=== data_mem_arbiter_flat ===
data_mem_arbiter_flat/gates.png
Bar = 50 um.
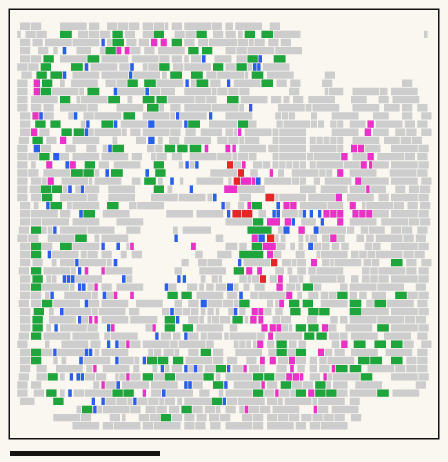

`config.mk`:
```
export PLATFORM = sky130hd
export DESIGN_NAME = data_mem_arbiter_flat
export DESIGN_NICKNAME = d
export VERILOG_FILES = /design/src/rtl/data_mem_arbiter_if.sv /design/src/rtl/data_mem_arbiter.sv /design/src/flat_wrapper.sv
export SDC_FILE = /design/constraint.sdc
export NUM_CORES = 1
export LEC_CHECK = 0
export CORE_MARGIN = 2
export CORE_UTILIZATION = 53
export CTS_BUF_LIST = sky130_fd_sc_hd__clkbuf_8
export CTS_CLUSTER_DIAMETER = 150
export CTS_CLUSTER_SIZE = 16
export DETAILED_ROUTE_END_ITERATION = 10
export PLACE_DENSITY = 0.95
export SYNTH_ARGS = -nofsm -noshare
export SYNTH_HDL_FRONTEND = slang
export SYNTH_SLANG_ARGS = --single-unit
```
`constraint.sdc`:
```
create_clock -name Clk -period 5.3 [get_ports Clk]
set_input_delay 0.795 -clock Clk [delete_from_list [all_inputs] [get_ports Clk]]
set_output_delay 0.795 -clock Clk [all_outputs]
set_load 0.02 [all_outputs]
```
`src/rtl/data_mem_arbiter_if.sv`:
```
// Requester-side bus of the data memory arbiter: request handshake plus response strobe.
interface data_mem_arbiter_if;
  logic        Valid;
  logic        Ready;
  logic        Write;
  logic [2:0]  funct3;
  logic [31:0] Address;
  logic [31:0] Write_Data;
  logic        Resp_Valid;
  logic [31:0] Read_Data;
  logic        Error;

  modport master (
    output Valid, Write, funct3, Address, Write_Data,
    input  Ready, Resp_Valid, Read_Data, Error
  );

  modport slave (
    input  Valid, Write, funct3, Address, Write_Data,
    output Ready, Resp_Valid, Read_Data, Error
  );
endinterface

```
`src/rtl/data_mem_arbiter.sv`:
```
// Two-port round-robin arbiter and word-access sequencer for the single-port data RAM.
// Loads are lane-extracted and extended here; SB/SH become read-modify-write.
module data_mem_arbiter #(
  parameter int unsigned MEM_WORDS = 128
) (
  input  logic                Clk,
  input  logic                Reset_n,
  data_mem_arbiter_if.slave   p0,
  data_mem_arbiter_if.slave   p1,
  output logic [31:0]         Mem_Address,
  output logic [31:0]         Mem_Write_Data,
  output logic                Mem_Write_Enable,
  output logic [2:0]          Mem_funct3,
  input  logic [31:0]         Mem_Read_Data
);

  localparam int unsigned ADDR_LIMIT = MEM_WORDS * 4;

  typedef enum logic [2:0] {
    IDLE, ACCESS, RMW_READ, RMW_WRITE, RESP, ERR_RESP
  } state_t;

  state_t      state_q;
  logic        last_grant_q;
  logic        sel_q;
  logic        wr_q;
  logic [2:0]  f3_q;
  logic [31:0] addr_q;
  logic [31:0] wdata_q;
  logic        err_q;

  logic        pending;
  logic        grant;
  logic        grant_port;
  logic        g_write;
  logic [2:0]  g_f3;
  logic [31:0] g_addr;
  logic [31:0] g_wdata;
  logic        g_err;
  logic [4:0]  lane_sh;
  logic [31:0] shifted;
  logic [31:0] load_data;
  logic [31:0] lane_mask;
  logic [31:0] merged;
  logic        resp;
  logic        resp_err;
  logic [31:0] resp_data;

  // The RAM is always accessed as whole words.
  assign Mem_funct3 = 3'b010;

  // Illegal funct3, misalignment or out-of-range address for a request.
  function automatic logic req_error(input logic wr, input logic [2:0] f3, input logic [31:0] a);
    logic bad_f3;
    logic misaligned;
    logic out_of_range;
    if (wr) bad_f3 = !(f3 inside {3'b000, 3'b001, 3'b010});
    else    bad_f3 = !(f3 inside {3'b000, 3'b001, 3'b010, 3'b100, 3'b101});
    misaligned   = ((f3[1:0] == 2'b01) && a[0]) || ((f3[1:0] == 2'b10) && (a[1:0] != 2'b00));
    out_of_range = (a >= 32'(ADDR_LIMIT));
    return bad_f3 || misaligned || out_of_range;
  endfunction

  // Round-robin winner selection and request field mux.
  always_comb begin
    pending    = p0.Ready | p1.Ready;
    grant_port = (p0.Valid & p1.Valid) ? ~last_grant_q : p1.Valid;
    grant      = (p0.Valid | p1.Valid) &&
                 (((state_q == IDLE) && !pending) || (state_q == RESP) || (state_q == ERR_RESP));
    g_write    = grant_port ? p1.Write      : p0.Write;
    g_f3       = grant_port ? p1.funct3     : p0.funct3;
    g_addr     = grant_port ? p1.Address    : p0.Address;
    g_wdata    = grant_port ? p1.Write_Data : p0.Write_Data;
    g_err      = req_error(g_write, g_f3, g_addr);
  end

  // Load lane extraction/extension and store lane merge from the current RAM word.
  always_comb begin
    lane_sh   = {addr_q[1:0], 3'b000};
    shifted   = Mem_Read_Data >> lane_sh;
    load_data = 32'h0;
    case (f3_q)
      3'b000:  load_data = {{24{shifted[7]}}, shifted[7:0]};
      3'b001:  load_data = {{16{shifted[15]}}, shifted[15:0]};
      3'b010:  load_data = shifted;
      3'b100:  load_data = {24'h0, shifted[7:0]};
      3'b101:  load_data = {16'h0, shifted[15:0]};
      default: load_data = 32'h0;
    endcase
    lane_mask = (f3_q == 3'b000) ? (32'h0000_00FF << lane_sh) : (32'h0000_FFFF << lane_sh);
    merged    = (Mem_Read_Data & ~lane_mask) | ((wdata_q << lane_sh) & lane_mask);
  end

  // Response strobe contents for the cycle that enters RESP/ERR_RESP.
  always_comb begin
    resp      = 1'b0;
    resp_err  = 1'b0;
    resp_data = 32'h0;
    case (state_q)
      IDLE: begin
        if (pending && err_q) begin
          resp     = 1'b1;
          resp_err = 1'b1;
        end
      end
      ACCESS: begin
        resp      = 1'b1;
        resp_data = wr_q ? 32'h0 : load_data;
      end
      RMW_WRITE: resp = 1'b1;
      default: ;
    endcase
  end

  // Sequencer state, grant latching and all registered outputs.
  always_ff @(posedge Clk or negedge Reset_n) begin
    if (!Reset_n) begin
      state_q          <= IDLE;
      last_grant_q     <= 1'b1;
      sel_q            <= 1'b0;
      wr_q             <= 1'b0;
      f3_q             <= 3'b000;
      addr_q           <= 32'h0;
      wdata_q          <= 32'h0;
      err_q            <= 1'b0;
      p0.Ready         <= 1'b0;
      p1.Ready         <= 1'b0;
      p0.Resp_Valid    <= 1'b0;
      p1.Resp_Valid    <= 1'b0;
      p0.Error         <= 1'b0;
      p1.Error         <= 1'b0;
      p0.Read_Data     <= 32'h0;
      p1.Read_Data     <= 32'h0;
      Mem_Address      <= 32'h0;
      Mem_Write_Data   <= 32'h0;
      Mem_Write_Enable <= 1'b0;
    end else begin
      p0.Ready         <= 1'b0;
      p1.Ready         <= 1'b0;
      Mem_Write_Enable <= 1'b0;
      p0.Resp_Valid    <= resp & ~sel_q;
      p1.Resp_Valid    <= resp & sel_q;
      p0.Error         <= resp & resp_err & ~sel_q;
      p1.Error         <= resp & resp_err & sel_q;
      if (resp && !sel_q) p0.Read_Data <= resp_data;
      if (resp && sel_q)  p1.Read_Data <= resp_data;

      case (state_q)
        IDLE: begin
          if (pending) begin
            if (err_q) begin
              state_q <= ERR_RESP;
            end else begin
              Mem_Address <= {addr_q[31:2], 2'b00};
              if (wr_q && (f3_q != 3'b010)) begin
                state_q <= RMW_READ;
              end else begin
                state_q <= ACCESS;
                if (wr_q) begin
                  Mem_Write_Data   <= wdata_q;
                  Mem_Write_Enable <= 1'b1;
                end
              end
            end
          end
        end
        ACCESS:    state_q <= RESP;
        RMW_READ: begin
          Mem_Write_Data   <= merged;
          Mem_Write_Enable <= 1'b1;
          state_q          <= RMW_WRITE;
        end
        RMW_WRITE: state_q <= RESP;
        RESP:      state_q <= IDLE;
        ERR_RESP:  state_q <= IDLE;
        default:   state_q <= IDLE;
      endcase

      if (grant) begin
        sel_q        <= grant_port;
        last_grant_q <= grant_port;
        wr_q         <= g_write;
        f3_q         <= g_f3;
        addr_q       <= g_addr;
        wdata_q      <= g_wdata;
        err_q        <= g_err;
        if (grant_port) p1.Ready <= 1'b1;
        else            p0.Ready <= 1'b1;
      end
    end
  end

endmodule
```
`src/flat_wrapper.sv`:
```
// flat-port wrapper written by rule: the top's interface ports become plain ports
module data_mem_arbiter_flat 
#(
  parameter int unsigned MEM_WORDS = 128
)
  (Clk, Reset_n, Mem_Address, Mem_Write_Data, Mem_Write_Enable, Mem_funct3, Mem_Read_Data, p0_Valid, p0_Write, p0_funct3, p0_Address, p0_Write_Data, p0_Ready, p0_Resp_Valid, p0_Read_Data, p0_Error, p1_Valid, p1_Write, p1_funct3, p1_Address, p1_Write_Data, p1_Ready, p1_Resp_Valid, p1_Read_Data, p1_Error);
  data_mem_arbiter_if p0_i ();
  data_mem_arbiter_if p1_i ();
  input  logic Clk;
  input  logic Reset_n;
  output logic [31:0] Mem_Address;
  output logic [31:0] Mem_Write_Data;
  output logic Mem_Write_Enable;
  output logic [2:0] Mem_funct3;
  input  logic [31:0] Mem_Read_Data;
  input wire logic [$bits(p0_i.Valid)-1:0] p0_Valid;
  input wire logic [$bits(p0_i.Write)-1:0] p0_Write;
  input wire logic [$bits(p0_i.funct3)-1:0] p0_funct3;
  input wire logic [$bits(p0_i.Address)-1:0] p0_Address;
  input wire logic [$bits(p0_i.Write_Data)-1:0] p0_Write_Data;
  output wire logic [$bits(p0_i.Ready)-1:0] p0_Ready;
  output wire logic [$bits(p0_i.Resp_Valid)-1:0] p0_Resp_Valid;
  output wire logic [$bits(p0_i.Read_Data)-1:0] p0_Read_Data;
  output wire logic [$bits(p0_i.Error)-1:0] p0_Error;
  input wire logic [$bits(p1_i.Valid)-1:0] p1_Valid;
  input wire logic [$bits(p1_i.Write)-1:0] p1_Write;
  input wire logic [$bits(p1_i.funct3)-1:0] p1_funct3;
  input wire logic [$bits(p1_i.Address)-1:0] p1_Address;
  input wire logic [$bits(p1_i.Write_Data)-1:0] p1_Write_Data;
  output wire logic [$bits(p1_i.Ready)-1:0] p1_Ready;
  output wire logic [$bits(p1_i.Resp_Valid)-1:0] p1_Resp_Valid;
  output wire logic [$bits(p1_i.Read_Data)-1:0] p1_Read_Data;
  output wire logic [$bits(p1_i.Error)-1:0] p1_Error;
  assign p0_i.Valid = p0_Valid;
  assign p0_i.Write = p0_Write;
  assign p0_i.funct3 = p0_funct3;
  assign p0_i.Address = p0_Address;
  assign p0_i.Write_Data = p0_Write_Data;
  assign p0_Ready = p0_i.Ready;
  assign p0_Resp_Valid = p0_i.Resp_Valid;
  assign p0_Read_Data = p0_i.Read_Data;
  assign p0_Error = p0_i.Error;
  assign p1_i.Valid = p1_Valid;
  assign p1_i.Write = p1_Write;
  assign p1_i.funct3 = p1_funct3;
  assign p1_i.Address = p1_Address;
  assign p1_i.Write_Data = p1_Write_Data;
  assign p1_Ready = p1_i.Ready;
  assign p1_Resp_Valid = p1_i.Resp_Valid;
  assign p1_Read_Data = p1_i.Read_Data;
  assign p1_Error = p1_i.Error;
  data_mem_arbiter #(.MEM_WORDS(MEM_WORDS)) u_core (.Clk(Clk), .Reset_n(Reset_n), .p0(p0_i), .p1(p1_i), .Mem_Address(Mem_Address), .Mem_Write_Data(Mem_Write_Data), .Mem_Write_Enable(Mem_Write_Enable), .Mem_funct3(Mem_funct3), .Mem_Read_Data(Mem_Read_Data));
endmodule
```
=== alu_issue_flat ===
**src/rtl/alu_pkg.sv**
```systemverilog
// Shared constants, itype bit positions and FSM encoding for the ALU issue front end.
`default_nettype none

package alu_pkg;

  localparam logic [6:0] OP_OP   = 7'h33;
  localparam logic [6:0] OP_IMM  = 7'h13;

  localparam int IT_R = 5;
  localparam int IT_I = 4;
  localparam int IT_S = 3;
  localparam int IT_B = 2;
  localparam int IT_U = 1;
  localparam int IT_J = 0;

  localparam logic [6:0] F7_ZERO = 7'h00;
  localparam logic [6:0] F7_ALT  = 7'h20;

  typedef enum logic [1:0] {
    ST_IDLE = 2'd0,
    ST_EXEC = 2'd1,
    ST_WB   = 2'd2
  } state_e;

endpackage

`default_nettype wire

```
**src/rtl/alu_issue_if.sv**
```systemverilog
// Instruction-in, ALU-operand and writeback signals of the issue block.
`default_nettype none

interface alu_issue_if #(
  parameter int WIDTH = 32
);
  logic             in_valid;
  logic             in_ready;
  logic [31:0]      in_instr;
  logic [WIDTH-1:0] in_rs1_val;
  logic [WIDTH-1:0] in_rs2_val;

  logic [9:0]       alu_fun;
  logic [5:0]       alu_itype;
  logic [WIDTH-1:0] alu_in1;
  logic [WIDTH-1:0] alu_in2;
  logic [WIDTH-1:0] alu_out;

  logic             wb_valid;
  logic             wb_ready;
  logic [4:0]       wb_rd;
  logic [WIDTH-1:0] wb_data;
  logic             wb_illegal;

  // Design-side view.
  modport slave (
    input  in_valid, in_instr, in_rs1_val, in_rs2_val, alu_out, wb_ready,
    output in_ready, alu_fun, alu_itype, alu_in1, alu_in2,
           wb_valid, wb_rd, wb_data, wb_illegal
  );

  // Environment-side view (register read, ALU, register-file writer).
  modport master (
    output in_valid, in_instr, in_rs1_val, in_rs2_val, alu_out, wb_ready,
    input  in_ready, alu_fun, alu_itype, alu_in1, alu_in2,
           wb_valid, wb_rd, wb_data, wb_illegal
  );
endinterface

`default_nettype wire

```
**src/rtl/alu_decode.sv**
```systemverilog
// Combinational RV32I OP / OP-IMM decoder producing ALU function, type and immediate.
`default_nettype none

module alu_decode
  import alu_pkg::*;
#(
  parameter int WIDTH = 32
) (
  input  logic [31:0]      instr_i,
  output logic [9:0]       fun_o,
  output logic [5:0]       itype_o,
  output logic [WIDTH-1:0] imm_sext_o,
  output logic [4:0]       rd_o,
  output logic             illegal_o
);

  logic [6:0] w_opcode;
  logic [2:0] w_f3;
  logic [6:0] w_f7;
  logic       w_unused_rs1;

  assign w_opcode     = instr_i[6:0];
  assign w_f3         = instr_i[14:12];
  assign w_f7         = instr_i[31:25];
  assign w_unused_rs1 = ^instr_i[19:15];

  assign rd_o       = instr_i[11:7];
  assign imm_sext_o = {{(WIDTH-12){instr_i[31]}}, instr_i[31:20]};

  always_comb begin
    fun_o     = '0;
    itype_o   = '0;
    illegal_o = 1'b1;
    if (w_opcode == OP_OP) begin
      fun_o         = {w_f3, w_f7};
      itype_o[IT_R] = 1'b1;
      illegal_o     = !((w_f7 == F7_ZERO) ||
                        ((w_f7 == F7_ALT) && ((w_f3 == 3'd0) || (w_f3 == 3'd5))));
    end else if (w_opcode == OP_IMM) begin
      // funct7 is zeroed; SRAI is recognised by the ALU from imm[11:5] in operand 2.
      fun_o         = {w_f3, 7'h00};
      itype_o[IT_I] = 1'b1;
      case (w_f3)
        3'd1:    illegal_o = (w_f7 != F7_ZERO);
        3'd5:    illegal_o = !((w_f7 == F7_ZERO) || (w_f7 == F7_ALT));
        default: illegal_o = 1'b0;
      endcase
    end
  end

endmodule

`default_nettype wire

```
**src/rtl/alu_issue.sv**
```systemverilog
// Issue sequencer: accept one instruction, drive the ALU for one cycle, present the writeback beat.
`default_nettype none

module alu_issue
  import alu_pkg::*;
#(
  parameter int WIDTH = 32
) (
  input  logic        clk,
  input  logic        rst,
  alu_issue_if.slave  bus
);

  logic [9:0]       dec_fun;
  logic [5:0]       dec_itype;
  logic [WIDTH-1:0] dec_imm;
  logic [4:0]       dec_rd;
  logic             dec_illegal;

  alu_decode #(.WIDTH(WIDTH)) u_decode (
    .instr_i    (bus.in_instr),
    .fun_o      (dec_fun),
    .itype_o    (dec_itype),
    .imm_sext_o (dec_imm),
    .rd_o       (dec_rd),
    .illegal_o  (dec_illegal)
  );

  state_e           state_q,   state_d;
  logic [9:0]       fun_q,     fun_d;
  logic [5:0]       itype_q,   itype_d;
  logic [WIDTH-1:0] in1_q,     in1_d;
  logic [WIDTH-1:0] in2_q,     in2_d;
  logic [4:0]       rd_q,      rd_d;
  logic [WIDTH-1:0] data_q,    data_d;
  logic             illegal_q, illegal_d;

  always_ff @(posedge clk) begin
    if (rst) begin
      state_q   <= ST_IDLE;
      fun_q     <= '0;
      itype_q   <= '0;
      in1_q     <= '0;
      in2_q     <= '0;
      rd_q      <= '0;
      data_q    <= '0;
      illegal_q <= 1'b0;
    end else begin
      state_q   <= state_d;
      fun_q     <= fun_d;
      itype_q   <= itype_d;
      in1_q     <= in1_d;
      in2_q     <= in2_d;
      rd_q      <= rd_d;
      data_q    <= data_d;
      illegal_q <= illegal_d;
    end
  end

  always_comb begin
    state_d   = state_q;
    fun_d     = fun_q;
    itype_d   = itype_q;
    in1_d     = in1_q;
    in2_d     = in2_q;
    rd_d      = rd_q;
    data_d    = data_q;
    illegal_d = illegal_q;
    case (state_q)
      ST_IDLE: begin
        if (bus.in_valid) begin
          rd_d      = dec_rd;
          illegal_d = dec_illegal;
          if (dec_illegal) begin
            // ALU operands are left untouched; the beat skips EXEC.
            data_d  = '0;
            state_d = ST_WB;
          end else begin
            fun_d   = dec_fun;
            itype_d = dec_itype;
            in1_d   = bus.in_rs1_val;
            in2_d   = dec_itype[IT_R] ? bus.in_rs2_val : dec_imm;
            state_d = ST_EXEC;
          end
        end
      end
      ST_EXEC: begin
        data_d  = (rd_q == 5'd0) ? '0 : bus.alu_out;
        state_d = ST_WB;
      end
      ST_WB: begin
        if (bus.wb_ready) begin
          state_d = ST_IDLE;
        end
      end
      default: state_d = ST_IDLE;
    endcase
  end

  assign bus.in_ready   = (state_q == ST_IDLE);
  assign bus.alu_fun    = fun_q;
  assign bus.alu_itype  = itype_q;
  assign bus.alu_in1    = in1_q;
  assign bus.alu_in2    = in2_q;
  assign bus.wb_valid   = (state_q == ST_WB);
  assign bus.wb_rd      = rd_q;
  assign bus.wb_data    = data_q;
  assign bus.wb_illegal = illegal_q;

endmodule

`default_nettype wire

```
**src/flat_wrapper.sv**
```systemverilog
// flat-port wrapper written by rule: the top's interface ports become plain ports
module alu_issue_flat import alu_pkg::*;
#(
  parameter int WIDTH = 32
)
  (clk, rst, bus_in_valid, bus_in_instr, bus_in_rs1_val, bus_in_rs2_val, bus_alu_out, bus_wb_ready, bus_in_ready, bus_alu_fun, bus_alu_itype, bus_alu_in1, bus_alu_in2, bus_wb_valid, bus_wb_rd, bus_wb_data, bus_wb_illegal);
  alu_issue_if #(.WIDTH(WIDTH)) bus_i ();
  input  logic clk;
  input  logic rst;
  input wire logic [$bits(bus_i.in_valid)-1:0] bus_in_valid;
  input wire logic [$bits(bus_i.in_instr)-1:0] bus_in_instr;
  input wire logic [$bits(bus_i.in_rs1_val)-1:0] bus_in_rs1_val;
  input wire logic [$bits(bus_i.in_rs2_val)-1:0] bus_in_rs2_val;
  input wire logic [$bits(bus_i.alu_out)-1:0] bus_alu_out;
  input wire logic [$bits(bus_i.wb_ready)-1:0] bus_wb_ready;
  output wire logic [$bits(bus_i.in_ready)-1:0] bus_in_ready;
  output wire logic [$bits(bus_i.alu_fun)-1:0] bus_alu_fun;
  output wire logic [$bits(bus_i.alu_itype)-1:0] bus_alu_itype;
  output wire logic [$bits(bus_i.alu_in1)-1:0] bus_alu_in1;
  output wire logic [$bits(bus_i.alu_in2)-1:0] bus_alu_in2;
  output wire logic [$bits(bus_i.wb_valid)-1:0] bus_wb_valid;
  output wire logic [$bits(bus_i.wb_rd)-1:0] bus_wb_rd;
  output wire logic [$bits(bus_i.wb_data)-1:0] bus_wb_data;
  output wire logic [$bits(bus_i.wb_illegal)-1:0] bus_wb_illegal;
  assign bus_i.in_valid = bus_in_valid;
  assign bus_i.in_instr = bus_in_instr;
  assign bus_i.in_rs1_val = bus_in_rs1_val;
  assign bus_i.in_rs2_val = bus_in_rs2_val;
  assign bus_i.alu_out = bus_alu_out;
  assign bus_i.wb_ready = bus_wb_ready;
  assign bus_in_ready = bus_i.in_ready;
  assign bus_alu_fun = bus_i.alu_fun;
  assign bus_alu_itype = bus_i.alu_itype;
  assign bus_alu_in1 = bus_i.alu_in1;
  assign bus_alu_in2 = bus_i.alu_in2;
  assign bus_wb_valid = bus_i.wb_valid;
  assign bus_wb_rd = bus_i.wb_rd;
  assign bus_wb_data = bus_i.wb_data;
  assign bus_wb_illegal = bus_i.wb_illegal;
  alu_issue #(.WIDTH(WIDTH)) u_core (.clk(clk), .rst(rst), .bus(bus_i));
endmodule
```
**config.mk**
```make
export PLATFORM = sky130hd
export DESIGN_NAME = alu_issue_flat
export DESIGN_NICKNAME = d
export VERILOG_FILES = /design/src/rtl/alu_pkg.sv /design/src/rtl/alu_issue_if.sv /design/src/rtl/alu_decode.sv /design/src/rtl/alu_issue.sv /design/src/flat_wrapper.sv
export SDC_FILE = /design/constraint.sdc
export NUM_CORES = 1
export LEC_CHECK = 0
export ABC_CLOCK_PERIOD_IN_PS = 3730
export CAP_MARGIN = 20
export CORE_MARGIN = 8
export CORE_UTILIZATION = 40
export CTS_CLUSTER_SIZE = 10
export DETAILED_ROUTE_END_ITERATION = 8
export HOLD_SLACK_MARGIN = 0.03
export PLACE_DENSITY = 0.81
export REMOVE_ABC_BUFFERS = 1
export SLEW_MARGIN = 20
export SYNTH_ARGS = -nofsm -noshare
export SYNTH_HDL_FRONTEND = slang
export SYNTH_HIERARCHICAL = 1
export SYNTH_SLANG_ARGS = --single-unit
```
**constraint.sdc**
```tcl
create_clock -name clk -period 3.73 [get_ports clk]
set_clock_uncertainty 0.1 [all_clocks]
set_input_delay 1.119 -clock clk [delete_from_list [all_inputs] [get_ports clk]]
set_output_delay 1.119 -clock clk [all_outputs]
set_load 0.02 [all_outputs]
```
alu_issue_flat/closeup.png
Bar = 10 um. Region (50, 25) to (75, 50) um. Cells in grey, sequential cells in the stronger grey; small squares are vias.
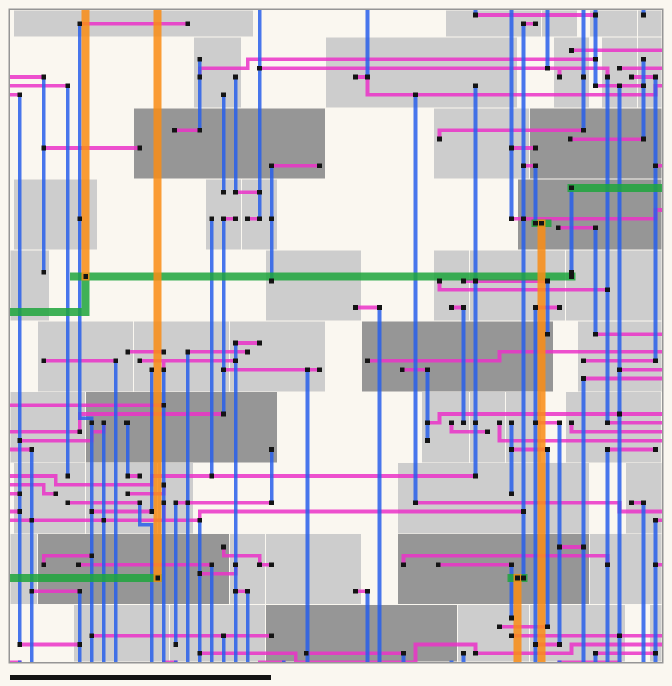
legend:
  blue:
    layer: M2
  green:
    layer: M3
  orange:
    layer: M4
  magenta:
    layer: M1
sequential cells in the window: 8
netlist names of flops here include: u_core/bus.alu_in2 (4), u_core/bus.alu_fun (3)
cells with their middle in the window: 40
most frequent: clkdlybuf4s50_1 (10), dfxtp_1 (8), nand2_1 (6)

==> results.tsv, alu_issue_flat <==
metric	value	unit
use_met3	9.03	%
core_region_area	11900	sq um
ys_chip_area	4830	sq um
worst_setup_path_end_kind	flip-flop	
cts_setup_buffers	0	
numPlacedInstances	863	
crit_cells	11	
via_count_of_the_first_global_routing_pass	4624	
postRouteAntennaNets	0	
die_height	126	um
run_status	finished clean	
synthDominantCellAreaShare	49.7	%
multiInputGateArea	1940	sq um
dr.pass1.iters	4	
grt_overflow	0	
synth.avg_cell_area	9.19	sq um
nFlopsAndLatches	120	
gr-usage-all-layers	19.0	%
## alu_issue_flat: worst paths after layout
check | slack (ns) | endpoint
max | 0.14 | u_core/bus.alu_in2[20]$_SDFFE_PP0P_
max reg2reg | 1.95 | u_core/bus.alu_in1[21]$_SDFFE_PP0P_
min | 0.36 | u_core/bus.alu_in1[1]$_SDFFE_PP0P_
min reg2reg | 0.36 | u_core/bus.alu_in1[1]$_SDFFE_PP0P_
## alu_issue_flat: worst reg2reg max path: stages, from the launching register on
cell	delay, ns
dfxtp_1	0.41
or4b_2	0.74
buf_12	0.22
nand2_1	0.11
a21oi_1	0.07
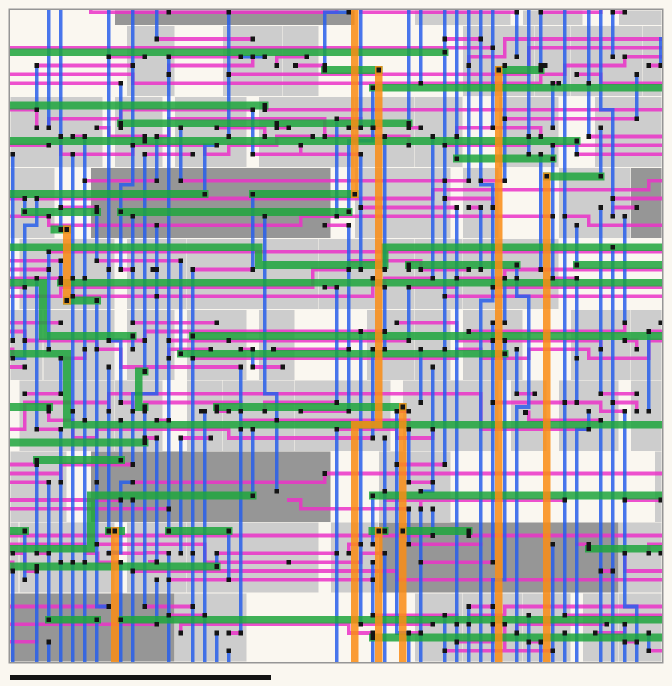
data_mem_arbiter_flat/closeup.png
Bar = 10 um. Region (59, 30) to (84, 55) um. Cells in grey, sequential cells in the stronger grey; small squares are vias.
legend:
  magenta:
    layer: M1
  blue:
    layer: M2
  green:
    layer: M3
  orange:
    layer: M4
cells with their middle in the window: 58
sequential cells in the window: 4
netlist names of flops here include: u_core.Mem_Write_Data (3), u_core.wdata_q (1)
most frequent: o21ai_0 (8)

About data_mem_arbiter_flat/gates.png:
legend:
  blue:
    family: nand cells
    cells: 114
    most_used: nand2_1
  red:
    family: and/or cells
    cells: 9
    where: centre
  green:
    family: mux cells
    cells: 150
    most_used: mux2i_1
    where: all over the die
  magenta:
    family: nor cells
    cells: 101
    most_used: nor4_1
dominant logic cell type in the layout: clkdlybuf4s50_1
Non-Filler Instances: 1,477
logic share of the area: 33.9%

==> results.tsv, data_mem_arbiter_flat <==
metric	value	unit
final_tally_of_hold_violations	0	
path_max_fanout	28	
run_status	finished clean	
path_class	flip-flop to flip-flop	
layout.cells.most_common_list	303 x clkdlybuf4s50_1, 205 x dfrtp_1, 103 x nand2_1, 101 x mux2i_1, 82 x o21ai_0	
die_height	143	um
crit_cells	4	
number_of_multi_input_combinational_cells_in_the_layout	654	
chipWidth	143	um
ys_seq_share	50.8	%
detailed_place_hpwl	23000	um
slew_headroom	27.0	%
pin_count	310	
pin_count_of_the_biggest_net_entering_global_routing	118	
wire_length_of_the_first_global_routing_pass	48000	um
postRouteAntennaNets	0	
worst_clock_skew	0.0178	ns
-- data_mem_arbiter_flat: report_power, final --
group	switching, W	total (W)	internal (W)
clock	0.000510	0.000807	0.000297
sequential	0.000448	0.00252	0.00207
combinational	0.00163	0.00288	0.00125
total	0.00259	0.00621	0.00362
-- data_mem_arbiter_flat: worst reg2reg max path, stage by stage (launching register included) --
cell      delay [ns]
dfrtp_1         0.98
clkinv_1        0.23
nand3_1         0.35
clkinv_1        0.85
mux2_2          0.60

==> notes/layouts.md <==
Pictures saved along the way, in no particular order.

Cell placement.
picture 1
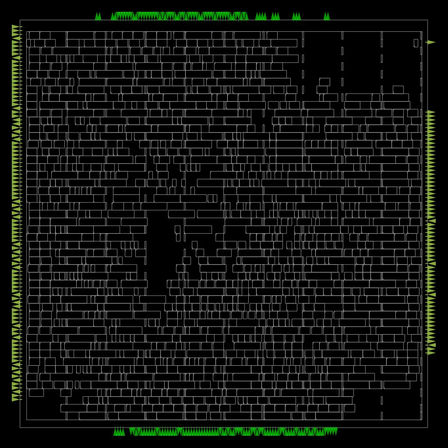
picture 2
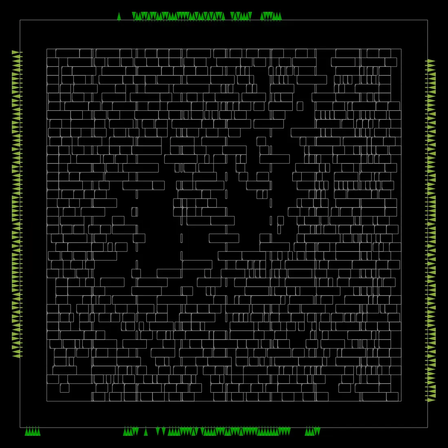
| picture | from |
|---|---|
| picture 1 | data_mem_arbiter_flat |
| picture 2 | alu_issue_flat |
The one with the most cells is picture 1.
The one with the most sequential cells is picture 1.


=== mac_layer_sched ===
File: src/rtl/mac_layer_sched.sv
// Fully-connected layer sequencer: walks NEURONS dot products of WIDTH terms through
// an external MAC core and synchronous memories, reporting each result and the signed argmax.
module mac_layer_sched #(
    parameter int BITS    = 24,
    parameter int WIDTH   = 784,
    parameter int NEURONS = 10,
    parameter int MEM_LAT = 1,
    parameter int PA_W    = $clog2(WIDTH),
    parameter int WA_W    = $clog2(WIDTH * NEURONS),
    parameter int NI_W    = $clog2(NEURONS)
) (
    input  logic            clk,
    input  logic            reset,
    input  logic            start,
    output logic            busy,
    output logic            done,
    output logic [PA_W-1:0] pix_addr,
    output logic [WA_W-1:0] wgt_addr,
    output logic            mac_en,
    output logic            mac_clr,
    input  logic [BITS-1:0] mac_out,
    output logic            res_valid,
    output logic [NI_W-1:0] res_idx,
    output logic [BITS-1:0] res_data,
    output logic [NI_W-1:0] class_out
);

    typedef enum logic [2:0] {
        S_IDLE,
        S_CLEAR,
        S_LOAD,
        S_DRAIN,
        S_STORE,
        S_DONE
    } state_t;

    localparam logic [PA_W-1:0] PIX_LAST   = PA_W'(WIDTH - 1);
    localparam logic [NI_W-1:0] NEUR_LAST  = NI_W'(NEURONS - 1);
    localparam logic [2:0]      DRAIN_LAST = 3'(MEM_LAT - 1);

    state_t               state_q, state_d;
    logic [PA_W-1:0]      pix_addr_q, pix_addr_d;
    logic [WA_W-1:0]      wgt_addr_q, wgt_addr_d;
    logic [NI_W-1:0]      neuron_q, neuron_d;
    logic [2:0]           drain_cnt_q, drain_cnt_d;
    logic [BITS-1:0]      best_q, best_d;
    logic [NI_W-1:0]      best_idx_q, best_idx_d;
    logic                 res_valid_q, res_valid_d;
    logic [NI_W-1:0]      res_idx_q, res_idx_d;
    logic [BITS-1:0]      res_data_q, res_data_d;
    logic [NI_W-1:0]      class_out_q, class_out_d;
    logic                 busy_q, busy_d;
    logic                 done_q, done_d;
    logic [MEM_LAT-1:0]   en_pipe_q, en_pipe_d;

    always_comb begin
        state_d     = state_q;
        pix_addr_d  = pix_addr_q;
        wgt_addr_d  = wgt_addr_q;
        neuron_d    = neuron_q;
        drain_cnt_d = drain_cnt_q;
        best_d      = best_q;
        best_idx_d  = best_idx_q;
        res_valid_d = 1'b0;
        res_idx_d   = res_idx_q;
        res_data_d  = res_data_q;
        class_out_d = class_out_q;

        case (state_q)
            S_IDLE: begin
                if (start) begin
                    state_d    = S_CLEAR;
                    neuron_d   = '0;
                    wgt_addr_d = '0;
                end
            end
            S_CLEAR: begin
                pix_addr_d = '0;
                state_d    = S_LOAD;
            end
            S_LOAD: begin
                // Weight address runs on across neurons, so no neuron*WIDTH product is needed.
                pix_addr_d = pix_addr_q + PA_W'(1);
                wgt_addr_d = wgt_addr_q + WA_W'(1);
                if (pix_addr_q == PIX_LAST) begin
                    state_d     = S_DRAIN;
                    drain_cnt_d = '0;
                end
            end
            S_DRAIN: begin
                if (drain_cnt_q == DRAIN_LAST) begin
                    state_d = S_STORE;
                end else begin
                    drain_cnt_d = drain_cnt_q + 3'd1;
                end
            end
            S_STORE: begin
                // Result registers are loaded here and therefore strobe out one cycle later.
                res_valid_d = 1'b1;
                res_data_d  = mac_out;
                res_idx_d   = neuron_q;
                if (neuron_q == '0 || $signed(mac_out) > $signed(best_q)) begin
                    best_d     = mac_out;
                    best_idx_d = neuron_q;
                end
                if (neuron_q == NEUR_LAST) begin
                    state_d = S_DONE;
                end else begin
                    neuron_d = neuron_q + NI_W'(1);
                    state_d  = S_CLEAR;
                end
            end
            S_DONE: begin
                class_out_d = best_idx_q;
                state_d     = S_IDLE;
            end
            default: state_d = S_IDLE;
        endcase

        busy_d = (state_d != S_IDLE);
        done_d = (state_d == S_DONE);

        en_pipe_d[0] = (state_q == S_LOAD);
        for (int i = 1; i < MEM_LAT; i++) begin
            en_pipe_d[i] = en_pipe_q[i-1];
        end
    end

    always_ff @(posedge clk) begin
        if (reset) begin
            state_q     <= S_IDLE;
            pix_addr_q  <= '0;
            wgt_addr_q  <= '0;
            neuron_q    <= '0;
            drain_cnt_q <= '0;
            best_q      <= '0;
            best_idx_q  <= '0;
            res_valid_q <= 1'b0;
            res_idx_q   <= '0;
            res_data_q  <= '0;
            class_out_q <= '0;
            busy_q      <= 1'b0;
            done_q      <= 1'b0;
            en_pipe_q   <= '0;
        end else begin
            state_q     <= state_d;
            pix_addr_q  <= pix_addr_d;
            wgt_addr_q  <= wgt_addr_d;
            neuron_q    <= neuron_d;
            drain_cnt_q <= drain_cnt_d;
            best_q      <= best_d;
            best_idx_q  <= best_idx_d;
            res_valid_q <= res_valid_d;
            res_idx_q   <= res_idx_d;
            res_data_q  <= res_data_d;
            class_out_q <= class_out_d;
            busy_q      <= busy_d;
            done_q      <= done_d;
            en_pipe_q   <= en_pipe_d;
        end
    end

    assign busy      = busy_q;
    assign done      = done_q;
    assign pix_addr  = pix_addr_q;
    assign wgt_addr  = wgt_addr_q;
    assign mac_en    = en_pipe_q[MEM_LAT-1];
    assign mac_clr   = reset | (state_q == S_CLEAR);
    assign res_valid = res_valid_q;
    assign res_idx   = res_idx_q;
    assign res_data  = res_data_q;
    assign class_out = class_out_q;

endmodule

File: config.mk
export PLATFORM = sky130hd
export DESIGN_NAME = mac_layer_sched
export DESIGN_NICKNAME = d
export VERILOG_FILES = /design/src/rtl/mac_layer_sched.sv
export SDC_FILE = /design/constraint.sdc
export NUM_CORES = 1
export LEC_CHECK = 0
export CAP_MARGIN = 20
export CORE_MARGIN = 8
export CORE_UTILIZATION = 38
export DETAILED_ROUTE_END_ITERATION = 10
export SKIP_LAST_GASP = 1
export SLEW_MARGIN = 20
export SYNTH_ARGS = -nofsm -noshare
export SYNTH_HDL_FRONTEND = slang
export SYNTH_SLANG_ARGS = --single-unit
File: constraint.sdc
create_clock -name clk -period 6 [get_ports clk]
set_input_delay 0.9 -clock clk [delete_from_list [all_inputs] [get_ports clk]]
set_output_delay 0.9 -clock clk [all_outputs]
set_load 0.02 [all_outputs]
=== synapse_current_gen ===
<file path="src/rtl/neuro_pkg.sv">
// Shared definitions for the neuromorphic datapath: widths, the synapse
// update FSM encoding, and the saturating add used by synapse and neuron.
package neuro_pkg;

  localparam int ISYN_WIDTH   = 8;
  localparam int WEIGHT_WIDTH = 8;

  typedef enum logic [1:0] {
    IDLE   = 2'd0,
    DECAY  = 2'd1,
    SCAN   = 2'd2,
    OUTPUT = 2'd3
  } syn_state_e;

  // Add in one extra bit so the carry is visible, then clamp to the ceiling.
  function automatic logic [ISYN_WIDTH-1:0] sat_add(
    input logic [ISYN_WIDTH-1:0]   a,
    input logic [WEIGHT_WIDTH-1:0] b,
    input logic [ISYN_WIDTH-1:0]   max_val
  );
    logic [ISYN_WIDTH:0] sum;
    sum = {1'b0, a} + {1'b0, b};
    if (sum > {1'b0, max_val}) begin
      return max_val;
    end
    return sum[ISYN_WIDTH-1:0];
  endfunction

endpackage

</file>
<file path="src/rtl/synapse_weight_rf.sv">
// Per-input weight storage: one synchronous write port, one combinational
// read port. A write and a read of the same entry in one cycle returns the
// old value; the new value is visible from the next cycle.
module synapse_weight_rf
  import neuro_pkg::*;
#(
  parameter int N_IN = 4,
  parameter int AW   = $clog2(N_IN)
) (
  input  logic                    clk,
  input  logic                    rst_i,
  input  logic                    we_i,
  input  logic [AW-1:0]           waddr_i,
  input  logic [WEIGHT_WIDTH-1:0] wdata_i,
  input  logic [AW-1:0]           raddr_i,
  output logic [WEIGHT_WIDTH-1:0] rdata_o
);

  logic [WEIGHT_WIDTH-1:0] mem_q [N_IN];
  logic                    addr_ok;

  // Writes to indices beyond the populated entries are silently dropped.
  assign addr_ok = (32'(waddr_i) < N_IN);

  // Weight storage; cleared to zero on reset.
  always_ff @(posedge clk or posedge rst_i) begin
    if (rst_i) begin
      for (int i = 0; i < N_IN; i++) begin
        mem_q[i] <= '0;
      end
    end else if (we_i && addr_ok) begin
      mem_q[waddr_i] <= wdata_i;
    end
  end

  assign rdata_o = mem_q[raddr_i];

endmodule

</file>
<file path="src/rtl/synapse_current_gen.sv">
// Synaptic current generator: collects sticky presynaptic spikes and, on an
// accepted tick, decays the accumulator then walks the inputs one per cycle
// adding weights of the spiking ones, finally publishing the result on isyn.
//
// Handshake: tick is a single-cycle request, accepted only while busy is low
// (FSM idle); requests while busy are dropped, not queued. isyn_valid is a
// one-cycle pulse marking that isyn has just been updated; there is no
// downstream backpressure.
module synapse_current_gen
  import neuro_pkg::*;
#(
  parameter int N_IN     = 4,
  parameter int TAU      = 2,
  parameter int ISYN_MAX = 255,
  parameter int AW       = $clog2(N_IN)
) (
  input  logic                    clk,
  input  logic                    rst_n,
  input  logic [N_IN-1:0]         spike_in,
  input  logic                    tick,
  input  logic                    w_we,
  input  logic [AW-1:0]           w_addr,
  input  logic [WEIGHT_WIDTH-1:0] w_data,
  output logic [ISYN_WIDTH-1:0]   isyn,
  output logic                    isyn_valid,
  output logic                    busy,
  output logic [1:0]              state_dbg
);

  localparam logic [ISYN_WIDTH-1:0] ISYN_MAX_C = ISYN_WIDTH'(ISYN_MAX);
  localparam logic [AW-1:0]         LAST_IDX   = AW'(N_IN - 1);

  syn_state_e              state_q, state_d;
  logic [ISYN_WIDTH-1:0]   acc_q, acc_d;
  logic [ISYN_WIDTH-1:0]   isyn_q, isyn_d;
  logic                    valid_q, valid_d;
  logic [AW-1:0]           idx_q, idx_d;
  logic [N_IN-1:0]         work_q, work_d;
  logic [N_IN-1:0]         pending_q, pending_d;
  logic [WEIGHT_WIDTH-1:0] w_rdata;

  synapse_weight_rf #(
    .N_IN (N_IN),
    .AW   (AW)
  ) u_weights (
    .clk     (clk),
    .rst_i   (rst_n),
    .we_i    (w_we),
    .waddr_i (w_addr),
    .wdata_i (w_data),
    .raddr_i (idx_q),
    .rdata_o (w_rdata)
  );

  // State and datapath registers; reset (active-high) aborts any update.
  always_ff @(posedge clk or posedge rst_n) begin
    if (rst_n) begin
      state_q   <= IDLE;
      acc_q     <= '0;
      isyn_q    <= '0;
      valid_q   <= 1'b0;
      idx_q     <= '0;
      work_q    <= '0;
      pending_q <= '0;
    end else begin
      state_q   <= state_d;
      acc_q     <= acc_d;
      isyn_q    <= isyn_d;
      valid_q   <= valid_d;
      idx_q     <= idx_d;
      work_q    <= work_d;
      pending_q <= pending_d;
    end
  end

  // Next-state logic: tick acceptance, decay, serial weight scan, publish.
  always_comb begin
    state_d   = state_q;
    acc_d     = acc_q;
    isyn_d    = isyn_q;
    valid_d   = 1'b0;
    idx_d     = idx_q;
    work_d    = work_q;
    pending_d = pending_q | spike_in;
    case (state_q)
      IDLE: begin
        if (tick) begin
          // Snapshot everything seen so far; this cycle's spikes are both
          // in the snapshot and kept for the next update, so none are lost.
          work_d    = pending_q | spike_in;
          pending_d = spike_in;
          idx_d     = '0;
          state_d   = DECAY;
        end
      end
      DECAY: begin
        acc_d   = acc_q - (acc_q >> TAU);
        state_d = SCAN;
      end
      SCAN: begin
        if (work_q[idx_q]) begin
          acc_d = sat_add(acc_q, w_rdata, ISYN_MAX_C);
        end
        if (idx_q == LAST_IDX) begin
          state_d = OUTPUT;
        end else begin
          idx_d = idx_q + AW'(1);
        end
      end
      OUTPUT: begin
        isyn_d  = acc_q;
        valid_d = 1'b1;
        state_d = IDLE;
      end
      default: state_d = IDLE;
    endcase
  end

  assign isyn       = isyn_q;
  assign isyn_valid = valid_q;
  assign busy       = (state_q != IDLE);
  assign state_dbg  = state_q;

endmodule

</file>
<file path="config.mk">
export PLATFORM = sky130hd
export DESIGN_NAME = synapse_current_gen
export DESIGN_NICKNAME = d
export VERILOG_FILES = /design/src/rtl/neuro_pkg.sv /design/src/rtl/synapse_weight_rf.sv /design/src/rtl/synapse_current_gen.sv
export SDC_FILE = /design/constraint.sdc
export NUM_CORES = 1
export LEC_CHECK = 0
export ABC_AREA = 1
export CORE_ASPECT_RATIO = 0.7
export CORE_MARGIN = 2
export CORE_UTILIZATION = 52
export CTS_BUF_LIST = sky130_fd_sc_hd__clkbuf_16
export DETAILED_ROUTE_END_ITERATION = 8
export PLACE_DENSITY = 0.76
export SLEW_MARGIN = 20
export SYNTH_ARGS = -nofsm -noshare
export SYNTH_HDL_FRONTEND = slang
export SYNTH_SLANG_ARGS = --single-unit
</file>
<file path="constraint.sdc">
create_clock -name clk -period 2.1 [get_ports clk]
set_input_delay 0.525 -clock clk [delete_from_list [all_inputs] [get_ports clk]]
set_output_delay 0.525 -clock clk [all_outputs]
set_load 0.01 [all_outputs]
</file>
=== clock_set_ctrl_flat ===
==> src/rtl/clock_ctrl_pkg.sv <==
// Shared types and default timing constants for the clock-setting controller.
package clock_ctrl_pkg;

    typedef enum logic [1:0] {
        RUN      = 2'd0,
        SET_HOUR = 2'd1,
        SET_MIN  = 2'd2
    } mode_t;

    localparam int DEFAULT_CLK_HZ          = 50_000_000;
    localparam int DEFAULT_DEBOUNCE_CYCLES = 1_000_000;

    // Bits needed to count 0..n-1, never less than one.
    function automatic int cnt_width(input int n);
        return (n > 1) ? $clog2(n) : 1;
    endfunction

endpackage

==> src/rtl/clock_set_ctrl_if.sv <==
// Button inputs and command/blink outputs between the controller (master) and the time datapath (slave).
interface clock_set_ctrl_if;
    import clock_ctrl_pkg::*;

    logic  btn_mode_n;
    logic  btn_inc_n;
    mode_t mode;
    logic  sec_tick;
    logic  sec_clear;
    logic  hour_inc;
    logic  min_inc;
    logic  blank_hour;
    logic  blank_min;

    modport master (
        input  btn_mode_n, btn_inc_n,
        output mode, sec_tick, sec_clear, hour_inc, min_inc, blank_hour, blank_min
    );

    modport slave (
        output btn_mode_n, btn_inc_n,
        input  mode, sec_tick, sec_clear, hour_inc, min_inc, blank_hour, blank_min
    );

endinterface

==> src/rtl/clock_set_ctrl_debounce.sv <==
// Two-flop synchronizer plus stability counter for one active-low button; emits a one-cycle press pulse.
module debounce
    import clock_ctrl_pkg::*;
#(
    parameter int DEBOUNCE_CYCLES = DEFAULT_DEBOUNCE_CYCLES
) (
    input  logic CLOCK_50,
    input  logic reset,
    input  logic btn_n,
    output logic press
);

    localparam int                CNT_W    = cnt_width(DEBOUNCE_CYCLES);
    localparam logic [CNT_W-1:0]  CNT_LAST = CNT_W'(DEBOUNCE_CYCLES - 1);

    logic             sync1_reg;
    logic             sync2_reg;
    logic             level_reg;
    logic             press_reg;
    logic [CNT_W-1:0] cnt_reg;

    always_ff @(posedge CLOCK_50) begin
        if (reset) begin
            sync1_reg <= 1'b1;
            sync2_reg <= 1'b1;
            level_reg <= 1'b1;
            press_reg <= 1'b0;
            cnt_reg   <= '0;
        end else begin
            sync1_reg <= btn_n;
            sync2_reg <= sync1_reg;
            press_reg <= 1'b0;
            // Any sample matching the accepted level restarts the stability count.
            if (sync2_reg == level_reg) begin
                cnt_reg <= '0;
            end else if (cnt_reg == CNT_LAST) begin
                level_reg <= sync2_reg;
                cnt_reg   <= '0;
                press_reg <= ~sync2_reg;
            end else begin
                cnt_reg <= cnt_reg + 1'b1;
            end
        end
    end

    assign press = press_reg;

endmodule

==> src/rtl/clock_set_ctrl.sv <==
// Mode FSM, seconds prescaler and digit-blink generator for a two-button clock-setting UI.
module clock_set_ctrl
    import clock_ctrl_pkg::*;
#(
    parameter int CLK_HZ          = DEFAULT_CLK_HZ,
    parameter int DEBOUNCE_CYCLES = DEFAULT_DEBOUNCE_CYCLES
) (
    input  logic              CLOCK_50,
    input  logic              reset,
    clock_set_ctrl_if.master  bus
);

    localparam int                  HALF       = (CLK_HZ / 2 > 0) ? CLK_HZ / 2 : 1;
    localparam int                  PRESC_W    = cnt_width(CLK_HZ);
    localparam int                  BLINK_W    = cnt_width(HALF);
    localparam logic [PRESC_W-1:0]  PRESC_LAST = PRESC_W'(CLK_HZ - 1);
    localparam logic [BLINK_W-1:0]  BLINK_LAST = BLINK_W'(HALF - 1);

    logic [1:0] btn_n;
    logic [1:0] evt;
    logic       mode_evt;
    logic       inc_evt;

    assign btn_n = {bus.btn_inc_n, bus.btn_mode_n};

    generate
        for (genvar gi = 0; gi < 2; gi++) begin : g_btn
            debounce #(
                .DEBOUNCE_CYCLES (DEBOUNCE_CYCLES)
            ) u_debounce (
                .CLOCK_50 (CLOCK_50),
                .reset    (reset),
                .btn_n    (btn_n[gi]),
                .press    (evt[gi])
            );
        end
    endgenerate

    assign mode_evt = evt[0];
    assign inc_evt  = evt[1];

    mode_t                state_reg, state_next;
    logic [PRESC_W-1:0]   presc_reg, presc_next;
    logic [BLINK_W-1:0]   blink_cnt_reg, blink_cnt_next;
    logic                 phase_reg, phase_next;
    logic                 sec_tick_reg, sec_tick_next;
    logic                 sec_clear_reg, sec_clear_next;
    logic                 hour_inc_reg, hour_inc_next;
    logic                 min_inc_reg, min_inc_next;
    logic                 blank_hour_reg, blank_hour_next;
    logic                 blank_min_reg, blank_min_next;

    always_comb begin
        state_next      = state_reg;
        presc_next      = '0;
        blink_cnt_next  = '0;
        phase_next      = 1'b0;
        sec_tick_next   = 1'b0;
        sec_clear_next  = 1'b0;
        hour_inc_next   = 1'b0;
        min_inc_next    = 1'b0;

        // A mode event always wins over a simultaneous inc event.
        case (state_reg)
            RUN: begin
                if (mode_evt) begin
                    state_next     = SET_HOUR;
                    sec_clear_next = 1'b1;
                end
            end
            SET_HOUR: begin
                if (mode_evt)     state_next    = SET_MIN;
                else if (inc_evt) hour_inc_next = 1'b1;
            end
            SET_MIN: begin
                if (mode_evt)     state_next   = RUN;
                else if (inc_evt) min_inc_next = 1'b1;
            end
            default: state_next = RUN;
        endcase

        // Leaving RUN zeroes the prescaler so a tick never coincides with sec_clear.
        if (state_reg == RUN && !mode_evt) begin
            if (presc_reg == PRESC_LAST) begin
                sec_tick_next = 1'b1;
            end else begin
                presc_next = presc_reg + 1'b1;
            end
        end

        // Edits and state changes restart the blink so the digits show at once.
        if (state_next != RUN && state_next == state_reg && !hour_inc_next && !min_inc_next) begin
            if (blink_cnt_reg == BLINK_LAST) begin
                phase_next = ~phase_reg;
            end else begin
                blink_cnt_next = blink_cnt_reg + 1'b1;
                phase_next     = phase_reg;
            end
        end

        blank_hour_next = (state_next == SET_HOUR) && phase_next;
        blank_min_next  = (state_next == SET_MIN)  && phase_next;
    end

    always_ff @(posedge CLOCK_50) begin
        if (reset) begin
            state_reg      <= RUN;
            presc_reg      <= '0;
            blink_cnt_reg  <= '0;
            phase_reg      <= 1'b0;
            sec_tick_reg   <= 1'b0;
            sec_clear_reg  <= 1'b0;
            hour_inc_reg   <= 1'b0;
            min_inc_reg    <= 1'b0;
            blank_hour_reg <= 1'b0;
            blank_min_reg  <= 1'b0;
        end else begin
            state_reg      <= state_next;
            presc_reg      <= presc_next;
            blink_cnt_reg  <= blink_cnt_next;
            phase_reg      <= phase_next;
            sec_tick_reg   <= sec_tick_next;
            sec_clear_reg  <= sec_clear_next;
            hour_inc_reg   <= hour_inc_next;
            min_inc_reg    <= min_inc_next;
            blank_hour_reg <= blank_hour_next;
            blank_min_reg  <= blank_min_next;
        end
    end

    assign bus.mode       = state_reg;
    assign bus.sec_tick   = sec_tick_reg;
    assign bus.sec_clear  = sec_clear_reg;
    assign bus.hour_inc   = hour_inc_reg;
    assign bus.min_inc    = min_inc_reg;
    assign bus.blank_hour = blank_hour_reg;
    assign bus.blank_min  = blank_min_reg;

endmodule

==> src/flat_wrapper.sv <==
// flat-port wrapper written by rule: the top's interface ports become plain ports
module clock_set_ctrl_flat import clock_ctrl_pkg::*;
#(
    parameter int CLK_HZ          = DEFAULT_CLK_HZ,
    parameter int DEBOUNCE_CYCLES = DEFAULT_DEBOUNCE_CYCLES
)
  (CLOCK_50, reset, bus_btn_mode_n, bus_btn_inc_n, bus_mode, bus_sec_tick, bus_sec_clear, bus_hour_inc, bus_min_inc, bus_blank_hour, bus_blank_min);
  clock_set_ctrl_if bus_i ();
  input  logic CLOCK_50;
  input  logic reset;
  input wire logic [$bits(bus_i.btn_mode_n)-1:0] bus_btn_mode_n;
  input wire logic [$bits(bus_i.btn_inc_n)-1:0] bus_btn_inc_n;
  output wire logic [$bits(bus_i.mode)-1:0] bus_mode;
  output wire logic [$bits(bus_i.sec_tick)-1:0] bus_sec_tick;
  output wire logic [$bits(bus_i.sec_clear)-1:0] bus_sec_clear;
  output wire logic [$bits(bus_i.hour_inc)-1:0] bus_hour_inc;
  output wire logic [$bits(bus_i.min_inc)-1:0] bus_min_inc;
  output wire logic [$bits(bus_i.blank_hour)-1:0] bus_blank_hour;
  output wire logic [$bits(bus_i.blank_min)-1:0] bus_blank_min;
  assign bus_i.btn_mode_n = bus_btn_mode_n;
  assign bus_i.btn_inc_n = bus_btn_inc_n;
  assign bus_mode = bus_i.mode;
  assign bus_sec_tick = bus_i.sec_tick;
  assign bus_sec_clear = bus_i.sec_clear;
  assign bus_hour_inc = bus_i.hour_inc;
  assign bus_min_inc = bus_i.min_inc;
  assign bus_blank_hour = bus_i.blank_hour;
  assign bus_blank_min = bus_i.blank_min;
  clock_set_ctrl #(.CLK_HZ(CLK_HZ), .DEBOUNCE_CYCLES(DEBOUNCE_CYCLES)) u_core (.CLOCK_50(CLOCK_50), .reset(reset), .bus(bus_i));
endmodule
==> config.mk <==
export PLATFORM = sky130hd
export DESIGN_NAME = clock_set_ctrl_flat
export DESIGN_NICKNAME = d
export VERILOG_FILES = /design/src/rtl/clock_ctrl_pkg.sv /design/src/rtl/clock_set_ctrl_if.sv /design/src/rtl/clock_set_ctrl_debounce.sv /design/src/rtl/clock_set_ctrl.sv /design/src/flat_wrapper.sv
export SDC_FILE = /design/constraint.sdc
export NUM_CORES = 1
export LEC_CHECK = 0
export CAP_MARGIN = 10
export CORE_UTILIZATION = 65
export DETAILED_ROUTE_END_ITERATION = 7
export GPL_TIMING_DRIVEN = 0
export PLACE_DENSITY = 0.83
export SYNTH_ARGS = -nofsm -noshare
export SYNTH_HDL_FRONTEND = slang
export SYNTH_HIERARCHICAL = 1
export SYNTH_SLANG_ARGS = --single-unit
==> constraint.sdc <==
create_clock -name CLOCK_50 -period 5.3 [get_ports CLOCK_50]
set_input_delay 1.06 -clock CLOCK_50 [delete_from_list [all_inputs] [get_ports CLOCK_50]]
set_output_delay 1.06 -clock CLOCK_50 [all_outputs]
set_load 0.005 [all_outputs]
=== if_id_stage_flat ===
===== src/rtl/pipeline_pkg.sv =====
// Shared MIPS pipeline definitions: instruction field positions, PC step and the IF/ID payload.
package pipeline_pkg;

  localparam int unsigned XLEN   = 32;
  localparam int unsigned REG_W  = 5;
  localparam int unsigned RS_MSB = 25;
  localparam int unsigned RS_LSB = 21;
  localparam int unsigned RT_MSB = 20;
  localparam int unsigned RT_LSB = 16;

  typedef logic [XLEN-1:0]  word_t;
  typedef logic [REG_W-1:0] reg_idx_t;

  localparam word_t NOP_INSTR = 32'h0000_0000;
  localparam word_t PC_STEP   = 32'd4;

  typedef struct packed {
    word_t instr;
    word_t pc_add4;
    logic  valid;
  } if_id_t;

  function automatic reg_idx_t rs_field(input word_t instr);
    return instr[RS_MSB:RS_LSB];
  endfunction

  function automatic reg_idx_t rt_field(input word_t instr);
    return instr[RT_MSB:RT_LSB];
  endfunction

endpackage


===== src/rtl/if_id_stage_if.sv =====
// Fetch/decode boundary signals: imem, ID-resolved control flow, EX load info and ID/EX controls.
interface if_id_stage_if;

  logic                     hold;
  pipeline_pkg::word_t      instructionIF;
  logic                     branchTakenID;
  pipeline_pkg::word_t      branchTargetID;
  logic                     jumpID;
  pipeline_pkg::word_t      jumpTargetID;
  logic                     memReadEX;
  pipeline_pkg::reg_idx_t   instructionRtEX;
  pipeline_pkg::word_t      pcIF;
  pipeline_pkg::word_t      pcAdd4ID;
  pipeline_pkg::word_t      instructionID;
  logic                     validID;
  logic                     idExFlush;
  logic                     idExStall;

  modport master (
    input  hold, instructionIF, branchTakenID, branchTargetID, jumpID, jumpTargetID,
           memReadEX, instructionRtEX,
    output pcIF, pcAdd4ID, instructionID, validID, idExFlush, idExStall
  );

  modport slave (
    output hold, instructionIF, branchTakenID, branchTargetID, jumpID, jumpTargetID,
           memReadEX, instructionRtEX,
    input  pcIF, pcAdd4ID, instructionID, validID, idExFlush, idExStall
  );

endinterface


===== src/rtl/hazard_detect.sv =====
// Load-use hazard detector: a load in EX whose rt feeds either source of the instruction in ID.
module hazard_detect
  import pipeline_pkg::*;
(
  input  logic     valid_id_i,
  input  logic     mem_read_ex_i,
  input  reg_idx_t rt_ex_i,
  input  reg_idx_t rs_id_i,
  input  reg_idx_t rt_id_i,
  output logic     hazard_c
);

  // $zero is never a real dependency
  assign hazard_c = valid_id_i & mem_read_ex_i & (rt_ex_i != '0) &
                    ((rt_ex_i == rs_id_i) | (rt_ex_i == rt_id_i));

endmodule


===== src/rtl/if_id_stage.sv =====
// Fetch stage with IF/ID pipeline register: PC, fetch redirect, load-use stall and perf counters.
module if_id_stage
  import pipeline_pkg::*;
#(
  parameter word_t       RESET_PC = 32'h0000_0000,
  parameter int unsigned CNT_W    = 16
) (
  input  logic              clk,
  input  logic              rstN,
  if_id_stage_if.master     bus,
  output logic [CNT_W-1:0]  stallCount,
  output logic [CNT_W-1:0]  flushCount
);

  word_t            pc_q, pc_d, pc_next;
  if_id_t           ifid_q, ifid_d;
  logic [CNT_W-1:0] stall_cnt_q, stall_cnt_d;
  logic [CNT_W-1:0] flush_cnt_q, flush_cnt_d;
  logic             hazard;
  logic             redirect;
  word_t            target;

  function automatic logic [CNT_W-1:0] sat_inc(input logic [CNT_W-1:0] c);
    return (&c) ? c : c + CNT_W'(1);
  endfunction

  hazard_detect u_hazard (
    .valid_id_i    (ifid_q.valid),
    .mem_read_ex_i (bus.memReadEX),
    .rt_ex_i       (bus.instructionRtEX),
    .rs_id_i       (rs_field(ifid_q.instr)),
    .rt_id_i       (rt_field(ifid_q.instr)),
    .hazard_c      (hazard)
  );

  // A stalled branch/jump stays in ID and is re-evaluated once the load has moved on
  assign redirect = (bus.branchTakenID | bus.jumpID) & ifid_q.valid & ~hazard;
  assign target   = bus.branchTakenID ? bus.branchTargetID : bus.jumpTargetID;
  assign pc_next  = pc_q + PC_STEP;

  always_comb begin
    pc_d        = pc_q;
    ifid_d      = ifid_q;
    stall_cnt_d = stall_cnt_q;
    flush_cnt_d = flush_cnt_q;
    if (!bus.hold) begin
      if (hazard) begin
        stall_cnt_d = sat_inc(stall_cnt_q);
      end else if (redirect) begin
        pc_d        = target;
        ifid_d      = '{instr: NOP_INSTR, pc_add4: '0, valid: 1'b0};
        flush_cnt_d = sat_inc(flush_cnt_q);
      end else begin
        pc_d   = pc_next;
        ifid_d = '{instr: bus.instructionIF, pc_add4: pc_next, valid: 1'b1};
      end
    end
  end

  always_ff @(posedge clk or negedge rstN) begin
    if (!rstN) begin
      pc_q        <= RESET_PC;
      ifid_q      <= '{instr: NOP_INSTR, pc_add4: '0, valid: 1'b0};
      stall_cnt_q <= '0;
      flush_cnt_q <= '0;
    end else begin
      pc_q        <= pc_d;
      ifid_q      <= ifid_d;
      stall_cnt_q <= stall_cnt_d;
      flush_cnt_q <= flush_cnt_d;
    end
  end

  assign bus.pcIF          = pc_q;
  assign bus.pcAdd4ID      = ifid_q.pc_add4;
  assign bus.instructionID = ifid_q.instr;
  assign bus.validID       = ifid_q.valid;
  assign bus.idExFlush     = hazard & ~bus.hold;
  assign bus.idExStall     = bus.hold;
  assign stallCount        = stall_cnt_q;
  assign flushCount        = flush_cnt_q;

endmodule

===== src/flat_wrapper.sv =====
// flat-port wrapper written by rule: the top's interface ports become plain ports
module if_id_stage_flat import pipeline_pkg::*;
#(
  parameter word_t       RESET_PC = 32'h0000_0000,
  parameter int unsigned CNT_W    = 16
)
  (clk, rstN, stallCount, flushCount, bus_hold, bus_instructionIF, bus_branchTakenID, bus_branchTargetID, bus_jumpID, bus_jumpTargetID, bus_memReadEX, bus_instructionRtEX, bus_pcIF, bus_pcAdd4ID, bus_instructionID, bus_validID, bus_idExFlush, bus_idExStall);
  if_id_stage_if bus_i ();
  input  logic clk;
  input  logic rstN;
  output logic [CNT_W-1:0] stallCount;
  output logic [CNT_W-1:0] flushCount;
  input wire logic [$bits(bus_i.hold)-1:0] bus_hold;
  input wire logic [$bits(bus_i.instructionIF)-1:0] bus_instructionIF;
  input wire logic [$bits(bus_i.branchTakenID)-1:0] bus_branchTakenID;
  input wire logic [$bits(bus_i.branchTargetID)-1:0] bus_branchTargetID;
  input wire logic [$bits(bus_i.jumpID)-1:0] bus_jumpID;
  input wire logic [$bits(bus_i.jumpTargetID)-1:0] bus_jumpTargetID;
  input wire logic [$bits(bus_i.memReadEX)-1:0] bus_memReadEX;
  input wire logic [$bits(bus_i.instructionRtEX)-1:0] bus_instructionRtEX;
  output wire logic [$bits(bus_i.pcIF)-1:0] bus_pcIF;
  output wire logic [$bits(bus_i.pcAdd4ID)-1:0] bus_pcAdd4ID;
  output wire logic [$bits(bus_i.instructionID)-1:0] bus_instructionID;
  output wire logic [$bits(bus_i.validID)-1:0] bus_validID;
  output wire logic [$bits(bus_i.idExFlush)-1:0] bus_idExFlush;
  output wire logic [$bits(bus_i.idExStall)-1:0] bus_idExStall;
  assign bus_i.hold = bus_hold;
  assign bus_i.instructionIF = bus_instructionIF;
  assign bus_i.branchTakenID = bus_branchTakenID;
  assign bus_i.branchTargetID = bus_branchTargetID;
  assign bus_i.jumpID = bus_jumpID;
  assign bus_i.jumpTargetID = bus_jumpTargetID;
  assign bus_i.memReadEX = bus_memReadEX;
  assign bus_i.instructionRtEX = bus_instructionRtEX;
  assign bus_pcIF = bus_i.pcIF;
  assign bus_pcAdd4ID = bus_i.pcAdd4ID;
  assign bus_instructionID = bus_i.instructionID;
  assign bus_validID = bus_i.validID;
  assign bus_idExFlush = bus_i.idExFlush;
  assign bus_idExStall = bus_i.idExStall;
  if_id_stage #(.RESET_PC(RESET_PC), .CNT_W(CNT_W)) u_core (.clk(clk), .rstN(rstN), .bus(bus_i), .stallCount(stallCount), .flushCount(flushCount));
endmodule

===== config.mk =====
export PLATFORM = sky130hd
export DESIGN_NAME = if_id_stage_flat
export DESIGN_NICKNAME = d
export VERILOG_FILES = /design/src/rtl/pipeline_pkg.sv /design/src/rtl/if_id_stage_if.sv /design/src/rtl/hazard_detect.sv /design/src/rtl/if_id_stage.sv /design/src/flat_wrapper.sv
export SDC_FILE = /design/constraint.sdc
export NUM_CORES = 1
export LEC_CHECK = 0
export ABC_AREA = 1
export CORE_ASPECT_RATIO = 0.75
export CORE_MARGIN = 4
export CORE_UTILIZATION = 40
export CTS_CLUSTER_DIAMETER = 50
export DETAILED_ROUTE_END_ITERATION = 6
export GPL_TIMING_DRIVEN = 0
export PLACE_DENSITY_LB_ADDON = 0.2
export SLEW_MARGIN = 10
export SYNTH_ARGS = -nofsm -noshare
export SYNTH_HDL_FRONTEND = slang
export SYNTH_HIERARCHICAL = 1
export SYNTH_SLANG_ARGS = --single-unit

===== constraint.sdc =====
create_clock -name clk -period 2.2 [get_ports clk]
set_input_delay 0.44 -clock clk [delete_from_list [all_inputs] [get_ports clk]]
set_output_delay 0.44 -clock clk [all_outputs]
set_load 0.02 [all_outputs]

clock_set_ctrl_flat/clock_wires.png
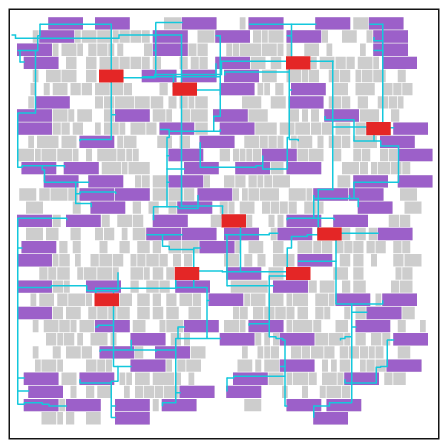
legend:
  cyan:
    item: clock wires
    length: 1,110 um
  purple:
    item: flip-flops
    count: 108
  red:
    item: clock-net drivers
    count: 9
routed clock nets: 10
portion of total power attributed to the clock network: 35.1%
worst clock skew: 0.0105 ns
insertion delay at the late pin of the worst-skew pair: 0.36 ns
clock-net power: 0.000454 W

==> results.tsv, clock_set_ctrl_flat <==
metric	value	unit
sh_seq_area	41.1	%
run_status	finished clean	
crit_cells	6	
flow.area_growth_from_synthesis	8.42	%
syn_nets	560	
cellPowerDensity	245	nW/um^2
core_region_area	7250	sq um
crit_family	buffers and inverters	
internal_power	0.00101	W
final-clk-cell-share	3.33	%
startpoint_type	input port	
total_switching_power	0.000283	W
synth-xor-area-share	9.20	%
multiInputGateArea	2550	sq um
synth-warning-count	6	
routed_via_density	5.97	
combPwrFrac	1.6	%
flip_flops_with_a_built_in_enable	0	
pin_count	12	
gr-usage-all-layers	25.6	%
period_used_share	53.2	%
tritoncts	done	
slowest_stage_delay_on_critical_path	0.65	ns
non_clock_buffer_count	31	
synthesis.instances	552	
gp_congestion	0.820	
path_cells	clkdlybuf4s50_1, or3_1, a21o_1, a31o_2, clkbuf_1, a21oi_1	
ys_seq_elements	108	
detail_route.drc_violations	0	
fin_tns_setup	0	ns
clock_set_ctrl_flat: layer usage:
| layer | vias to the layer above | wire length [um] | part of all wire [%] |
|---|---|---|---|
| li1 | 2059 | - | - |
| met1 | 1906 | 4510 | 48 |
| met2 | 68 | 4560 | 48 |
| met3 | 9 | 298 | 3.1 |
| met4 | 0 | 102 | 1.1 |
| met5 | - | 0 | 0 |
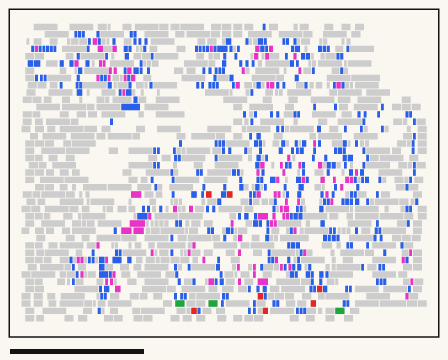
if_id_stage_flat/gates.png
Bar = 50 um.
legend:
  blue:
    family: nand cells
    cells: 391
    most_used: nand2_1
    where: all over the die
  red:
    family: and/or cells
    cells: 7
    most_used: or2_2
    where: south
  green:
    family: mux cells
    cells: 3
    most_used: mux2i_1
  magenta:
    family: nor cells
    cells: 96
    most_used: nor2_1
logic share of the area: 30.9%
dominant logic cell type in the layout: nand2_1
Non-Filler Instances: 1,400

==> results.tsv, if_id_stage_flat <==
metric	value	unit
fmax	0.446	GHz
ys_chip_area	6930	sq um
power_top_consumer	combinational logic	
flip_flops_with_a_built_in_enable	0	
final-clk-cell-share	5.95	%
gp_congestion	0.940	
met1_usage	33.4	%
wirelength	23900	um
muxShareOfSynthArea	0.434	%
run_status	complete, but fails checks	
setup_slack	-0.0441	ns
setup.worst_path.start	u_core/bus.instructionID[17]$_DFFE_PN0P_	
dr.pass1.iters	5	
core_util_floorplan	40.9	%
violations	setup timing	
row_count	41	
avgRoutedWirePerCell	17.0	um
setup_viols_final	1	
-- if_id_stage_flat: timing repair --
action	in CTS	in global routing
cloned	0	2
pin swaps	4	9
hold buffers	1	0
endpoints found under the setup margin	103	94
setup buffers	7	8
endpoints found under the hold margin	47	0
resized	22	30
-- if_id_stage_flat: sequential cells by signal, indices dropped and copies added (netlist names) --
name,flops
u_core/bus.pcAdd4ID,32
u_core/bus.pcIF,32
u_core/flushCount,16
u_core/bus.validID,1
u_core/stallCount,16
u_core/bus.instructionID,32
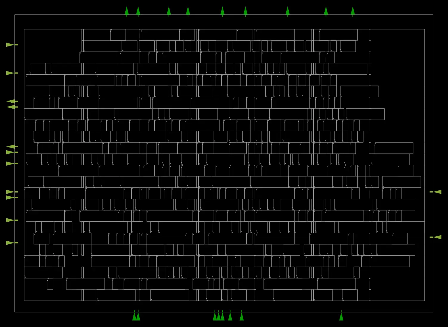
synapse_current_gen/placed.png
Non-Filler Instances: 556
area of the placeable core: 6280 sq um
row count: 24
# fillers: 467
number of tap instances: 78

==> results.tsv, synapse_current_gen <==
metric	value	unit
via_count_of_the_first_global_routing_pass	2956	
finalCoreUtilization	70.3	%
violations	setup timing	
run_status	complete, but fails checks	
setup_viols_final	8	
cts.path.max_buffers	2	
setup_slack	-0.146	ns
nFlopsAndLatches	61	
dr.pass1.iters	4	
holdPathEnd	pending_q[1]$_DFF_PP0_	
crit_end	acc_q[3]$_DFFE_PP0P_	
syn_nets	456	
path_class	flip-flop to flip-flop	
holdCritPathClass	flip-flop to flip-flop	
synthTopCellsByArea	dfrtp_1 45%, nand2_1 11%, ha_1 7.4%	
period_used_share	107	%
synth-xor-area-share	1.55	%
synthesis.instances	416	
synth.yosys.num_cells	416	
internal_power	0.00452	W
synthAoiAreaFrac	15.5	%
flow.area_growth_from_synthesis	30.3	%
grt_overflow	0	
==> synapse_current_gen: through the flow <==
step           TNS, ns  area (sq um)  total power (W)  setup slack (ns)
6_report        -0.871          4410          0.00788            -0.146
5_1_grt          -1.57          4410          0.00850            -0.240
4_1_cts         -0.607          4280          0.00747           -0.0995
3_5_place_dp    -0.713          3880          0.00563            -0.134
3_3_place_gp    -0.270          3880          0.00551            -0.113
2_1_floorplan        0          3400          0.00455            0.0131
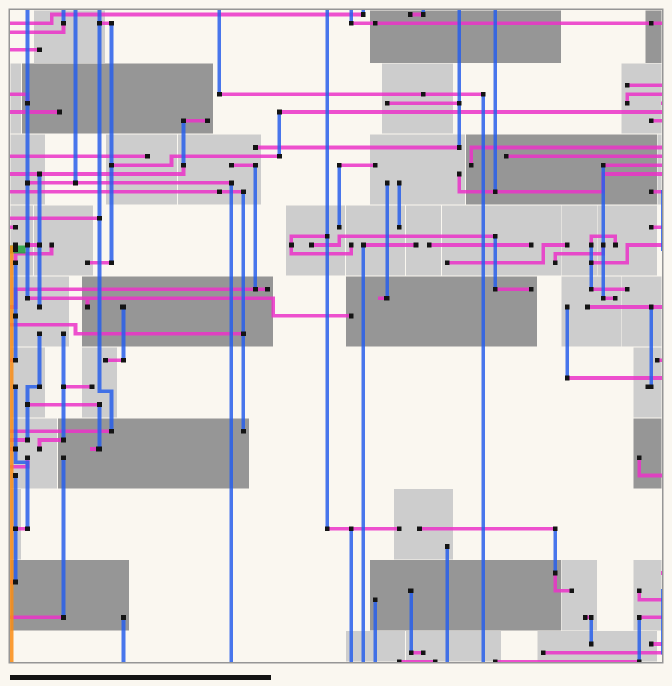
mac_layer_sched/closeup.png
Bar = 10 um. Region (52, 26) to (77, 51) um. Cells in grey, sequential cells in the stronger grey; small squares are vias.
legend:
  green:
    layer: M3
  magenta:
    layer: M1
  blue:
    layer: M2
  orange:
    layer: M4
cells with their middle in the window: 30
netlist names of flops here include: best_q (3), state_q (3)
sequential cells in the window: 8
most frequent: dfxtp_1 (8), nand2b_1 (6), inv_1 (4)

==> results.tsv, mac_layer_sched <==
metric	value	unit
detailed_place_hpwl	7930	um
drv_slew	0	
flip_flops_with_a_built_in_enable	0	
buffers_inverters_on_critical_path	2	
total_switching_power	0.000307	W
worst_path_max_delay_cell	a21oi_4	
crit_cells	9	
clkSlewWorstSetupHoldPaths	0.06	ns
async_reset_ff_share	0	%
slowest_stage_delay_on_critical_path	0.61	ns
setup.worst_path.start	mac_out[23]	
gp_congestion	0.789	
bufAreaShareNonClock	15.0	%
worst_hold_startpoint	res_data[12]$_SDFFE_PP0P_	
place_ws	2.18	ns
ys_seq_share	40.7	%
nFlopsAndLatches	97	
grt_util_met2	21.7	%
run_status	finished clean	
path_class	input port to flip-flop	
cts_made_buffers	9	
htree_num_levels	3	
dr.pass1.iters	4	
synthAoiAreaFrac	11.1	%
holdPathEnd	res_data[12]$_SDFFE_PP0P_	
combAreaFraction	42.0	%
path_cells	clkdlybuf4s50_1, ha_1, nand4_1, nor4_2, o311ai_1, and3_4, a21oi_4, buf_16, mux2i_1	
core_util_floorplan	38.4	%
synth.yosys.num_cells	567	
setup_viols_final	0	
==> mac_layer_sched: layout by cell type (no fill, tap or decap), types with 9 or more instances in the layout <==
cell	n
a21oi_1	50
clkbuf_16	9
clkdlybuf4s50_1	85
dfxtp_1	97
ha_1	31
inv_1	37
mux2i_1	30
nand2_1	77
nand2b_1	60
nand3_1	17
nand4_1	9
nor2_1	47
o21ai_0	10
==> mac_layer_sched: state kept, by name, indices dropped and copies added (netlist names), 3 cells and up <==
name,flops
wgt_addr,13
pix_addr,10
state_q,3
drain_cnt_q,3
res_data,24
best_q,24
neuron_q,4
best_idx_q,4
res_idx,4
class_out,4

=== wb_spi_sram ===
wb_spi_sram/placed.png
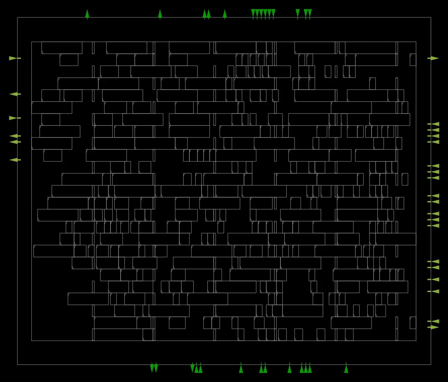

[src/rtl/levenshtein_pkg.sv]
// Shared definitions for the Levenshtein controller's serial SRAM path.
// Holds the SPI opcodes of the external 23LC1024-style SRAM, the length of
// one single-byte frame (cmd + 24-bit address + data), and the state type
// of the Wishbone-to-SPI bridge FSM.
package levenshtein_pkg;

  localparam logic [7:0]  SPI_CMD_READ  = 8'h03;
  localparam logic [7:0]  SPI_CMD_WRITE = 8'h02;
  localparam int unsigned SPI_FRAME_LEN = 40;

  typedef enum logic [1:0] {
    IDLE,
    SHIFT,
    DONE,
    GAP
  } spi_state_t;

endpackage

[src/rtl/spi_shift_engine.sv]
// SPI mode-0 shift engine for one fixed-length 40-bit frame.
// Ports:
//   clk_i, rst_ni : system clock, asynchronous active-low reset
//   start         : load frame and begin shifting (single-cycle pulse)
//   frame         : 40-bit frame to transmit, MSB first
//   miso          : serial input, sampled on SCK rising transitions
//   sck           : SPI clock, idle low, toggles every clk_i cycle when busy
//   mosi_bit      : current transmit bit (tx MSB), ungated
//   rx            : last 8 bits received, first-received bit in MSB
//   done          : high during the cycle whose edge completes the frame
module spi_shift_engine
  import levenshtein_pkg::*;
(
  input  logic        clk_i,
  input  logic        rst_ni,
  input  logic        start,
  input  logic [39:0] frame,
  input  logic        miso,
  output logic        sck,
  output logic        mosi_bit,
  output logic [7:0]  rx,
  output logic        done
);

  logic [39:0] tx;
  logic [5:0]  cnt;
  logic        busy;

  always_ff @(posedge clk_i or negedge rst_ni) begin
    if (!rst_ni) begin
      tx   <= '0;
      rx   <= '0;
      cnt  <= '0;
      sck  <= 1'b0;
      busy <= 1'b0;
    end else if (start) begin
      tx   <= frame;
      cnt  <= 6'(SPI_FRAME_LEN - 1);
      sck  <= 1'b0;
      busy <= 1'b1;
    end else if (busy) begin
      sck <= ~sck;
      if (!sck) begin
        // Rising SCK: sample MISO.
        rx <= {rx[6:0], miso};
      end else begin
        // Falling SCK: advance MOSI; one bit per full SCK period.
        tx <= {tx[38:0], 1'b0};
        if (cnt == '0) begin
          busy <= 1'b0;
        end else begin
          cnt <= cnt - 6'd1;
        end
      end
    end
  end

  assign mosi_bit = tx[39];
  assign done     = busy & sck & (cnt == '0);

endmodule

[src/rtl/wb_spi_sram.sv]
// Wishbone classic slave bridging the Levenshtein controller's master port
// to an external serial SRAM. Every bus cycle becomes one full SPI frame:
// 8-bit opcode, 24-bit address, 8 data bits. Ack arrives 81 cycles after the
// request is sampled; chip select stays high at least 2 cycles between frames.
// Ports:
//   clk_i, rst_ni         : system clock, asynchronous active-low reset
//   wbs_cyc_i, wbs_stb_i  : Wishbone cycle / strobe
//   wbs_adr_i             : byte address (zero-extended/truncated to 24 bits)
//   wbs_we_i, wbs_dat_i   : write enable and write data
//   wbs_ack_o             : single-cycle acknowledge
//   wbs_err_o, wbs_rty_o  : always 0
//   wbs_dat_o             : read data, held until the next read completes
//   spi_cs_n_o, spi_sck_o, spi_mosi_o, spi_miso_i : SPI mode-0 pins
module wb_spi_sram
  import levenshtein_pkg::*;
#(
  parameter int unsigned ADDR_WIDTH = 24,
  parameter logic [7:0]  CMD_READ   = SPI_CMD_READ,
  parameter logic [7:0]  CMD_WRITE  = SPI_CMD_WRITE
) (
  input  logic                  clk_i,
  input  logic                  rst_ni,
  input  logic                  wbs_cyc_i,
  input  logic                  wbs_stb_i,
  input  logic [ADDR_WIDTH-1:0] wbs_adr_i,
  input  logic                  wbs_we_i,
  input  logic [7:0]            wbs_dat_i,
  output logic                  wbs_ack_o,
  output logic                  wbs_err_o,
  output logic                  wbs_rty_o,
  output logic [7:0]            wbs_dat_o,
  output logic                  spi_cs_n_o,
  output logic                  spi_sck_o,
  output logic                  spi_mosi_o,
  input  logic                  spi_miso_i
);

  spi_state_t  state_q, state_d;
  logic        cs_n_q, cs_n_d;
  logic        ack_q, ack_d;
  logic [7:0]  dat_q, dat_d;
  logic        we_q, we_d;
  logic        start;
  logic        done;
  logic        mosi_bit;
  logic [7:0]  rx;
  logic [23:0] spi_adr;
  logic [39:0] frame;

  if (ADDR_WIDTH >= 24) begin : g_adr_trunc
    assign spi_adr = wbs_adr_i[23:0];
  end else begin : g_adr_zext
    assign spi_adr = {{(24 - ADDR_WIDTH){1'b0}}, wbs_adr_i};
  end

  assign frame = {wbs_we_i ? CMD_WRITE : CMD_READ,
                  spi_adr,
                  wbs_we_i ? wbs_dat_i : 8'h00};

  spi_shift_engine u_engine (
    .clk_i    (clk_i),
    .rst_ni   (rst_ni),
    .start    (start),
    .frame    (frame),
    .miso     (spi_miso_i),
    .sck      (spi_sck_o),
    .mosi_bit (mosi_bit),
    .rx       (rx),
    .done     (done)
  );

  always_ff @(posedge clk_i or negedge rst_ni) begin
    if (!rst_ni) begin
      state_q <= IDLE;
      cs_n_q  <= 1'b1;
      ack_q   <= 1'b0;
      dat_q   <= 8'h00;
      we_q    <= 1'b0;
    end else begin
      state_q <= state_d;
      cs_n_q  <= cs_n_d;
      ack_q   <= ack_d;
      dat_q   <= dat_d;
      we_q    <= we_d;
    end
  end

  always_comb begin
    state_d = state_q;
    cs_n_d  = cs_n_q;
    ack_d   = ack_q;
    dat_d   = dat_q;
    we_d    = we_q;
    start   = 1'b0;
    unique case (state_q)
      IDLE: begin
        if (wbs_cyc_i && wbs_stb_i && !ack_q) begin
          start   = 1'b1;
          we_d    = wbs_we_i;
          cs_n_d  = 1'b0;
          state_d = SHIFT;
        end
      end
      SHIFT: begin
        // Frame always runs to completion, even if the master drops cyc.
        if (done) state_d = DONE;
      end
      DONE: begin
        cs_n_d  = 1'b1;
        ack_d   = wbs_cyc_i;
        if (!we_q) dat_d = rx;
        state_d = GAP;
      end
      GAP: begin
        ack_d   = 1'b0;
        state_d = IDLE;
      end
      default: state_d = IDLE;
    endcase
  end

  assign wbs_ack_o  = ack_q;
  assign wbs_err_o  = 1'b0;
  assign wbs_rty_o  = 1'b0;
  assign wbs_dat_o  = dat_q;
  assign spi_cs_n_o = cs_n_q;
  assign spi_mosi_o = mosi_bit & ~cs_n_q;

endmodule

[config.mk]
export PLATFORM = sky130hd
export DESIGN_NAME = wb_spi_sram
export DESIGN_NICKNAME = d
export VERILOG_FILES = /design/src/rtl/levenshtein_pkg.sv /design/src/rtl/spi_shift_engine.sv /design/src/rtl/wb_spi_sram.sv
export SDC_FILE = /design/constraint.sdc
export NUM_CORES = 1
export LEC_CHECK = 0
export CORE_AREA = 3 3 91 76
export CTS_CLUSTER_DIAMETER = 80
export DETAILED_ROUTE_END_ITERATION = 8
export DIE_AREA = 0 0 94 79
export DONT_BUFFER_PORTS = 1
export SYNTH_ARGS = -nofsm -noshare
export SYNTH_HDL_FRONTEND = slang
export SYNTH_SLANG_ARGS = --single-unit
[constraint.sdc]
create_clock -name clk_i -period 2.59 [get_ports clk_i]
set_input_delay 0.518 -clock clk_i [delete_from_list [all_inputs] [get_ports clk_i]]
set_output_delay 0.518 -clock clk_i [all_outputs]
set_load 0.01 [all_outputs]
=== ib32bit_fetch_unit ===
## config.mk

```make
export PLATFORM = sky130hd
export DESIGN_NAME = ib32bit_fetch_unit
export DESIGN_NICKNAME = d
export VERILOG_FILES = /design/src/rtl/ib32bit_pkg.sv /design/src/rtl/ib32bit_fetch_fifo.sv /design/src/rtl/ib32bit_fetch_unit.sv
export SDC_FILE = /design/constraint.sdc
export NUM_CORES = 1
export LEC_CHECK = 0
export ABC_AREA = 1
export CAP_MARGIN = 15
export CELL_PAD_IN_SITES_DETAIL_PLACEMENT = 1
export CELL_PAD_IN_SITES_GLOBAL_PLACEMENT = 1
export CORE_MARGIN = 2
export CORE_UTILIZATION = 35
export DETAILED_ROUTE_END_ITERATION = 7
export DONT_BUFFER_PORTS = 1
export HOLD_SLACK_MARGIN = 0.08
export PLACE_DENSITY_LB_ADDON = 0.1
export SYNTH_ARGS = -nofsm -noshare
export SYNTH_HDL_FRONTEND = slang
export SYNTH_SLANG_ARGS = --single-unit
export TNS_END_PERCENT = 100
```

## constraint.sdc

```tcl
create_clock -name clk -period 2.2 [get_ports clk]
set_input_delay 0.22 -clock clk [delete_from_list [all_inputs] [get_ports clk]]
set_output_delay 0.22 -clock clk [all_outputs]
set_load 0.02 [all_outputs]
```

## src/rtl/ib32bit_pkg.sv

```systemverilog
// ----------------------------------------------------------------------------
// ib32bit_pkg
// Shared types and constants for the 32-bit processor instruction-fetch front
// end: address/data widths, the fetch FSM state encoding, the buffered
// instruction entry and the PC increment helper.
// ----------------------------------------------------------------------------
package ib32bit_pkg;

    // Word-address width of PC / imem (64 words, wraps mod 2^AWIDTH).
    localparam int AWIDTH = 6;
    // Instruction width.
    localparam int DWIDTH = 32;

    // Fetch sequencer states.
    //   IDLE : nothing outstanding, waiting for buffer room
    //   REQ  : issuing a read this cycle
    //   WAIT : awaiting read data for a live request
    //   DROP : awaiting read data that belongs to a squashed request
    typedef enum logic [1:0] {
        IDLE = 2'd0,
        REQ  = 2'd1,
        WAIT = 2'd2,
        DROP = 2'd3
    } fetch_state_t;

    // One buffered instruction together with the PC it was fetched from.
    typedef struct packed {
        logic [AWIDTH-1:0] pc;
        logic [DWIDTH-1:0] instr;
    } fetch_entry_t;

    // Sequential PC step; wraps naturally at 2^AWIDTH.
    function automatic logic [AWIDTH-1:0] pc_incr(input logic [AWIDTH-1:0] pc);
        return pc + AWIDTH'(1'b1);
    endfunction

endpackage

```

## src/rtl/ib32bit_fetch_fifo.sv

```systemverilog
// ----------------------------------------------------------------------------
// ib32bit_fetch_fifo
// Small synchronous FIFO of fetch_entry_t used as the instruction buffer.
// The head entry is read straight from storage registers, so there is no
// combinational path from i_data to o_head. Flush has priority over push/pop.
//
// Ports
//   clk      in   clock, all state on posedge
//   rst      in   synchronous active-high reset
//   i_push   in   write i_data at the tail (caller guarantees not full)
//   i_pop    in   drop the head entry (caller guarantees not empty)
//   i_flush  in   empty the buffer; same-cycle push/pop are ignored
//   i_data   in   entry to push
//   o_head   out  oldest entry
//   o_count  out  number of valid entries
//   o_empty  out  buffer holds no entries
// ----------------------------------------------------------------------------
module ib32bit_fetch_fifo
    import ib32bit_pkg::*;
#(
    parameter int DEPTH = 2
) (
    input  logic                           clk,
    input  logic                           rst,
    input  logic                           i_push,
    input  logic                           i_pop,
    input  logic                           i_flush,
    input  fetch_entry_t                   i_data,
    output fetch_entry_t                   o_head,
    output logic [$clog2(DEPTH+1)-1:0]     o_count,
    output logic                           o_empty
);

    localparam int PTR_W = (DEPTH > 1) ? $clog2(DEPTH) : 1;
    localparam int CNT_W = $clog2(DEPTH + 1);

    fetch_entry_t     r_mem [DEPTH];
    logic [PTR_W-1:0] r_rd_ptr;
    logic [PTR_W-1:0] r_wr_ptr;
    logic [CNT_W-1:0] r_count;
    logic [PTR_W-1:0] w_rd_ptr_nxt;
    logic [PTR_W-1:0] w_wr_ptr_nxt;

    // Pointer advance with wrap at DEPTH (DEPTH need not be a power of two).
    always_comb begin
        if (r_rd_ptr == PTR_W'(DEPTH - 1)) begin
            w_rd_ptr_nxt = '0;
        end else begin
            w_rd_ptr_nxt = r_rd_ptr + PTR_W'(1'b1);
        end
        if (r_wr_ptr == PTR_W'(DEPTH - 1)) begin
            w_wr_ptr_nxt = '0;
        end else begin
            w_wr_ptr_nxt = r_wr_ptr + PTR_W'(1'b1);
        end
    end

    // Storage, pointers and occupancy; flush empties without touching storage.
    always_ff @(posedge clk) begin
        if (rst) begin
            r_rd_ptr <= '0;
            r_wr_ptr <= '0;
            r_count  <= '0;
            for (int i = 0; i < DEPTH; i++) begin
                r_mem[i] <= '0;
            end
        end else if (i_flush) begin
            r_rd_ptr <= '0;
            r_wr_ptr <= '0;
            r_count  <= '0;
        end else begin
            if (i_push) begin
                r_mem[r_wr_ptr] <= i_data;
                r_wr_ptr        <= w_wr_ptr_nxt;
            end else begin
                r_wr_ptr <= r_wr_ptr;
            end
            if (i_pop) begin
                r_rd_ptr <= w_rd_ptr_nxt;
            end else begin
                r_rd_ptr <= r_rd_ptr;
            end
            case ({i_push, i_pop})
                2'b10:   r_count <= r_count + CNT_W'(1'b1);
                2'b01:   r_count <= r_count - CNT_W'(1'b1);
                default: r_count <= r_count;
            endcase
        end
    end

    assign o_head  = r_mem[r_rd_ptr];
    assign o_count = r_count;
    assign o_empty = (r_count == CNT_W'(1'b0));

endmodule

```

## src/rtl/ib32bit_fetch_unit.sv

```systemverilog
// ----------------------------------------------------------------------------
// ib32bit_fetch_unit
// Instruction-fetch front end. Reads the current PC from the PC register,
// drives its next value, issues single-word reads to imem (at most one
// outstanding), buffers returned instructions with their PC and presents them
// to decode over valid/ready. A taken branch/jump from execute redirects the
// PC, flushes the buffer and squashes any read still in flight.
//
// Ports
//   clk          in   clock, all state on posedge
//   rst          in   synchronous active-high reset, overrides everything
//   pc_q         in   current PC (PC register output)
//   pc_next      out  next PC (PC register input), combinational
//   imem_req     out  one-cycle read request
//   imem_addr    out  read address, valid with imem_req
//   imem_rvalid  in   read data valid, at least one cycle after imem_req
//   imem_rdata   in   read data
//   redirect     in   branch/jump taken, one-cycle pulse
//   redirect_pc  in   target PC, valid with redirect
//   if_valid     out  instruction available to decode
//   if_ready     in   decode accepts
//   if_instr     out  instruction at buffer head
//   if_pc        out  PC of if_instr
// ----------------------------------------------------------------------------
module ib32bit_fetch_unit
    import ib32bit_pkg::*;
#(
    parameter int BUF_DEPTH = 2
) (
    input  logic              clk,
    input  logic              rst,
    input  logic [AWIDTH-1:0] pc_q,
    output logic [AWIDTH-1:0] pc_next,
    output logic              imem_req,
    output logic [AWIDTH-1:0] imem_addr,
    input  logic              imem_rvalid,
    input  logic [DWIDTH-1:0] imem_rdata,
    input  logic              redirect,
    input  logic [AWIDTH-1:0] redirect_pc,
    output logic              if_valid,
    input  logic              if_ready,
    output logic [DWIDTH-1:0] if_instr,
    output logic [AWIDTH-1:0] if_pc
);

    localparam int CNT_W = $clog2(BUF_DEPTH + 1);

    fetch_state_t      r_state;
    logic [AWIDTH-1:0] r_saved_addr;

    fetch_entry_t      w_push_data;
    fetch_entry_t      w_head;
    logic [CNT_W-1:0]  w_count;
    logic              w_empty;
    logic              w_push;
    logic              w_pop;
    logic              w_outstanding;
    logic [CNT_W:0]    w_occ;
    logic [CNT_W:0]    w_occ_after;
    logic              w_room;
    logic              w_room_after;

    // Buffer handshakes. A redirect squashes the returning data, and the
    // flush inside the FIFO already overrides any same-cycle pop.
    always_comb begin
        w_pop             = if_valid && if_ready;
        w_push            = (r_state == WAIT) && imem_rvalid && !redirect;
        w_push_data.pc    = r_saved_addr;
        w_push_data.instr = imem_rdata;
    end

    // Room reservation: an outstanding read owns a buffer slot so that its
    // data can always be accepted. w_room_after is the view once this
    // cycle's return has landed and any pop has left (used from WAIT only).
    always_comb begin
        w_outstanding = (r_state == WAIT) || (r_state == DROP);
        w_occ         = {1'b0, w_count} + {{CNT_W{1'b0}}, w_outstanding};
        w_occ_after   = {1'b0, w_count} + (CNT_W+1)'(1'b1) - {{CNT_W{1'b0}}, w_pop};
        w_room        = (w_occ < (CNT_W+1)'(BUF_DEPTH));
        w_room_after  = (w_occ_after < (CNT_W+1)'(BUF_DEPTH));
    end

    // Fetch sequencer and saved request address.
    always_ff @(posedge clk) begin
        if (rst) begin
            r_state      <= IDLE;
            r_saved_addr <= '0;
        end else if (redirect) begin
            // Anything in flight belongs to the old path; restart at the target.
            case (r_state)
                IDLE: begin
                    r_state      <= REQ;
                    r_saved_addr <= r_saved_addr;
                end
                REQ: begin
                    // The read still goes out this cycle; its data must be dropped.
                    r_state      <= DROP;
                    r_saved_addr <= pc_q;
                end
                WAIT: begin
                    r_state      <= imem_rvalid ? REQ : DROP;
                    r_saved_addr <= r_saved_addr;
                end
                DROP: begin
                    r_state      <= imem_rvalid ? REQ : DROP;
                    r_saved_addr <= r_saved_addr;
                end
                default: begin
                    r_state      <= IDLE;
                    r_saved_addr <= r_saved_addr;
                end
            endcase
        end else begin
            case (r_state)
                IDLE: begin
                    r_state      <= w_room ? REQ : IDLE;
                    r_saved_addr <= r_saved_addr;
                end
                REQ: begin
                    r_state      <= WAIT;
                    r_saved_addr <= pc_q;
                end
                WAIT: begin
                    if (imem_rvalid) begin
                        r_state <= w_room_after ? REQ : IDLE;
                    end else begin
                        r_state <= WAIT;
                    end
                    r_saved_addr <= r_saved_addr;
                end
                DROP: begin
                    r_state      <= imem_rvalid ? REQ : DROP;
                    r_saved_addr <= r_saved_addr;
                end
                default: begin
                    r_state      <= IDLE;
                    r_saved_addr <= r_saved_addr;
                end
            endcase
        end
    end

    // Read request and next-PC selection; the PC only advances on the cycle
    // a request is issued, so it always names the next word to fetch.
    always_comb begin
        imem_req = !rst && (r_state == REQ);
        if (imem_req) begin
            imem_addr = pc_q;
        end else begin
            imem_addr = '0;
        end
        if (rst) begin
            pc_next = '0;
        end else if (redirect) begin
            pc_next = redirect_pc;
        end else if (r_state == REQ) begin
            pc_next = pc_incr(pc_q);
        end else begin
            pc_next = pc_q;
        end
    end

    ib32bit_fetch_fifo #(
        .DEPTH (BUF_DEPTH)
    ) u_fifo (
        .clk     (clk),
        .rst     (rst),
        .i_push  (w_push),
        .i_pop   (w_pop),
        .i_flush (redirect),
        .i_data  (w_push_data),
        .o_head  (w_head),
        .o_count (w_count),
        .o_empty (w_empty)
    );

    assign if_valid = !w_empty;
    assign if_instr = w_head.instr;
    assign if_pc    = w_head.pc;

endmodule

```

=== crc_stream_appender ===
--- config.mk ---
export PLATFORM = sky130hd
export DESIGN_NAME = crc_stream_appender
export DESIGN_NICKNAME = d
export VERILOG_FILES = /design/src/rtl/crc_stream_appender.sv
export SDC_FILE = /design/constraint.sdc
export NUM_CORES = 1
export LEC_CHECK = 0
export ABC_CLOCK_PERIOD_IN_PS = 2400
export CAP_MARGIN = 20
export CORE_MARGIN = 4
export CORE_UTILIZATION = 53
export CTS_BUF_LIST = sky130_fd_sc_hd__clkbuf_8
export CTS_CLUSTER_SIZE = 8
export DETAILED_ROUTE_END_ITERATION = 10
export PLACE_DENSITY = 0.85
export RECOVER_POWER = 50
export SLEW_MARGIN = 20
export SYNTH_ARGS = -nofsm -noshare
export SYNTH_HDL_FRONTEND = slang
export SYNTH_SLANG_ARGS = --single-unit
--- constraint.sdc ---
create_clock -name clk -period 2.4 [get_ports clk]
set_clock_uncertainty 0.2 [all_clocks]
set_input_delay 0.24 -clock clk [delete_from_list [all_inputs] [get_ports clk]]
set_output_delay 0.24 -clock clk [all_outputs]
set_load 0.02 [all_outputs]
--- src/rtl/crc_stream_appender.sv ---
// Streaming CRC appender: forwards each packet unchanged, then emits the final
// CRC as CRCWIDTH/DATAWIDTH extra words (most-significant word first).

module crc_calculator #(
    parameter int                   DATAWIDTH  = 8,
    parameter int                   CRCWIDTH   = 16,
    parameter logic [CRCWIDTH-1:0]  POLYNOMIAL = 16'h8005
) (
    input  logic [CRCWIDTH-1:0]  crc_i,
    input  logic [DATAWIDTH-1:0] dat_i,
    output logic [CRCWIDTH-1:0]  crc_o
);

    logic [CRCWIDTH-1:0] c;
    logic                fb;

    // Non-reflected shift register, data consumed MSB first.
    always_comb begin
        c  = crc_i;
        fb = 1'b0;
        for (int unsigned i = 0; i < DATAWIDTH; i++) begin
            fb = c[CRCWIDTH-1] ^ dat_i[DATAWIDTH-1-i];
            c  = {c[CRCWIDTH-2:0], 1'b0} ^ (fb ? POLYNOMIAL : '0);
        end
    end

    assign crc_o = c;

endmodule

module crc_stream_appender #(
    parameter int                   DATAWIDTH  = 8,
    parameter int                   CRCWIDTH   = 16,
    parameter logic [CRCWIDTH-1:0]  POLYNOMIAL = 16'h8005,
    parameter logic [CRCWIDTH-1:0]  INIT       = 16'h0000,
    parameter bit                   REFIN      = 1'b1,
    parameter bit                   REFOUT     = 1'b1,
    parameter logic [CRCWIDTH-1:0]  XOROUT     = 16'h0000
) (
    input  logic                 clk,
    input  logic                 reset,
    input  logic [DATAWIDTH-1:0] i_dat,
    input  logic                 i_val,
    input  logic                 i_sop,
    input  logic                 i_eop,
    output logic                 o_rdy,
    output logic [DATAWIDTH-1:0] o_dat,
    output logic                 o_val,
    output logic                 o_sop,
    output logic                 o_eop,
    input  logic                 i_rdy,
    output logic                 o_err
);

    localparam int NWORDS = CRCWIDTH / DATAWIDTH;
    localparam int CW     = (NWORDS > 1) ? $clog2(NWORDS) : 1;
    localparam logic [CW-1:0] LAST = CW'(NWORDS - 1);

    localparam logic [1:0] IDLE   = 2'd0;
    localparam logic [1:0] DATA   = 2'd1;
    localparam logic [1:0] APPEND = 2'd2;

    logic [1:0]           state_q, state_d;
    logic [CRCWIDTH-1:0]  acc_q, acc_d;
    logic [CW-1:0]        cnt_q, cnt_d;
    logic                 err_q, err_d;

    logic [DATAWIDTH-1:0] dat_rev, dat_cond;
    logic [CRCWIDTH-1:0]  crc_seed, crc_next;
    logic [CRCWIDTH-1:0]  acc_rev, final_crc, crc_shift;
    logic [DATAWIDTH-1:0] app_word;

    logic                 rdy, val, sop, eop;
    logic [DATAWIDTH-1:0] dat;

    always_comb begin
        dat_rev = '0;
        for (int unsigned i = 0; i < DATAWIDTH; i++) dat_rev[i] = i_dat[DATAWIDTH-1-i];
    end

    always_comb begin
        acc_rev = '0;
        for (int unsigned i = 0; i < CRCWIDTH; i++) acc_rev[i] = acc_q[CRCWIDTH-1-i];
    end

    assign dat_cond  = REFIN ? dat_rev : i_dat;
    // A sop word always restarts from INIT, even when it arrives mid-packet.
    assign crc_seed  = (state_q == DATA && !i_sop) ? acc_q : INIT;
    assign final_crc = (REFOUT ? acc_rev : acc_q) ^ XOROUT;
    assign crc_shift = final_crc >> (DATAWIDTH * (NWORDS - 1 - int'(cnt_q)));
    assign app_word  = crc_shift[DATAWIDTH-1:0];

    crc_calculator #(
        .DATAWIDTH  (DATAWIDTH),
        .CRCWIDTH   (CRCWIDTH),
        .POLYNOMIAL (POLYNOMIAL)
    ) u_crc (
        .crc_i (crc_seed),
        .dat_i (dat_cond),
        .crc_o (crc_next)
    );

    always_comb begin
        state_d = state_q;
        acc_d   = acc_q;
        cnt_d   = cnt_q;
        err_d   = 1'b0;
        rdy     = 1'b0;
        val     = 1'b0;
        sop     = 1'b0;
        eop     = 1'b0;
        dat     = i_dat;
        case (state_q)
            IDLE: begin
                rdy = i_sop ? i_rdy : 1'b1;
                val = i_val & i_sop;
                sop = i_val & i_sop;
                if (i_val && rdy) begin
                    if (i_sop) begin
                        acc_d   = crc_next;
                        state_d = i_eop ? APPEND : DATA;
                    end else begin
                        err_d = 1'b1;
                    end
                end
            end
            DATA: begin
                rdy = i_rdy;
                val = i_val;
                sop = i_val & i_sop;
                if (i_val && i_rdy) begin
                    acc_d = crc_next;
                    err_d = i_sop;
                    if (i_eop) state_d = APPEND;
                end
            end
            APPEND: begin
                val = 1'b1;
                dat = app_word;
                eop = (cnt_q == LAST);
                if (i_rdy) begin
                    if (cnt_q == LAST) begin
                        cnt_d   = '0;
                        state_d = IDLE;
                    end else begin
                        cnt_d = cnt_q + 1'b1;
                    end
                end
            end
            default: state_d = IDLE;
        endcase
    end

    // Handshake outputs are forced low while reset is held, independent of inputs.
    assign o_rdy = rdy & reset;
    assign o_val = val & reset;
    assign o_sop = sop & reset;
    assign o_eop = eop & reset;
    assign o_dat = dat;
    assign o_err = err_q;

    always_ff @(posedge clk or negedge reset) begin
        if (!reset) begin
            state_q <= IDLE;
            acc_q   <= INIT;
            cnt_q   <= '0;
            err_q   <= 1'b0;
        end else begin
            state_q <= state_d;
            acc_q   <= acc_d;
            cnt_q   <= cnt_d;
            err_q   <= err_d;
        end
    end

endmodule

=== bcd_pulse_gen_flat ===
`src/rtl/bcd_pulse_gen_pkg.sv`:
```
// Shared definitions for the BCD pulse generator: digit limit, FSM states,
// and the phase-counter width helper.
package bcd_pulse_gen_pkg;

  localparam logic [3:0] BCD_MAX = 4'd9;

  typedef enum logic [1:0] {
    ST_IDLE,
    ST_HIGH,
    ST_LOW,
    ST_DONE
  } state_t;

  // Wide enough to count to the longer of the two phases, with one spare bit.
  function automatic int unsigned phase_width(input int unsigned pulse_w,
                                              input int unsigned gap_cyc);
    int unsigned longest;
    longest = (pulse_w > gap_cyc) ? pulse_w : gap_cyc;
    return $clog2(longest) + 1;
  endfunction

endpackage

```
`src/rtl/bcd_pulse_gen_if.sv`:
```
// Control/status bundle between the requesting logic and bcd_pulse_gen.
interface bcd_pulse_gen_if #(
  parameter int unsigned NDIG = 2
);

  logic                start;
  logic [4*NDIG-1:0]   value;
  logic                ready;
  logic                busy;
  logic                pulse;
  logic [4*NDIG-1:0]   remaining;
  logic                done;
  logic                err;

  modport master (
    output start, value,
    input  ready, busy, pulse, remaining, done, err
  );

  modport slave (
    input  start, value,
    output ready, busy, pulse, remaining, done, err
  );

endinterface

```
`src/rtl/bcd_digit_down.sv`:
```
// One BCD digit of the remaining-count register: loadable, counts down with
// 0 -> 9 wrap and borrow-out into the next digit.
module bcd_digit_down
  import bcd_pulse_gen_pkg::*;
(
  input  logic       clk,
  input  logic       rst,
  input  logic       i_load,
  input  logic [3:0] i_load_val,
  input  logic       i_dec,
  output logic [3:0] o_digit,
  output logic       o_borrow,
  output logic       o_zero,
  output logic       o_invalid
);

  logic [3:0] r_digit;

  always_ff @(posedge clk) begin
    if (rst) begin
      r_digit <= '0;
    end else if (i_load) begin
      r_digit <= i_load_val;
    end else if (i_dec) begin
      r_digit <= (r_digit == 4'd0) ? BCD_MAX : (r_digit - 4'd1);
    end
  end

  assign o_digit   = r_digit;
  assign o_borrow  = i_dec && (r_digit == 4'd0);
  assign o_zero    = (r_digit == 4'd0);
  // Judges the value being offered for load, not the stored digit.
  assign o_invalid = (i_load_val > BCD_MAX);

endmodule

```
`src/rtl/bcd_pulse_gen.sv`:
```
// Emits exactly decimal(value) pulses of PULSE_W high / GAP_CYC low cycles,
// tracking the outstanding count in a chain of BCD down-counting digits.
module bcd_pulse_gen
  import bcd_pulse_gen_pkg::*;
#(
  parameter int unsigned NDIG    = 2,
  parameter int unsigned PULSE_W = 1,
  parameter int unsigned GAP_CYC = 1
) (
  input  logic           clk,
  input  logic           rst,
  bcd_pulse_gen_if.slave bus
);

  localparam int unsigned PH_W = phase_width(PULSE_W, GAP_CYC);
  localparam int unsigned VW   = 4 * NDIG;

  state_t          r_state;
  logic [PH_W-1:0] r_phase;
  logic            r_ready;
  logic            r_busy;
  logic            r_pulse;
  logic            r_done;
  logic            r_err;

  logic [VW-1:0]   w_rem;
  logic [NDIG-1:0] w_dec;
  logic [NDIG-1:0] w_borrow;
  logic [NDIG-1:0] w_zero;
  logic [NDIG-1:0] w_invalid;
  logic            w_any_invalid;
  logic            w_value_zero;
  logic            w_load;
  logic            w_dec_req;
  logic            w_all_zero;
  logic            w_is_one;
  logic            w_hi_last;
  logic            w_lo_last;
  logic            w_train_end;

  assign w_any_invalid = |w_invalid;
  assign w_value_zero  = (bus.value == '0);
  assign w_all_zero    = &w_zero;
  assign w_is_one      = (w_rem == VW'(1));
  assign w_hi_last     = (r_phase == PH_W'(PULSE_W - 1));
  assign w_lo_last     = (r_phase == PH_W'(GAP_CYC - 1));

  assign w_load    = (r_state == ST_IDLE) && bus.start && !w_any_invalid && !w_value_zero;
  assign w_dec_req = (r_state == ST_HIGH) && w_hi_last && !w_all_zero;
  // Count reaches zero on this decrement; underflow/zero terms are purely defensive.
  assign w_train_end = w_is_one || w_all_zero || w_borrow[NDIG-1];

  for (genvar g = 0; g < NDIG; g++) begin : g_dig
    if (g == 0) begin : g_lsd
      assign w_dec[g] = w_dec_req;
    end else begin : g_upper
      assign w_dec[g] = w_borrow[g-1];
    end

    bcd_digit_down u_digit (
      .clk        (clk),
      .rst        (rst),
      .i_load     (w_load),
      .i_load_val (bus.value[4*g +: 4]),
      .i_dec      (w_dec[g]),
      .o_digit    (w_rem[4*g +: 4]),
      .o_borrow   (w_borrow[g]),
      .o_zero     (w_zero[g]),
      .o_invalid  (w_invalid[g])
    );
  end

  always_ff @(posedge clk) begin
    if (rst) begin
      r_state <= ST_IDLE;
      r_phase <= '0;
      r_ready <= 1'b1;
      r_busy  <= 1'b0;
      r_pulse <= 1'b0;
      r_done  <= 1'b0;
      r_err   <= 1'b0;
    end else begin
      r_done <= 1'b0;
      r_err  <= 1'b0;
      unique case (r_state)
        ST_IDLE: begin
          if (bus.start) begin
            if (w_any_invalid) begin
              r_err <= 1'b1;
            end else if (w_value_zero) begin
              r_state <= ST_DONE;
              r_done  <= 1'b1;
            end else begin
              r_state <= ST_HIGH;
              r_phase <= '0;
              r_ready <= 1'b0;
              r_busy  <= 1'b1;
              r_pulse <= 1'b1;
            end
          end
        end
        ST_HIGH: begin
          if (w_hi_last) begin
            r_phase <= '0;
            r_pulse <= 1'b0;
            if (w_train_end) begin
              r_state <= ST_DONE;
              r_done  <= 1'b1;
              r_busy  <= 1'b0;
              r_ready <= 1'b1;
            end else begin
              r_state <= ST_LOW;
            end
          end else begin
            r_phase <= r_phase + 1'b1;
          end
        end
        ST_LOW: begin
          if (w_lo_last) begin
            r_phase <= '0;
            r_pulse <= 1'b1;
            r_state <= ST_HIGH;
          end else begin
            r_phase <= r_phase + 1'b1;
          end
        end
        ST_DONE: begin
          r_state <= ST_IDLE;
        end
        default: begin
          r_state <= ST_IDLE;
        end
      endcase
    end
  end

  assign bus.ready     = r_ready;
  assign bus.busy      = r_busy;
  assign bus.pulse     = r_pulse;
  assign bus.done      = r_done;
  assign bus.err       = r_err;
  assign bus.remaining = w_rem;

endmodule
```
`src/flat_wrapper.sv`:
```
// flat-port wrapper written by rule: the top's interface ports become plain ports
module bcd_pulse_gen_flat import bcd_pulse_gen_pkg::*;
#(
  parameter int unsigned NDIG    = 2,
  parameter int unsigned PULSE_W = 1,
  parameter int unsigned GAP_CYC = 1
)
  (clk, rst, bus_start, bus_value, bus_ready, bus_busy, bus_pulse, bus_remaining, bus_done, bus_err);
  bcd_pulse_gen_if #(.NDIG(NDIG)) bus_i ();
  input  logic clk;
  input  logic rst;
  input wire logic [$bits(bus_i.start)-1:0] bus_start;
  input wire logic [$bits(bus_i.value)-1:0] bus_value;
  output wire logic [$bits(bus_i.ready)-1:0] bus_ready;
  output wire logic [$bits(bus_i.busy)-1:0] bus_busy;
  output wire logic [$bits(bus_i.pulse)-1:0] bus_pulse;
  output wire logic [$bits(bus_i.remaining)-1:0] bus_remaining;
  output wire logic [$bits(bus_i.done)-1:0] bus_done;
  output wire logic [$bits(bus_i.err)-1:0] bus_err;
  assign bus_i.start = bus_start;
  assign bus_i.value = bus_value;
  assign bus_ready = bus_i.ready;
  assign bus_busy = bus_i.busy;
  assign bus_pulse = bus_i.pulse;
  assign bus_remaining = bus_i.remaining;
  assign bus_done = bus_i.done;
  assign bus_err = bus_i.err;
  bcd_pulse_gen #(.NDIG(NDIG), .PULSE_W(PULSE_W), .GAP_CYC(GAP_CYC)) u_core (.clk(clk), .rst(rst), .bus(bus_i));
endmodule
```
`config.mk`:
```
export PLATFORM = sky130hd
export DESIGN_NAME = bcd_pulse_gen_flat
export DESIGN_NICKNAME = d
export VERILOG_FILES = /design/src/rtl/bcd_pulse_gen_pkg.sv /design/src/rtl/bcd_pulse_gen_if.sv /design/src/rtl/bcd_digit_down.sv /design/src/rtl/bcd_pulse_gen.sv /design/src/flat_wrapper.sv
export SDC_FILE = /design/constraint.sdc
export NUM_CORES = 1
export LEC_CHECK = 0
export ABC_CLOCK_PERIOD_IN_PS = 5200
export CAP_MARGIN = 15
export CORE_MARGIN = 1
export CORE_UTILIZATION = 25
export CTS_BUF_LIST = sky130_fd_sc_hd__clkbuf_4 sky130_fd_sc_hd__clkbuf_8
export DETAILED_ROUTE_END_ITERATION = 8
export PLACE_DENSITY = 0.48
export SYNTH_ARGS = -nofsm -noshare
export SYNTH_HDL_FRONTEND = slang
export SYNTH_HIERARCHICAL = 1
export SYNTH_SLANG_ARGS = --single-unit
```
`constraint.sdc`:
```
create_clock -name clk -period 5.2 [get_ports clk]
set_input_delay 1.04 -clock clk [delete_from_list [all_inputs] [get_ports clk]]
set_output_delay 1.04 -clock clk [all_outputs]
set_load 0.1 [all_outputs]
```
ib32bit_fetch_unit/clock_wires.png
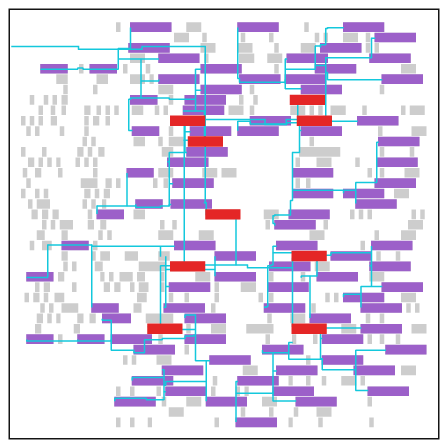
legend:
  red:
    item: clock-net drivers
    count: 9
  cyan:
    item: clock wires
    length: 1,120 um
  purple:
    item: flip-flops
    count: 89
flops lie: all over the die
clock-net power: 0.00148 W
portion of total power attributed to the clock network: 40.5%
insertion delay at the late pin of the worst-skew pair: 0.33 ns
worst clock skew: 0.00991 ns

==> results.tsv, ib32bit_fetch_unit <==
metric	value	unit
via_count_of_the_first_global_routing_pass	2693	
crit_end	imem_addr[2]	
wirelength	8410	um
simple_gate_area_share	15.1	%
cts_setup_buffers	0	
clock-root-buffer	clkbuf_16	
warnings	26	
worst_path_max_delay_cell	nor2_1	
worst-endpoint-arrival	1.68	ns
largestRegisters	u_fifo.r_mem x76, r_saved_addr x6	
ys_seq_elements	89	
synthesis.instances	364	
layout.cells.most_common_list	81 x nor2_1, 76 x edfxtp_1, 54 x inv_1, 38 x mux2_2, 33 x nand2_1	
run_status	finished clean	
postRouteAntennaNets	0	
antenna_found_initial	0	
grt_util_met2	24.9	%
multiInputGateArea	1230	sq um
path_max_fanout	7	
muxShareOfSynthArea	10.5	%
-- ib32bit_fetch_unit: layout make-up --
type,instances,area share (%)
tap,143,3.93
inverter,58,4.78
sequential,89,55.8
clock buffer,10,5.02
timing repair buffer,8,2.25
multi-input combinational,204,26.9
clock inverter,6,1.29
-- ib32bit_fetch_unit: where the power goes --
group	leakage, nW	switching (W)	internal (W)
logic	0.822	0.000194	0.0000718
registers	0.894	0.0000199	0.00189
clock network	0.139	0.000608	0.000873
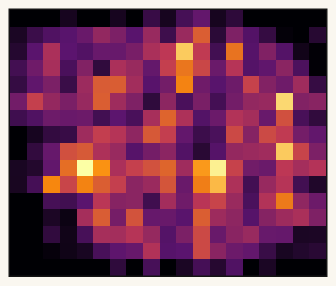
wb_spi_sram/route_heat.png
The die is cut into 19 by 16 equal tiles; black is low, pale yellow is high, scaled to the fullest tile. Values are wire area over tile area, all layers added.
tiles over half the peak: 16%
emptiest ninth of the die: south-west
fullest tile: 0.41
nearly empty tiles: 13%
wire length after detailed routing: 5800 um
routed via count: 2,119
wire length per cell: 14.7 um
Global Route Usage Sum: 17.2%

## Picture notes: wb_spi_sram/placed.png
area of the placeable core: 5940 sq um
sequential cell count: 69
sequential cell area share: 52.0%
number of tap instances: 81
row count: 25

==> results.tsv, wb_spi_sram <==
metric	value	unit
run_status	finished clean	
period_used_share	73.3	%
layout.cells.non_filler	396	
cp.required	2.82	ns
n_antenna_cell	0	
pin_count	52	
worst_setup_path_end_kind	flip-flop	
clock-sinks	69	
met1_usage	23.6	%
slew_headroom	57.0	%
warnings	31	
met2_length	2610	um
final_net_count	355	
synthesis.instances	314	
layout.cells.largest_class	flip-flops and latches	
prevailing_logic_family_in_the_synthesized_netlist	simple AND/OR/NAND/NOR gates	
worst_r2r_end	state_q[1]$_DFFE_PN0P_	
number_of_multi_input_combinational_cells_in_the_layout	221	
flow.area_growth_from_synthesis	8.49	%
layout.cells.most_common_list	87 x nand2_1, 68 x dfrtp_1, 31 x a31oi_1, 30 x nor2_1, 16 x mux2_2	
path_max_fanout	4	
tritoncts	done	
[wb_spi_sram: through the flow]
step / cell area, sq um / hold slack, ns
2_1_floorplan: 3070 / 0.222
3_3_place_gp: 3110 / 0.224
3_5_place_dp: 3110 / 0.224
4_1_cts: 3320 / 0.0534
5_1_grt: 3320 / 0.0577
6_report: 3320 / 0.0572
[wb_spi_sram: where the power goes]
group / total (W) / internal, W / switching (W)
Clock: 0.000802 / 0.000378 / 0.000424
Sequential: 0.00108 / 0.00108 / 0
Combinational: 0.0000269 / 0.00000522 / 0.0000217
Total: 0.00191 / 0.00146 / 0.000446
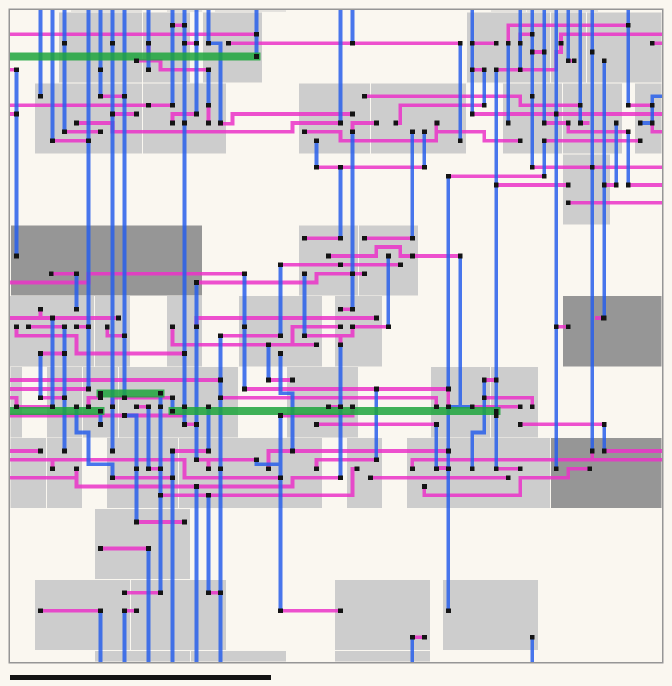
bcd_pulse_gen_flat/closeup.png
Bar = 10 um. Region (17, 5) to (42, 30) um. Cells in grey, sequential cells in the stronger grey; small squares are vias.
legend:
  magenta:
    layer: M1
  blue:
    layer: M2
  green:
    layer: M3
netlist names of flops here include: u_core/g_dig.u_digit/o_digit (3)
cells with their middle in the window: 40
sequential cells in the window: 3
most frequent: clkdlybuf4s50_1 (5)

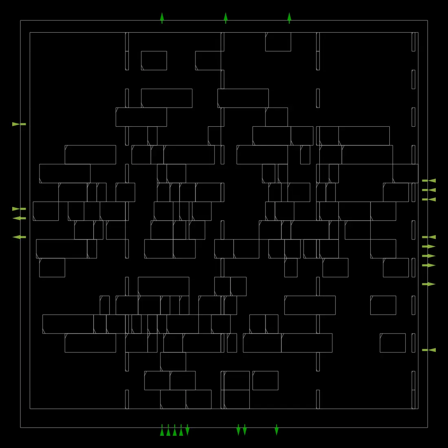
bcd_pulse_gen_flat/placed.png
number of tap instances: 44
fraction of the core area covered by cells at the end of the flow: 36.6%
row count: 20

==> results.tsv, bcd_pulse_gen_flat <==
metric	value	unit
via_count_of_the_first_global_routing_pass	747	
path_class	flip-flop to flip-flop	
synth.avg_cell_area	8.88	sq um
cts_repair_resize_count	0	
grt_util_met2	20.8	%
met1_usage	17.0	%
avgRoutedWirePerCell	12.2	um
final.fill_count	340	
leakagePower	0.411	nW
run_status	finished clean	
pwr.group.clock	0.0000678	W
grt_setup_unrepaired	no	
final_net_count	129	
setup.worst_path.start	u_core/g_dig[0].u_digit/o_digit[2]$_SDFFE_PP0P_	
final-clk-cell-share	2.46	%
holdPathEnd	u_core/bus.ready$_SDFFE_PP1P_	
layout_top_cell	clkdlybuf4s50_1	
worst-endpoint-arrival	3.41	ns
ys_chip_area	808	sq um
core_util_floorplan	26.5	%
fp.dieArea	3460	sq um
htree_num_levels	1	
routed_via_count	775	
path_cells	nor4_1, a211oi_1, or3b_1, nor3_1, or3b_1, nor3_1, a221o_1, nand2b_1, a32o_2	
non_clock_buffer_count	23	
synthesis.instances	91	
routed_via_density	4.81	
bcd_pulse_gen_flat: cell families (layout without fill, tap and decap cells):
family                 Yosys count  after routing  share of synthesized area [%]
XOR/XNOR                         4              4                           4.34
multiplexers                     1              1                           1.24
buffers and inverters            7             33                           3.25
AND-OR/OR-AND                   24             24                           24.3
flip-flops                      15             15                           37.2
AND/OR/NAND/NOR                 40             40                           29.7
bcd_pulse_gen_flat: stage by stage:
stage	worst slack [ns]	std cells	area, sq um
floorplan	1.74	91	808
global placement	1.74	157	1090
detailed placement	1.70	157	1090
CTS	1.98	161	1120
global route	1.80	161	1120
finish	1.98	161	1120
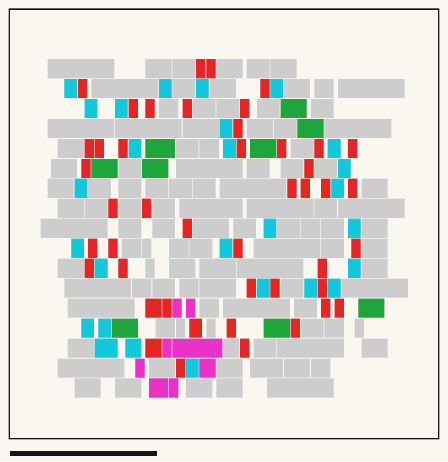
crc_stream_appender/gates.png
Bar = 20 um.
legend:
  red:
    family: nand cells
    cells: 45
    most_used: nand2_1
  green:
    family: mux cells
    cells: 9
    most_used: mux2i_1
  cyan:
    family: aoi and oai cells
    cells: 27
    most_used: o21ai_0
  magenta:
    family: nor cells
    cells: 8
    most_used: nor2_1
    where: south
dominant logic cell type in the layout: nand2_1
Non-Filler Instances: 221
logic share of the area: 45.7%

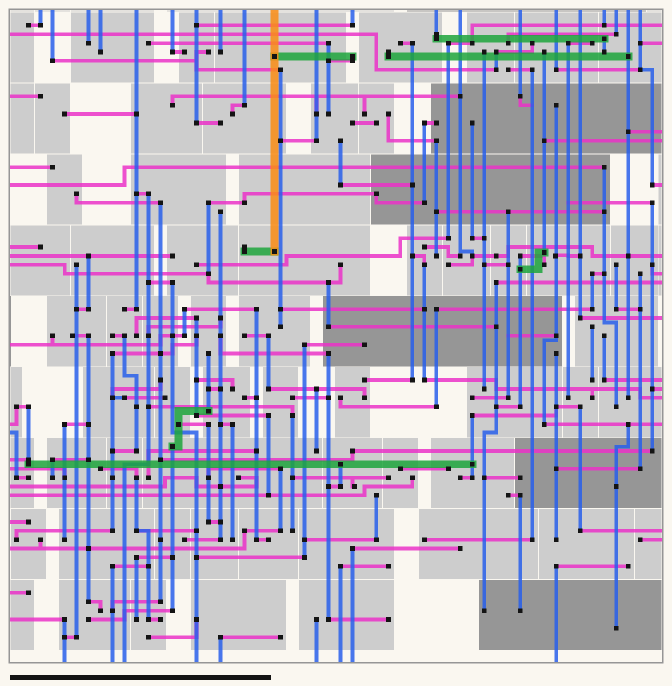
crc_stream_appender/closeup.png
Bar = 10 um. Region (17, 5) to (42, 30) um. Cells in grey, sequential cells in the stronger grey; small squares are vias.
legend:
  green:
    layer: M3
  blue:
    layer: M2
  magenta:
    layer: M1
  orange:
    layer: M4
cells with their middle in the window: 61
sequential cells in the window: 5
netlist names of flops here include: acc_q (3)
most frequent: nand2_1 (9)

==> results.tsv, crc_stream_appender <==
metric	value	unit
run_status	finished clean	
cts_hold_buffers	0	
die_height	58.3	um
post_synth_instance_area	1340	sq um
gr-usage-all-layers	20.1	%
pin_count_of_the_biggest_net_entering_global_routing	21	
power_frac_clock	16.0	%
worst-endpoint-arrival	1.86	ns
sh_seq_area	28.5	%
ys_chip_area	1340	sq um
grt_setup_unrepaired	no	
synthTopCellsByArea	dfrtp_1 37%, nand2_1 12%, xnor2_1 11%	
ys_seq_share	37.3	%
flip_flops_with_a_built_in_enable	0	
slew_headroom	59.4	%
tap_cells	28	
gp_congestion	0.822	
wire_length_of_the_first_global_routing_pass	5260	um
final_tally_of_hold_violations	0	
grt_util_met2	34.1	%
synthesis.instances	157	
internal_power	0.000987	W
place_ws	0.00159	ns
routed_via_count	1190	
antenna_found_initial	0	
-- crc_stream_appender: sequential cells by signal (all words and copies together) (netlist names) --
name / flops
acc_q: 16
cnt_q: 1
o_err: 1
state_q: 2
-- crc_stream_appender: kinds of logic (layout without fill, tap and decap cells) --
logic type	count (synthesis)	in the layout	share of synthesized area, %
DFF	20	20	37.3
xor gates and xnor gates	35	35	24.0
AOI/OAI and AO/OA	29	29	11.8
and+or+nand+nor	54	54	17.4
buffers and inverters	10	46	2.80
muxes	9	9	6.81

=== audio_frame_sequencer ===
audio_frame_sequencer/closeup.png
Bar = 10 um. Region (78, 42) to (103, 67) um. Cells in grey, sequential cells in the stronger grey; small squares are vias.
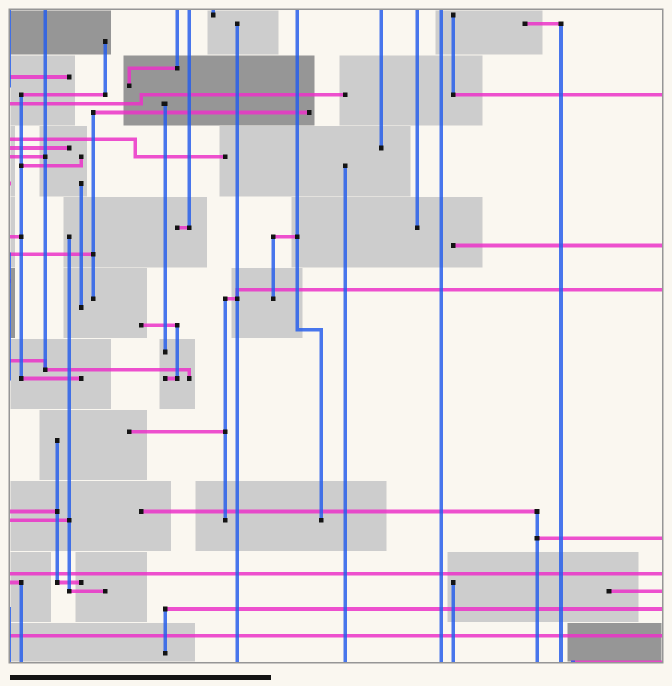

<file path="config.mk">
export PLATFORM = sky130hd
export DESIGN_NAME = audio_frame_sequencer
export DESIGN_NICKNAME = d
export VERILOG_FILES = /design/src/rtl/audio_pkg.sv /design/src/rtl/audio_chan_latch.sv /design/src/rtl/audio_frame_sequencer.sv
export SDC_FILE = /design/constraint.sdc
export NUM_CORES = 1
export LEC_CHECK = 0
export ABC_AREA = 0
export CELL_PAD_IN_SITES_DETAIL_PLACEMENT = 1
export CELL_PAD_IN_SITES_GLOBAL_PLACEMENT = 1
export CORE_UTILIZATION = 32
export CTS_CLUSTER_DIAMETER = 100
export DETAILED_ROUTE_END_ITERATION = 16
export PLACE_DENSITY_LB_ADDON = 0.3
export SLEW_MARGIN = 40
export SYNTH_ARGS = -nofsm -noshare
export SYNTH_HDL_FRONTEND = slang
export SYNTH_SLANG_ARGS = --single-unit
</file>
<file path="constraint.sdc">
create_clock -name clk -period 1.8 [get_ports clk]
set_input_delay 0.36 -clock clk [delete_from_list [all_inputs] [get_ports clk]]
set_output_delay 0.36 -clock clk [all_outputs]
set_load 0.05 [all_outputs]
</file>
<file path="src/rtl/audio_pkg.sv">
// Shared types and defaults for the audio frame sequencer.
package audio_pkg;

   localparam int DATA_W_DEF  = 32;
   localparam int TIMEOUT_DEF = 4096;

   typedef enum logic [1:0] {
      ST_CAPTURE = 2'd0,
      ST_TX      = 2'd1,
      ST_RX      = 2'd2,
      ST_PLAY    = 2'd3
   } audio_state_e;

   // Saturating 8-bit increment used for the DSP timeout counter.
   function automatic logic [7:0] sat_inc8(input logic [7:0] v);
      logic [7:0] r;
      if (v == 8'hFF) begin
         r = v;
      end else begin
         r = v + 8'd1;
      end
      return r;
   endfunction

endpackage

</file>
<file path="src/rtl/audio_chan_latch.sv">
// One-sample valid/ready holding register for a single ADC channel.
// The ready output is registered: it is high only while the block will be
// capturing and this channel has not yet caught its sample for the frame.
module audio_chan_latch #(
   parameter int DATA_W = 32
) (
   input  logic              clk,
   input  logic              reset,
   input  logic              clear_i,      // frame finished, forget held sample
   input  logic              accept_en_i,  // block is capturing next cycle
   input  logic [DATA_W-1:0] in_data_i,
   input  logic              in_valid_i,
   output logic              in_ready_o,
   output logic              take_o,       // handshake in the current cycle
   output logic              full_o,
   output logic [DATA_W-1:0] data_o
);

   logic              ready_q, ready_d;
   logic              full_q, full_d;
   logic [DATA_W-1:0] data_q, data_d;
   logic              take_s;

   assign take_s = in_valid_i && ready_q;

   // Next-state for the held sample, its flag and the registered ready.
   always_comb begin
      full_d = full_q;
      data_d = data_q;
      if (clear_i) begin
         full_d = 1'b0;
      end else if (take_s) begin
         full_d = 1'b1;
         data_d = in_data_i;
      end else begin
         full_d = full_q;
      end
      ready_d = accept_en_i && !full_d;
   end

   // Holding registers, cleared by the synchronous reset.
   always_ff @(posedge clk) begin
      if (reset) begin
         ready_q <= 1'b0;
         full_q  <= 1'b0;
         data_q  <= '0;
      end else begin
         ready_q <= ready_d;
         full_q  <= full_d;
         data_q  <= data_d;
      end
   end

   assign in_ready_o = ready_q;
   assign take_o     = take_s;
   assign full_o     = full_q;
   assign data_o     = data_q;

endmodule

</file>
<file path="src/rtl/audio_frame_sequencer.sv">
// Stereo frame sequencer: capture an L/R ADC pair, optionally round-trip it
// through a DSP (with a response timeout), then play it out on the DAC.
module audio_frame_sequencer
   import audio_pkg::*;
#(
   parameter int DATA_W  = DATA_W_DEF,
   parameter int TIMEOUT = TIMEOUT_DEF
) (
   input  logic              clk,
   input  logic              reset,
   input  logic [DATA_W-1:0] adc_l_data,
   input  logic              adc_l_valid,
   output logic              adc_l_ready,
   input  logic [DATA_W-1:0] adc_r_data,
   input  logic              adc_r_valid,
   output logic              adc_r_ready,
   output logic [DATA_W-1:0] dac_l_data,
   output logic              dac_l_valid,
   input  logic              dac_l_ready,
   output logic [DATA_W-1:0] dac_r_data,
   output logic              dac_r_valid,
   input  logic              dac_r_ready,
   output logic [DATA_W-1:0] proc_tx_l,
   output logic [DATA_W-1:0] proc_tx_r,
   output logic              proc_tx_valid,
   input  logic              proc_tx_ready,
   input  logic [DATA_W-1:0] proc_rx_l,
   input  logic [DATA_W-1:0] proc_rx_r,
   input  logic              proc_rx_valid,
   output logic              proc_rx_ready,
   input  logic              bypass,
   input  logic              mute,
   output logic              busy,
   output logic [15:0]       frame_count,
   output logic [7:0]        timeout_count
);

   localparam int CNT_W = (TIMEOUT > 2) ? $clog2(TIMEOUT) : 1;
   localparam logic [CNT_W-1:0] CNT_LAST = CNT_W'(TIMEOUT - 1);

   audio_state_e      state_q, state_d;

   logic              l_take_s, r_take_s, l_full_s, r_full_s;
   logic [DATA_W-1:0] l_held_s, r_held_s, l_smp_s, r_smp_s;
   logic              l_have_s, r_have_s;
   logic              clear_s, accept_en_s;
   logic              tx_hs_s, rx_hs_s, rx_to_s, l_done_s, r_done_s, play_entry_s;

   logic [DATA_W-1:0] proc_tx_l_q, proc_tx_l_d, proc_tx_r_q, proc_tx_r_d;
   logic              proc_tx_valid_q, proc_tx_valid_d;
   logic              proc_rx_ready_q, proc_rx_ready_d;
   logic [CNT_W-1:0]  rx_cnt_q, rx_cnt_d;
   logic [DATA_W-1:0] dac_l_data_q, dac_l_data_d, dac_r_data_q, dac_r_data_d;
   logic              dac_l_valid_q, dac_l_valid_d, dac_r_valid_q, dac_r_valid_d;
   logic              busy_q, busy_d;
   logic [15:0]       frame_count_q, frame_count_d;
   logic [7:0]        timeout_count_q, timeout_count_d;

   audio_chan_latch #(.DATA_W(DATA_W)) u_latch_l (
      .clk         (clk),
      .reset       (reset),
      .clear_i     (clear_s),
      .accept_en_i (accept_en_s),
      .in_data_i   (adc_l_data),
      .in_valid_i  (adc_l_valid),
      .in_ready_o  (adc_l_ready),
      .take_o      (l_take_s),
      .full_o      (l_full_s),
      .data_o      (l_held_s)
   );

   audio_chan_latch #(.DATA_W(DATA_W)) u_latch_r (
      .clk         (clk),
      .reset       (reset),
      .clear_i     (clear_s),
      .accept_en_i (accept_en_s),
      .in_data_i   (adc_r_data),
      .in_valid_i  (adc_r_valid),
      .in_ready_o  (adc_r_ready),
      .take_o      (r_take_s),
      .full_o      (r_full_s),
      .data_o      (r_held_s)
   );

   // A channel counts as latched in the cycle its handshake happens, so the
   // sample is forwarded straight from the ADC bus in that cycle.
   assign l_have_s = l_full_s || l_take_s;
   assign r_have_s = r_full_s || r_take_s;
   assign l_smp_s  = l_take_s ? adc_l_data : l_held_s;
   assign r_smp_s  = r_take_s ? adc_r_data : r_held_s;

   assign tx_hs_s  = proc_tx_valid_q && proc_tx_ready;
   assign rx_hs_s  = proc_rx_ready_q && proc_rx_valid;
   // A response arriving on the last counted cycle wins over the timeout.
   assign rx_to_s  = (state_q == ST_RX) && !rx_hs_s && (rx_cnt_q == CNT_LAST);
   assign l_done_s = !dac_l_valid_q || dac_l_ready;
   assign r_done_s = !dac_r_valid_q || dac_r_ready;

   assign play_entry_s = (state_q != ST_PLAY) && (state_d == ST_PLAY);
   assign clear_s      = (state_q == ST_PLAY) && (state_d == ST_CAPTURE);
   assign accept_en_s  = (state_d == ST_CAPTURE);

   // State register.
   always_ff @(posedge clk) begin
      if (reset) begin
         state_q <= ST_CAPTURE;
      end else begin
         state_q <= state_d;
      end
   end

   // Next-state decode.
   always_comb begin
      state_d = state_q;
      case (state_q)
         ST_CAPTURE: begin
            if (l_have_s && r_have_s) begin
               state_d = bypass ? ST_PLAY : ST_TX;
            end else begin
               state_d = ST_CAPTURE;
            end
         end
         ST_TX: begin
            if (tx_hs_s) begin
               state_d = ST_RX;
            end else begin
               state_d = ST_TX;
            end
         end
         ST_RX: begin
            if (rx_hs_s || rx_to_s) begin
               state_d = ST_PLAY;
            end else begin
               state_d = ST_RX;
            end
         end
         ST_PLAY: begin
            if (l_done_s && r_done_s) begin
               state_d = ST_CAPTURE;
            end else begin
               state_d = ST_PLAY;
            end
         end
         default: state_d = ST_CAPTURE;
      endcase
   end

   // Output/datapath decode: every output is computed one cycle ahead from
   // the next state so that it can be driven straight from a flop.
   always_comb begin
      proc_tx_l_d     = proc_tx_l_q;
      proc_tx_r_d     = proc_tx_r_q;
      dac_l_data_d    = dac_l_data_q;
      dac_r_data_d    = dac_r_data_q;
      frame_count_d   = frame_count_q;
      timeout_count_d = timeout_count_q;

      proc_tx_valid_d = (state_d == ST_TX);
      proc_rx_ready_d = (state_d == ST_RX);
      busy_d          = (state_d != ST_CAPTURE);

      if ((state_q == ST_CAPTURE) && (state_d == ST_TX)) begin
         proc_tx_l_d = l_smp_s;
         proc_tx_r_d = r_smp_s;
      end else begin
         proc_tx_l_d = proc_tx_l_q;
         proc_tx_r_d = proc_tx_r_q;
      end

      if ((state_q == ST_RX) && (state_d == ST_RX)) begin
         rx_cnt_d = rx_cnt_q + {{(CNT_W-1){1'b0}}, 1'b1};
      end else begin
         rx_cnt_d = '0;
      end

      // Mute is only looked at on entry; it then covers the whole frame.
      if (play_entry_s) begin
         if (mute || rx_to_s) begin
            dac_l_data_d = '0;
            dac_r_data_d = '0;
         end else if (state_q == ST_CAPTURE) begin
            dac_l_data_d = l_smp_s;
            dac_r_data_d = r_smp_s;
         end else begin
            dac_l_data_d = proc_rx_l;
            dac_r_data_d = proc_rx_r;
         end
         dac_l_valid_d = 1'b1;
         dac_r_valid_d = 1'b1;
      end else if ((state_q == ST_PLAY) && (state_d == ST_PLAY)) begin
         dac_l_valid_d = dac_l_valid_q && !dac_l_ready;
         dac_r_valid_d = dac_r_valid_q && !dac_r_ready;
      end else begin
         dac_l_valid_d = 1'b0;
         dac_r_valid_d = 1'b0;
      end

      if (clear_s) begin
         frame_count_d = frame_count_q + 16'd1;
      end else begin
         frame_count_d = frame_count_q;
      end

      if (rx_to_s) begin
         timeout_count_d = sat_inc8(timeout_count_q);
      end else begin
         timeout_count_d = timeout_count_q;
      end
   end

   // Output and datapath registers.
   always_ff @(posedge clk) begin
      if (reset) begin
         proc_tx_l_q     <= '0;
         proc_tx_r_q     <= '0;
         proc_tx_valid_q <= 1'b0;
         proc_rx_ready_q <= 1'b0;
         rx_cnt_q        <= '0;
         dac_l_data_q    <= '0;
         dac_r_data_q    <= '0;
         dac_l_valid_q   <= 1'b0;
         dac_r_valid_q   <= 1'b0;
         busy_q          <= 1'b0;
         frame_count_q   <= 16'd0;
         timeout_count_q <= 8'd0;
      end else begin
         proc_tx_l_q     <= proc_tx_l_d;
         proc_tx_r_q     <= proc_tx_r_d;
         proc_tx_valid_q <= proc_tx_valid_d;
         proc_rx_ready_q <= proc_rx_ready_d;
         rx_cnt_q        <= rx_cnt_d;
         dac_l_data_q    <= dac_l_data_d;
         dac_r_data_q    <= dac_r_data_d;
         dac_l_valid_q   <= dac_l_valid_d;
         dac_r_valid_q   <= dac_r_valid_d;
         busy_q          <= busy_d;
         frame_count_q   <= frame_count_d;
         timeout_count_q <= timeout_count_d;
      end
   end

   assign proc_tx_l     = proc_tx_l_q;
   assign proc_tx_r     = proc_tx_r_q;
   assign proc_tx_valid = proc_tx_valid_q;
   assign proc_rx_ready = proc_rx_ready_q;
   assign dac_l_data    = dac_l_data_q;
   assign dac_r_data    = dac_r_data_q;
   assign dac_l_valid   = dac_l_valid_q;
   assign dac_r_valid   = dac_r_valid_q;
   assign busy          = busy_q;
   assign frame_count   = frame_count_q;
   assign timeout_count = timeout_count_q;

endmodule
</file>
=== gpio_input_conditioner_flat ===
**src/rtl/gpio_input_conditioner_if.sv**
```systemverilog
// Pin, event-flag and IRQ bundle between the board/CPU side and gpio_input_conditioner.
interface gpio_input_conditioner_if #(
  parameter int unsigned NUM_CH = 6
);
  logic [NUM_CH-1:0] PIN_IN;
  logic [NUM_CH-1:0] STATE_OUT;
  logic [NUM_CH-1:0] RISE_EVT;
  logic [NUM_CH-1:0] FALL_EVT;
  logic [NUM_CH-1:0] EVT_CLR;
  logic [NUM_CH-1:0] EVT_MASK;
  logic              IRQ;

  modport master (
    output PIN_IN, EVT_CLR, EVT_MASK,
    input  STATE_OUT, RISE_EVT, FALL_EVT, IRQ
  );

  modport slave (
    input  PIN_IN, EVT_CLR, EVT_MASK,
    output STATE_OUT, RISE_EVT, FALL_EVT, IRQ
  );
endinterface

```
**src/rtl/gpio_input_conditioner.sv**
```systemverilog
// Per-channel 2-FF sync, polarity normalisation, counter debounce, sticky W1C event flags, masked IRQ.
// Optional auto-repeat of RISE_EVT while held: define GPIO_AUTOREPEAT_EN.
module gpio_input_conditioner #(
  parameter int unsigned NUM_CH          = 6,
  parameter int unsigned DEBOUNCE_CYCLES = 251250,
  parameter int unsigned CNT_W           = 18,
  parameter int unsigned ACTIVE_LOW      = 1,
  parameter int unsigned REPEAT_DELAY    = 12562500,
  parameter int unsigned REPEAT_RATE     = 2512500
) (
  input  logic                     CLK,
  input  logic                     RSTb,
  gpio_input_conditioner_if.slave  bus
);

  typedef enum logic {ST_STABLE, ST_QUALIFY} deb_state_t;

  localparam logic             POL      = (ACTIVE_LOW != 0);
  localparam logic [CNT_W-1:0] CNT_LAST = CNT_W'(DEBOUNCE_CYCLES - 1);

  logic [NUM_CH-1:0] r_s1, r_s2, w_level;
  logic [NUM_CH-1:0] r_state, w_state_nxt;
  logic [NUM_CH-1:0] r_rise, r_fall;
  logic [NUM_CH-1:0] w_rise_set, w_fall_set, w_rise_evt;
  logic              r_irq;
  deb_state_t        r_st      [NUM_CH];
  deb_state_t        w_st_nxt  [NUM_CH];
  logic [CNT_W-1:0]  r_cnt     [NUM_CH];
  logic [CNT_W-1:0]  w_cnt_nxt [NUM_CH];

  // Sync flops idle at the de-asserted pin level so reset never looks like a press.
  always_ff @(posedge CLK or negedge RSTb) begin
    if (!RSTb) begin
      r_s1 <= {NUM_CH{POL}};
      r_s2 <= {NUM_CH{POL}};
    end else begin
      r_s1 <= bus.PIN_IN;
      r_s2 <= r_s1;
    end
  end

  assign w_level = r_s2 ^ {NUM_CH{POL}};

  always_comb begin
    w_state_nxt = r_state;
    w_rise_set  = '0;
    w_fall_set  = '0;
    for (int unsigned i = 0; i < NUM_CH; i++) begin
      w_st_nxt[i]  = r_st[i];
      w_cnt_nxt[i] = r_cnt[i];
      case (r_st[i])
        ST_STABLE: begin
          if (w_level[i] != r_state[i]) begin
            w_cnt_nxt[i] = CNT_W'(1);
            w_st_nxt[i]  = ST_QUALIFY;
          end
        end
        ST_QUALIFY: begin
          if (w_level[i] == r_state[i]) begin
            w_cnt_nxt[i] = '0;
            w_st_nxt[i]  = ST_STABLE;
          end else if (r_cnt[i] == CNT_LAST) begin
            w_state_nxt[i] = w_level[i];
            w_rise_set[i]  = w_level[i];
            w_fall_set[i]  = ~w_level[i];
            w_cnt_nxt[i]   = '0;
            w_st_nxt[i]    = ST_STABLE;
          end else begin
            w_cnt_nxt[i] = r_cnt[i] + CNT_W'(1);
          end
        end
        default: begin
          w_cnt_nxt[i] = '0;
          w_st_nxt[i]  = ST_STABLE;
        end
      endcase
    end
  end

  always_ff @(posedge CLK or negedge RSTb) begin
    if (!RSTb) begin
      for (int unsigned i = 0; i < NUM_CH; i++) begin
        r_st[i]  <= ST_STABLE;
        r_cnt[i] <= '0;
      end
      r_state <= '0;
    end else begin
      for (int unsigned i = 0; i < NUM_CH; i++) begin
        r_st[i]  <= w_st_nxt[i];
        r_cnt[i] <= w_cnt_nxt[i];
      end
      r_state <= w_state_nxt;
    end
  end

`ifdef GPIO_AUTOREPEAT_EN
  localparam int unsigned REP_MAX = (REPEAT_DELAY > REPEAT_RATE) ? REPEAT_DELAY : REPEAT_RATE;
  localparam int unsigned HOLD_W  = $clog2(REP_MAX + 1);
  localparam logic [HOLD_W-1:0] DELAY_LAST = HOLD_W'(REPEAT_DELAY - 1);
  localparam logic [HOLD_W-1:0] RATE_LAST  = HOLD_W'(REPEAT_RATE - 1);

  logic [HOLD_W-1:0] r_hold [NUM_CH];
  logic [NUM_CH-1:0] r_rep, w_rep_fire;

  always_comb begin
    w_rep_fire = '0;
    for (int unsigned i = 0; i < NUM_CH; i++) begin
      w_rep_fire[i] = r_state[i] & w_state_nxt[i] &
                      (r_hold[i] == (r_rep[i] ? RATE_LAST : DELAY_LAST));
    end
  end

  // r_rep selects the first-delay threshold versus the steady repeat interval.
  always_ff @(posedge CLK or negedge RSTb) begin
    if (!RSTb) begin
      for (int unsigned i = 0; i < NUM_CH; i++) r_hold[i] <= '0;
      r_rep <= '0;
    end else begin
      for (int unsigned i = 0; i < NUM_CH; i++) begin
        if (!r_state[i] || !w_state_nxt[i]) begin
          r_hold[i] <= '0;
          r_rep[i]  <= 1'b0;
        end else if (w_rep_fire[i]) begin
          r_hold[i] <= '0;
          r_rep[i]  <= 1'b1;
        end else begin
          r_hold[i] <= r_hold[i] + HOLD_W'(1);
        end
      end
    end
  end

  assign w_rise_evt = w_rise_set | w_rep_fire;
`else
  // Repeat timing has no effect in this build; the mask below is constant all-ones.
  assign w_rise_evt = w_rise_set & {NUM_CH{(REPEAT_DELAY | REPEAT_RATE | 1) != 0}};
`endif

  // Set has priority over clear so an event coinciding with EVT_CLR is kept.
  always_ff @(posedge CLK or negedge RSTb) begin
    if (!RSTb) begin
      r_rise <= '0;
      r_fall <= '0;
      r_irq  <= 1'b0;
    end else begin
      r_rise <= (r_rise & ~bus.EVT_CLR) | w_rise_evt;
      r_fall <= (r_fall & ~bus.EVT_CLR) | w_fall_set;
      r_irq  <= |((r_rise | r_fall) & bus.EVT_MASK);
    end
  end

  assign bus.STATE_OUT = r_state;
  assign bus.RISE_EVT  = r_rise;
  assign bus.FALL_EVT  = r_fall;
  assign bus.IRQ       = r_irq;

endmodule

```
**src/flat_wrapper.sv**
```systemverilog
// flat-port wrapper written by rule: the top's interface ports become plain ports
module gpio_input_conditioner_flat 
#(
  parameter int unsigned NUM_CH          = 6,
  parameter int unsigned DEBOUNCE_CYCLES = 251250,
  parameter int unsigned CNT_W           = 18,
  parameter int unsigned ACTIVE_LOW      = 1,
  parameter int unsigned REPEAT_DELAY    = 12562500,
  parameter int unsigned REPEAT_RATE     = 2512500
)
  (CLK, RSTb, bus_PIN_IN, bus_EVT_CLR, bus_EVT_MASK, bus_STATE_OUT, bus_RISE_EVT, bus_FALL_EVT, bus_IRQ);
  gpio_input_conditioner_if #(.NUM_CH(NUM_CH)) bus_i ();
  input  logic CLK;
  input  logic RSTb;
  input wire logic [$bits(bus_i.PIN_IN)-1:0] bus_PIN_IN;
  input wire logic [$bits(bus_i.EVT_CLR)-1:0] bus_EVT_CLR;
  input wire logic [$bits(bus_i.EVT_MASK)-1:0] bus_EVT_MASK;
  output wire logic [$bits(bus_i.STATE_OUT)-1:0] bus_STATE_OUT;
  output wire logic [$bits(bus_i.RISE_EVT)-1:0] bus_RISE_EVT;
  output wire logic [$bits(bus_i.FALL_EVT)-1:0] bus_FALL_EVT;
  output wire logic [$bits(bus_i.IRQ)-1:0] bus_IRQ;
  assign bus_i.PIN_IN = bus_PIN_IN;
  assign bus_i.EVT_CLR = bus_EVT_CLR;
  assign bus_i.EVT_MASK = bus_EVT_MASK;
  assign bus_STATE_OUT = bus_i.STATE_OUT;
  assign bus_RISE_EVT = bus_i.RISE_EVT;
  assign bus_FALL_EVT = bus_i.FALL_EVT;
  assign bus_IRQ = bus_i.IRQ;
  gpio_input_conditioner #(.NUM_CH(NUM_CH), .DEBOUNCE_CYCLES(DEBOUNCE_CYCLES), .CNT_W(CNT_W), .ACTIVE_LOW(ACTIVE_LOW), .REPEAT_DELAY(REPEAT_DELAY), .REPEAT_RATE(REPEAT_RATE)) u_core (.CLK(CLK), .RSTb(RSTb), .bus(bus_i));
endmodule
```
**config.mk**
```make
export PLATFORM = sky130hd
export DESIGN_NAME = gpio_input_conditioner_flat
export DESIGN_NICKNAME = d
export VERILOG_FILES = /design/src/rtl/gpio_input_conditioner_if.sv /design/src/rtl/gpio_input_conditioner.sv /design/src/flat_wrapper.sv
export SDC_FILE = /design/constraint.sdc
export NUM_CORES = 1
export LEC_CHECK = 0
export CORE_UTILIZATION = 38
export DETAILED_ROUTE_END_ITERATION = 8
export GPL_TIMING_DRIVEN = 0
export PLACE_DENSITY_LB_ADDON = 0.08
export SETUP_SLACK_MARGIN = 0.5
export SLEW_MARGIN = 20
export SYNTH_ARGS = -nofsm -noshare
export SYNTH_HDL_FRONTEND = slang
export SYNTH_SLANG_ARGS = --single-unit
```
**constraint.sdc**
```tcl
create_clock -name CLK -period 2.8 [get_ports CLK]
set_clock_uncertainty 0.2 [all_clocks]
set_input_delay 0.56 -clock CLK [delete_from_list [all_inputs] [get_ports CLK]]
set_output_delay 0.56 -clock CLK [all_outputs]
set_load 0.01 [all_outputs]
```
=== s2m_pipe ===
`src/rtl/s2m_pipe.sv`:
```
// s2m_pipe: ready-path register slice (skid buffer) for a valid/ready stream.
// pipe_in_ready comes straight from a flop, so the downstream ready never
// reaches the upstream ready combinationally. A single skid register holds
// the beat that was already in flight when downstream stalled. While the skid
// is empty, valid and data pass straight through with no added latency.
module s2m_pipe #(
  parameter int DATA_WIDTH = 256,
  parameter int CNT_WIDTH  = 16
) (
  input  logic                  clk,
  input  logic                  reset,
  input  logic                  pipe_in_valid,
  input  logic [DATA_WIDTH-1:0] pipe_in_data,
  output logic                  pipe_in_ready,
  output logic                  pipe_out_valid,
  output logic [DATA_WIDTH-1:0] pipe_out_data,
  input  logic                  pipe_out_ready,
  output logic                  skid_full,
  output logic [CNT_WIDTH-1:0]  stall_cnt
);

  // PASS: the skid is empty and the stream flows through.
  // SKID: the skid holds one beat and upstream is held off.
  typedef enum logic {
    ST_PASS = 1'b0,
    ST_SKID = 1'b1
  } state_t;

  state_t                r_state;
  state_t                w_state_next;
  logic                  r_in_ready;
  logic                  w_in_ready_next;
  logic [DATA_WIDTH-1:0] r_skid_data;
  logic [CNT_WIDTH-1:0]  r_stall_cnt;

  logic                  w_in_xfer;
  logic                  w_skid_load;
  logic                  w_cnt_max;

  // An input beat is accepted only while the registered ready is high.
  // The ready flop is low in SKID, so acceptance implies PASS.
  assign w_in_xfer   = pipe_in_valid & r_in_ready;
  // Capture into the skid when a beat is accepted but downstream cannot take it.
  assign w_skid_load = (r_state == ST_PASS) & w_in_xfer & ~pipe_out_ready;
  assign w_cnt_max   = &r_stall_cnt;

  // State register and the registered upstream ready.
  // Ready resets low and rises on the first edge after reset deasserts.
  always_ff @(posedge clk or posedge reset) begin
    if (reset) begin
      r_state    <= ST_PASS;
      r_in_ready <= 1'b0;
    end else begin
      r_state    <= w_state_next;
      r_in_ready <= w_in_ready_next;
    end
  end

  // Next-state logic. Ready is reloaded on the same edge the skid drains,
  // so input resumes in the cycle right after the skid beat leaves.
  always_comb begin
    w_state_next    = r_state;
    w_in_ready_next = r_in_ready;
    case (r_state)
      ST_PASS: begin
        if (w_skid_load) begin
          w_state_next    = ST_SKID;
          w_in_ready_next = 1'b0;
        end else begin
          w_in_ready_next = 1'b1;
        end
      end
      ST_SKID: begin
        if (pipe_out_ready) begin
          w_state_next    = ST_PASS;
          w_in_ready_next = 1'b1;
        end else begin
          w_in_ready_next = 1'b0;
        end
      end
      default: begin
        w_state_next    = ST_PASS;
        w_in_ready_next = 1'b0;
      end
    endcase
  end

  // Output logic: zero-latency pass-through in PASS, skid contents in SKID.
  always_comb begin
    pipe_out_valid = 1'b0;
    pipe_out_data  = pipe_in_data;
    case (r_state)
      ST_PASS: begin
        pipe_out_valid = w_in_xfer;
        pipe_out_data  = pipe_in_data;
      end
      ST_SKID: begin
        pipe_out_valid = 1'b1;
        pipe_out_data  = r_skid_data;
      end
      default: begin
        pipe_out_valid = 1'b0;
        pipe_out_data  = pipe_in_data;
      end
    endcase
  end

  // Skid payload: loaded only on capture, otherwise held. It has no reset
  // because it is never observed unless the state is SKID.
  always_ff @(posedge clk) begin
    if (w_skid_load) begin
      r_skid_data <= pipe_in_data;
    end
  end

  // Saturating count of clock edges spent in SKID.
  always_ff @(posedge clk or posedge reset) begin
    if (reset) begin
      r_stall_cnt <= '0;
    end else if ((r_state == ST_SKID) && !w_cnt_max) begin
      r_stall_cnt <= r_stall_cnt + {{(CNT_WIDTH-1){1'b0}}, 1'b1};
    end
  end

  assign pipe_in_ready = r_in_ready;
  assign skid_full     = (r_state == ST_SKID);
  assign stall_cnt     = r_stall_cnt;

endmodule

```
`config.mk`:
```
export PLATFORM = sky130hd
export DESIGN_NAME = s2m_pipe
export DESIGN_NICKNAME = d
export VERILOG_FILES = /design/src/rtl/s2m_pipe.sv
export SDC_FILE = /design/constraint.sdc
export NUM_CORES = 1
export LEC_CHECK = 0
export ABC_AREA = 1
export CORE_AREA = 5 5 203 205
export CTS_CLUSTER_SIZE = 10
export DETAILED_ROUTE_END_ITERATION = 10
export DIE_AREA = 0 0 208 210
export SLEW_MARGIN = 20
export SYNTH_ARGS = -nofsm -noshare
export SYNTH_HDL_FRONTEND = slang
export SYNTH_SLANG_ARGS = --single-unit
```
`constraint.sdc`:
```
create_clock -name clk -period 23.5 [get_ports clk]
set_clock_uncertainty 0.1 [all_clocks]
set_input_delay 2.35 -clock clk [delete_from_list [all_inputs] [get_ports clk]]
set_output_delay 2.35 -clock clk [all_outputs]
set_load 0.05 [all_outputs]
```
=== game_frame_ctrl ===
===== src/rtl/game_frame_ctrl.sv =====
`default_nettype none
// ============================================================================
// Module   : game_frame_ctrl
// Purpose  : Once-per-frame game sequencer for the VGA maze game. Latches the
//            keyboard direction flags on frame_tick, computes the next sprite
//            position (gravity + border clamp), checks it against four fixed
//            walls one per cycle, then commits it.
// Revision : 1.0  initial release
// ============================================================================
module game_frame_ctrl #(
    parameter int START_X = 10,
    parameter int START_Y = 10,
    parameter int STEP    = 1,
    parameter int SPRITE  = 10,
    parameter int X_MAX   = 620,
    parameter int Y_MIN   = 10,
    parameter int Y_MAX   = 460,
    parameter int X_MIN   = 10
) (
    input  logic        sysclk,
    input  logic        rst_n,
    input  logic        frame_tick,
    input  logic        key_left,
    input  logic        key_right,
    input  logic        key_up,
    input  logic        key_start,
    output logic [9:0]  pos_x,
    output logic [9:0]  pos_y,
    output logic [1:0]  state,
    output logic        busy,
    output logic [15:0] frames,
    output logic        tick_miss
);

    localparam logic [9:0]         START_X_V = 10'(START_X);
    localparam logic [9:0]         START_Y_V = 10'(START_Y);
    localparam logic [9:0]         X_MAX_V   = 10'(X_MAX);
    localparam logic signed [10:0] STEP_S    = 11'(STEP);
    localparam logic signed [10:0] X_MIN_S   = 11'(X_MIN);
    localparam logic signed [10:0] X_MAX_S   = 11'(X_MAX);
    localparam logic signed [10:0] Y_MIN_S   = 11'(Y_MIN);
    localparam logic signed [10:0] Y_MAX_S   = 11'(Y_MAX);
    localparam logic [10:0]        SPR       = 11'(SPRITE);
    localparam logic [10:0]        WALL_W    = 11'd10;

    typedef enum logic [3:0] {
        S_IDLE, S_WAIT, S_MOVE, S_CHK0, S_CHK1, S_CHK2, S_CHK3,
        S_COMMIT, S_DEAD, S_WIN
    } fsm_t;

    fsm_t               st, st_nxt;
    logic               restart;
    logic               lat_l, lat_r, lat_u;
    logic [9:0]         cand_x, cand_y;
    logic               hit;
    logic signed [10:0] dx, dy, mv_x, mv_y, clamp_x, clamp_y;
    logic [10:0]        wall_x, gap_top, gap_bot, ext_x, ext_y;
    logic               wall_hit;

    // Externally visible 2-bit game state for a given internal state
    function automatic logic [1:0] state_code(input fsm_t s);
        case (s)
            S_IDLE:  state_code = 2'b00;
            S_DEAD:  state_code = 2'b10;
            S_WIN:   state_code = 2'b11;
            default: state_code = 2'b01;
        endcase
    endfunction

    // Frame update in flight: from the move calculation through commit
    function automatic logic busy_code(input fsm_t s);
        case (s)
            S_MOVE, S_CHK0, S_CHK1, S_CHK2, S_CHK3, S_COMMIT: busy_code = 1'b1;
            default:                                          busy_code = 1'b0;
        endcase
    endfunction

    // State register; state/busy are registered from the next state so they
    // change on the same edge as the FSM
    always_ff @(posedge sysclk or negedge rst_n) begin
        if (!rst_n) begin
            st    <= S_IDLE;
            state <= 2'b00;
            busy  <= 1'b0;
        end else begin
            st    <= st_nxt;
            state <= state_code(st_nxt);
            busy  <= busy_code(st_nxt);
        end
    end

    // Next-state logic; restart wins over a coincident frame_tick
    always_comb begin
        st_nxt  = st;
        restart = 1'b0;
        case (st)
            S_IDLE, S_DEAD, S_WIN: begin
                if (key_start) begin
                    st_nxt  = S_WAIT;
                    restart = 1'b1;
                end
            end
            S_WAIT:   if (frame_tick) st_nxt = S_MOVE;
            S_MOVE:   st_nxt = S_CHK0;
            S_CHK0:   st_nxt = S_CHK1;
            S_CHK1:   st_nxt = S_CHK2;
            S_CHK2:   st_nxt = S_CHK3;
            S_CHK3:   st_nxt = S_COMMIT;
            S_COMMIT: begin
                if (hit)                    st_nxt = S_DEAD;
                else if (cand_x == X_MAX_V) st_nxt = S_WIN;
                else                        st_nxt = S_WAIT;
            end
            default:  st_nxt = S_IDLE;
        endcase
    end

    // Candidate position: signed step, gravity, clamp without wrap-around
    always_comb begin
        dx = '0;
        if (lat_r && !lat_l)      dx = STEP_S;
        else if (lat_l && !lat_r) dx = -STEP_S;
        dy   = lat_u ? -STEP_S : STEP_S;
        mv_x = $signed({1'b0, pos_x}) + dx;
        mv_y = $signed({1'b0, pos_y}) + dy;
        if (mv_x < X_MIN_S)      clamp_x = X_MIN_S;
        else if (mv_x > X_MAX_S) clamp_x = X_MAX_S;
        else                     clamp_x = mv_x;
        if (mv_y < Y_MIN_S)      clamp_y = Y_MIN_S;
        else if (mv_y > Y_MAX_S) clamp_y = Y_MAX_S;
        else                     clamp_y = mv_y;
    end

    // Wall table lookup and collision test for the wall of the current check
    always_comb begin
        wall_x  = 11'd180;
        gap_top = 11'd300;
        gap_bot = 11'd400;
        case (st)
            S_CHK1: begin wall_x = 11'd280; gap_top = 11'd200; gap_bot = 11'd250; end
            S_CHK2: begin wall_x = 11'd380; gap_top = 11'd150; gap_bot = 11'd200; end
            S_CHK3: begin wall_x = 11'd480; gap_top = 11'd370; gap_bot = 11'd420; end
            default: ;
        endcase
        ext_x    = {1'b0, cand_x};
        ext_y    = {1'b0, cand_y};
        wall_hit = (ext_x + SPR > wall_x) && (ext_x < wall_x + WALL_W) &&
                   ((ext_y < gap_top) || (ext_y + SPR > gap_bot));
    end

    // Datapath: key latch, candidate, hit accumulation, commit, counters
    always_ff @(posedge sysclk or negedge rst_n) begin
        if (!rst_n) begin
            pos_x     <= START_X_V;
            pos_y     <= START_Y_V;
            frames    <= '0;
            tick_miss <= 1'b0;
            lat_l     <= 1'b0;
            lat_r     <= 1'b0;
            lat_u     <= 1'b0;
            cand_x    <= START_X_V;
            cand_y    <= START_Y_V;
            hit       <= 1'b0;
        end else begin
            if (frame_tick && busy) tick_miss <= 1'b1;
            case (st)
                S_WAIT: begin
                    if (frame_tick) begin
                        lat_l <= key_left;
                        lat_r <= key_right;
                        lat_u <= key_up;
                    end
                end
                S_MOVE: begin
                    cand_x <= clamp_x[9:0];
                    cand_y <= clamp_y[9:0];
                    hit    <= 1'b0;
                end
                S_CHK0, S_CHK1, S_CHK2, S_CHK3: begin
                    if (wall_hit) hit <= 1'b1;
                end
                S_COMMIT: begin
                    pos_x <= cand_x;
                    pos_y <= cand_y;
                    if (!hit && (cand_x != X_MAX_V) && (frames != 16'hFFFF))
                        frames <= frames + 16'd1;
                end
                default: ;
            endcase
            if (restart) begin
                pos_x  <= START_X_V;
                pos_y  <= START_Y_V;
                frames <= '0;
            end
        end
    end

endmodule
`default_nettype wire


===== config.mk =====
export PLATFORM = sky130hd
export DESIGN_NAME = game_frame_ctrl
export DESIGN_NICKNAME = d
export VERILOG_FILES = /design/src/rtl/game_frame_ctrl.sv
export SDC_FILE = /design/constraint.sdc
export NUM_CORES = 1
export LEC_CHECK = 0
export ABC_CLOCK_PERIOD_IN_PS = 4200
export CORE_ASPECT_RATIO = 0.5
export CORE_MARGIN = 2
export CORE_UTILIZATION = 55
export DETAILED_ROUTE_END_ITERATION = 16
export GPL_TIMING_DRIVEN = 0
export HOLD_SLACK_MARGIN = 0.1
export PLACE_DENSITY = 0.87
export SETUP_SLACK_MARGIN = 0.4
export SLEW_MARGIN = 0
export SYNTH_ARGS = -nofsm -noshare
export SYNTH_HDL_FRONTEND = slang
export SYNTH_SLANG_ARGS = --single-unit

===== constraint.sdc =====
create_clock -name sysclk -period 4.2 [get_ports sysclk]
set_clock_uncertainty 0.2 [all_clocks]
set_input_delay 0.84 -clock sysclk [delete_from_list [all_inputs] [get_ports sysclk]]
set_output_delay 0.84 -clock sysclk [all_outputs]
set_load 0.05 [all_outputs]

s2m_pipe/clock_wires.png
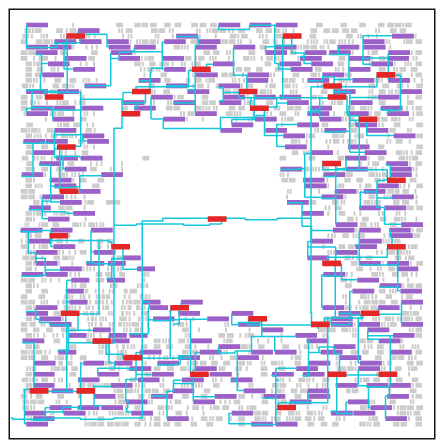
legend:
  cyan:
    item: clock wires
    length: 4,230 um
  red:
    item: clock-net drivers
    count: 34
  purple:
    item: flip-flops
    count: 274
flops lie: all over the die
routed clock nets: 35
insertion delay at the late pin of the worst-skew pair: 0.52 ns

==> results.tsv, s2m_pipe <==
metric	value	unit
run_status	finished clean	
synthesis.instances	1247	
clock-root-buffer	clkbuf_16	
met2_length	19600	um
cts.path.max_buffers	3	
core_region_area	39300	sq um
warnings	30	
detail_route.drc_violations	0	
drv_cap	0	
buffers_inverters_on_critical_path	3	
uppermost_layer_routed	met5	
pin_count_of_the_biggest_net_entering_global_routing	205	
place_ws	17.10	ns
cp.required	21.05	ns
clock-sinks	274	
wire_length_of_the_first_global_routing_pass	61400	um
clkSlewWorstSetupHoldPaths	0.05	ns
worst_hold_startpoint	stall_cnt[13]$_DFFE_PP0P_	
top_cells_by_count	832 x nand2_1, 256 x edfxtp_1, 32 x buf_2	
via_count_of_the_first_global_routing_pass	10200	
met1_usage	21.3	%
drv_slew	0	
final.fill_count	3718	
routed_via_density	4.46	
wire_length_on_met3	4060	um
ys_seq_share	67.5	%
path_max_fanout	177	
[s2m_pipe: final cells by class]
type | instances | area, sq um | share of cell area (%)
antenna | 3 | 7.51 | 0.0401
clock buffer | 47 | 921 | 4.91
timing repair buffer | 540 | 5400 | 28.8
multi-input combinational | 890 | 3490 | 18.6
tap | 525 | 657 | 3.51
clock inverter | 3 | 18.8 | 0.100
sequential | 274 | 8140 | 43.4
inverter | 25 | 101 | 0.541
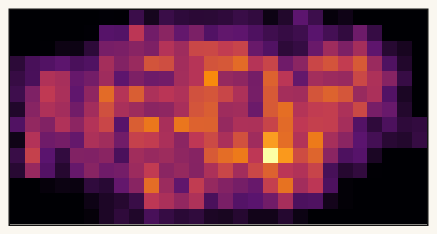
game_frame_ctrl/route_heat.png
The die is cut into 28 by 14 equal tiles; black is low, pale yellow is high, scaled to the fullest tile. Values are wire area over tile area, all layers added.
mean over tiles: 0.21
nearly empty tiles: 18%
tiles over half the peak: 18%
densest ninth of the die: centre
wire length after detailed routing: 13,400 um
Global Route Usage Sum: 28.3%
routed via count: 4,686
wire length per cell: 17.8 um

==> results.tsv, game_frame_ctrl <==
metric	value	unit
run_status	finished clean	
pin_count	47	
startpoint_type	flip-flop	
htree_num_levels	3	
numPlacedInstances	738	
worst_setup_path_end_kind	flip-flop	
clkSlewWorstSetupHoldPaths	0.06	ns
cts_repair_resize_count	0	
routed_via_density	6.21	
tap_cells	117	
cts_hold_buffers	0	
uppermost_layer_routed	met4	
dr.pass1.iters	5	
reg2reg_depth	14	
multiInputGateArea	3160	sq um
final_net_count	685	
drtIter0Drc	415	
grt_setup_unrepaired	no	
use_met3	5.21	%
non_clock_buffer_count	74	
adder_share	11.7	%
finalCoreUtilization	67.7	%
synth.yosys.num_cells	575	
met1_usage	38.2	%
[game_frame_ctrl: critical path, stage by stage, from the launching register on]
cell	delay (ns)
dfrtp_1	0.36
inv_1	0.07
ha_1	0.17
buf_4	0.16
buf_2	0.20
xor2_1	0.18
ha_1	0.23
nand2_1	0.09
o21ai_0	0.11
a2bb2oi_2	0.28
o22ai_2	0.15
a21o_2	0.24
a221o_1	0.37
a311o_2	0.44
o31ai_2	0.22
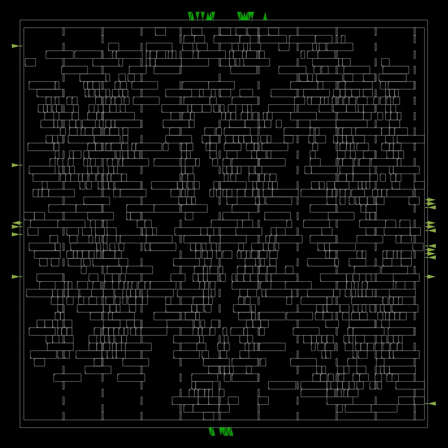
gpio_input_conditioner_flat/placed.png
# fillers: 1,880
row count: 51

==> results.tsv, gpio_input_conditioner_flat <==
metric	value	unit
cts_made_buffers	17	
met2_length	8840	um
final.clkbuf_count	18	
place_ws	0.254	ns
ys_seq_share	47.4	%
clock-root-buffer	clkbuf_16	
non_clock_buffer_count	79	
setup_slack	0.542	ns
number_of_multi_input_combinational_cells_in_the_layout	625	
hold_depth	0	
fp.dieArea	20800	sq um
wire_length_of_the_first_global_routing_pass	31100	um
run_status	finished clean	
n_antenna_cell	0	
flip_flops_with_a_built_in_enable	0	
period_used_share	80.6	%
crit_cells	7	
## gpio_input_conditioner_flat: cells by family after synthesis
kind of cell / synth area share (%)
adder cells (fa/ha/maj): 1.95
AND-OR/OR-AND: 16.2
AND/OR/NAND/NOR: 26.4
XOR/XNOR: 1.37
buffers and inverters: 4.25
multiplexers: 2.38
flip-flops: 47.4
## gpio_input_conditioner_flat: worst reg2reg max path, stage by stage (launching register included)
cell       delay (ns)
dfrtp_1          0.42
inv_1            0.07
ha_1             0.18
nand4bb_1        0.13
or4b_1           0.53
nor3_4           0.28
nor2_1           0.08
a211o_1          0.27
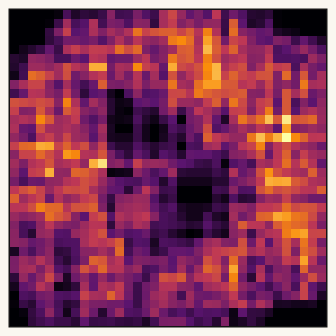
audio_frame_sequencer/route_heat.png
The die is cut into 36 by 36 equal tiles; black is low, pale yellow is high, scaled to the fullest tile. Values are wire area over tile area, all layers added.
mean over tiles: 0.19
emptiest ninth of the die: centre
nearly empty tiles: 5.6%
fullest tile: 0.53
tiles over half the peak: 23%
wire length per cell: 19.6 um
Global Route Usage Sum: 22.3%
routed via count: 9,932
wire length after detailed routing: 38,600 um

Notes on audio_frame_sequencer/closeup.png above:
legend:
  blue:
    layer: M2
  magenta:
    layer: M1
netlist names of flops here include: rx_cnt_q (2)
cells with their middle in the window: 19
most frequent: buf_12 (6), buf_4 (3)
sequential cells in the window: 2

==> results.tsv, audio_frame_sequencer <==
metric	value	unit
period_needed	2.09	ns
fp.dieArea	32900	sq um
setup_viols_final	71	
async_reset_ff_share	0	%
n_antenna_cell	2	
run_status	complete, but fails checks	
cts_made_buffers	28	
violations	setup timing	
worst_path_max_delay_cell	dfxtp_2	
path_cells	ha_4, nand4_1, a211o_1, o32a_1, nor3_4, buf_8, clkbuf_16, mux2i_1	
buffers_inverters_on_critical_path	2	
final-clk-cell-share	5.64	%
tritoncts	done	
syn_nets	1300	
htree_num_levels	1	
dominantRegCellSynth	dfxtp_1	
route.layer.met1.wl	16300	um
post_route_design_area	16400	sq um
worst_clock_skew	0.0169	ns
chipWidth	181	um
worst_hold_startpoint	reset	
ys_seq_elements	239	
setup.worst_path.start	rx_cnt_q[1]$_SDFF_PP0_	
grt_overflow	0	
uppermost_layer_routed	met4	
synth-xor-area-share	2.21	%
setup_slack	-0.289	ns
## audio_frame_sequencer: what timing repair did
| item | CTS | global route |
|---|---|---|
| setup endpoints to repair | 184 | 204 |
| resized | 95 | 68 |
| buffers inserted | 28 | 11 |
| pin swaps | 31 | 29 |
| cloned | 18 | 8 |
## audio_frame_sequencer: metrics by stage
stage / utilization (%) / hold slack [ns]
6_report: 51.7 / 0.264
5_1_grt: 51.7 / 0.295
4_1_cts: 50.5 / 0.239
3_5_place_dp: 44.1 / 0.448
3_3_place_gp: 44.1 / 0.441
2_1_floorplan: - / 0.420

=== approx_adder_pipe ===
approx_adder_pipe/gates.png
Bar = 50 um.
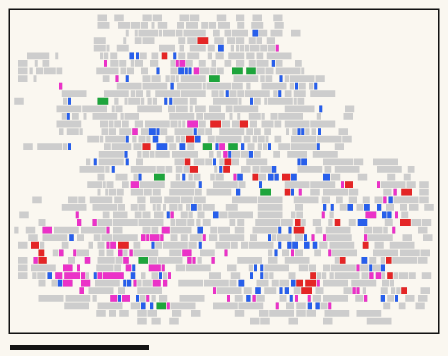

## src/rtl/approx_adder_pipe.sv

```systemverilog
// approx_adder_pipe: two-stage valid/ready adder with exact, lower-part-OR and truncation modes,
// plus a saturating error monitor comparing every delivered result against the exact sum.
module approx_adder_pipe #(
  parameter int WIDTH = 8,
  parameter int APPROX_BITS = 3,
  parameter int CNT_W = 16,
  parameter int ACC_W = 24
) (
  input  logic             clk,
  input  logic             rst_n,
  input  logic             in_valid,
  output logic             in_ready,
  input  logic [WIDTH-1:0] in_a,
  input  logic [WIDTH-1:0] in_b,
  input  logic             in_cin,
  input  logic [1:0]       in_mode,
  output logic             out_valid,
  input  logic             out_ready,
  output logic [WIDTH:0]   out_sum,
  output logic             out_err,
  input  logic             stat_clr,
  output logic [CNT_W-1:0] stat_count,
  output logic [CNT_W-1:0] stat_err_cnt,
  output logic [ACC_W-1:0] stat_abs_err
);
  localparam int S = WIDTH + 1;
  localparam int K = APPROX_BITS;
  localparam int KM = (K > 0) ? K - 1 : 0;
  localparam int AW = ((ACC_W > S) ? ACC_W : S) + 1;
  generate
    if (K < 0 || K > WIDTH) begin : g_bad_k
      $error("APPROX_BITS must lie in 0..WIDTH");
    end
  endgenerate
  logic [S-1:0] ea, eb, mask, exact, loa, trn, approx, d;
  logic [S-1:0] s1_exact, s1_approx, s2_diff;
  logic [AW-1:0] acc_nx, acc_max;
  logic carry, s1_valid, s1_load, s2_load, out_hs;
  assign s2_load = !out_valid || out_ready;
  assign s1_load = !s1_valid || s2_load;
  assign in_ready = s1_load;
  assign out_hs = out_valid && out_ready;
  always_comb begin
    ea = S'(in_a);
    eb = S'(in_b);
    mask = ~({S{1'b1}} << K);
    carry = (K > 0) && in_a[KM] && in_b[KM];
    exact = ea + eb + S'(in_cin);
    loa = ((((ea >> K) + (eb >> K) + S'(carry)) << K)) | ((ea | eb) & mask);
    trn = ((ea >> K) + (eb >> K)) << K;
    // modes 0 and 3 (equal mode bits) and K=0 always take the exact sum
    approx = (K == 0 || in_mode[1] == in_mode[0]) ? exact : (in_mode[0] ? loa : trn);
    d = (s1_exact >= s1_approx) ? s1_exact - s1_approx : s1_approx - s1_exact;
    acc_nx = AW'(stat_abs_err) + AW'(s2_diff);
    acc_max = AW'({ACC_W{1'b1}});
  end
  always_ff @(posedge clk or negedge rst_n) begin
    if (!rst_n) begin
      s1_valid <= 1'b0;
      s1_exact <= '0;
      s1_approx <= '0;
      out_valid <= 1'b0;
      out_sum <= '0;
      out_err <= 1'b0;
      s2_diff <= '0;
    end else begin
      if (s1_load) begin
        s1_valid <= in_valid;
        if (in_valid) begin
          s1_exact <= exact;
          s1_approx <= approx;
        end
      end
      if (s2_load) begin
        out_valid <= s1_valid;
        if (s1_valid) begin
          out_sum <= s1_approx;
          out_err <= s1_approx != s1_exact;
          s2_diff <= d;
        end
      end
    end
  end
  always_ff @(posedge clk or negedge rst_n) begin
    if (!rst_n) begin
      stat_count <= '0;
      stat_err_cnt <= '0;
      stat_abs_err <= '0;
    end else if (stat_clr) begin
      stat_count <= '0;
      stat_err_cnt <= '0;
      stat_abs_err <= '0;
    end else if (out_hs) begin
      stat_count <= stat_count + CNT_W'(~&stat_count);
      stat_err_cnt <= stat_err_cnt + CNT_W'(out_err && !(&stat_err_cnt));
      stat_abs_err <= (acc_nx > acc_max) ? {ACC_W{1'b1}} : acc_nx[ACC_W-1:0];
    end
  end
endmodule
```

## config.mk

```make
export PLATFORM = sky130hd
export DESIGN_NAME = approx_adder_pipe
export DESIGN_NICKNAME = d
export VERILOG_FILES = /design/src/rtl/approx_adder_pipe.sv
export SDC_FILE = /design/constraint.sdc
export NUM_CORES = 1
export LEC_CHECK = 0
export CORE_ASPECT_RATIO = 0.75
export CORE_UTILIZATION = 35
export DETAILED_ROUTE_END_ITERATION = 6
export PLACE_DENSITY = 0.65
export SYNTH_ARGS = -nofsm -noshare
export SYNTH_HDL_FRONTEND = slang
export SYNTH_SLANG_ARGS = --single-unit
export TNS_END_PERCENT = 10
```

## constraint.sdc

```tcl
create_clock -name clk -period 2.55 [get_ports clk]
set_clock_uncertainty 0.2 [all_clocks]
set_input_delay 0.51 -clock clk [delete_from_list [all_inputs] [get_ports clk]]
set_output_delay 0.51 -clock clk [all_outputs]
set_load 0.005 [all_outputs]
```

=== id_ex_stage ===
--- src/rtl/id_ex_stage.sv ---
// id_ex_stage: decode-to-execute pipeline register.
// Latches the decoded operands and controls. It forwards results from EX/MEM and
// MEM/WB into the rs/rt operands, then drives the ALU inputs a, b and aluc.
// It also detects a load-use hazard between the instruction it holds and the
// instruction now in decode.
//
// Ports:
//   clock, resetn         rising-edge clock, synchronous active-low reset
//   stall, flush          hold contents / replace contents with a bubble
//   d_*                   decoded instruction presented by the decode stage
//   m_wreg/m_m2reg/m_rn/m_alu   EX/MEM write-back info for forwarding
//   w_wreg/w_rn/w_data    MEM/WB write-back info for forwarding
//   e_a, e_b, e_aluc      ALU operands and operation code
//   e_store               forwarded rt value (store data)
//   e_valid/e_wreg/e_m2reg/e_wmem/e_rn   registered controls, gated by valid
//   load_use              decode must be held this cycle
module id_ex_stage #(
  parameter int AW = 5,
  parameter int DW = 32
) (
  input  logic          clock,
  input  logic          resetn,
  input  logic          stall,
  input  logic          flush,
  input  logic          d_valid,
  input  logic [AW-1:0] d_rs,
  input  logic [AW-1:0] d_rt,
  input  logic [AW-1:0] d_rn,
  input  logic          d_use_rs,
  input  logic          d_use_rt,
  input  logic [DW-1:0] d_qa,
  input  logic [DW-1:0] d_qb,
  input  logic [DW-1:0] d_imm,
  input  logic [4:0]    d_sa,
  input  logic [3:0]    d_aluc,
  input  logic          d_aluimm,
  input  logic          d_shift,
  input  logic          d_wreg,
  input  logic          d_m2reg,
  input  logic          d_wmem,
  input  logic          m_wreg,
  input  logic          m_m2reg,
  input  logic [AW-1:0] m_rn,
  input  logic [DW-1:0] m_alu,
  input  logic          w_wreg,
  input  logic [AW-1:0] w_rn,
  input  logic [DW-1:0] w_data,
  output logic [DW-1:0] e_a,
  output logic [DW-1:0] e_b,
  output logic [3:0]    e_aluc,
  output logic [DW-1:0] e_store,
  output logic          e_valid,
  output logic          e_wreg,
  output logic          e_m2reg,
  output logic          e_wmem,
  output logic [AW-1:0] e_rn,
  output logic          load_use
);

  logic          valid_r, aluimm_r, shift_r, wreg_r, m2reg_r, wmem_r;
  logic [AW-1:0] rs_r, rt_r, rn_r;
  logic [DW-1:0] qa_r, qb_r, imm_r;
  logic [4:0]    sa_r;
  logic [3:0]    aluc_r;

  logic [DW-1:0] fa_s, fb_s;
  logic          load_use_s;

  // Forwarded value for one source register. EX/MEM is the younger result, so
  // it wins over MEM/WB. A load still in EX/MEM has no data yet and is skipped;
  // load_use keeps a dependent instruction out of this stage in that case.
  // Register 0 is hard-wired to zero and is never forwarded.
  function automatic logic [DW-1:0] fwd_sel(
    input logic [AW-1:0] src,
    input logic [DW-1:0] q,
    input logic          mw,
    input logic          mm2,
    input logic [AW-1:0] mrn,
    input logic [DW-1:0] malu,
    input logic          ww,
    input logic [AW-1:0] wrn,
    input logic [DW-1:0] wdat
  );
    logic [DW-1:0] res;
    res = q;
    if (mw && !mm2 && (mrn != {AW{1'b0}}) && (mrn == src)) begin
      res = malu;
    end else if (ww && (wrn != {AW{1'b0}}) && (wrn == src)) begin
      res = wdat;
    end else begin
      res = q;
    end
    return res;
  endfunction

  // Operand forwarding for rs and rt.
  always_comb begin
    fa_s = qa_r;
    fb_s = qb_r;
    fa_s = fwd_sel(rs_r, qa_r, m_wreg, m_m2reg, m_rn, m_alu, w_wreg, w_rn, w_data);
    fb_s = fwd_sel(rt_r, qb_r, m_wreg, m_m2reg, m_rn, m_alu, w_wreg, w_rn, w_data);
  end

  // Load-use hazard: a load held here feeds a register that decode reads.
  always_comb begin
    load_use_s = 1'b0;
    if (d_valid && valid_r && wreg_r && m2reg_r && (rn_r != {AW{1'b0}})) begin
      load_use_s = (d_use_rs && (d_rs == rn_r)) || (d_use_rt && (d_rt == rn_r));
    end else begin
      load_use_s = 1'b0;
    end
  end

  // Pipeline register. Priority: reset, flush, stall, load-use bubble, load.
  always_ff @(posedge clock) begin
    if (!resetn || flush || (!stall && load_use_s)) begin
      valid_r  <= 1'b0;
      rs_r     <= {AW{1'b0}};
      rt_r     <= {AW{1'b0}};
      rn_r     <= {AW{1'b0}};
      qa_r     <= {DW{1'b0}};
      qb_r     <= {DW{1'b0}};
      imm_r    <= {DW{1'b0}};
      sa_r     <= 5'd0;
      aluc_r   <= 4'd0;
      aluimm_r <= 1'b0;
      shift_r  <= 1'b0;
      wreg_r   <= 1'b0;
      m2reg_r  <= 1'b0;
      wmem_r   <= 1'b0;
    end else if (stall) begin
      // Capture write-backs that complete while held, so they are not lost
      // once the forwarding source moves on.
      qa_r <= fa_s;
      qb_r <= fb_s;
    end else begin
      valid_r  <= d_valid;
      rs_r     <= d_rs;
      rt_r     <= d_rt;
      rn_r     <= d_rn;
      qa_r     <= d_qa;
      qb_r     <= d_qb;
      imm_r    <= d_imm;
      sa_r     <= d_sa;
      aluc_r   <= d_aluc;
      aluimm_r <= d_aluimm;
      shift_r  <= d_shift;
      wreg_r   <= d_wreg;
      m2reg_r  <= d_m2reg;
      wmem_r   <= d_wmem;
    end
  end

  // ALU operand selection and gated controls.
  always_comb begin
    e_a = fa_s;
    e_b = fb_s;
    if (shift_r) begin
      e_a = fb_s;
      e_b = {{(DW-5){1'b0}}, sa_r};
    end else if (aluimm_r) begin
      e_a = fa_s;
      e_b = imm_r;
    end else begin
      e_a = fa_s;
      e_b = fb_s;
    end
  end

  assign e_store  = fb_s;
  assign e_aluc   = aluc_r;
  assign e_valid  = valid_r;
  assign e_wreg   = valid_r & wreg_r;
  assign e_m2reg  = valid_r & m2reg_r;
  assign e_wmem   = valid_r & wmem_r;
  assign e_rn     = rn_r;
  assign load_use = load_use_s;

endmodule
--- config.mk ---
export PLATFORM = sky130hd
export DESIGN_NAME = id_ex_stage
export DESIGN_NICKNAME = d
export VERILOG_FILES = /design/src/rtl/id_ex_stage.sv
export SDC_FILE = /design/constraint.sdc
export NUM_CORES = 1
export LEC_CHECK = 0
export CAP_MARGIN = 25
export CORE_MARGIN = 2
export CORE_UTILIZATION = 46
export DETAILED_ROUTE_END_ITERATION = 6
export PLACE_DENSITY = 0.82
export SLEW_MARGIN = 20
export SYNTH_ARGS = -nofsm -noshare
export SYNTH_HDL_FRONTEND = slang
export SYNTH_SLANG_ARGS = --single-unit
--- constraint.sdc ---
create_clock -name clock -period 2.92 [get_ports clock]
set_input_delay 0.292 -clock clock [delete_from_list [all_inputs] [get_ports clock]]
set_output_delay 0.292 -clock clock [all_outputs]
set_load 0.01 [all_outputs]
=== imem_loader_flat ===
### src/rtl/imem_loader_pkg.sv
// -----------------------------------------------------------------------------
// imem_loader_pkg
//   Shared types and helpers for the instruction-memory loader.
//   - ldr_state_t : loader FSM state encoding
//   - xor8        : running checksum step over payload bytes
// -----------------------------------------------------------------------------
package imem_loader_pkg;

  typedef enum logic [2:0] {
    IDLE,
    HDR_HI,
    HDR_LO,
    DATA_HI,
    DATA_LO,
    CHK,
    DONE,
    ERR
  } ldr_state_t;

  function automatic logic [7:0] xor8(input logic [7:0] acc, input logic [7:0] b);
    return acc ^ b;
  endfunction

endpackage

### src/rtl/imem_loader_if.sv
// -----------------------------------------------------------------------------
// imem_loader_if
//   Byte stream from the host/UART source into the loader (valid/ready).
//   A byte moves on a clock edge where rx_valid and rx_ready are both high.
//   Ports (modports):
//     master : byte source  -> drives rx_data, rx_valid; observes rx_ready
//     slave  : loader       -> observes rx_data, rx_valid; drives rx_ready
// -----------------------------------------------------------------------------
interface imem_loader_if;

  logic [7:0] rx_data;
  logic       rx_valid;
  logic       rx_ready;

  modport master (output rx_data, output rx_valid, input  rx_ready);
  modport slave  (input  rx_data, input  rx_valid, output rx_ready);

endinterface

### src/rtl/imem_loader.sv
// -----------------------------------------------------------------------------
// imem_loader
//   Writer side of the CPU instruction-memory port. Consumes a framed byte
//   stream  CNT_HI CNT_LO {W_HI W_LO}*N CHK, packs each byte pair into a 16-bit
//   word written to consecutive imem byte addresses starting at BASE_ADDR
//   (must be even), and holds the CPU in reset until a full image has been
//   loaded with a matching XOR checksum over the 2N payload bytes.
// Parameters
//   BASE_ADDR  byte address of the first word (even)
//   MAX_WORDS  largest accepted word count; larger header -> ERR
// Ports
//   clk, rst_n     clock, synchronous active-low reset
//   start          one-cycle pulse; starts a load from IDLE, DONE or ERR
//   rx             byte stream (slave side)
//   mem_addr       imem byte address of the current word
//   mem_wdata      imem write data
//   mem_we         one-cycle write strobe, one clock after the W_LO transfer
//   cpu_rst_n      CPU reset, released only while in DONE
//   busy           load in progress (header through checksum)
//   done / err     load verified / load failed (levels)
//   words_loaded   words written in the current load
// -----------------------------------------------------------------------------
module imem_loader
  import imem_loader_pkg::*;
#(
  parameter logic [15:0] BASE_ADDR = 16'h0000,
  parameter int unsigned MAX_WORDS = 32768
) (
  input  logic         clk,
  input  logic         rst_n,
  input  logic         start,
  imem_loader_if.slave rx,
  output logic [15:0]  mem_addr,
  output logic [15:0]  mem_wdata,
  output logic         mem_we,
  output logic         cpu_rst_n,
  output logic         busy,
  output logic         done,
  output logic         err,
  output logic [15:0]  words_loaded
);

  ldr_state_t  state, state_nxt;
  logic [15:0] cnt;      // header count, then words still to receive
  logic [7:0]  hi_byte;
  logic [7:0]  chk_acc;
  logic [15:0] addr;
  logic [15:0] wcount;
  logic [15:0] wdata;
  logic        we;

  logic        in_load;
  logic        xfer;
  logic        can_start;
  logic [15:0] hdr_n;

  assign in_load   = state inside {HDR_HI, HDR_LO, DATA_HI, DATA_LO, CHK};
  assign xfer      = rx.rx_valid & in_load;
  // start is only honoured when no load is running; a start that coincides
  // with the CHK transfer therefore cannot disturb that load's verdict.
  assign can_start = start & (state inside {IDLE, DONE, ERR});
  // Full word count as it becomes known during the CNT_LO transfer.
  assign hdr_n     = {cnt[15:8], rx.rx_data};

  // NOTE: every signal written here gets a default first, so no path through
  // the case statement leaves it unassigned and no latch is inferred.
  always_comb begin
    state_nxt = state;
    unique case (state)
      IDLE, DONE, ERR: if (can_start) state_nxt = HDR_HI;
      HDR_HI:          if (xfer) state_nxt = HDR_LO;
      HDR_LO: if (xfer) begin
        if (hdr_n == 16'd0)                   state_nxt = CHK;
        else if (32'(hdr_n) > MAX_WORDS)      state_nxt = ERR;
        else                                  state_nxt = DATA_HI;
      end
      DATA_HI:         if (xfer) state_nxt = DATA_LO;
      DATA_LO:         if (xfer) state_nxt = (cnt == 16'd1) ? CHK : DATA_HI;
      CHK:             if (xfer) state_nxt = (xor8(chk_acc, rx.rx_data) == 8'h00) ? DONE : ERR;
      default:         state_nxt = IDLE;
    endcase
  end

  // NOTE: sequential state uses non-blocking assignments only, so every
  // register samples the pre-edge values of the others regardless of order.
  always_ff @(posedge clk) begin
    if (!rst_n) begin
      state   <= IDLE;
      cnt     <= '0;
      hi_byte <= '0;
      chk_acc <= '0;
      addr    <= BASE_ADDR;
      wcount  <= '0;
      wdata   <= '0;
      we      <= 1'b0;
    end else begin
      state <= state_nxt;
      we    <= 1'b0;

      // Address and count advance after the strobe has been presented.
      if (we) begin
        addr   <= addr + 16'd2;
        wcount <= wcount + 16'd1;
      end

      if (can_start) begin
        cnt     <= '0;
        chk_acc <= '0;
        addr    <= BASE_ADDR;
        wcount  <= '0;
      end

      if (xfer) begin
        unique case (state)
          HDR_HI:  cnt[15:8] <= rx.rx_data;
          HDR_LO:  cnt[7:0]  <= rx.rx_data;
          DATA_HI: begin
            hi_byte <= rx.rx_data;
            chk_acc <= xor8(chk_acc, rx.rx_data);
          end
          DATA_LO: begin
            wdata   <= {hi_byte, rx.rx_data};
            we      <= 1'b1;
            cnt     <= cnt - 16'd1;
            chk_acc <= xor8(chk_acc, rx.rx_data);
          end
          default: ;
        endcase
      end
    end
  end

  assign rx.rx_ready   = in_load;
  assign busy          = in_load;
  assign done          = (state == DONE);
  assign err           = (state == ERR);
  assign cpu_rst_n     = (state == DONE);
  assign mem_addr      = addr;
  assign mem_wdata     = wdata;
  assign mem_we        = we;
  assign words_loaded  = wcount;

endmodule

### src/flat_wrapper.sv
// flat-port wrapper written by rule: the top's interface ports become plain ports
module imem_loader_flat import imem_loader_pkg::*;
#(
  parameter logic [15:0] BASE_ADDR = 16'h0000,
  parameter int unsigned MAX_WORDS = 32768
)
  (clk, rst_n, start, mem_addr, mem_wdata, mem_we, cpu_rst_n, busy, done, err, words_loaded, rx_rx_data, rx_rx_valid, rx_rx_ready);
  imem_loader_if rx_i ();
  input  logic clk;
  input  logic rst_n;
  input  logic start;
  output logic [15:0] mem_addr;
  output logic [15:0] mem_wdata;
  output logic mem_we;
  output logic cpu_rst_n;
  output logic busy;
  output logic done;
  output logic err;
  output logic [15:0] words_loaded;
  input wire logic [$bits(rx_i.rx_data)-1:0] rx_rx_data;
  input wire logic [$bits(rx_i.rx_valid)-1:0] rx_rx_valid;
  output wire logic [$bits(rx_i.rx_ready)-1:0] rx_rx_ready;
  assign rx_i.rx_data = rx_rx_data;
  assign rx_i.rx_valid = rx_rx_valid;
  assign rx_rx_ready = rx_i.rx_ready;
  imem_loader #(.BASE_ADDR(BASE_ADDR), .MAX_WORDS(MAX_WORDS)) u_core (.clk(clk), .rst_n(rst_n), .start(start), .rx(rx_i), .mem_addr(mem_addr), .mem_wdata(mem_wdata), .mem_we(mem_we), .cpu_rst_n(cpu_rst_n), .busy(busy), .done(done), .err(err), .words_loaded(words_loaded));
endmodule
### config.mk
export PLATFORM = sky130hd
export DESIGN_NAME = imem_loader_flat
export DESIGN_NICKNAME = d
export VERILOG_FILES = /design/src/rtl/imem_loader_pkg.sv /design/src/rtl/imem_loader_if.sv /design/src/rtl/imem_loader.sv /design/src/flat_wrapper.sv
export SDC_FILE = /design/constraint.sdc
export NUM_CORES = 1
export LEC_CHECK = 0
export ABC_CLOCK_PERIOD_IN_PS = 4600
export CAP_MARGIN = 0
export CELL_PAD_IN_SITES_DETAIL_PLACEMENT = 0
export CELL_PAD_IN_SITES_GLOBAL_PLACEMENT = 1
export CORE_UTILIZATION = 42
export DETAILED_ROUTE_END_ITERATION = 16
export PLACE_DENSITY = 0.95
export SYNTH_ARGS = -nofsm -noshare
export SYNTH_HDL_FRONTEND = slang
export SYNTH_SLANG_ARGS = --single-unit
export TNS_END_PERCENT = 100
### constraint.sdc
create_clock -name clk -period 4.6 [get_ports clk]
set_input_delay 0.92 -clock clk [delete_from_list [all_inputs] [get_ports clk]]
set_output_delay 0.92 -clock clk [all_outputs]
set_load 0.02 [all_outputs]
=== adder_stage4_2_ctrl ===
$ cat config.mk
export PLATFORM = sky130hd
export DESIGN_NAME = adder_stage4_2_ctrl
export DESIGN_NICKNAME = d
export VERILOG_FILES = /design/src/rtl/adder_stage4_2_ctrl.sv
export SDC_FILE = /design/constraint.sdc
export NUM_CORES = 1
export LEC_CHECK = 0
export CAP_MARGIN = 5
export CORE_AREA = 2 2 47 49
export CTS_CLUSTER_DIAMETER = 150
export DETAILED_ROUTE_END_ITERATION = 10
export DIE_AREA = 0 0 49 51
export GPL_TIMING_DRIVEN = 0
export PLACE_DENSITY = 0.69
export SKIP_LAST_GASP = 1
export SLEW_MARGIN = 20
export SYNTH_ARGS = -nofsm -noshare
export SYNTH_HDL_FRONTEND = slang
export SYNTH_SLANG_ARGS = --single-unit
export TNS_END_PERCENT = 10
$ cat constraint.sdc
create_clock -name clk -period 2.19 [get_ports clk]
set_input_delay 0.3285 -clock clk [delete_from_list [all_inputs] [get_ports clk]]
set_output_delay 0.3285 -clock clk [all_outputs]
set_load 0.02 [all_outputs]
$ cat src/rtl/adder_stage4_2_ctrl.sv
// Sequencer and operand-gating controller for the conv2 stage-4 three-input adder.
// Optional power gating (SLEEP/WAKE, idle counter) is compiled in with ADDER4_POWER_GATE_EN.
module adder_stage4_2_ctrl #(
  parameter int PIXELS_PER_FRAME = 64,
  parameter int IDLE_TIMEOUT     = 8,
  parameter int WAKE_CYCLES      = 2,
  parameter int CW               = $clog2(PIXELS_PER_FRAME)
) (
  input  logic          clk,
  input  logic          reset,
  input  logic          in_valid,
  output logic          in_ready,
  output logic          adder_enable,
  input  logic          adder_done,
  output logic [CW-1:0] pixel_count,
  output logic          frame_done,
  output logic          power_on,
  output logic          busy,
  output logic          protocol_err
);

  if (PIXELS_PER_FRAME < 2 || IDLE_TIMEOUT < 1 || WAKE_CYCLES < 1) begin : g_bad_params
    $error("adder_stage4_2_ctrl: illegal parameter combination");
  end

  localparam logic [CW-1:0] LAST = CW'(PIXELS_PER_FRAME - 1);

`ifdef ADDER4_POWER_GATE_EN
  typedef enum logic [1:0] {RUN = 2'd0, DRAIN = 2'd1, SLEEP = 2'd2, WAKE = 2'd3} state_t;

  localparam int IW = $clog2(IDLE_TIMEOUT + 1);
  localparam int WW = $clog2(WAKE_CYCLES + 1);
  localparam logic [IW-1:0] IDLE_MAX  = IW'(IDLE_TIMEOUT);
  localparam logic [IW-1:0] IDLE_LAST = IW'(IDLE_TIMEOUT - 1);
  localparam logic [WW-1:0] WAKE_LAST = WW'(WAKE_CYCLES - 1);

  logic [IW-1:0] idle_cnt;
  logic [WW-1:0] wake_cnt;
`else
  typedef enum logic [1:0] {RUN = 2'd0, DRAIN = 2'd1} state_t;
`endif

  state_t        state;
  logic [CW-1:0] issue_cnt;
  logic          outstanding;
  logic          ignore_done;

  logic accept;
  logic done_seen;
  logic result;
  logic stray;
  logic pix_wrap;
  logic issue_wrap;

  assign in_ready     = (state == RUN);
  assign accept       = in_valid & in_ready;
  assign adder_enable = accept;
  assign busy         = (state != RUN) | outstanding;

  // The adder has no reset, so its done output is untrusted for one cycle after reset.
  assign done_seen  = adder_done & ~ignore_done;
  assign result     = done_seen & outstanding;
  assign stray      = done_seen & ~outstanding;
  assign pix_wrap   = (pixel_count == LAST);
  assign issue_wrap = (issue_cnt == LAST);

`ifndef ADDER4_POWER_GATE_EN
  assign power_on = 1'b1;
`endif

  // NOTE: all state below is updated with non-blocking assignments so every
  // branch reads the pre-edge values, regardless of statement order.
  always_ff @(posedge clk) begin
    if (reset) begin
      state        <= RUN;
      issue_cnt    <= '0;
      pixel_count  <= '0;
      frame_done   <= 1'b0;
      protocol_err <= 1'b0;
      outstanding  <= 1'b0;
      ignore_done  <= 1'b1;
`ifdef ADDER4_POWER_GATE_EN
      power_on     <= 1'b1;
      idle_cnt     <= '0;
      wake_cnt     <= '0;
`endif
    end else begin
      ignore_done <= 1'b0;
      outstanding <= accept;
      frame_done  <= result & pix_wrap;

      if (result) pixel_count <= pix_wrap ? '0 : pixel_count + 1'b1;
      if (stray) protocol_err <= 1'b1;
      if (accept) issue_cnt <= issue_wrap ? '0 : issue_cnt + 1'b1;

      case (state)
        RUN: begin
          if (accept && issue_wrap) state <= DRAIN;
`ifdef ADDER4_POWER_GATE_EN
          if (in_valid) begin
            idle_cnt <= '0;
          end else begin
            if (idle_cnt != IDLE_MAX) idle_cnt <= idle_cnt + 1'b1;
            // This idle cycle is the IDLE_TIMEOUT-th; sleep only once the last result is back.
            if (idle_cnt >= IDLE_LAST && !outstanding) begin
              state    <= SLEEP;
              power_on <= 1'b0;
            end
          end
`endif
        end
        DRAIN: begin
          if (result && pix_wrap) state <= RUN;
        end
`ifdef ADDER4_POWER_GATE_EN
        SLEEP: begin
          idle_cnt <= '0;
          if (in_valid) begin
            state    <= WAKE;
            power_on <= 1'b1;
            wake_cnt <= '0;
          end
        end
        WAKE: begin
          if (wake_cnt == WAKE_LAST) state <= RUN;
          else wake_cnt <= wake_cnt + 1'b1;
        end
`endif
        default: state <= RUN;
      endcase
    end
  end

endmodule


## Gallery

Routed metal per tile.
Plate I
The die is cut into 29 by 29 equal tiles; black is low, pale yellow is high, scaled to the fullest tile. Values are wire area over tile area, all layers added.
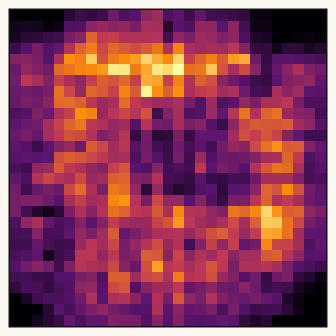
Plate II
The die is cut into 31 by 23 equal tiles; black is low, pale yellow is high, scaled to the fullest tile. Values are wire area over tile area, all layers added.
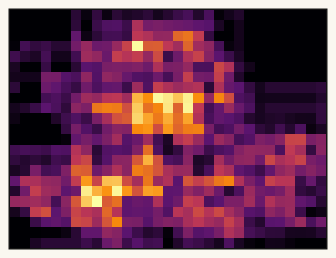
Plate III
The die is cut into 10 by 10 equal tiles; black is low, pale yellow is high, scaled to the fullest tile. Values are wire area over tile area, all layers added.
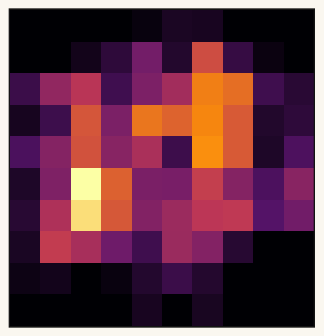
Plate IV
The die is cut into 20 by 20 equal tiles; black is low, pale yellow is high, scaled to the fullest tile. Values are wire area over tile area, all layers added.
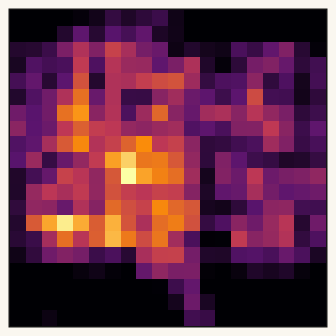
For approx_adder_pipe, see Plate II.
For imem_loader_flat, see Plate IV.
For id_ex_stage, see Plate I.
For adder_stage4_2_ctrl, see Plate III.

Key to Plate IV:
densest ninth of the die: centre
fullest tile: 0.62
tiles over half the peak: 16%

id_ex_stage/clock_wires.png
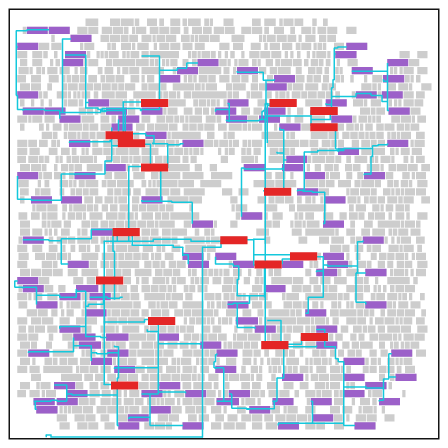
legend:
  red:
    item: clock-net drivers
    count: 17
  purple:
    item: flip-flops
    count: 126
  cyan:
    item: clock wires
    length: 1,960 um
flops lie: all over the die
insertion delay at the late pin of the worst-skew pair: 0.43 ns
portion of total power attributed to the clock network: 41.5%
clock-net power: 0.00234 W
worst clock skew: 0.00837 ns

==> results.tsv, id_ex_stage <==
metric	value	unit
path_max_fanout	31	
simple_gate_area_share	22.2	%
detailed_place_hpwl	25800	um
run_status	complete, but fails checks	
layout-drive-gt1-share	21.7	%
setup.reg_to_reg.worst_slack	0.61	ns
buffers_inverters_on_critical_path	3	
wire_length_on_met3	4160	um
startpoint_type	flip-flop	
chipWidth	144	um
non_clock_buffer_count	473	
fmax	0.339	GHz
grt_most_used_layer	met2	
setup_slack	-0.0261	ns
ys_seq_share	27.9	%
async_reset_ff_share	0	%
synthAoiAreaFrac	29.8	%
flow.area_growth_from_synthesis	64.1	%
violations	setup timing	
synth.yosys.num_cells	1269	
slew_headroom	49.7	%
cellPowerDensity	379	nW/um^2
bufAreaShareNonClock	30.9	%
reg2reg_depth	6	
synth_top_cell_by_count	nor2_1	
drv_slew	0	
setup_viols_final	2	
## id_ex_stage: timing repair
action / in CTS / in global routing
resized: 265 / 80
setup endpoints to repair: 96 / 52
pin swaps: 16 / 6
buffers inserted: 7 / 1
gates cloned: 5 / 0
## id_ex_stage: flip-flops by register name, summed over array words and instances (netlist names)
name      flops
imm_r        32
rt_r          5
aluimm_r      1
qb_r         32
sa_r          5
e_rn          5
qa_r         32
m2reg_r       1
shift_r       1
wmem_r        1
wreg_r        1
e_aluc        4
e_valid       1
rs_r          5
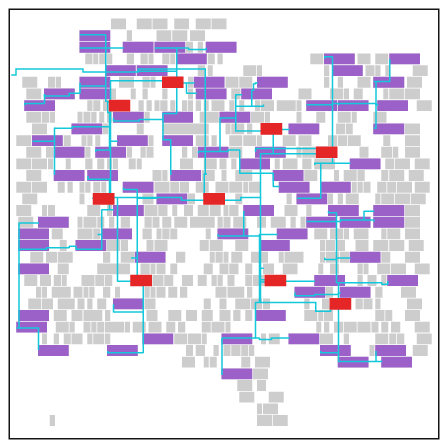
imem_loader_flat/clock_wires.png
legend:
  purple:
    item: flip-flops
    count: 83
  cyan:
    item: clock wires
    length: 972 um
  red:
    item: clock-net drivers
    count: 9
flops lie: all over the die
routed clock nets: 10
clock-net power: 0.000533 W
insertion delay at the late pin of the worst-skew pair: 0.35 ns
portion of total power attributed to the clock network: 24.8%
worst clock skew: 0.00840 ns

==> results.tsv, imem_loader_flat <==
metric	value	unit
worst_hold_startpoint	u_core.mem_wdata[6]$_SDFFE_PN0P_	
final-clk-cell-share	4.11	%
register_share_of_total_power	41.1	%
dr.pass1.iters	4	
wire_length_of_the_first_global_routing_pass	16100	um
seq_power	0.000882	W
startpoint_type	flip-flop	
holdCritPathClass	flip-flop to flip-flop	
setup_viols_final	0	
cts_setup_buffers	0	
crit_cells	3	
slew_headroom	38.0	%
final_tally_of_hold_violations	0	
numPlacedInstances	658	
avgRoutedWirePerCell	14.5	um
chipWidth	99.8	um
detail_route.drc_violations	0	
regToRegStartpoint	u_core.state[1]$_SDFFE_PN0P_	
layout.cells.largest_class	multi-input combinational cells	
path_class	flip-flop to output port	
synth-warning-count	0	
clock-sinks	83	
setup.reg_to_reg.worst_slack	2.36	ns
run_status	finished clean	
via_count_of_the_first_global_routing_pass	3344	
core_util_floorplan	43.5	%
internal_power	0.00134	W
cp.required	3.68	ns
imem_loader_flat: metal layers:
metal  vias to the layer above  global-route usage [%]  share of wire, %
met1                      1759                    27.8                46
li1                       1803                       -                 -
met2                       136                    31.9                45
met4                         0                    6.11               1.5
met5                         -                       0                 0
met3                        13                    5.01               7.5
imem_loader_flat: tightest hold or removal path, cell delays in order, from the launching register on:
cell	delay [ns]
dfxtp_1	0.31
nand2_1	0.05
a21oi_1	0.05
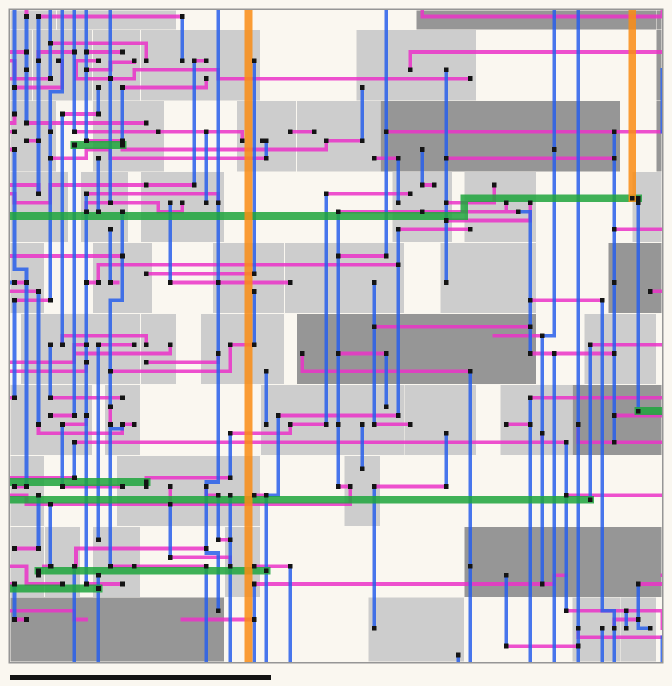
approx_adder_pipe/closeup.png
Bar = 10 um. Region (64, 22) to (89, 47) um. Cells in grey, sequential cells in the stronger grey; small squares are vias.
legend:
  green:
    layer: M3
  magenta:
    layer: M1
  orange:
    layer: M4
  blue:
    layer: M2
sequential cells in the window: 4
netlist names of flops here include: stat_abs_err (3), stat_count (1)
cells with their middle in the window: 39
most frequent: buf_4 (5), nor2_1 (4), dfrtp_1 (4)

## Picture notes: approx_adder_pipe/gates.png
legend:
  blue:
    family: nand cells
    cells: 117
    most_used: nand2_1
  red:
    family: and/or cells
    cells: 32
    most_used: or3_1
  green:
    family: mux cells
    cells: 10
  magenta:
    family: nor cells
    cells: 88
    most_used: nor2_1
dominant logic cell type in the layout: buf_4
Non-Filler Instances: 1,098
logic share of the area: 42.8%

==> results.tsv, approx_adder_pipe <==
metric	value	unit
multiInputGateArea	3810	sq um
post_route_design_area	8900	sq um
power_frac_clock	23.7	%
grt_overflow	0	
wirelength	16100	um
port_buffers	91	
pin_count_of_the_biggest_net_entering_global_routing	41	
violations	setup timing	
hold_depth	2	
die_height	116	um
setup.reg_to_reg.worst_slack	-0.20	ns
via_count_of_the_first_global_routing_pass	5220	
internal_power	0.00406	W
setup.worst_path.start	s1_approx[5]$_DFFE_PN0P_	
row_count	41	
run_status	complete, but fails checks	
setup_viols_final	4	
synth_top_cell_by_count	dfrtp_1	
setup_slack	-0.201	ns
synthDominantCellAreaShare	39.4	%
fmax	0.363	GHz
synthDistinctLibCells	64	
met1_usage	28.1	%
fp.dieArea	17800	sq um
nFlopsAndLatches	95	
drv_cap	0	
core_region_area	16800	sq um
pwr.group.clock	0.00147	W
pin_count	92	
[approx_adder_pipe: critical path, stage by stage (launching register included)]
cell	delay, ns
dfrtp_1	0.39
buf_6	0.12
ha_4	0.27
and4_4	0.25
buf_4	0.12
a31oi_4	0.11
and2_4	0.17
and3_1	0.18
a311o_1	0.39
a2111o_1	0.39
o211ai_1	0.09
[approx_adder_pipe: flip-flops by register name (all words and copies together), names as in the netlist]
signal,cells
out_valid,1
s1_valid,1
s1_approx,9
stat_count,16
out_sum,9
stat_abs_err,24
s1_exact,9
s2_diff,9
stat_err_cnt,16
out_err,1
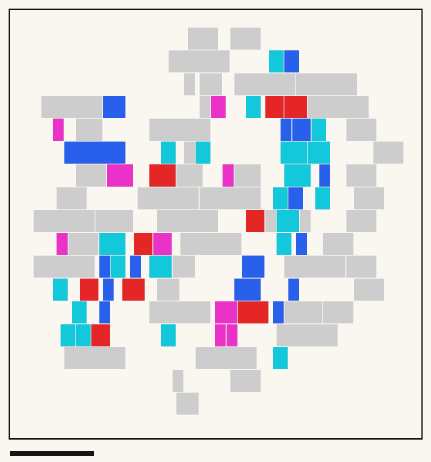
adder_stage4_2_ctrl/gates.png
Bar = 10 um.
legend:
  cyan:
    family: aoi and oai cells
    cells: 21
    most_used: a21oi_1
  magenta:
    family: nor cells
    cells: 9
    most_used: nor2_1
  blue:
    family: nand cells
    cells: 16
    most_used: nand2_1
  red:
    family: and/or cells
    cells: 9
    most_used: or3_1
dominant logic cell type in the layout: dfxtp_1
Non-Filler Instances: 130

==> results.tsv, adder_stage4_2_ctrl <==
metric	value	unit
run_status	finished clean	
leakagePower	0.334	nW
largestRegisters	issue_cnt x6, pixel_count x6	
pin_count	16	
path_cells	clkdlybuf4s50_1, nor2b_2, clkdlybuf4s50_1	
drv_slew	0	
period_used_share	96.6	%
clock-root-buffer	clkbuf_4	
synthDistinctLibCells	30	
placedInstanceArea	930	sq um
port_buffers	14	
antenna_found_initial	0	
tap_cells	28	
bufAreaShareNonClock	15.8	%
cellPowerDensity	561	nW/um^2
swShare	23.5	%
hold_depth	2	
postRouteAntennaNets	0	
==> adder_stage4_2_ctrl: worst min-delay path, delay by kind of cell, from the launching register on <==
kind / cells / cell delay (ns)
AND/OR/NAND/NOR: 2 / 0.12
flip-flops: 1 / 0.34
==> adder_stage4_2_ctrl: layer usage <==
metal	track usage (%)	part of all wire, %
met4	10.0	2.8
met3	3.51	4.4
met1	14.8	48
met2	22.1	45
met5	0	0

=== cam_capture_ctrl_flat ===
**src/rtl/cam_capture_ctrl_pkg.sv**
```systemverilog
// Shared definitions for the camera capture write-side sequencer:
// FSM state type, default frame geometry and the RGB565 -> RGB332 packing rule.
package cam_pkg;

    typedef enum logic [1:0] {
        ST_IDLE,
        ST_WAIT_VS,
        ST_CAPTURE,
        ST_DONE
    } cam_state_t;

    localparam int unsigned IMG_W_DEF = 160;
    localparam int unsigned IMG_H_DEF = 120;

    // Number of pixels stored per frame.
    function automatic int unsigned calc_npix(input int unsigned w, input int unsigned h);
        return w * h;
    endfunction

    // b1 = {R[4:0],G[5:3]}, b2 = {G[2:0],B[4:0]}; keep the top bits of each channel.
    function automatic logic [7:0] rgb565_to_rgb332(input logic [7:0] b1, input logic [7:0] b2);
        return {b1[7:5], b1[2:0], b2[4:3]};
    endfunction

endpackage

```
**src/rtl/cam_capture_ctrl_if.sv**
```systemverilog
// Camera pin / frame-buffer write-port bundle for cam_capture_ctrl.
// master: the side driving the camera pins and observing the buffer port.
// slave:  the capture controller itself.
interface cam_capture_ctrl_if #(
    parameter int unsigned AW = 15,
    parameter int unsigned DW = 8
) ();
    logic          init;
    logic          vsync;
    logic          href;
    logic [7:0]    px_data;
    logic [AW-1:0] mem_px_addr;
    logic [DW-1:0] mem_px_data;
    logic          px_wr;
    logic          frame_done;
    logic          busy;

    modport master (
        output init, vsync, href, px_data,
        input  mem_px_addr, mem_px_data, px_wr, frame_done, busy
    );

    modport slave (
        input  init, vsync, href, px_data,
        output mem_px_addr, mem_px_data, px_wr, frame_done, busy
    );
endinterface

```
**src/rtl/cam_capture_ctrl_rgb.sv**
```systemverilog
// Combinational RGB565 byte pair to RGB332 pixel packer.
module rgb565_to_rgb332 (
    input  logic [7:0] b1,
    input  logic [7:0] b2,
    output logic [7:0] px
);
    assign px = cam_pkg::rgb565_to_rgb332(b1, b2);
endmodule

```
**src/rtl/cam_capture_ctrl.sv**
```systemverilog
// Write-side sequencer for the dual-port frame buffer: decodes the OV7670
// vsync/href/byte stream, packs byte pairs into RGB332 pixels and writes them
// to a linear address. All outputs are registered.
module cam_capture_ctrl
    import cam_pkg::*;
#(
    parameter int unsigned AW    = 15,
    parameter int unsigned DW    = 8,
    parameter int unsigned IMG_W = IMG_W_DEF,
    parameter int unsigned IMG_H = IMG_H_DEF
) (
    input  logic              clk,
    input  logic              rst,
    cam_capture_ctrl_if.slave bus
);

    localparam logic [AW-1:0] NPIX = AW'(calc_npix(IMG_W, IMG_H));

    cam_state_t    state;
    logic          vsync_d;
    logic          byte_phase;
    logic [7:0]    byte1;
    logic [AW-1:0] count;
    logic [AW-1:0] addr_q;
    logic [DW-1:0] data_q;
    logic          px_wr_q;
    logic          frame_done_q;
    logic          busy_q;
    logic [7:0]    packed_px;

    rgb565_to_rgb332 u_pack (
        .b1 (byte1),
        .b2 (bus.px_data),
        .px (packed_px)
    );

    // Previous vsync sample, used to detect the falling edge that opens a frame.
    always_ff @(posedge clk or posedge rst) begin
        if (rst) begin
            vsync_d <= 1'b0;
        end else begin
            vsync_d <= bus.vsync;
        end
    end

    // Capture FSM with byte pairing, address counter and registered outputs.
    always_ff @(posedge clk or posedge rst) begin
        if (rst) begin
            state        <= ST_IDLE;
            byte_phase   <= 1'b0;
            byte1        <= '0;
            count        <= '0;
            addr_q       <= '0;
            data_q       <= '0;
            px_wr_q      <= 1'b0;
            frame_done_q <= 1'b0;
            busy_q       <= 1'b0;
        end else begin
            px_wr_q      <= 1'b0;
            frame_done_q <= 1'b0;
            unique case (state)
                ST_IDLE: begin
                    busy_q     <= 1'b0;
                    byte_phase <= 1'b0;
                    if (bus.init) begin
                        state <= ST_WAIT_VS;
                    end
                end
                ST_WAIT_VS: begin
                    byte_phase <= 1'b0;
                    if (!bus.init) begin
                        state <= ST_IDLE;
                    end else if (vsync_d && !bus.vsync) begin
                        state  <= ST_CAPTURE;
                        busy_q <= 1'b1;
                        count  <= '0;
                        addr_q <= '0;
                    end
                end
                ST_CAPTURE: begin
                    // vsync takes priority over a byte presented on the same edge
                    if (bus.vsync) begin
                        state        <= ST_DONE;
                        busy_q       <= 1'b0;
                        frame_done_q <= 1'b1;
                        byte_phase   <= 1'b0;
                    end else if (bus.href) begin
                        byte_phase <= ~byte_phase;
                        if (!byte_phase) begin
                            byte1 <= bus.px_data;
                        end else if (count != NPIX) begin
                            px_wr_q <= 1'b1;
                            data_q  <= DW'(packed_px);
                            addr_q  <= count;
                            count   <= count + AW'(1);
                        end
                    end else begin
                        // an orphan first byte at end of line is dropped
                        byte_phase <= 1'b0;
                    end
                end
                ST_DONE: begin
                    busy_q <= 1'b0;
                    state  <= bus.init ? ST_WAIT_VS : ST_IDLE;
                end
                default: state <= ST_IDLE;
            endcase
        end
    end

    assign bus.mem_px_addr = addr_q;
    assign bus.mem_px_data = data_q;
    assign bus.px_wr       = px_wr_q;
    assign bus.frame_done  = frame_done_q;
    assign bus.busy        = busy_q;

endmodule

```
**src/flat_wrapper.sv**
```systemverilog
// flat-port wrapper written by rule: the top's interface ports become plain ports
module cam_capture_ctrl_flat import cam_pkg::*;
#(
    parameter int unsigned AW    = 15,
    parameter int unsigned DW    = 8,
    parameter int unsigned IMG_W = IMG_W_DEF,
    parameter int unsigned IMG_H = IMG_H_DEF
)
  (clk, rst, bus_init, bus_vsync, bus_href, bus_px_data, bus_mem_px_addr, bus_mem_px_data, bus_px_wr, bus_frame_done, bus_busy);
  cam_capture_ctrl_if #(.AW(AW), .DW(DW)) bus_i ();
  input  logic clk;
  input  logic rst;
  input wire logic [$bits(bus_i.init)-1:0] bus_init;
  input wire logic [$bits(bus_i.vsync)-1:0] bus_vsync;
  input wire logic [$bits(bus_i.href)-1:0] bus_href;
  input wire logic [$bits(bus_i.px_data)-1:0] bus_px_data;
  output wire logic [$bits(bus_i.mem_px_addr)-1:0] bus_mem_px_addr;
  output wire logic [$bits(bus_i.mem_px_data)-1:0] bus_mem_px_data;
  output wire logic [$bits(bus_i.px_wr)-1:0] bus_px_wr;
  output wire logic [$bits(bus_i.frame_done)-1:0] bus_frame_done;
  output wire logic [$bits(bus_i.busy)-1:0] bus_busy;
  assign bus_i.init = bus_init;
  assign bus_i.vsync = bus_vsync;
  assign bus_i.href = bus_href;
  assign bus_i.px_data = bus_px_data;
  assign bus_mem_px_addr = bus_i.mem_px_addr;
  assign bus_mem_px_data = bus_i.mem_px_data;
  assign bus_px_wr = bus_i.px_wr;
  assign bus_frame_done = bus_i.frame_done;
  assign bus_busy = bus_i.busy;
  cam_capture_ctrl #(.AW(AW), .DW(DW), .IMG_W(IMG_W), .IMG_H(IMG_H)) u_core (.clk(clk), .rst(rst), .bus(bus_i));
endmodule
```
**config.mk**
```make
export PLATFORM = sky130hd
export DESIGN_NAME = cam_capture_ctrl_flat
export DESIGN_NICKNAME = d
export VERILOG_FILES = /design/src/rtl/cam_capture_ctrl_pkg.sv /design/src/rtl/cam_capture_ctrl_if.sv /design/src/rtl/cam_capture_ctrl_rgb.sv /design/src/rtl/cam_capture_ctrl.sv /design/src/flat_wrapper.sv
export SDC_FILE = /design/constraint.sdc
export NUM_CORES = 1
export LEC_CHECK = 0
export CAP_MARGIN = 15
export CORE_UTILIZATION = 47
export DETAILED_ROUTE_END_ITERATION = 16
export GPL_TIMING_DRIVEN = 0
export HOLD_SLACK_MARGIN = 0.08
export PLACE_DENSITY = 0.71
export SLEW_MARGIN = 40
export SYNTH_ARGS = -nofsm -noshare
export SYNTH_HDL_FRONTEND = slang
export SYNTH_HIERARCHICAL = 1
export SYNTH_SLANG_ARGS = --single-unit
```
**constraint.sdc**
```tcl
create_clock -name clk -period 2.98 [get_ports clk]
set_input_delay 0.596 -clock clk [delete_from_list [all_inputs] [get_ports clk]]
set_output_delay 0.596 -clock clk [all_outputs]
set_load 0.05 [all_outputs]
```
=== router_pkt_tx ===
[config.mk]
export PLATFORM = sky130hd
export DESIGN_NAME = router_pkt_tx
export DESIGN_NICKNAME = d
export VERILOG_FILES = /design/src/rtl/router_pkg.sv /design/src/rtl/router_tx_lfsr.sv /design/src/rtl/router_pkt_tx.sv
export SDC_FILE = /design/constraint.sdc
export NUM_CORES = 1
export LEC_CHECK = 0
export ABC_CLOCK_PERIOD_IN_PS = 2300
export CAP_MARGIN = 15
export CORE_MARGIN = 1.5
export CORE_UTILIZATION = 50
export CTS_BUF_LIST = sky130_fd_sc_hd__clkbuf_2 sky130_fd_sc_hd__clkbuf_4 sky130_fd_sc_hd__clkbuf_8
export DETAILED_ROUTE_END_ITERATION = 8
export PLACE_DENSITY = 0.73
export SLEW_MARGIN = 20
export SYNTH_ARGS = -nofsm -noshare
export SYNTH_HDL_FRONTEND = slang
export SYNTH_SLANG_ARGS = --single-unit
[constraint.sdc]
create_clock -name clock -period 2.3 [get_ports clock]
set_input_delay 0.46 -clock clock [delete_from_list [all_inputs] [get_ports clock]]
set_output_delay 0.46 -clock clock [all_outputs]
set_load 0.01 [all_outputs]
[src/rtl/router_pkg.sv]
// router_pkg: shared definitions for the router packet transmitter.
//   - state_t      : transmitter FSM states
//   - ADDR_INVALID : destination code that is never accepted
//   - LEN_W        : payload length field width
//   - LFSR_TAPS    : feedback taps of the payload LFSR (bits 7,5,4,3)
//   - lfsr_step()  : one shift of the payload LFSR
package router_pkg;

    localparam int unsigned LEN_W        = 6;
    localparam logic [1:0]  ADDR_INVALID = 2'b11;
    localparam logic [7:0]  LFSR_TAPS    = 8'hB8;
    localparam logic [7:0]  LFSR_NZ_SEED = 8'h01;

    typedef enum logic [2:0] {
        IDLE,
        HEADER,
        PAYLOAD,
        PARITY,
        ERR_WAIT,
        DONE
    } state_t;

    function automatic logic [7:0] lfsr_step(input logic [7:0] cur);
        return {cur[6:0], ^(cur & LFSR_TAPS)};
    endfunction

endpackage

[src/rtl/router_tx_lfsr.sv]
// router_tx_lfsr: 8-bit payload byte generator.
// Ports:
//   clock   - rising-edge clock
//   reset   - asynchronous active-high reset, clears q
//   load    - load seed (an all-zero seed is replaced by 8'h01)
//   seed    - seed value
//   advance - shift once
//   q       - current LFSR value
module router_tx_lfsr
    import router_pkg::*;
(
    input  logic       clock,
    input  logic       reset,
    input  logic       load,
    input  logic [7:0] seed,
    input  logic       advance,
    output logic [7:0] q
);

    always_ff @(posedge clock or posedge reset) begin
        if (reset) begin
            q <= 8'h00;
        end else if (load) begin
            // All-zero is a lock-up state for this LFSR
            q <= (seed == 8'h00) ? LFSR_NZ_SEED : seed;
        end else if (advance) begin
            q <= lfsr_step(q);
        end
    end

endmodule

[src/rtl/router_pkt_tx.sv]
// router_pkt_tx: sends one packet (header, LFSR payload, parity) into a router
// input port, honouring the router's busy stall, then samples its err flag.
// Ports:
//   clock, reset         - clock (rising edge), asynchronous active-high reset
//   start                - packet request, taken only while cmd_ready=1
//   dest_addr, pkt_len   - destination (0..2) and payload length (1..MAX_LEN)
//   seed                 - payload LFSR seed
//   busy, err            - router stall and router parity error flag
//   cmd_ready            - idle and able to accept start
//   data_out, pkt_valid  - byte to router and header/payload qualifier
//   tx_done, tx_err      - completion pulse, err captured for the last packet
//   inject_err           - only with ROUTER_TX_ERR_INJ_EN: corrupt parity bit 0
// Build option: define ROUTER_TX_ERR_INJ_EN to add the inject_err input.
module router_pkt_tx
    import router_pkg::*;
#(
    parameter int unsigned MAX_LEN = 63
) (
    input  logic             clock,
    input  logic             reset,
    input  logic             start,
    input  logic [1:0]       dest_addr,
    input  logic [LEN_W-1:0] pkt_len,
    input  logic [7:0]       seed,
    input  logic             busy,
    input  logic             err,
    output logic             cmd_ready,
    output logic [7:0]       data_out,
    output logic             pkt_valid,
    output logic             tx_done,
    output logic             tx_err
`ifdef ROUTER_TX_ERR_INJ_EN
    ,
    input  logic             inject_err
`endif
);

    state_t           state_q;
    logic [LEN_W-1:0] len_q;
    logic [LEN_W-1:0] cnt_q;       // index of the payload byte on data_out
    logic [7:0]       parity_q;    // XOR of all bytes consumed so far
    logic             err_acc_q;
    logic             ew_second_q;
    logic [7:0]       lfsr_q;
    logic             inj_q;
    logic             accept;
    logic             lfsr_adv;

    assign accept = start && (state_q == IDLE) && (dest_addr != ADDR_INVALID) &&
                    (pkt_len != '0) && (32'(pkt_len) <= MAX_LEN);

    // The LFSR runs one byte ahead of data_out so the next byte is ready
    // in lfsr_q at the edge that consumes the current one.
    assign lfsr_adv = !busy && ((state_q == HEADER) ||
                                ((state_q == PAYLOAD) && (cnt_q != len_q)));

    router_tx_lfsr u_lfsr (
        .clock   (clock),
        .reset   (reset),
        .load    (accept),
        .seed    (seed),
        .advance (lfsr_adv),
        .q       (lfsr_q)
    );

`ifdef ROUTER_TX_ERR_INJ_EN
    always_ff @(posedge clock or posedge reset) begin
        if (reset) begin
            inj_q <= 1'b0;
        end else if (accept) begin
            inj_q <= inject_err;
        end
    end
`else
    assign inj_q = 1'b0;
`endif

    always_ff @(posedge clock or posedge reset) begin
        if (reset) begin
            state_q     <= IDLE;
            cmd_ready   <= 1'b1;
            data_out    <= 8'h00;
            pkt_valid   <= 1'b0;
            tx_done     <= 1'b0;
            tx_err      <= 1'b0;
            len_q       <= '0;
            cnt_q       <= '0;
            parity_q    <= 8'h00;
            err_acc_q   <= 1'b0;
            ew_second_q <= 1'b0;
        end else begin
            unique case (state_q)
                IDLE: begin
                    if (accept) begin
                        state_q   <= HEADER;
                        cmd_ready <= 1'b0;
                        data_out  <= {pkt_len, dest_addr};
                        pkt_valid <= 1'b1;
                        tx_err    <= 1'b0;
                        len_q     <= pkt_len;
                        cnt_q     <= '0;
                        parity_q  <= 8'h00;
                    end
                end
                HEADER: begin
                    if (!busy) begin
                        state_q  <= PAYLOAD;
                        parity_q <= data_out;
                        data_out <= lfsr_q;
                        cnt_q    <= LEN_W'(1);
                    end
                end
                PAYLOAD: begin
                    if (!busy) begin
                        parity_q <= parity_q ^ data_out;
                        if (cnt_q == len_q) begin
                            state_q   <= PARITY;
                            pkt_valid <= 1'b0;
                            data_out  <= parity_q ^ data_out ^ {7'b0, inj_q};
                        end else begin
                            data_out <= lfsr_q;
                            cnt_q    <= cnt_q + LEN_W'(1);
                        end
                    end
                end
                PARITY: begin
                    if (!busy) begin
                        state_q     <= ERR_WAIT;
                        data_out    <= 8'h00;
                        err_acc_q   <= 1'b0;
                        ew_second_q <= 1'b0;
                    end
                end
                ERR_WAIT: begin
                    if (!ew_second_q) begin
                        ew_second_q <= 1'b1;
                        err_acc_q   <= err;
                    end else begin
                        state_q <= DONE;
                        tx_err  <= err_acc_q | err;
                        tx_done <= 1'b1;
                    end
                end
                DONE: begin
                    state_q   <= IDLE;
                    tx_done   <= 1'b0;
                    cmd_ready <= 1'b1;
                end
                default: begin
                    state_q   <= IDLE;
                    cmd_ready <= 1'b1;
                    data_out  <= 8'h00;
                    pkt_valid <= 1'b0;
                    tx_done   <= 1'b0;
                end
            endcase
        end
    end

endmodule

=== fp_div_arbiter ===
[config.mk]
export PLATFORM = sky130hd
export DESIGN_NAME = fp_div_arbiter
export DESIGN_NICKNAME = d
export VERILOG_FILES = /design/src/rtl/fp_div_arbiter.sv
export SDC_FILE = /design/constraint.sdc
export NUM_CORES = 1
export LEC_CHECK = 0
export ABC_AREA = 1
export CAP_MARGIN = 20
export CORE_AREA = 2 2 283 285
export DETAILED_ROUTE_END_ITERATION = 8
export DIE_AREA = 0 0 285 287
export HOLD_SLACK_MARGIN = 0.02
export SETUP_SLACK_MARGIN = 0.1
export SYNTH_ARGS = -nofsm -noshare
export SYNTH_HDL_FRONTEND = slang
export SYNTH_SLANG_ARGS = --single-unit
[constraint.sdc]
create_clock -name clock -period 3.3 [get_ports clock]
set_clock_uncertainty 0.2 [all_clocks]
set_input_delay 0.825 -clock clock [delete_from_list [all_inputs] [get_ports clock]]
set_output_delay 0.825 -clock clock [all_outputs]
set_load 0.02 [all_outputs]
[src/rtl/fp_div_arbiter.sv]
// Shares one fixed-latency divider among NUM_REQ requesters: round-robin issue,
// credit-based flow control and an in-order tag FIFO steering results to per-requester FIFOs.
module fp_div_arbiter #(
   parameter int NUM_REQ = 4,
   parameter int LATENCY = 14,
   parameter int DEPTH   = 4
) (
   input  logic                  clock,
   input  logic                  reset_n,
   input  logic [NUM_REQ-1:0]    req_valid,
   output logic [NUM_REQ-1:0]    req_ready,
   input  logic [NUM_REQ*32-1:0] req_a,
   input  logic [NUM_REQ*32-1:0] req_b,
   output logic [NUM_REQ-1:0]    resp_valid,
   input  logic [NUM_REQ-1:0]    resp_ready,
   output logic [NUM_REQ*32-1:0] resp_data,
   output logic                  div_go,
   output logic [31:0]           div_a,
   output logic [31:0]           div_b,
   input  logic                  div_done,
   input  logic [31:0]           div_result,
   output logic                  err
);
   localparam int IW  = (NUM_REQ > 1) ? $clog2(NUM_REQ) : 1;
   localparam int TPW = (LATENCY > 1) ? $clog2(LATENCY) : 1;
   localparam int TCW = $clog2(LATENCY + 1);
   localparam int RPW = (DEPTH > 1) ? $clog2(DEPTH) : 1;
   localparam int RCW = $clog2(DEPTH + 1);

   logic [IW-1:0]      rr;
   logic [TCW-1:0]     drain;
   logic [NUM_REQ-1:0] eligible;
   logic               grant;
   logic [IW-1:0]      gidx;
   logic [31:0]        a_arr [NUM_REQ];
   logic [31:0]        b_arr [NUM_REQ];

   logic [IW-1:0]      tag_mem [LATENCY];
   logic [TPW-1:0]     tag_wr;
   logic [TPW-1:0]     tag_rd;
   logic [TCW-1:0]     tag_cnt;
   logic               tag_empty;
   logic               tag_pop;
   logic [IW-1:0]      tag_head;

   function automatic logic [IW-1:0] rr_add(input logic [IW-1:0] base, input int off);
      int sum;
      sum = int'(base) + off;
      if (sum >= NUM_REQ) sum = sum - NUM_REQ;
      return IW'(sum);
   endfunction

   function automatic logic [TPW-1:0] tag_inc(input logic [TPW-1:0] p);
      return (p == TPW'(LATENCY - 1)) ? '0 : p + 1'b1;
   endfunction

   // Scan from the highest offset down so the requester closest to rr wins.
   always_comb begin
      grant = 1'b0;
      gidx  = '0;
      for (int k = NUM_REQ - 1; k >= 0; k--) begin
         if (eligible[rr_add(rr, k)]) begin
            grant = 1'b1;
            gidx  = rr_add(rr, k);
         end
      end
   end

   assign div_go    = grant;
   assign div_a     = grant ? a_arr[gidx] : '0;
   assign div_b     = grant ? b_arr[gidx] : '0;
   assign tag_empty = (tag_cnt == '0);
   assign tag_pop   = div_done && !tag_empty;
   assign tag_head  = tag_mem[tag_rd];

   always_ff @(posedge clock) begin
      if (grant) tag_mem[tag_wr] <= gidx;
   end

   always_ff @(posedge clock or negedge reset_n) begin
      if (!reset_n) begin
         tag_wr  <= '0;
         tag_rd  <= '0;
         tag_cnt <= '0;
         rr      <= '0;
         drain   <= TCW'(LATENCY);
         err     <= 1'b0;
      end else begin
         if (grant) begin
            tag_wr <= tag_inc(tag_wr);
            rr     <= rr_add(gidx, 1);
         end
         if (tag_pop) tag_rd <= tag_inc(tag_rd);
         case ({grant, tag_pop})
            2'b10:   tag_cnt <= tag_cnt + 1'b1;
            2'b01:   tag_cnt <= tag_cnt - 1'b1;
            default: ;
         endcase
         if (drain != '0) drain <= drain - 1'b1;
         // Completions during the drain window belong to work issued before reset.
         if (div_done && tag_empty && (drain == '0)) err <= 1'b1;
      end
   end

   generate
      for (genvar gi = 0; gi < NUM_REQ; gi++) begin : g_req
         logic [31:0]    fifo_mem [DEPTH];
         logic [RPW-1:0] wr_ptr;
         logic [RPW-1:0] rd_ptr;
         logic [RCW-1:0] occ;
         logic [RCW-1:0] credit;
         logic           wr_en;
         logic           rd_en;
         logic           issue;

         assign a_arr[gi]              = req_a[32*gi +: 32];
         assign b_arr[gi]              = req_b[32*gi +: 32];
         assign eligible[gi]           = req_valid[gi] && (credit != '0) && (drain == '0);
         assign issue                  = grant && (gidx == IW'(gi));
         assign req_ready[gi]          = issue;
         assign wr_en                  = tag_pop && (tag_head == IW'(gi));
         assign resp_valid[gi]         = (occ != '0);
         assign rd_en                  = resp_valid[gi] && resp_ready[gi];
         assign resp_data[32*gi +: 32] = resp_valid[gi] ? fifo_mem[rd_ptr] : '0;

         always_ff @(posedge clock) begin
            if (wr_en) fifo_mem[wr_ptr] <= div_result;
         end

         // Credit covers both in-flight divides and buffered results, so a write never finds the FIFO full.
         always_ff @(posedge clock or negedge reset_n) begin
            if (!reset_n) begin
               wr_ptr <= '0;
               rd_ptr <= '0;
               occ    <= '0;
               credit <= RCW'(DEPTH);
            end else begin
               if (wr_en) wr_ptr <= (wr_ptr == RPW'(DEPTH - 1)) ? '0 : wr_ptr + 1'b1;
               if (rd_en) rd_ptr <= (rd_ptr == RPW'(DEPTH - 1)) ? '0 : rd_ptr + 1'b1;
               case ({wr_en, rd_en})
                  2'b10:   occ <= occ + 1'b1;
                  2'b01:   occ <= occ - 1'b1;
                  default: ;
               endcase
               case ({issue, rd_en})
                  2'b10:   credit <= credit - 1'b1;
                  2'b01:   credit <= credit + 1'b1;
                  default: ;
               endcase
            end
         end
      end
   endgenerate
endmodule

router_pkt_tx/clock_wires.png
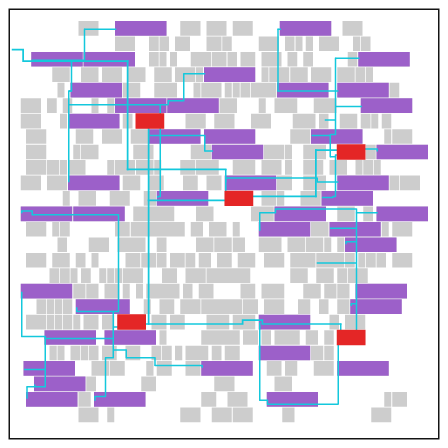
legend:
  purple:
    item: flip-flops
    count: 45
  red:
    item: clock-net drivers
    count: 5
  cyan:
    item: clock wires
    length: 618 um
routed clock nets: 6
flops lie: all over the die
worst clock skew: 0.00877 ns
insertion delay at the late pin of the worst-skew pair: 0.31 ns

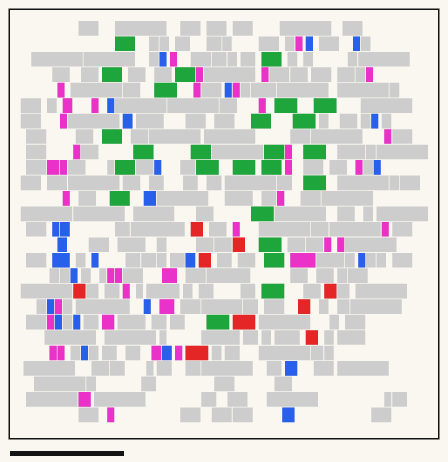
router_pkt_tx/gates.png
Bar = 20 um.
legend:
  green:
    family: mux cells
    cells: 25
    most_used: mux2i_1
  magenta:
    family: nor cells
    cells: 40
    most_used: nor2_1
    where: all over the die
  blue:
    family: nand cells
    cells: 26
    most_used: nand2_1
    where: all over the die
  red:
    family: and/or cells
    cells: 9
    most_used: and3_1
Non-Filler Instances: 393
dominant logic cell type in the layout: dfrtp_1
logic share of the area: 42.0%

==> results.tsv, router_pkt_tx <==
metric	value	unit
run_status	finished clean	
worst_r2r_end	data_out[4]$_DFFE_PP0P_	
buffers_inverters_on_critical_path	1	
place_ws	-0.247	ns
prevailing_logic_family_in_the_synthesized_netlist	AND-OR/OR-AND gates	
worst_path_max_delay_cell	dfrtp_1	
syn_nets	288	
flip_flops_with_a_built_in_enable	0	
setup.reg_to_reg.worst_slack	0.08	ns
synth.avg_cell_area	9.83	sq um
sh_seq_area	33.9	%
synth-xor-area-share	6.03	%
worst-endpoint-arrival	2.41	ns
bufAreaShareNonClock	17.7	%
detailed_place_hpwl	4460	um
setup.worst_path.start	cnt_q[2]$_DFFE_PP0P_	
fmax	0.450	GHz
wire_length_of_the_first_global_routing_pass	10200	um
fp.dieArea	5670	sq um
layout.area.seq	1130	sq um
chipWidth	75.3	um
final_net_count	344	
grt_setup_unrepaired	no	
period_needed	2.22	ns
final.fill_count	444	
routed_via_count	2194	
==> router_pkt_tx: registers in the layout, summed over array words and instances, names as in the netlist, 3 cells and up <==
| name | count |
|---|---|
| data_out | 8 |
| parity_q | 8 |
| u_lfsr.q | 8 |
| cnt_q | 6 |
| len_q | 6 |
| state_q | 3 |
==> router_pkt_tx: metal layers <==
layer | routed length (um) | share of wire [%] | up-vias | track usage (%)
li1 | - | - | 1067 | -
met1 | 2770 | 45 | 1066 | 32.6
met2 | 3050 | 49 | 47 | 39.5
met3 | 249 | 4.0 | 14 | 6.61
met4 | 115 | 1.9 | 0 | 8.33
met5 | 0 | 0 | - | 0
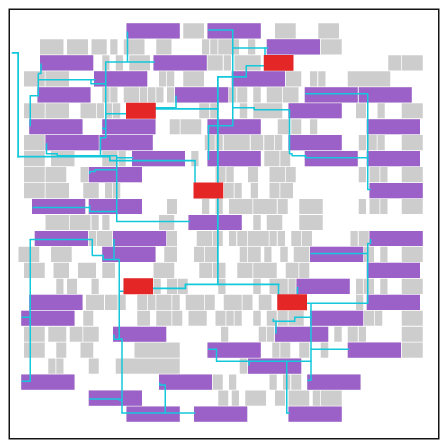
cam_capture_ctrl_flat/clock_wires.png
legend:
  red:
    item: clock-net drivers
    count: 5
  cyan:
    item: clock wires
    length: 580 um
  purple:
    item: flip-flops
    count: 51
routed clock nets: 6
worst clock skew: 0.00756 ns

==> results.tsv, cam_capture_ctrl_flat <==
metric	value	unit
fp.dieArea	5320	sq um
wire_length_on_met3	250	um
worst_path_max_delay_cell	or4_4	
worst_setup_path_end_kind	flip-flop	
place_ws	0.359	ns
startpoint_type	flip-flop	
cts_repair_resize_count	0	
run_status	finished clean	
setup.reg_to_reg.worst_slack	0.31	ns
clock-sinks	51	
routed_via_count	1876	
drv_cap	0	
period_needed	2.67	ns
met2_length	2300	um
placedInstanceArea	2830	sq um
layout_top_cell	nand2_1	
via_count_of_the_first_global_routing_pass	1825	
==> cam_capture_ctrl_flat: worst min-delay path, stage by stage <==
cell     delay, ns
buf_4         0.08
nand2_1       0.04
nand2_1       0.04
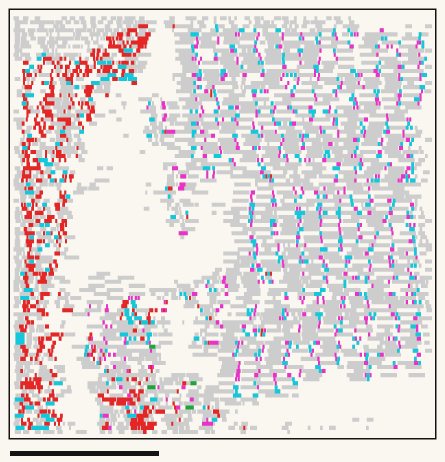
fp_div_arbiter/gates.png
Bar = 100 um.
legend:
  red:
    family: nand cells
    cells: 558
    most_used: nand2_1
  green:
    family: mux cells
    cells: 4
  magenta:
    family: nor cells
    cells: 589
    most_used: nor2_1
  cyan:
    family: aoi and oai cells
    cells: 518
    most_used: o21ai_0
    where: all over the die
Non-Filler Instances: 4,527
logic share of the area: 24.4%
dominant logic cell type in the layout: nor2_1

==> results.tsv, fp_div_arbiter <==
metric	value	unit
largest_reg_flops	512	
violations	setup timing	
pin_count	501	
final_tally_of_hold_violations	0	
flow.area_growth_from_synthesis	47.2	%
clock-sinks	599	
period_needed	4.28	ns
regToRegStartpoint	drain[1]$_DFFE_PN1P_	
tap_cells	1050	
synth-warning-count	0	
place_ws	-1.20	ns
run_status	complete, but fails checks	
crit_end	div_b[29]	
dr.pass1.iters	5	
setup_viols_final	78	
grt_setup_unrepaired	yes	
avgRoutedWirePerCell	20.5	um
synthDominantCellAreaShare	59.2	%
setup_slack	-0.977	ns
## fp_div_arbiter: repair_timing
action | in CTS | in global routing
hold buffers | 1 | 0
resized | 482 | 472
endpoints found under the hold margin | 8 | 0
setup buffers | 18 | 50
pin swaps | 57 | 122
endpoints found under the setup margin | 214 | 216
gates cloned | 10 | 20
## fp_div_arbiter: routing by layer
metal	track usage, %	routed length, um	share of wire [%]
met5	0	0	0
met4	9.37	4260	4.6
met3	3.97	5580	6.0
met2	38.5	48700	53
met1	23.6	34200	37

==> screenshots <==
Zoomed window.
image #1
Bar = 10 um. Region (24, 9) to (49, 34) um. Cells in grey, sequential cells in the stronger grey; small squares are vias.
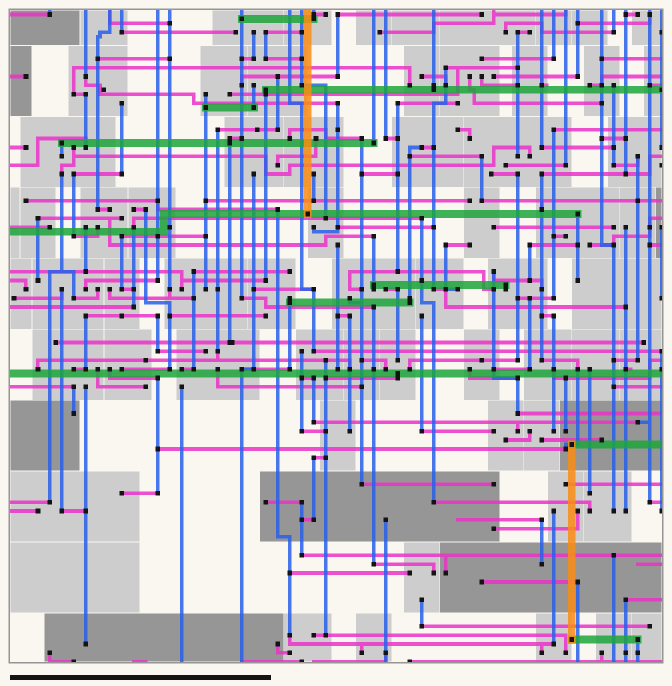
image #2
Bar = 10 um. Region (130, 74) to (155, 99) um. Cells in grey, sequential cells in the stronger grey; small squares are vias.
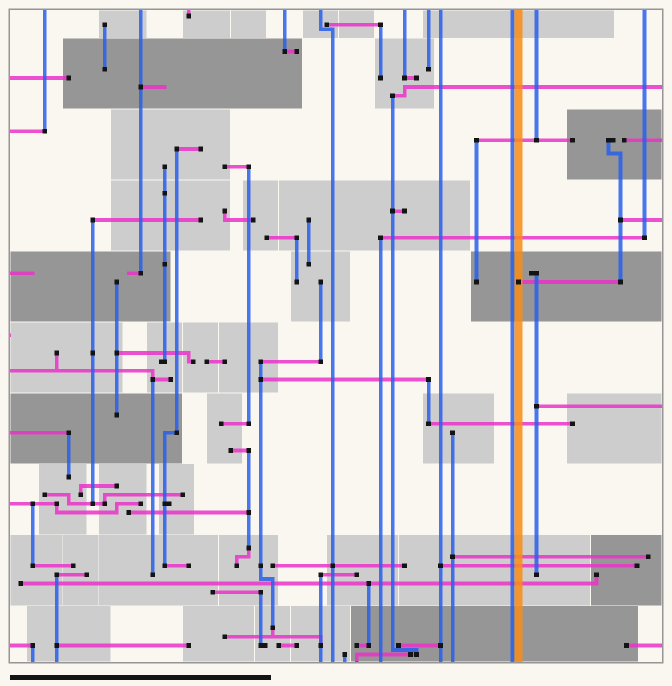
image #3
Bar = 10 um. Region (25, 10) to (50, 35) um. Cells in grey, sequential cells in the stronger grey; small squares are vias.
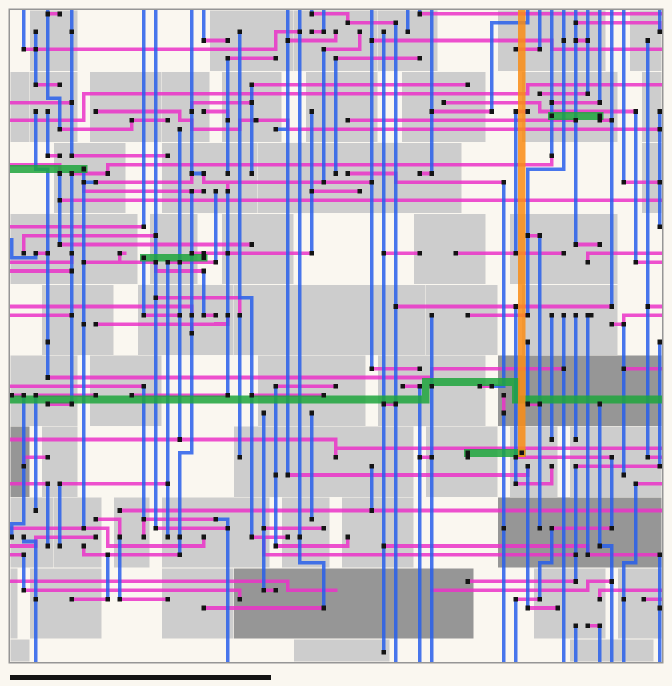
- largest die: image #2
router_pkt_tx is image #3.
fp_div_arbiter is image #2.
cam_capture_ctrl_flat is image #1.

Key to image #2:
legend:
  blue:
    layer: M2
  orange:
    layer: M4
  magenta:
    layer: M1
most frequent: inv_1 (7), nor2_2 (5), ha_1 (4)
netlist names of flops here include: g_req.wr_ptr (3), g_req.fifo_mem (2)
sequential cells in the window: 5
cells with their middle in the window: 29


=== sweep_game_engine ===
sweep_game_engine/gates.png
Bar = 20 um.
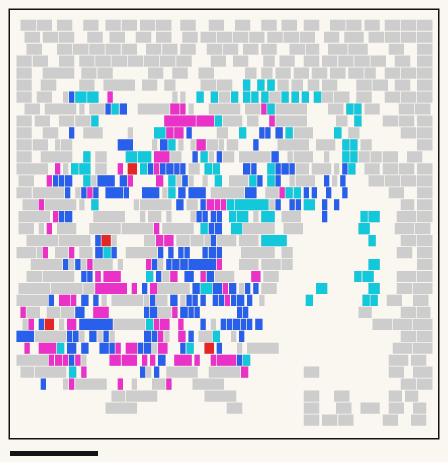

--- config.mk ---
export PLATFORM = sky130hd
export DESIGN_NAME = sweep_game_engine
export DESIGN_NICKNAME = d
export VERILOG_FILES = /design/src/rtl/sweep_game_engine.sv
export SDC_FILE = /design/constraint.sdc
export NUM_CORES = 1
export LEC_CHECK = 0
export ABC_AREA = 1
export CORE_UTILIZATION = 46
export CTS_BUF_LIST = sky130_fd_sc_hd__clkbuf_4
export CTS_CLUSTER_DIAMETER = 50
export DETAILED_ROUTE_END_ITERATION = 7
export MAX_ROUTING_LAYER = met4
export PLACE_DENSITY = 0.9
export SLEW_MARGIN = 0
export SYNTH_ARGS = -nofsm -noshare
export SYNTH_HDL_FRONTEND = slang
export SYNTH_SLANG_ARGS = --single-unit
--- constraint.sdc ---
create_clock -name clk -period 3.3 [get_ports clk]
set_clock_uncertainty 0.1 [all_clocks]
set_input_delay 0.495 -clock clk [delete_from_list [all_inputs] [get_ports clk]]
set_output_delay 0.495 -clock clk [all_outputs]
set_load 0.02 [all_outputs]
--- src/rtl/sweep_game_engine.sv ---
// Stop-the-light game core: a red cursor bounces along an N-LED strip and the
// player stops it on the target LED; the packed GRB frame feeds the strip serialiser.
module sweep_game_engine #(
  parameter int NUM_LEDS   = 8,
  parameter int TARGET     = 4,
  parameter int BASE_TICK  = 2**24,
  parameter int NUM_LEVELS = 5,
  parameter int LIVES      = 3,
  parameter int HOLD_TICKS = 4,
  localparam int LW        = $clog2(LIVES + 1)
) (
  input  logic                     clk,
  input  logic                     reset,
  input  logic                     run,
  input  logic                     go,
  output logic [24*NUM_LEDS-1:0]   grb_out,
  output logic [2:0]               level,
  output logic [LW-1:0]            lives,
  output logic                     step,
  output logic                     hit,
  output logic                     miss,
  output logic                     game_over
);

  localparam int PW = $clog2(NUM_LEDS);
  localparam int CW = $clog2(BASE_TICK + 1);
  localparam int HW = $clog2(HOLD_TICKS + 1);

  localparam logic [2:0] S_IDLE  = 3'd0;
  localparam logic [2:0] S_SWEEP = 3'd1;
  localparam logic [2:0] S_HIT   = 3'd2;
  localparam logic [2:0] S_MISS  = 3'd3;
  localparam logic [2:0] S_OVER  = 3'd4;

  localparam logic [23:0] RED    = 24'h00FF00;
  localparam logic [23:0] WHITE  = 24'hFFFFFF;
  localparam logic [23:0] OFF    = 24'h000000;
  localparam logic [23:0] ORANGE = 24'h66FF00;
  localparam logic [23:0] GREEN  = 24'hFF0000;
  localparam logic [23:0] CYAN   = 24'hFF00FF;
  localparam logic [23:0] BLUE   = 24'h0000FF;
  localparam logic [23:0] VIOLET = 24'h0066FF;

  localparam logic [PW-1:0] TGT_POS   = PW'(TARGET);
  localparam logic [PW-1:0] LAST_POS  = PW'(NUM_LEDS - 1);
  localparam logic [2:0]    LVL_MAX   = 3'(NUM_LEVELS - 1);
  localparam logic [HW-1:0] HOLD_LAST = HW'(HOLD_TICKS - 1);
  localparam logic [LW-1:0] LIVES_INI = LW'(LIVES);
  localparam logic [CW-1:0] BASE_CNT  = CW'(BASE_TICK);

  logic [2:0]    state_reg;
  logic [PW-1:0] pos_reg;
  logic          dir_up_reg;
  logic [2:0]    level_reg;
  logic [LW-1:0] lives_reg;
  logic [CW-1:0] cnt_reg;
  logic [HW-1:0] hold_reg;
  logic          go_d_reg;
  logic          hit_reg;
  logic          miss_reg;

  logic          go_edge;
  logic          active;
  logic [CW-1:0] period;
  logic          step_w;
  logic [23:0]   lvl_colour;

  assign go_edge = go & ~go_d_reg;
  assign active  = (state_reg == S_SWEEP) || (state_reg == S_HIT) || (state_reg == S_MISS);
  // Each level halves the step period.
  assign period  = BASE_CNT >> level_reg;
  assign step_w  = run && active && (cnt_reg == period - 1'b1);

  always_comb begin
    lvl_colour = VIOLET;
    case (level_reg)
      3'd0:    lvl_colour = ORANGE;
      3'd1:    lvl_colour = GREEN;
      3'd2:    lvl_colour = CYAN;
      3'd3:    lvl_colour = BLUE;
      default: lvl_colour = VIOLET;
    endcase
  end

  always_ff @(posedge clk) begin
    if (reset) begin
      state_reg  <= S_IDLE;
      pos_reg    <= '0;
      dir_up_reg <= 1'b1;
      level_reg  <= '0;
      lives_reg  <= LIVES_INI;
      cnt_reg    <= '0;
      hold_reg   <= '0;
      go_d_reg   <= 1'b0;
      hit_reg    <= 1'b0;
      miss_reg   <= 1'b0;
    end else begin
      go_d_reg <= go;
      hit_reg  <= 1'b0;
      miss_reg <= 1'b0;
      if (run && active)
        cnt_reg <= step_w ? '0 : cnt_reg + 1'b1;

      // Every state change below also clears the tick counter.
      case (state_reg)
        S_IDLE: begin
          if (go_edge) begin
            state_reg  <= S_SWEEP;
            pos_reg    <= '0;
            dir_up_reg <= 1'b1;
            cnt_reg    <= '0;
          end
        end
        S_SWEEP: begin
          if (go_edge && run) begin
            cnt_reg  <= '0;
            hold_reg <= '0;
            if (pos_reg == TGT_POS) begin
              state_reg <= S_HIT;
              hit_reg   <= 1'b1;
              if (level_reg != LVL_MAX)
                level_reg <= level_reg + 1'b1;
            end else begin
              state_reg <= S_MISS;
              miss_reg  <= 1'b1;
              lives_reg <= lives_reg - 1'b1;
            end
          end else if (step_w) begin
            if (dir_up_reg) begin
              pos_reg <= pos_reg + 1'b1;
              if (pos_reg == LAST_POS - 1'b1)
                dir_up_reg <= 1'b0;
            end else begin
              pos_reg <= pos_reg - 1'b1;
              if (pos_reg == PW'(1))
                dir_up_reg <= 1'b1;
            end
          end
        end
        S_HIT, S_MISS: begin
          if (step_w) begin
            if (hold_reg == HOLD_LAST) begin
              hold_reg <= '0;
              cnt_reg  <= '0;
              if (state_reg == S_MISS && lives_reg == '0) begin
                state_reg <= S_OVER;
              end else begin
                state_reg  <= S_SWEEP;
                pos_reg    <= '0;
                dir_up_reg <= 1'b1;
              end
            end else begin
              hold_reg <= hold_reg + 1'b1;
            end
          end
        end
        S_OVER: begin
          if (go_edge) begin
            state_reg <= S_IDLE;
            level_reg <= '0;
            lives_reg <= LIVES_INI;
            cnt_reg   <= '0;
          end
        end
        default: state_reg <= S_IDLE;
      endcase
    end
  end

  // One colour mux per LED; LED0 occupies the most significant 24 bits.
  genvar gi;
  generate
    for (gi = 0; gi < NUM_LEDS; gi++) begin : g_led
      logic [23:0] led;
      always_comb begin
        led = OFF;
        case (state_reg)
          S_IDLE:  led = (gi == TARGET) ? lvl_colour : OFF;
          S_SWEEP: begin
            if (pos_reg == PW'(gi))
              led = RED;
            else if (gi == TARGET)
              led = OFF;
            else
              led = lvl_colour;
          end
          S_HIT:   led = WHITE;
          S_MISS:  led = (pos_reg == PW'(gi)) ? RED : OFF;
          S_OVER:  led = RED;
          default: led = OFF;
        endcase
      end
      assign grb_out[24*(NUM_LEDS-gi)-1 -: 24] = led;
    end
  endgenerate

  assign level     = level_reg;
  assign lives     = lives_reg;
  assign step      = step_w;
  assign hit       = hit_reg;
  assign miss      = miss_reg;
  assign game_over = (state_reg == S_OVER);

endmodule

=== dac_spi_out ===
### src/rtl/dac_spi_out.sv
// dac_spi_out: scales each oscillator sample by a 5-bit volume and shifts it out as a 16-bit MSB-first SPI frame.
// Latency: CS_N falls 2 cycles after sample_valid. No backpressure: a full one-entry hold is overwritten and overrun pulses.
module dac_spi_out #(
  parameter int CLK_DIV    = 2,
  parameter int GAP_CYCLES = 2
) (
  input  logic        clk,
  input  logic        rst,
  input  logic [15:0] sample_in,
  input  logic        sample_valid,
  input  logic [4:0]  vol,
  output logic        DAC_SCLK,
  output logic        DAC_SDI,
  output logic        DAC_CS_N,
  output logic        busy,
  output logic        overrun
);

  typedef enum logic [1:0] {IDLE, SHIFT, GAP} state_t;

  localparam logic [7:0] DIV_LAST = 8'(CLK_DIV - 1);
  localparam logic [7:0] GAP_LAST = 8'(GAP_CYCLES - 1);

  state_t      state, state_n;
  logic [15:0] hold_data;
  logic [4:0]  hold_vol;
  logic        hold_full;
  logic        pull;
  logic [20:0] product;
  logic [15:0] scaled;
  logic [15:0] shreg, shreg_n;
  logic [3:0]  bit_cnt, bit_cnt_n;
  logic [7:0]  div_cnt, div_cnt_n;
  logic [7:0]  gap_cnt, gap_cnt_n;
  logic        sclk_n, sdi_n, cs_n_n;

  // Truncating scale: keep the top 16 of the 21-bit product.
  assign product = {5'd0, hold_data} * {16'd0, hold_vol};
  assign scaled  = 16'(product >> 5);

  always_ff @(posedge clk or posedge rst) begin
    if (rst) begin
      hold_data <= '0;
      hold_vol  <= '0;
      hold_full <= 1'b0;
      overrun   <= 1'b0;
      busy      <= 1'b0;
    end else begin
      if (sample_valid) begin
        hold_data <= sample_in;
        hold_vol  <= vol;
        hold_full <= 1'b1;
      end else if (pull) begin
        hold_full <= 1'b0;
      end
      overrun <= sample_valid && hold_full && !pull;
      busy    <= sample_valid || hold_full || (state != IDLE);
    end
  end

  always_ff @(posedge clk or posedge rst) begin
    if (rst) begin
      state    <= IDLE;
      shreg    <= '0;
      bit_cnt  <= '0;
      div_cnt  <= '0;
      gap_cnt  <= '0;
      DAC_SCLK <= 1'b0;
      DAC_SDI  <= 1'b0;
      DAC_CS_N <= 1'b1;
    end else begin
      state    <= state_n;
      shreg    <= shreg_n;
      bit_cnt  <= bit_cnt_n;
      div_cnt  <= div_cnt_n;
      gap_cnt  <= gap_cnt_n;
      DAC_SCLK <= sclk_n;
      DAC_SDI  <= sdi_n;
      DAC_CS_N <= cs_n_n;
    end
  end

  always_comb begin
    state_n   = state;
    shreg_n   = shreg;
    bit_cnt_n = bit_cnt;
    div_cnt_n = div_cnt;
    gap_cnt_n = gap_cnt;
    sclk_n    = DAC_SCLK;
    sdi_n     = DAC_SDI;
    cs_n_n    = DAC_CS_N;
    pull      = 1'b0;
    case (state)
      IDLE: begin
        if (hold_full) begin
          pull      = 1'b1;
          shreg_n   = scaled;
          bit_cnt_n = 4'd15;
          div_cnt_n = '0;
          sclk_n    = 1'b0;
          sdi_n     = scaled[15];
          cs_n_n    = 1'b0;
          state_n   = SHIFT;
        end
      end
      SHIFT: begin
        if (div_cnt == DIV_LAST) begin
          div_cnt_n = '0;
          if (!DAC_SCLK) begin
            sclk_n = 1'b1;
          end else begin
            sclk_n = 1'b0;
            // The last falling edge closes the frame instead of shifting.
            if (bit_cnt == 4'd0) begin
              state_n   = GAP;
              cs_n_n    = 1'b1;
              sdi_n     = 1'b0;
              gap_cnt_n = '0;
            end else begin
              shreg_n   = {shreg[14:0], 1'b0};
              sdi_n     = shreg[14];
              bit_cnt_n = bit_cnt - 4'd1;
            end
          end
        end else begin
          div_cnt_n = div_cnt + 8'd1;
        end
      end
      GAP: begin
        if (gap_cnt == GAP_LAST) begin
          state_n = IDLE;
        end else begin
          gap_cnt_n = gap_cnt + 8'd1;
        end
      end
      default: state_n = IDLE;
    endcase
  end

endmodule

### config.mk
export PLATFORM = sky130hd
export DESIGN_NAME = dac_spi_out
export DESIGN_NICKNAME = d
export VERILOG_FILES = /design/src/rtl/dac_spi_out.sv
export SDC_FILE = /design/constraint.sdc
export NUM_CORES = 1
export LEC_CHECK = 0
export ABC_CLOCK_PERIOD_IN_PS = 5330
export CAP_MARGIN = 40
export CORE_UTILIZATION = 54
export DETAILED_ROUTE_END_ITERATION = 12
export PLACE_DENSITY = 0.7
export SETUP_SLACK_MARGIN = 0.4
export SYNTH_ARGS = -nofsm -noshare
export SYNTH_HDL_FRONTEND = slang
export SYNTH_SLANG_ARGS = --single-unit
### constraint.sdc
create_clock -name clk -period 5.33 [get_ports clk]
set_input_delay 1.066 -clock clk [delete_from_list [all_inputs] [get_ports clk]]
set_output_delay 1.066 -clock clk [all_outputs]
set_load 0.02 [all_outputs]
dac_spi_out/gates.png
Bar = 20 um.
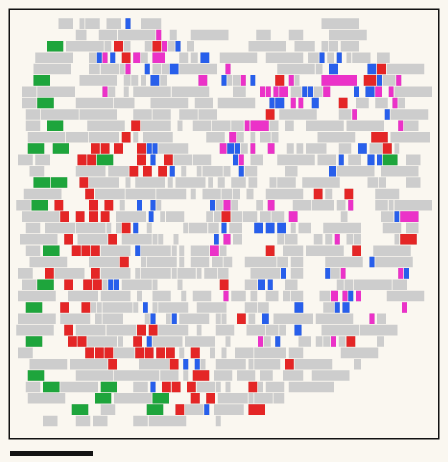
legend:
  magenta:
    family: nor cells
    cells: 50
    most_used: nor2_1
  blue:
    family: nand cells
    cells: 71
    most_used: nand2_1
  green:
    family: mux cells
    cells: 22
    most_used: mux2_2
  red:
    family: and/or cells
    cells: 81
    most_used: and2_1
logic share of the area: 58.2%
dominant logic cell type in the layout: dfrtp_1
Non-Filler Instances: 731

==> results.tsv, dac_spi_out <==
metric	value	unit
total_switching_power	0.000981	W
cellPowerDensity	384	nW/um^2
fin_tns_setup	0	ns
period_needed	4.19	ns
port_buffers	28	
power_frac_clock	20.0	%
antenna_found_initial	0	
post_route_design_area	6050	sq um
setup_slack	1.14	ns
drv_cap	0	
hold_depth	1	
simple_gate_area_share	19.9	%
run_status	finished clean	
worst_clock_skew	0.0178	ns
cts.path.max_buffers	2	
uppermost_layer_routed	met4	
synthAoiAreaFrac	14.9	%
register_share_of_total_power	23.5	%
async_reset_ff_share	100	%
wirelength	10400	um
gp_congestion	0.863	
swShare	42.2	%
grt_util_met2	35.8	%
ys_seq_elements	64	
synth-warning-count	0	
power_top_consumer	combinational logic	
route.layer.met1.wl	5180	um
die_height	103	um
wire_length_on_met3	344	um
-- dac_spi_out: state kept, by name, indices dropped and copies added, names as in the netlist, 2 cells and up --
register / cells
div_cnt: 8
hold_data: 16
hold_vol: 5
bit_cnt: 4
shreg: 15
gap_cnt: 8
state: 2
-- dac_spi_out: cell type report --
class	count	area (sq um)	share of cell area (%)
clock buffer	12	145	2.40
sequential	64	1600	26.5
tap	133	166	2.75
timing repair buffer	31	310	5.13
inverter	62	233	3.84
clock inverter	4	70.1	1.16
multi-input combinational	425	3530	58.2
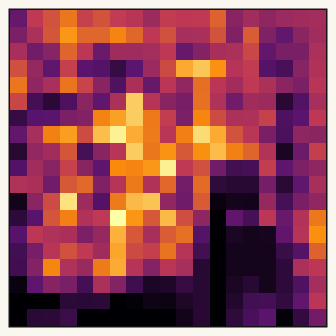
sweep_game_engine/route_heat.png
The die is cut into 19 by 19 equal tiles; black is low, pale yellow is high, scaled to the fullest tile. Values are wire area over tile area, all layers added.
emptiest ninth of the die: south-east
tiles over half the peak: 31%
mean over tiles: 0.19
fullest tile: 0.49
wire length after detailed routing: 11,600 um
routed via count: 3,934
wire length per cell: 14.8 um

About sweep_game_engine/gates.png:
legend:
  magenta:
    family: nor cells
    cells: 77
    most_used: nor2_1
  red:
    family: and/or cells
    cells: 4
  blue:
    family: nand cells
    cells: 146
    most_used: nand2_1
  cyan:
    family: aoi and oai cells
    cells: 81
    most_used: o21ai_0
Non-Filler Instances: 786
logic share of the area: 35.2%
dominant logic cell type in the layout: clkdlybuf4s50_1

==> results.tsv, sweep_game_engine <==
metric	value	unit
run_status	finished clean	
synthTopCellsByArea	buf_4 27%, dfxtp_1 21%, nand2_1 9.0%	
period_needed	3.08	ns
pwr.group.clock	0.000275	W
fin_tns_setup	0	ns
ys_chip_area	4180	sq um
tightestPinTransition	0.660	ns
clkSlewWorstSetupHoldPaths	0.14	ns
clock_insertion_delay_worst_skew	0.36	ns
final.fill_count	748	
seq_power	0.000622	W
buffers_inverters_on_critical_path	3	
cp.required	2.70	ns
fmax	0.325	GHz
synth.yosys.num_cells	601	
crit_family	buffers and inverters	
largest_reg_flops	25	
reg2reg_depth	9	
grt_most_used_layer	met2	
max-vdd-ir-drop	949	uV
placedInstanceArea	5340	sq um
grt_util_met2	43.9	%
async_reset_ff_share	0	%
power_top_consumer	combinational logic	
total_switching_power	0.00380	W
hold_depth	2	
cts_hold_buffers	0	
routed_via_density	5.01	
cts_repair_resize_count	18	
finalPower	0.00729	W
sweep_game_engine: cell type report:
type | count | area (sq um) | share of cell area [%]
tap | 108 | 135 | 2.46
sequential | 43 | 863 | 15.7
clock inverter | 2 | 12.5 | 0.228
timing repair buffer | 230 | 2280 | 41.6
inverter | 58 | 218 | 3.96
multi-input combinational | 339 | 1940 | 35.2
clock buffer | 6 | 45.0 | 0.820


==> screenshots <==
Clock network drawn from the DEF.
shot_01.png
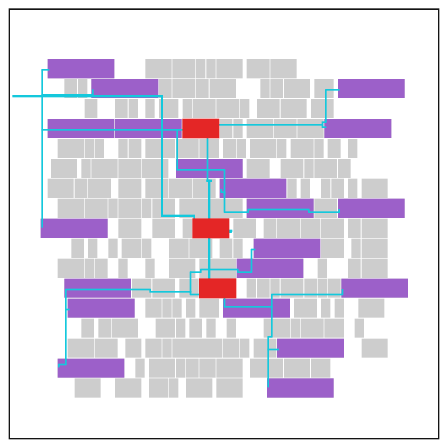
shot_02.png
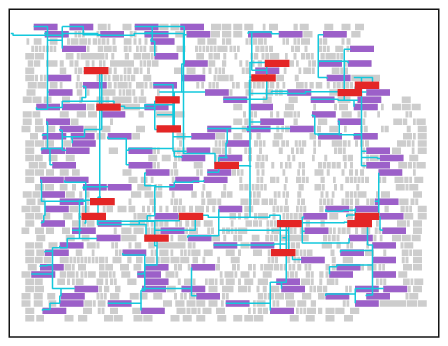
shot_03.png
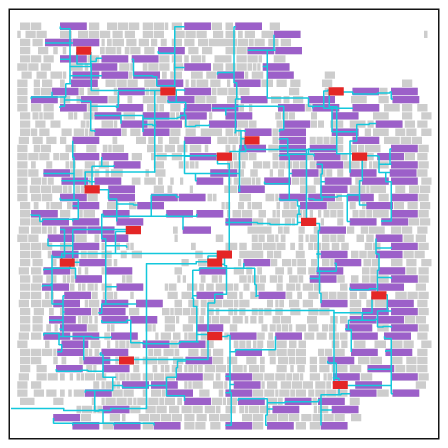
shot_04.png
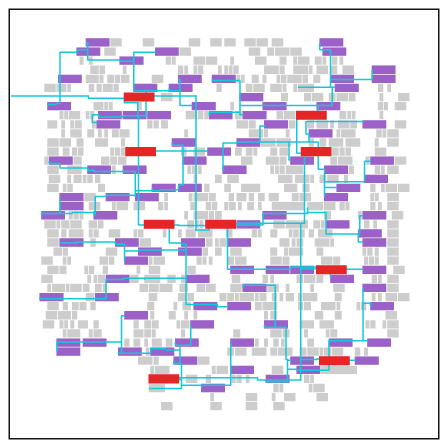
shot_05.png
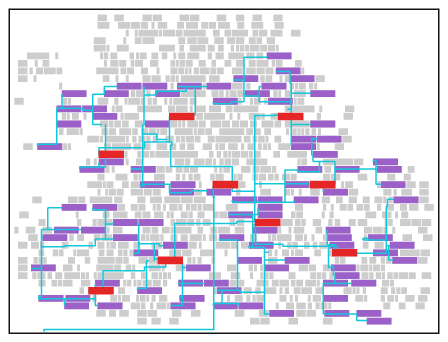
shot_06.png
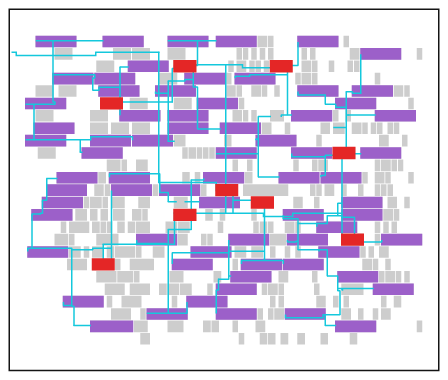
- fewest sequential cells: shot_01.png
For approx_adder_pipe, see shot_05.png.
For if_id_stage_flat, see shot_02.png.
For crc_stream_appender, see shot_01.png.
For mac_layer_sched, see shot_04.png.
For data_mem_arbiter_flat, see shot_03.png.
For wb_spi_sram, see shot_06.png.

Key to shot_06.png:
legend:
  cyan:
    item: clock wires
    length: 871 um
  red:
    item: clock-net drivers
    count: 9
  purple:
    item: flip-flops
    count: 69
routed clock nets: 10


==> gallery <==
Selected gate families.
(a)
Bar = 20 um.
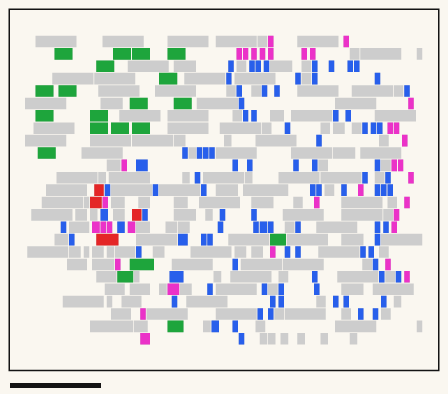
(b)
Bar = 20 um.
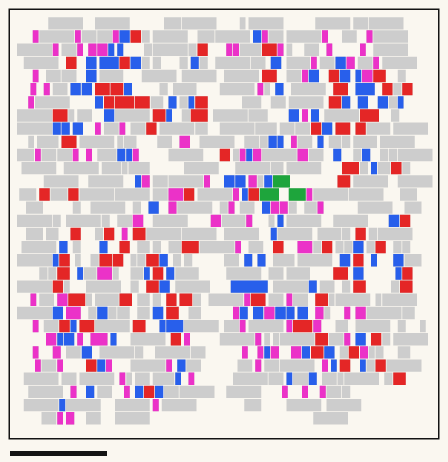
(c)
Bar = 20 um.
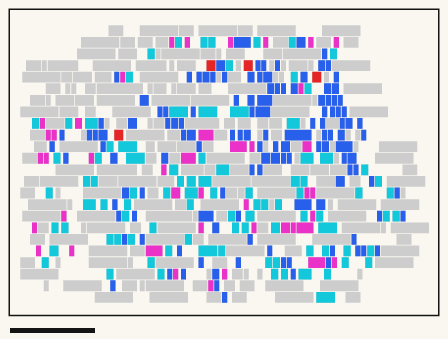
(d)
Bar = 20 um.
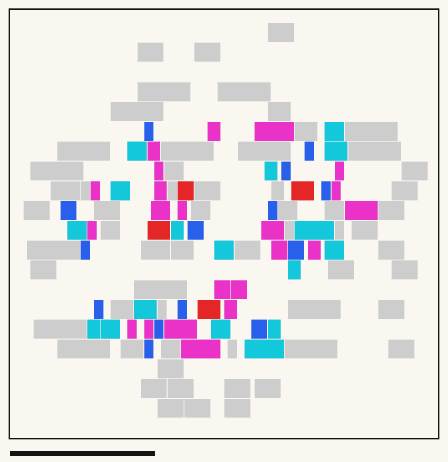
(e)
Bar = 50 um.
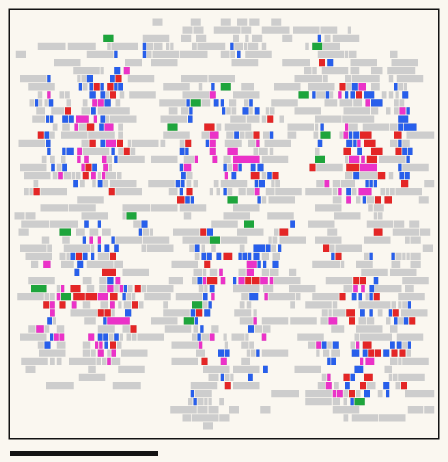
(f)
Bar = 50 um.
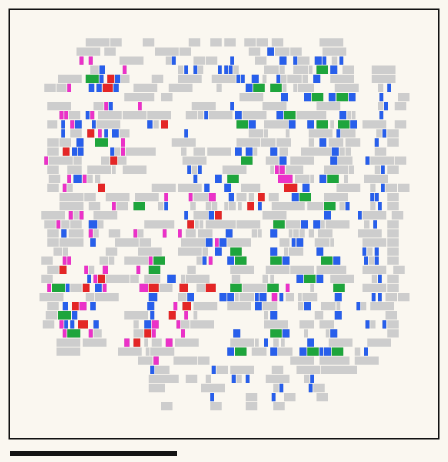
(f) is mac_layer_sched.
(e) is gpio_input_conditioner_flat.
(a) is wb_spi_sram.
(c) is synapse_current_gen.
(d) is bcd_pulse_gen_flat.
(b) is clock_set_ctrl_flat.
- largest die: (e)
- smallest die: (d)

Key to (e):
legend:
  green:
    family: mux cells
    cells: 18
    most_used: mux2i_1
  magenta:
    family: nor cells
    cells: 94
    most_used: nor2_1
  blue:
    family: nand cells
    cells: 199
    most_used: nand2_1
  red:
    family: and/or cells
    cells: 84
    most_used: or3_1

No activity file was given, so power comes from the tool's default toggle rates.
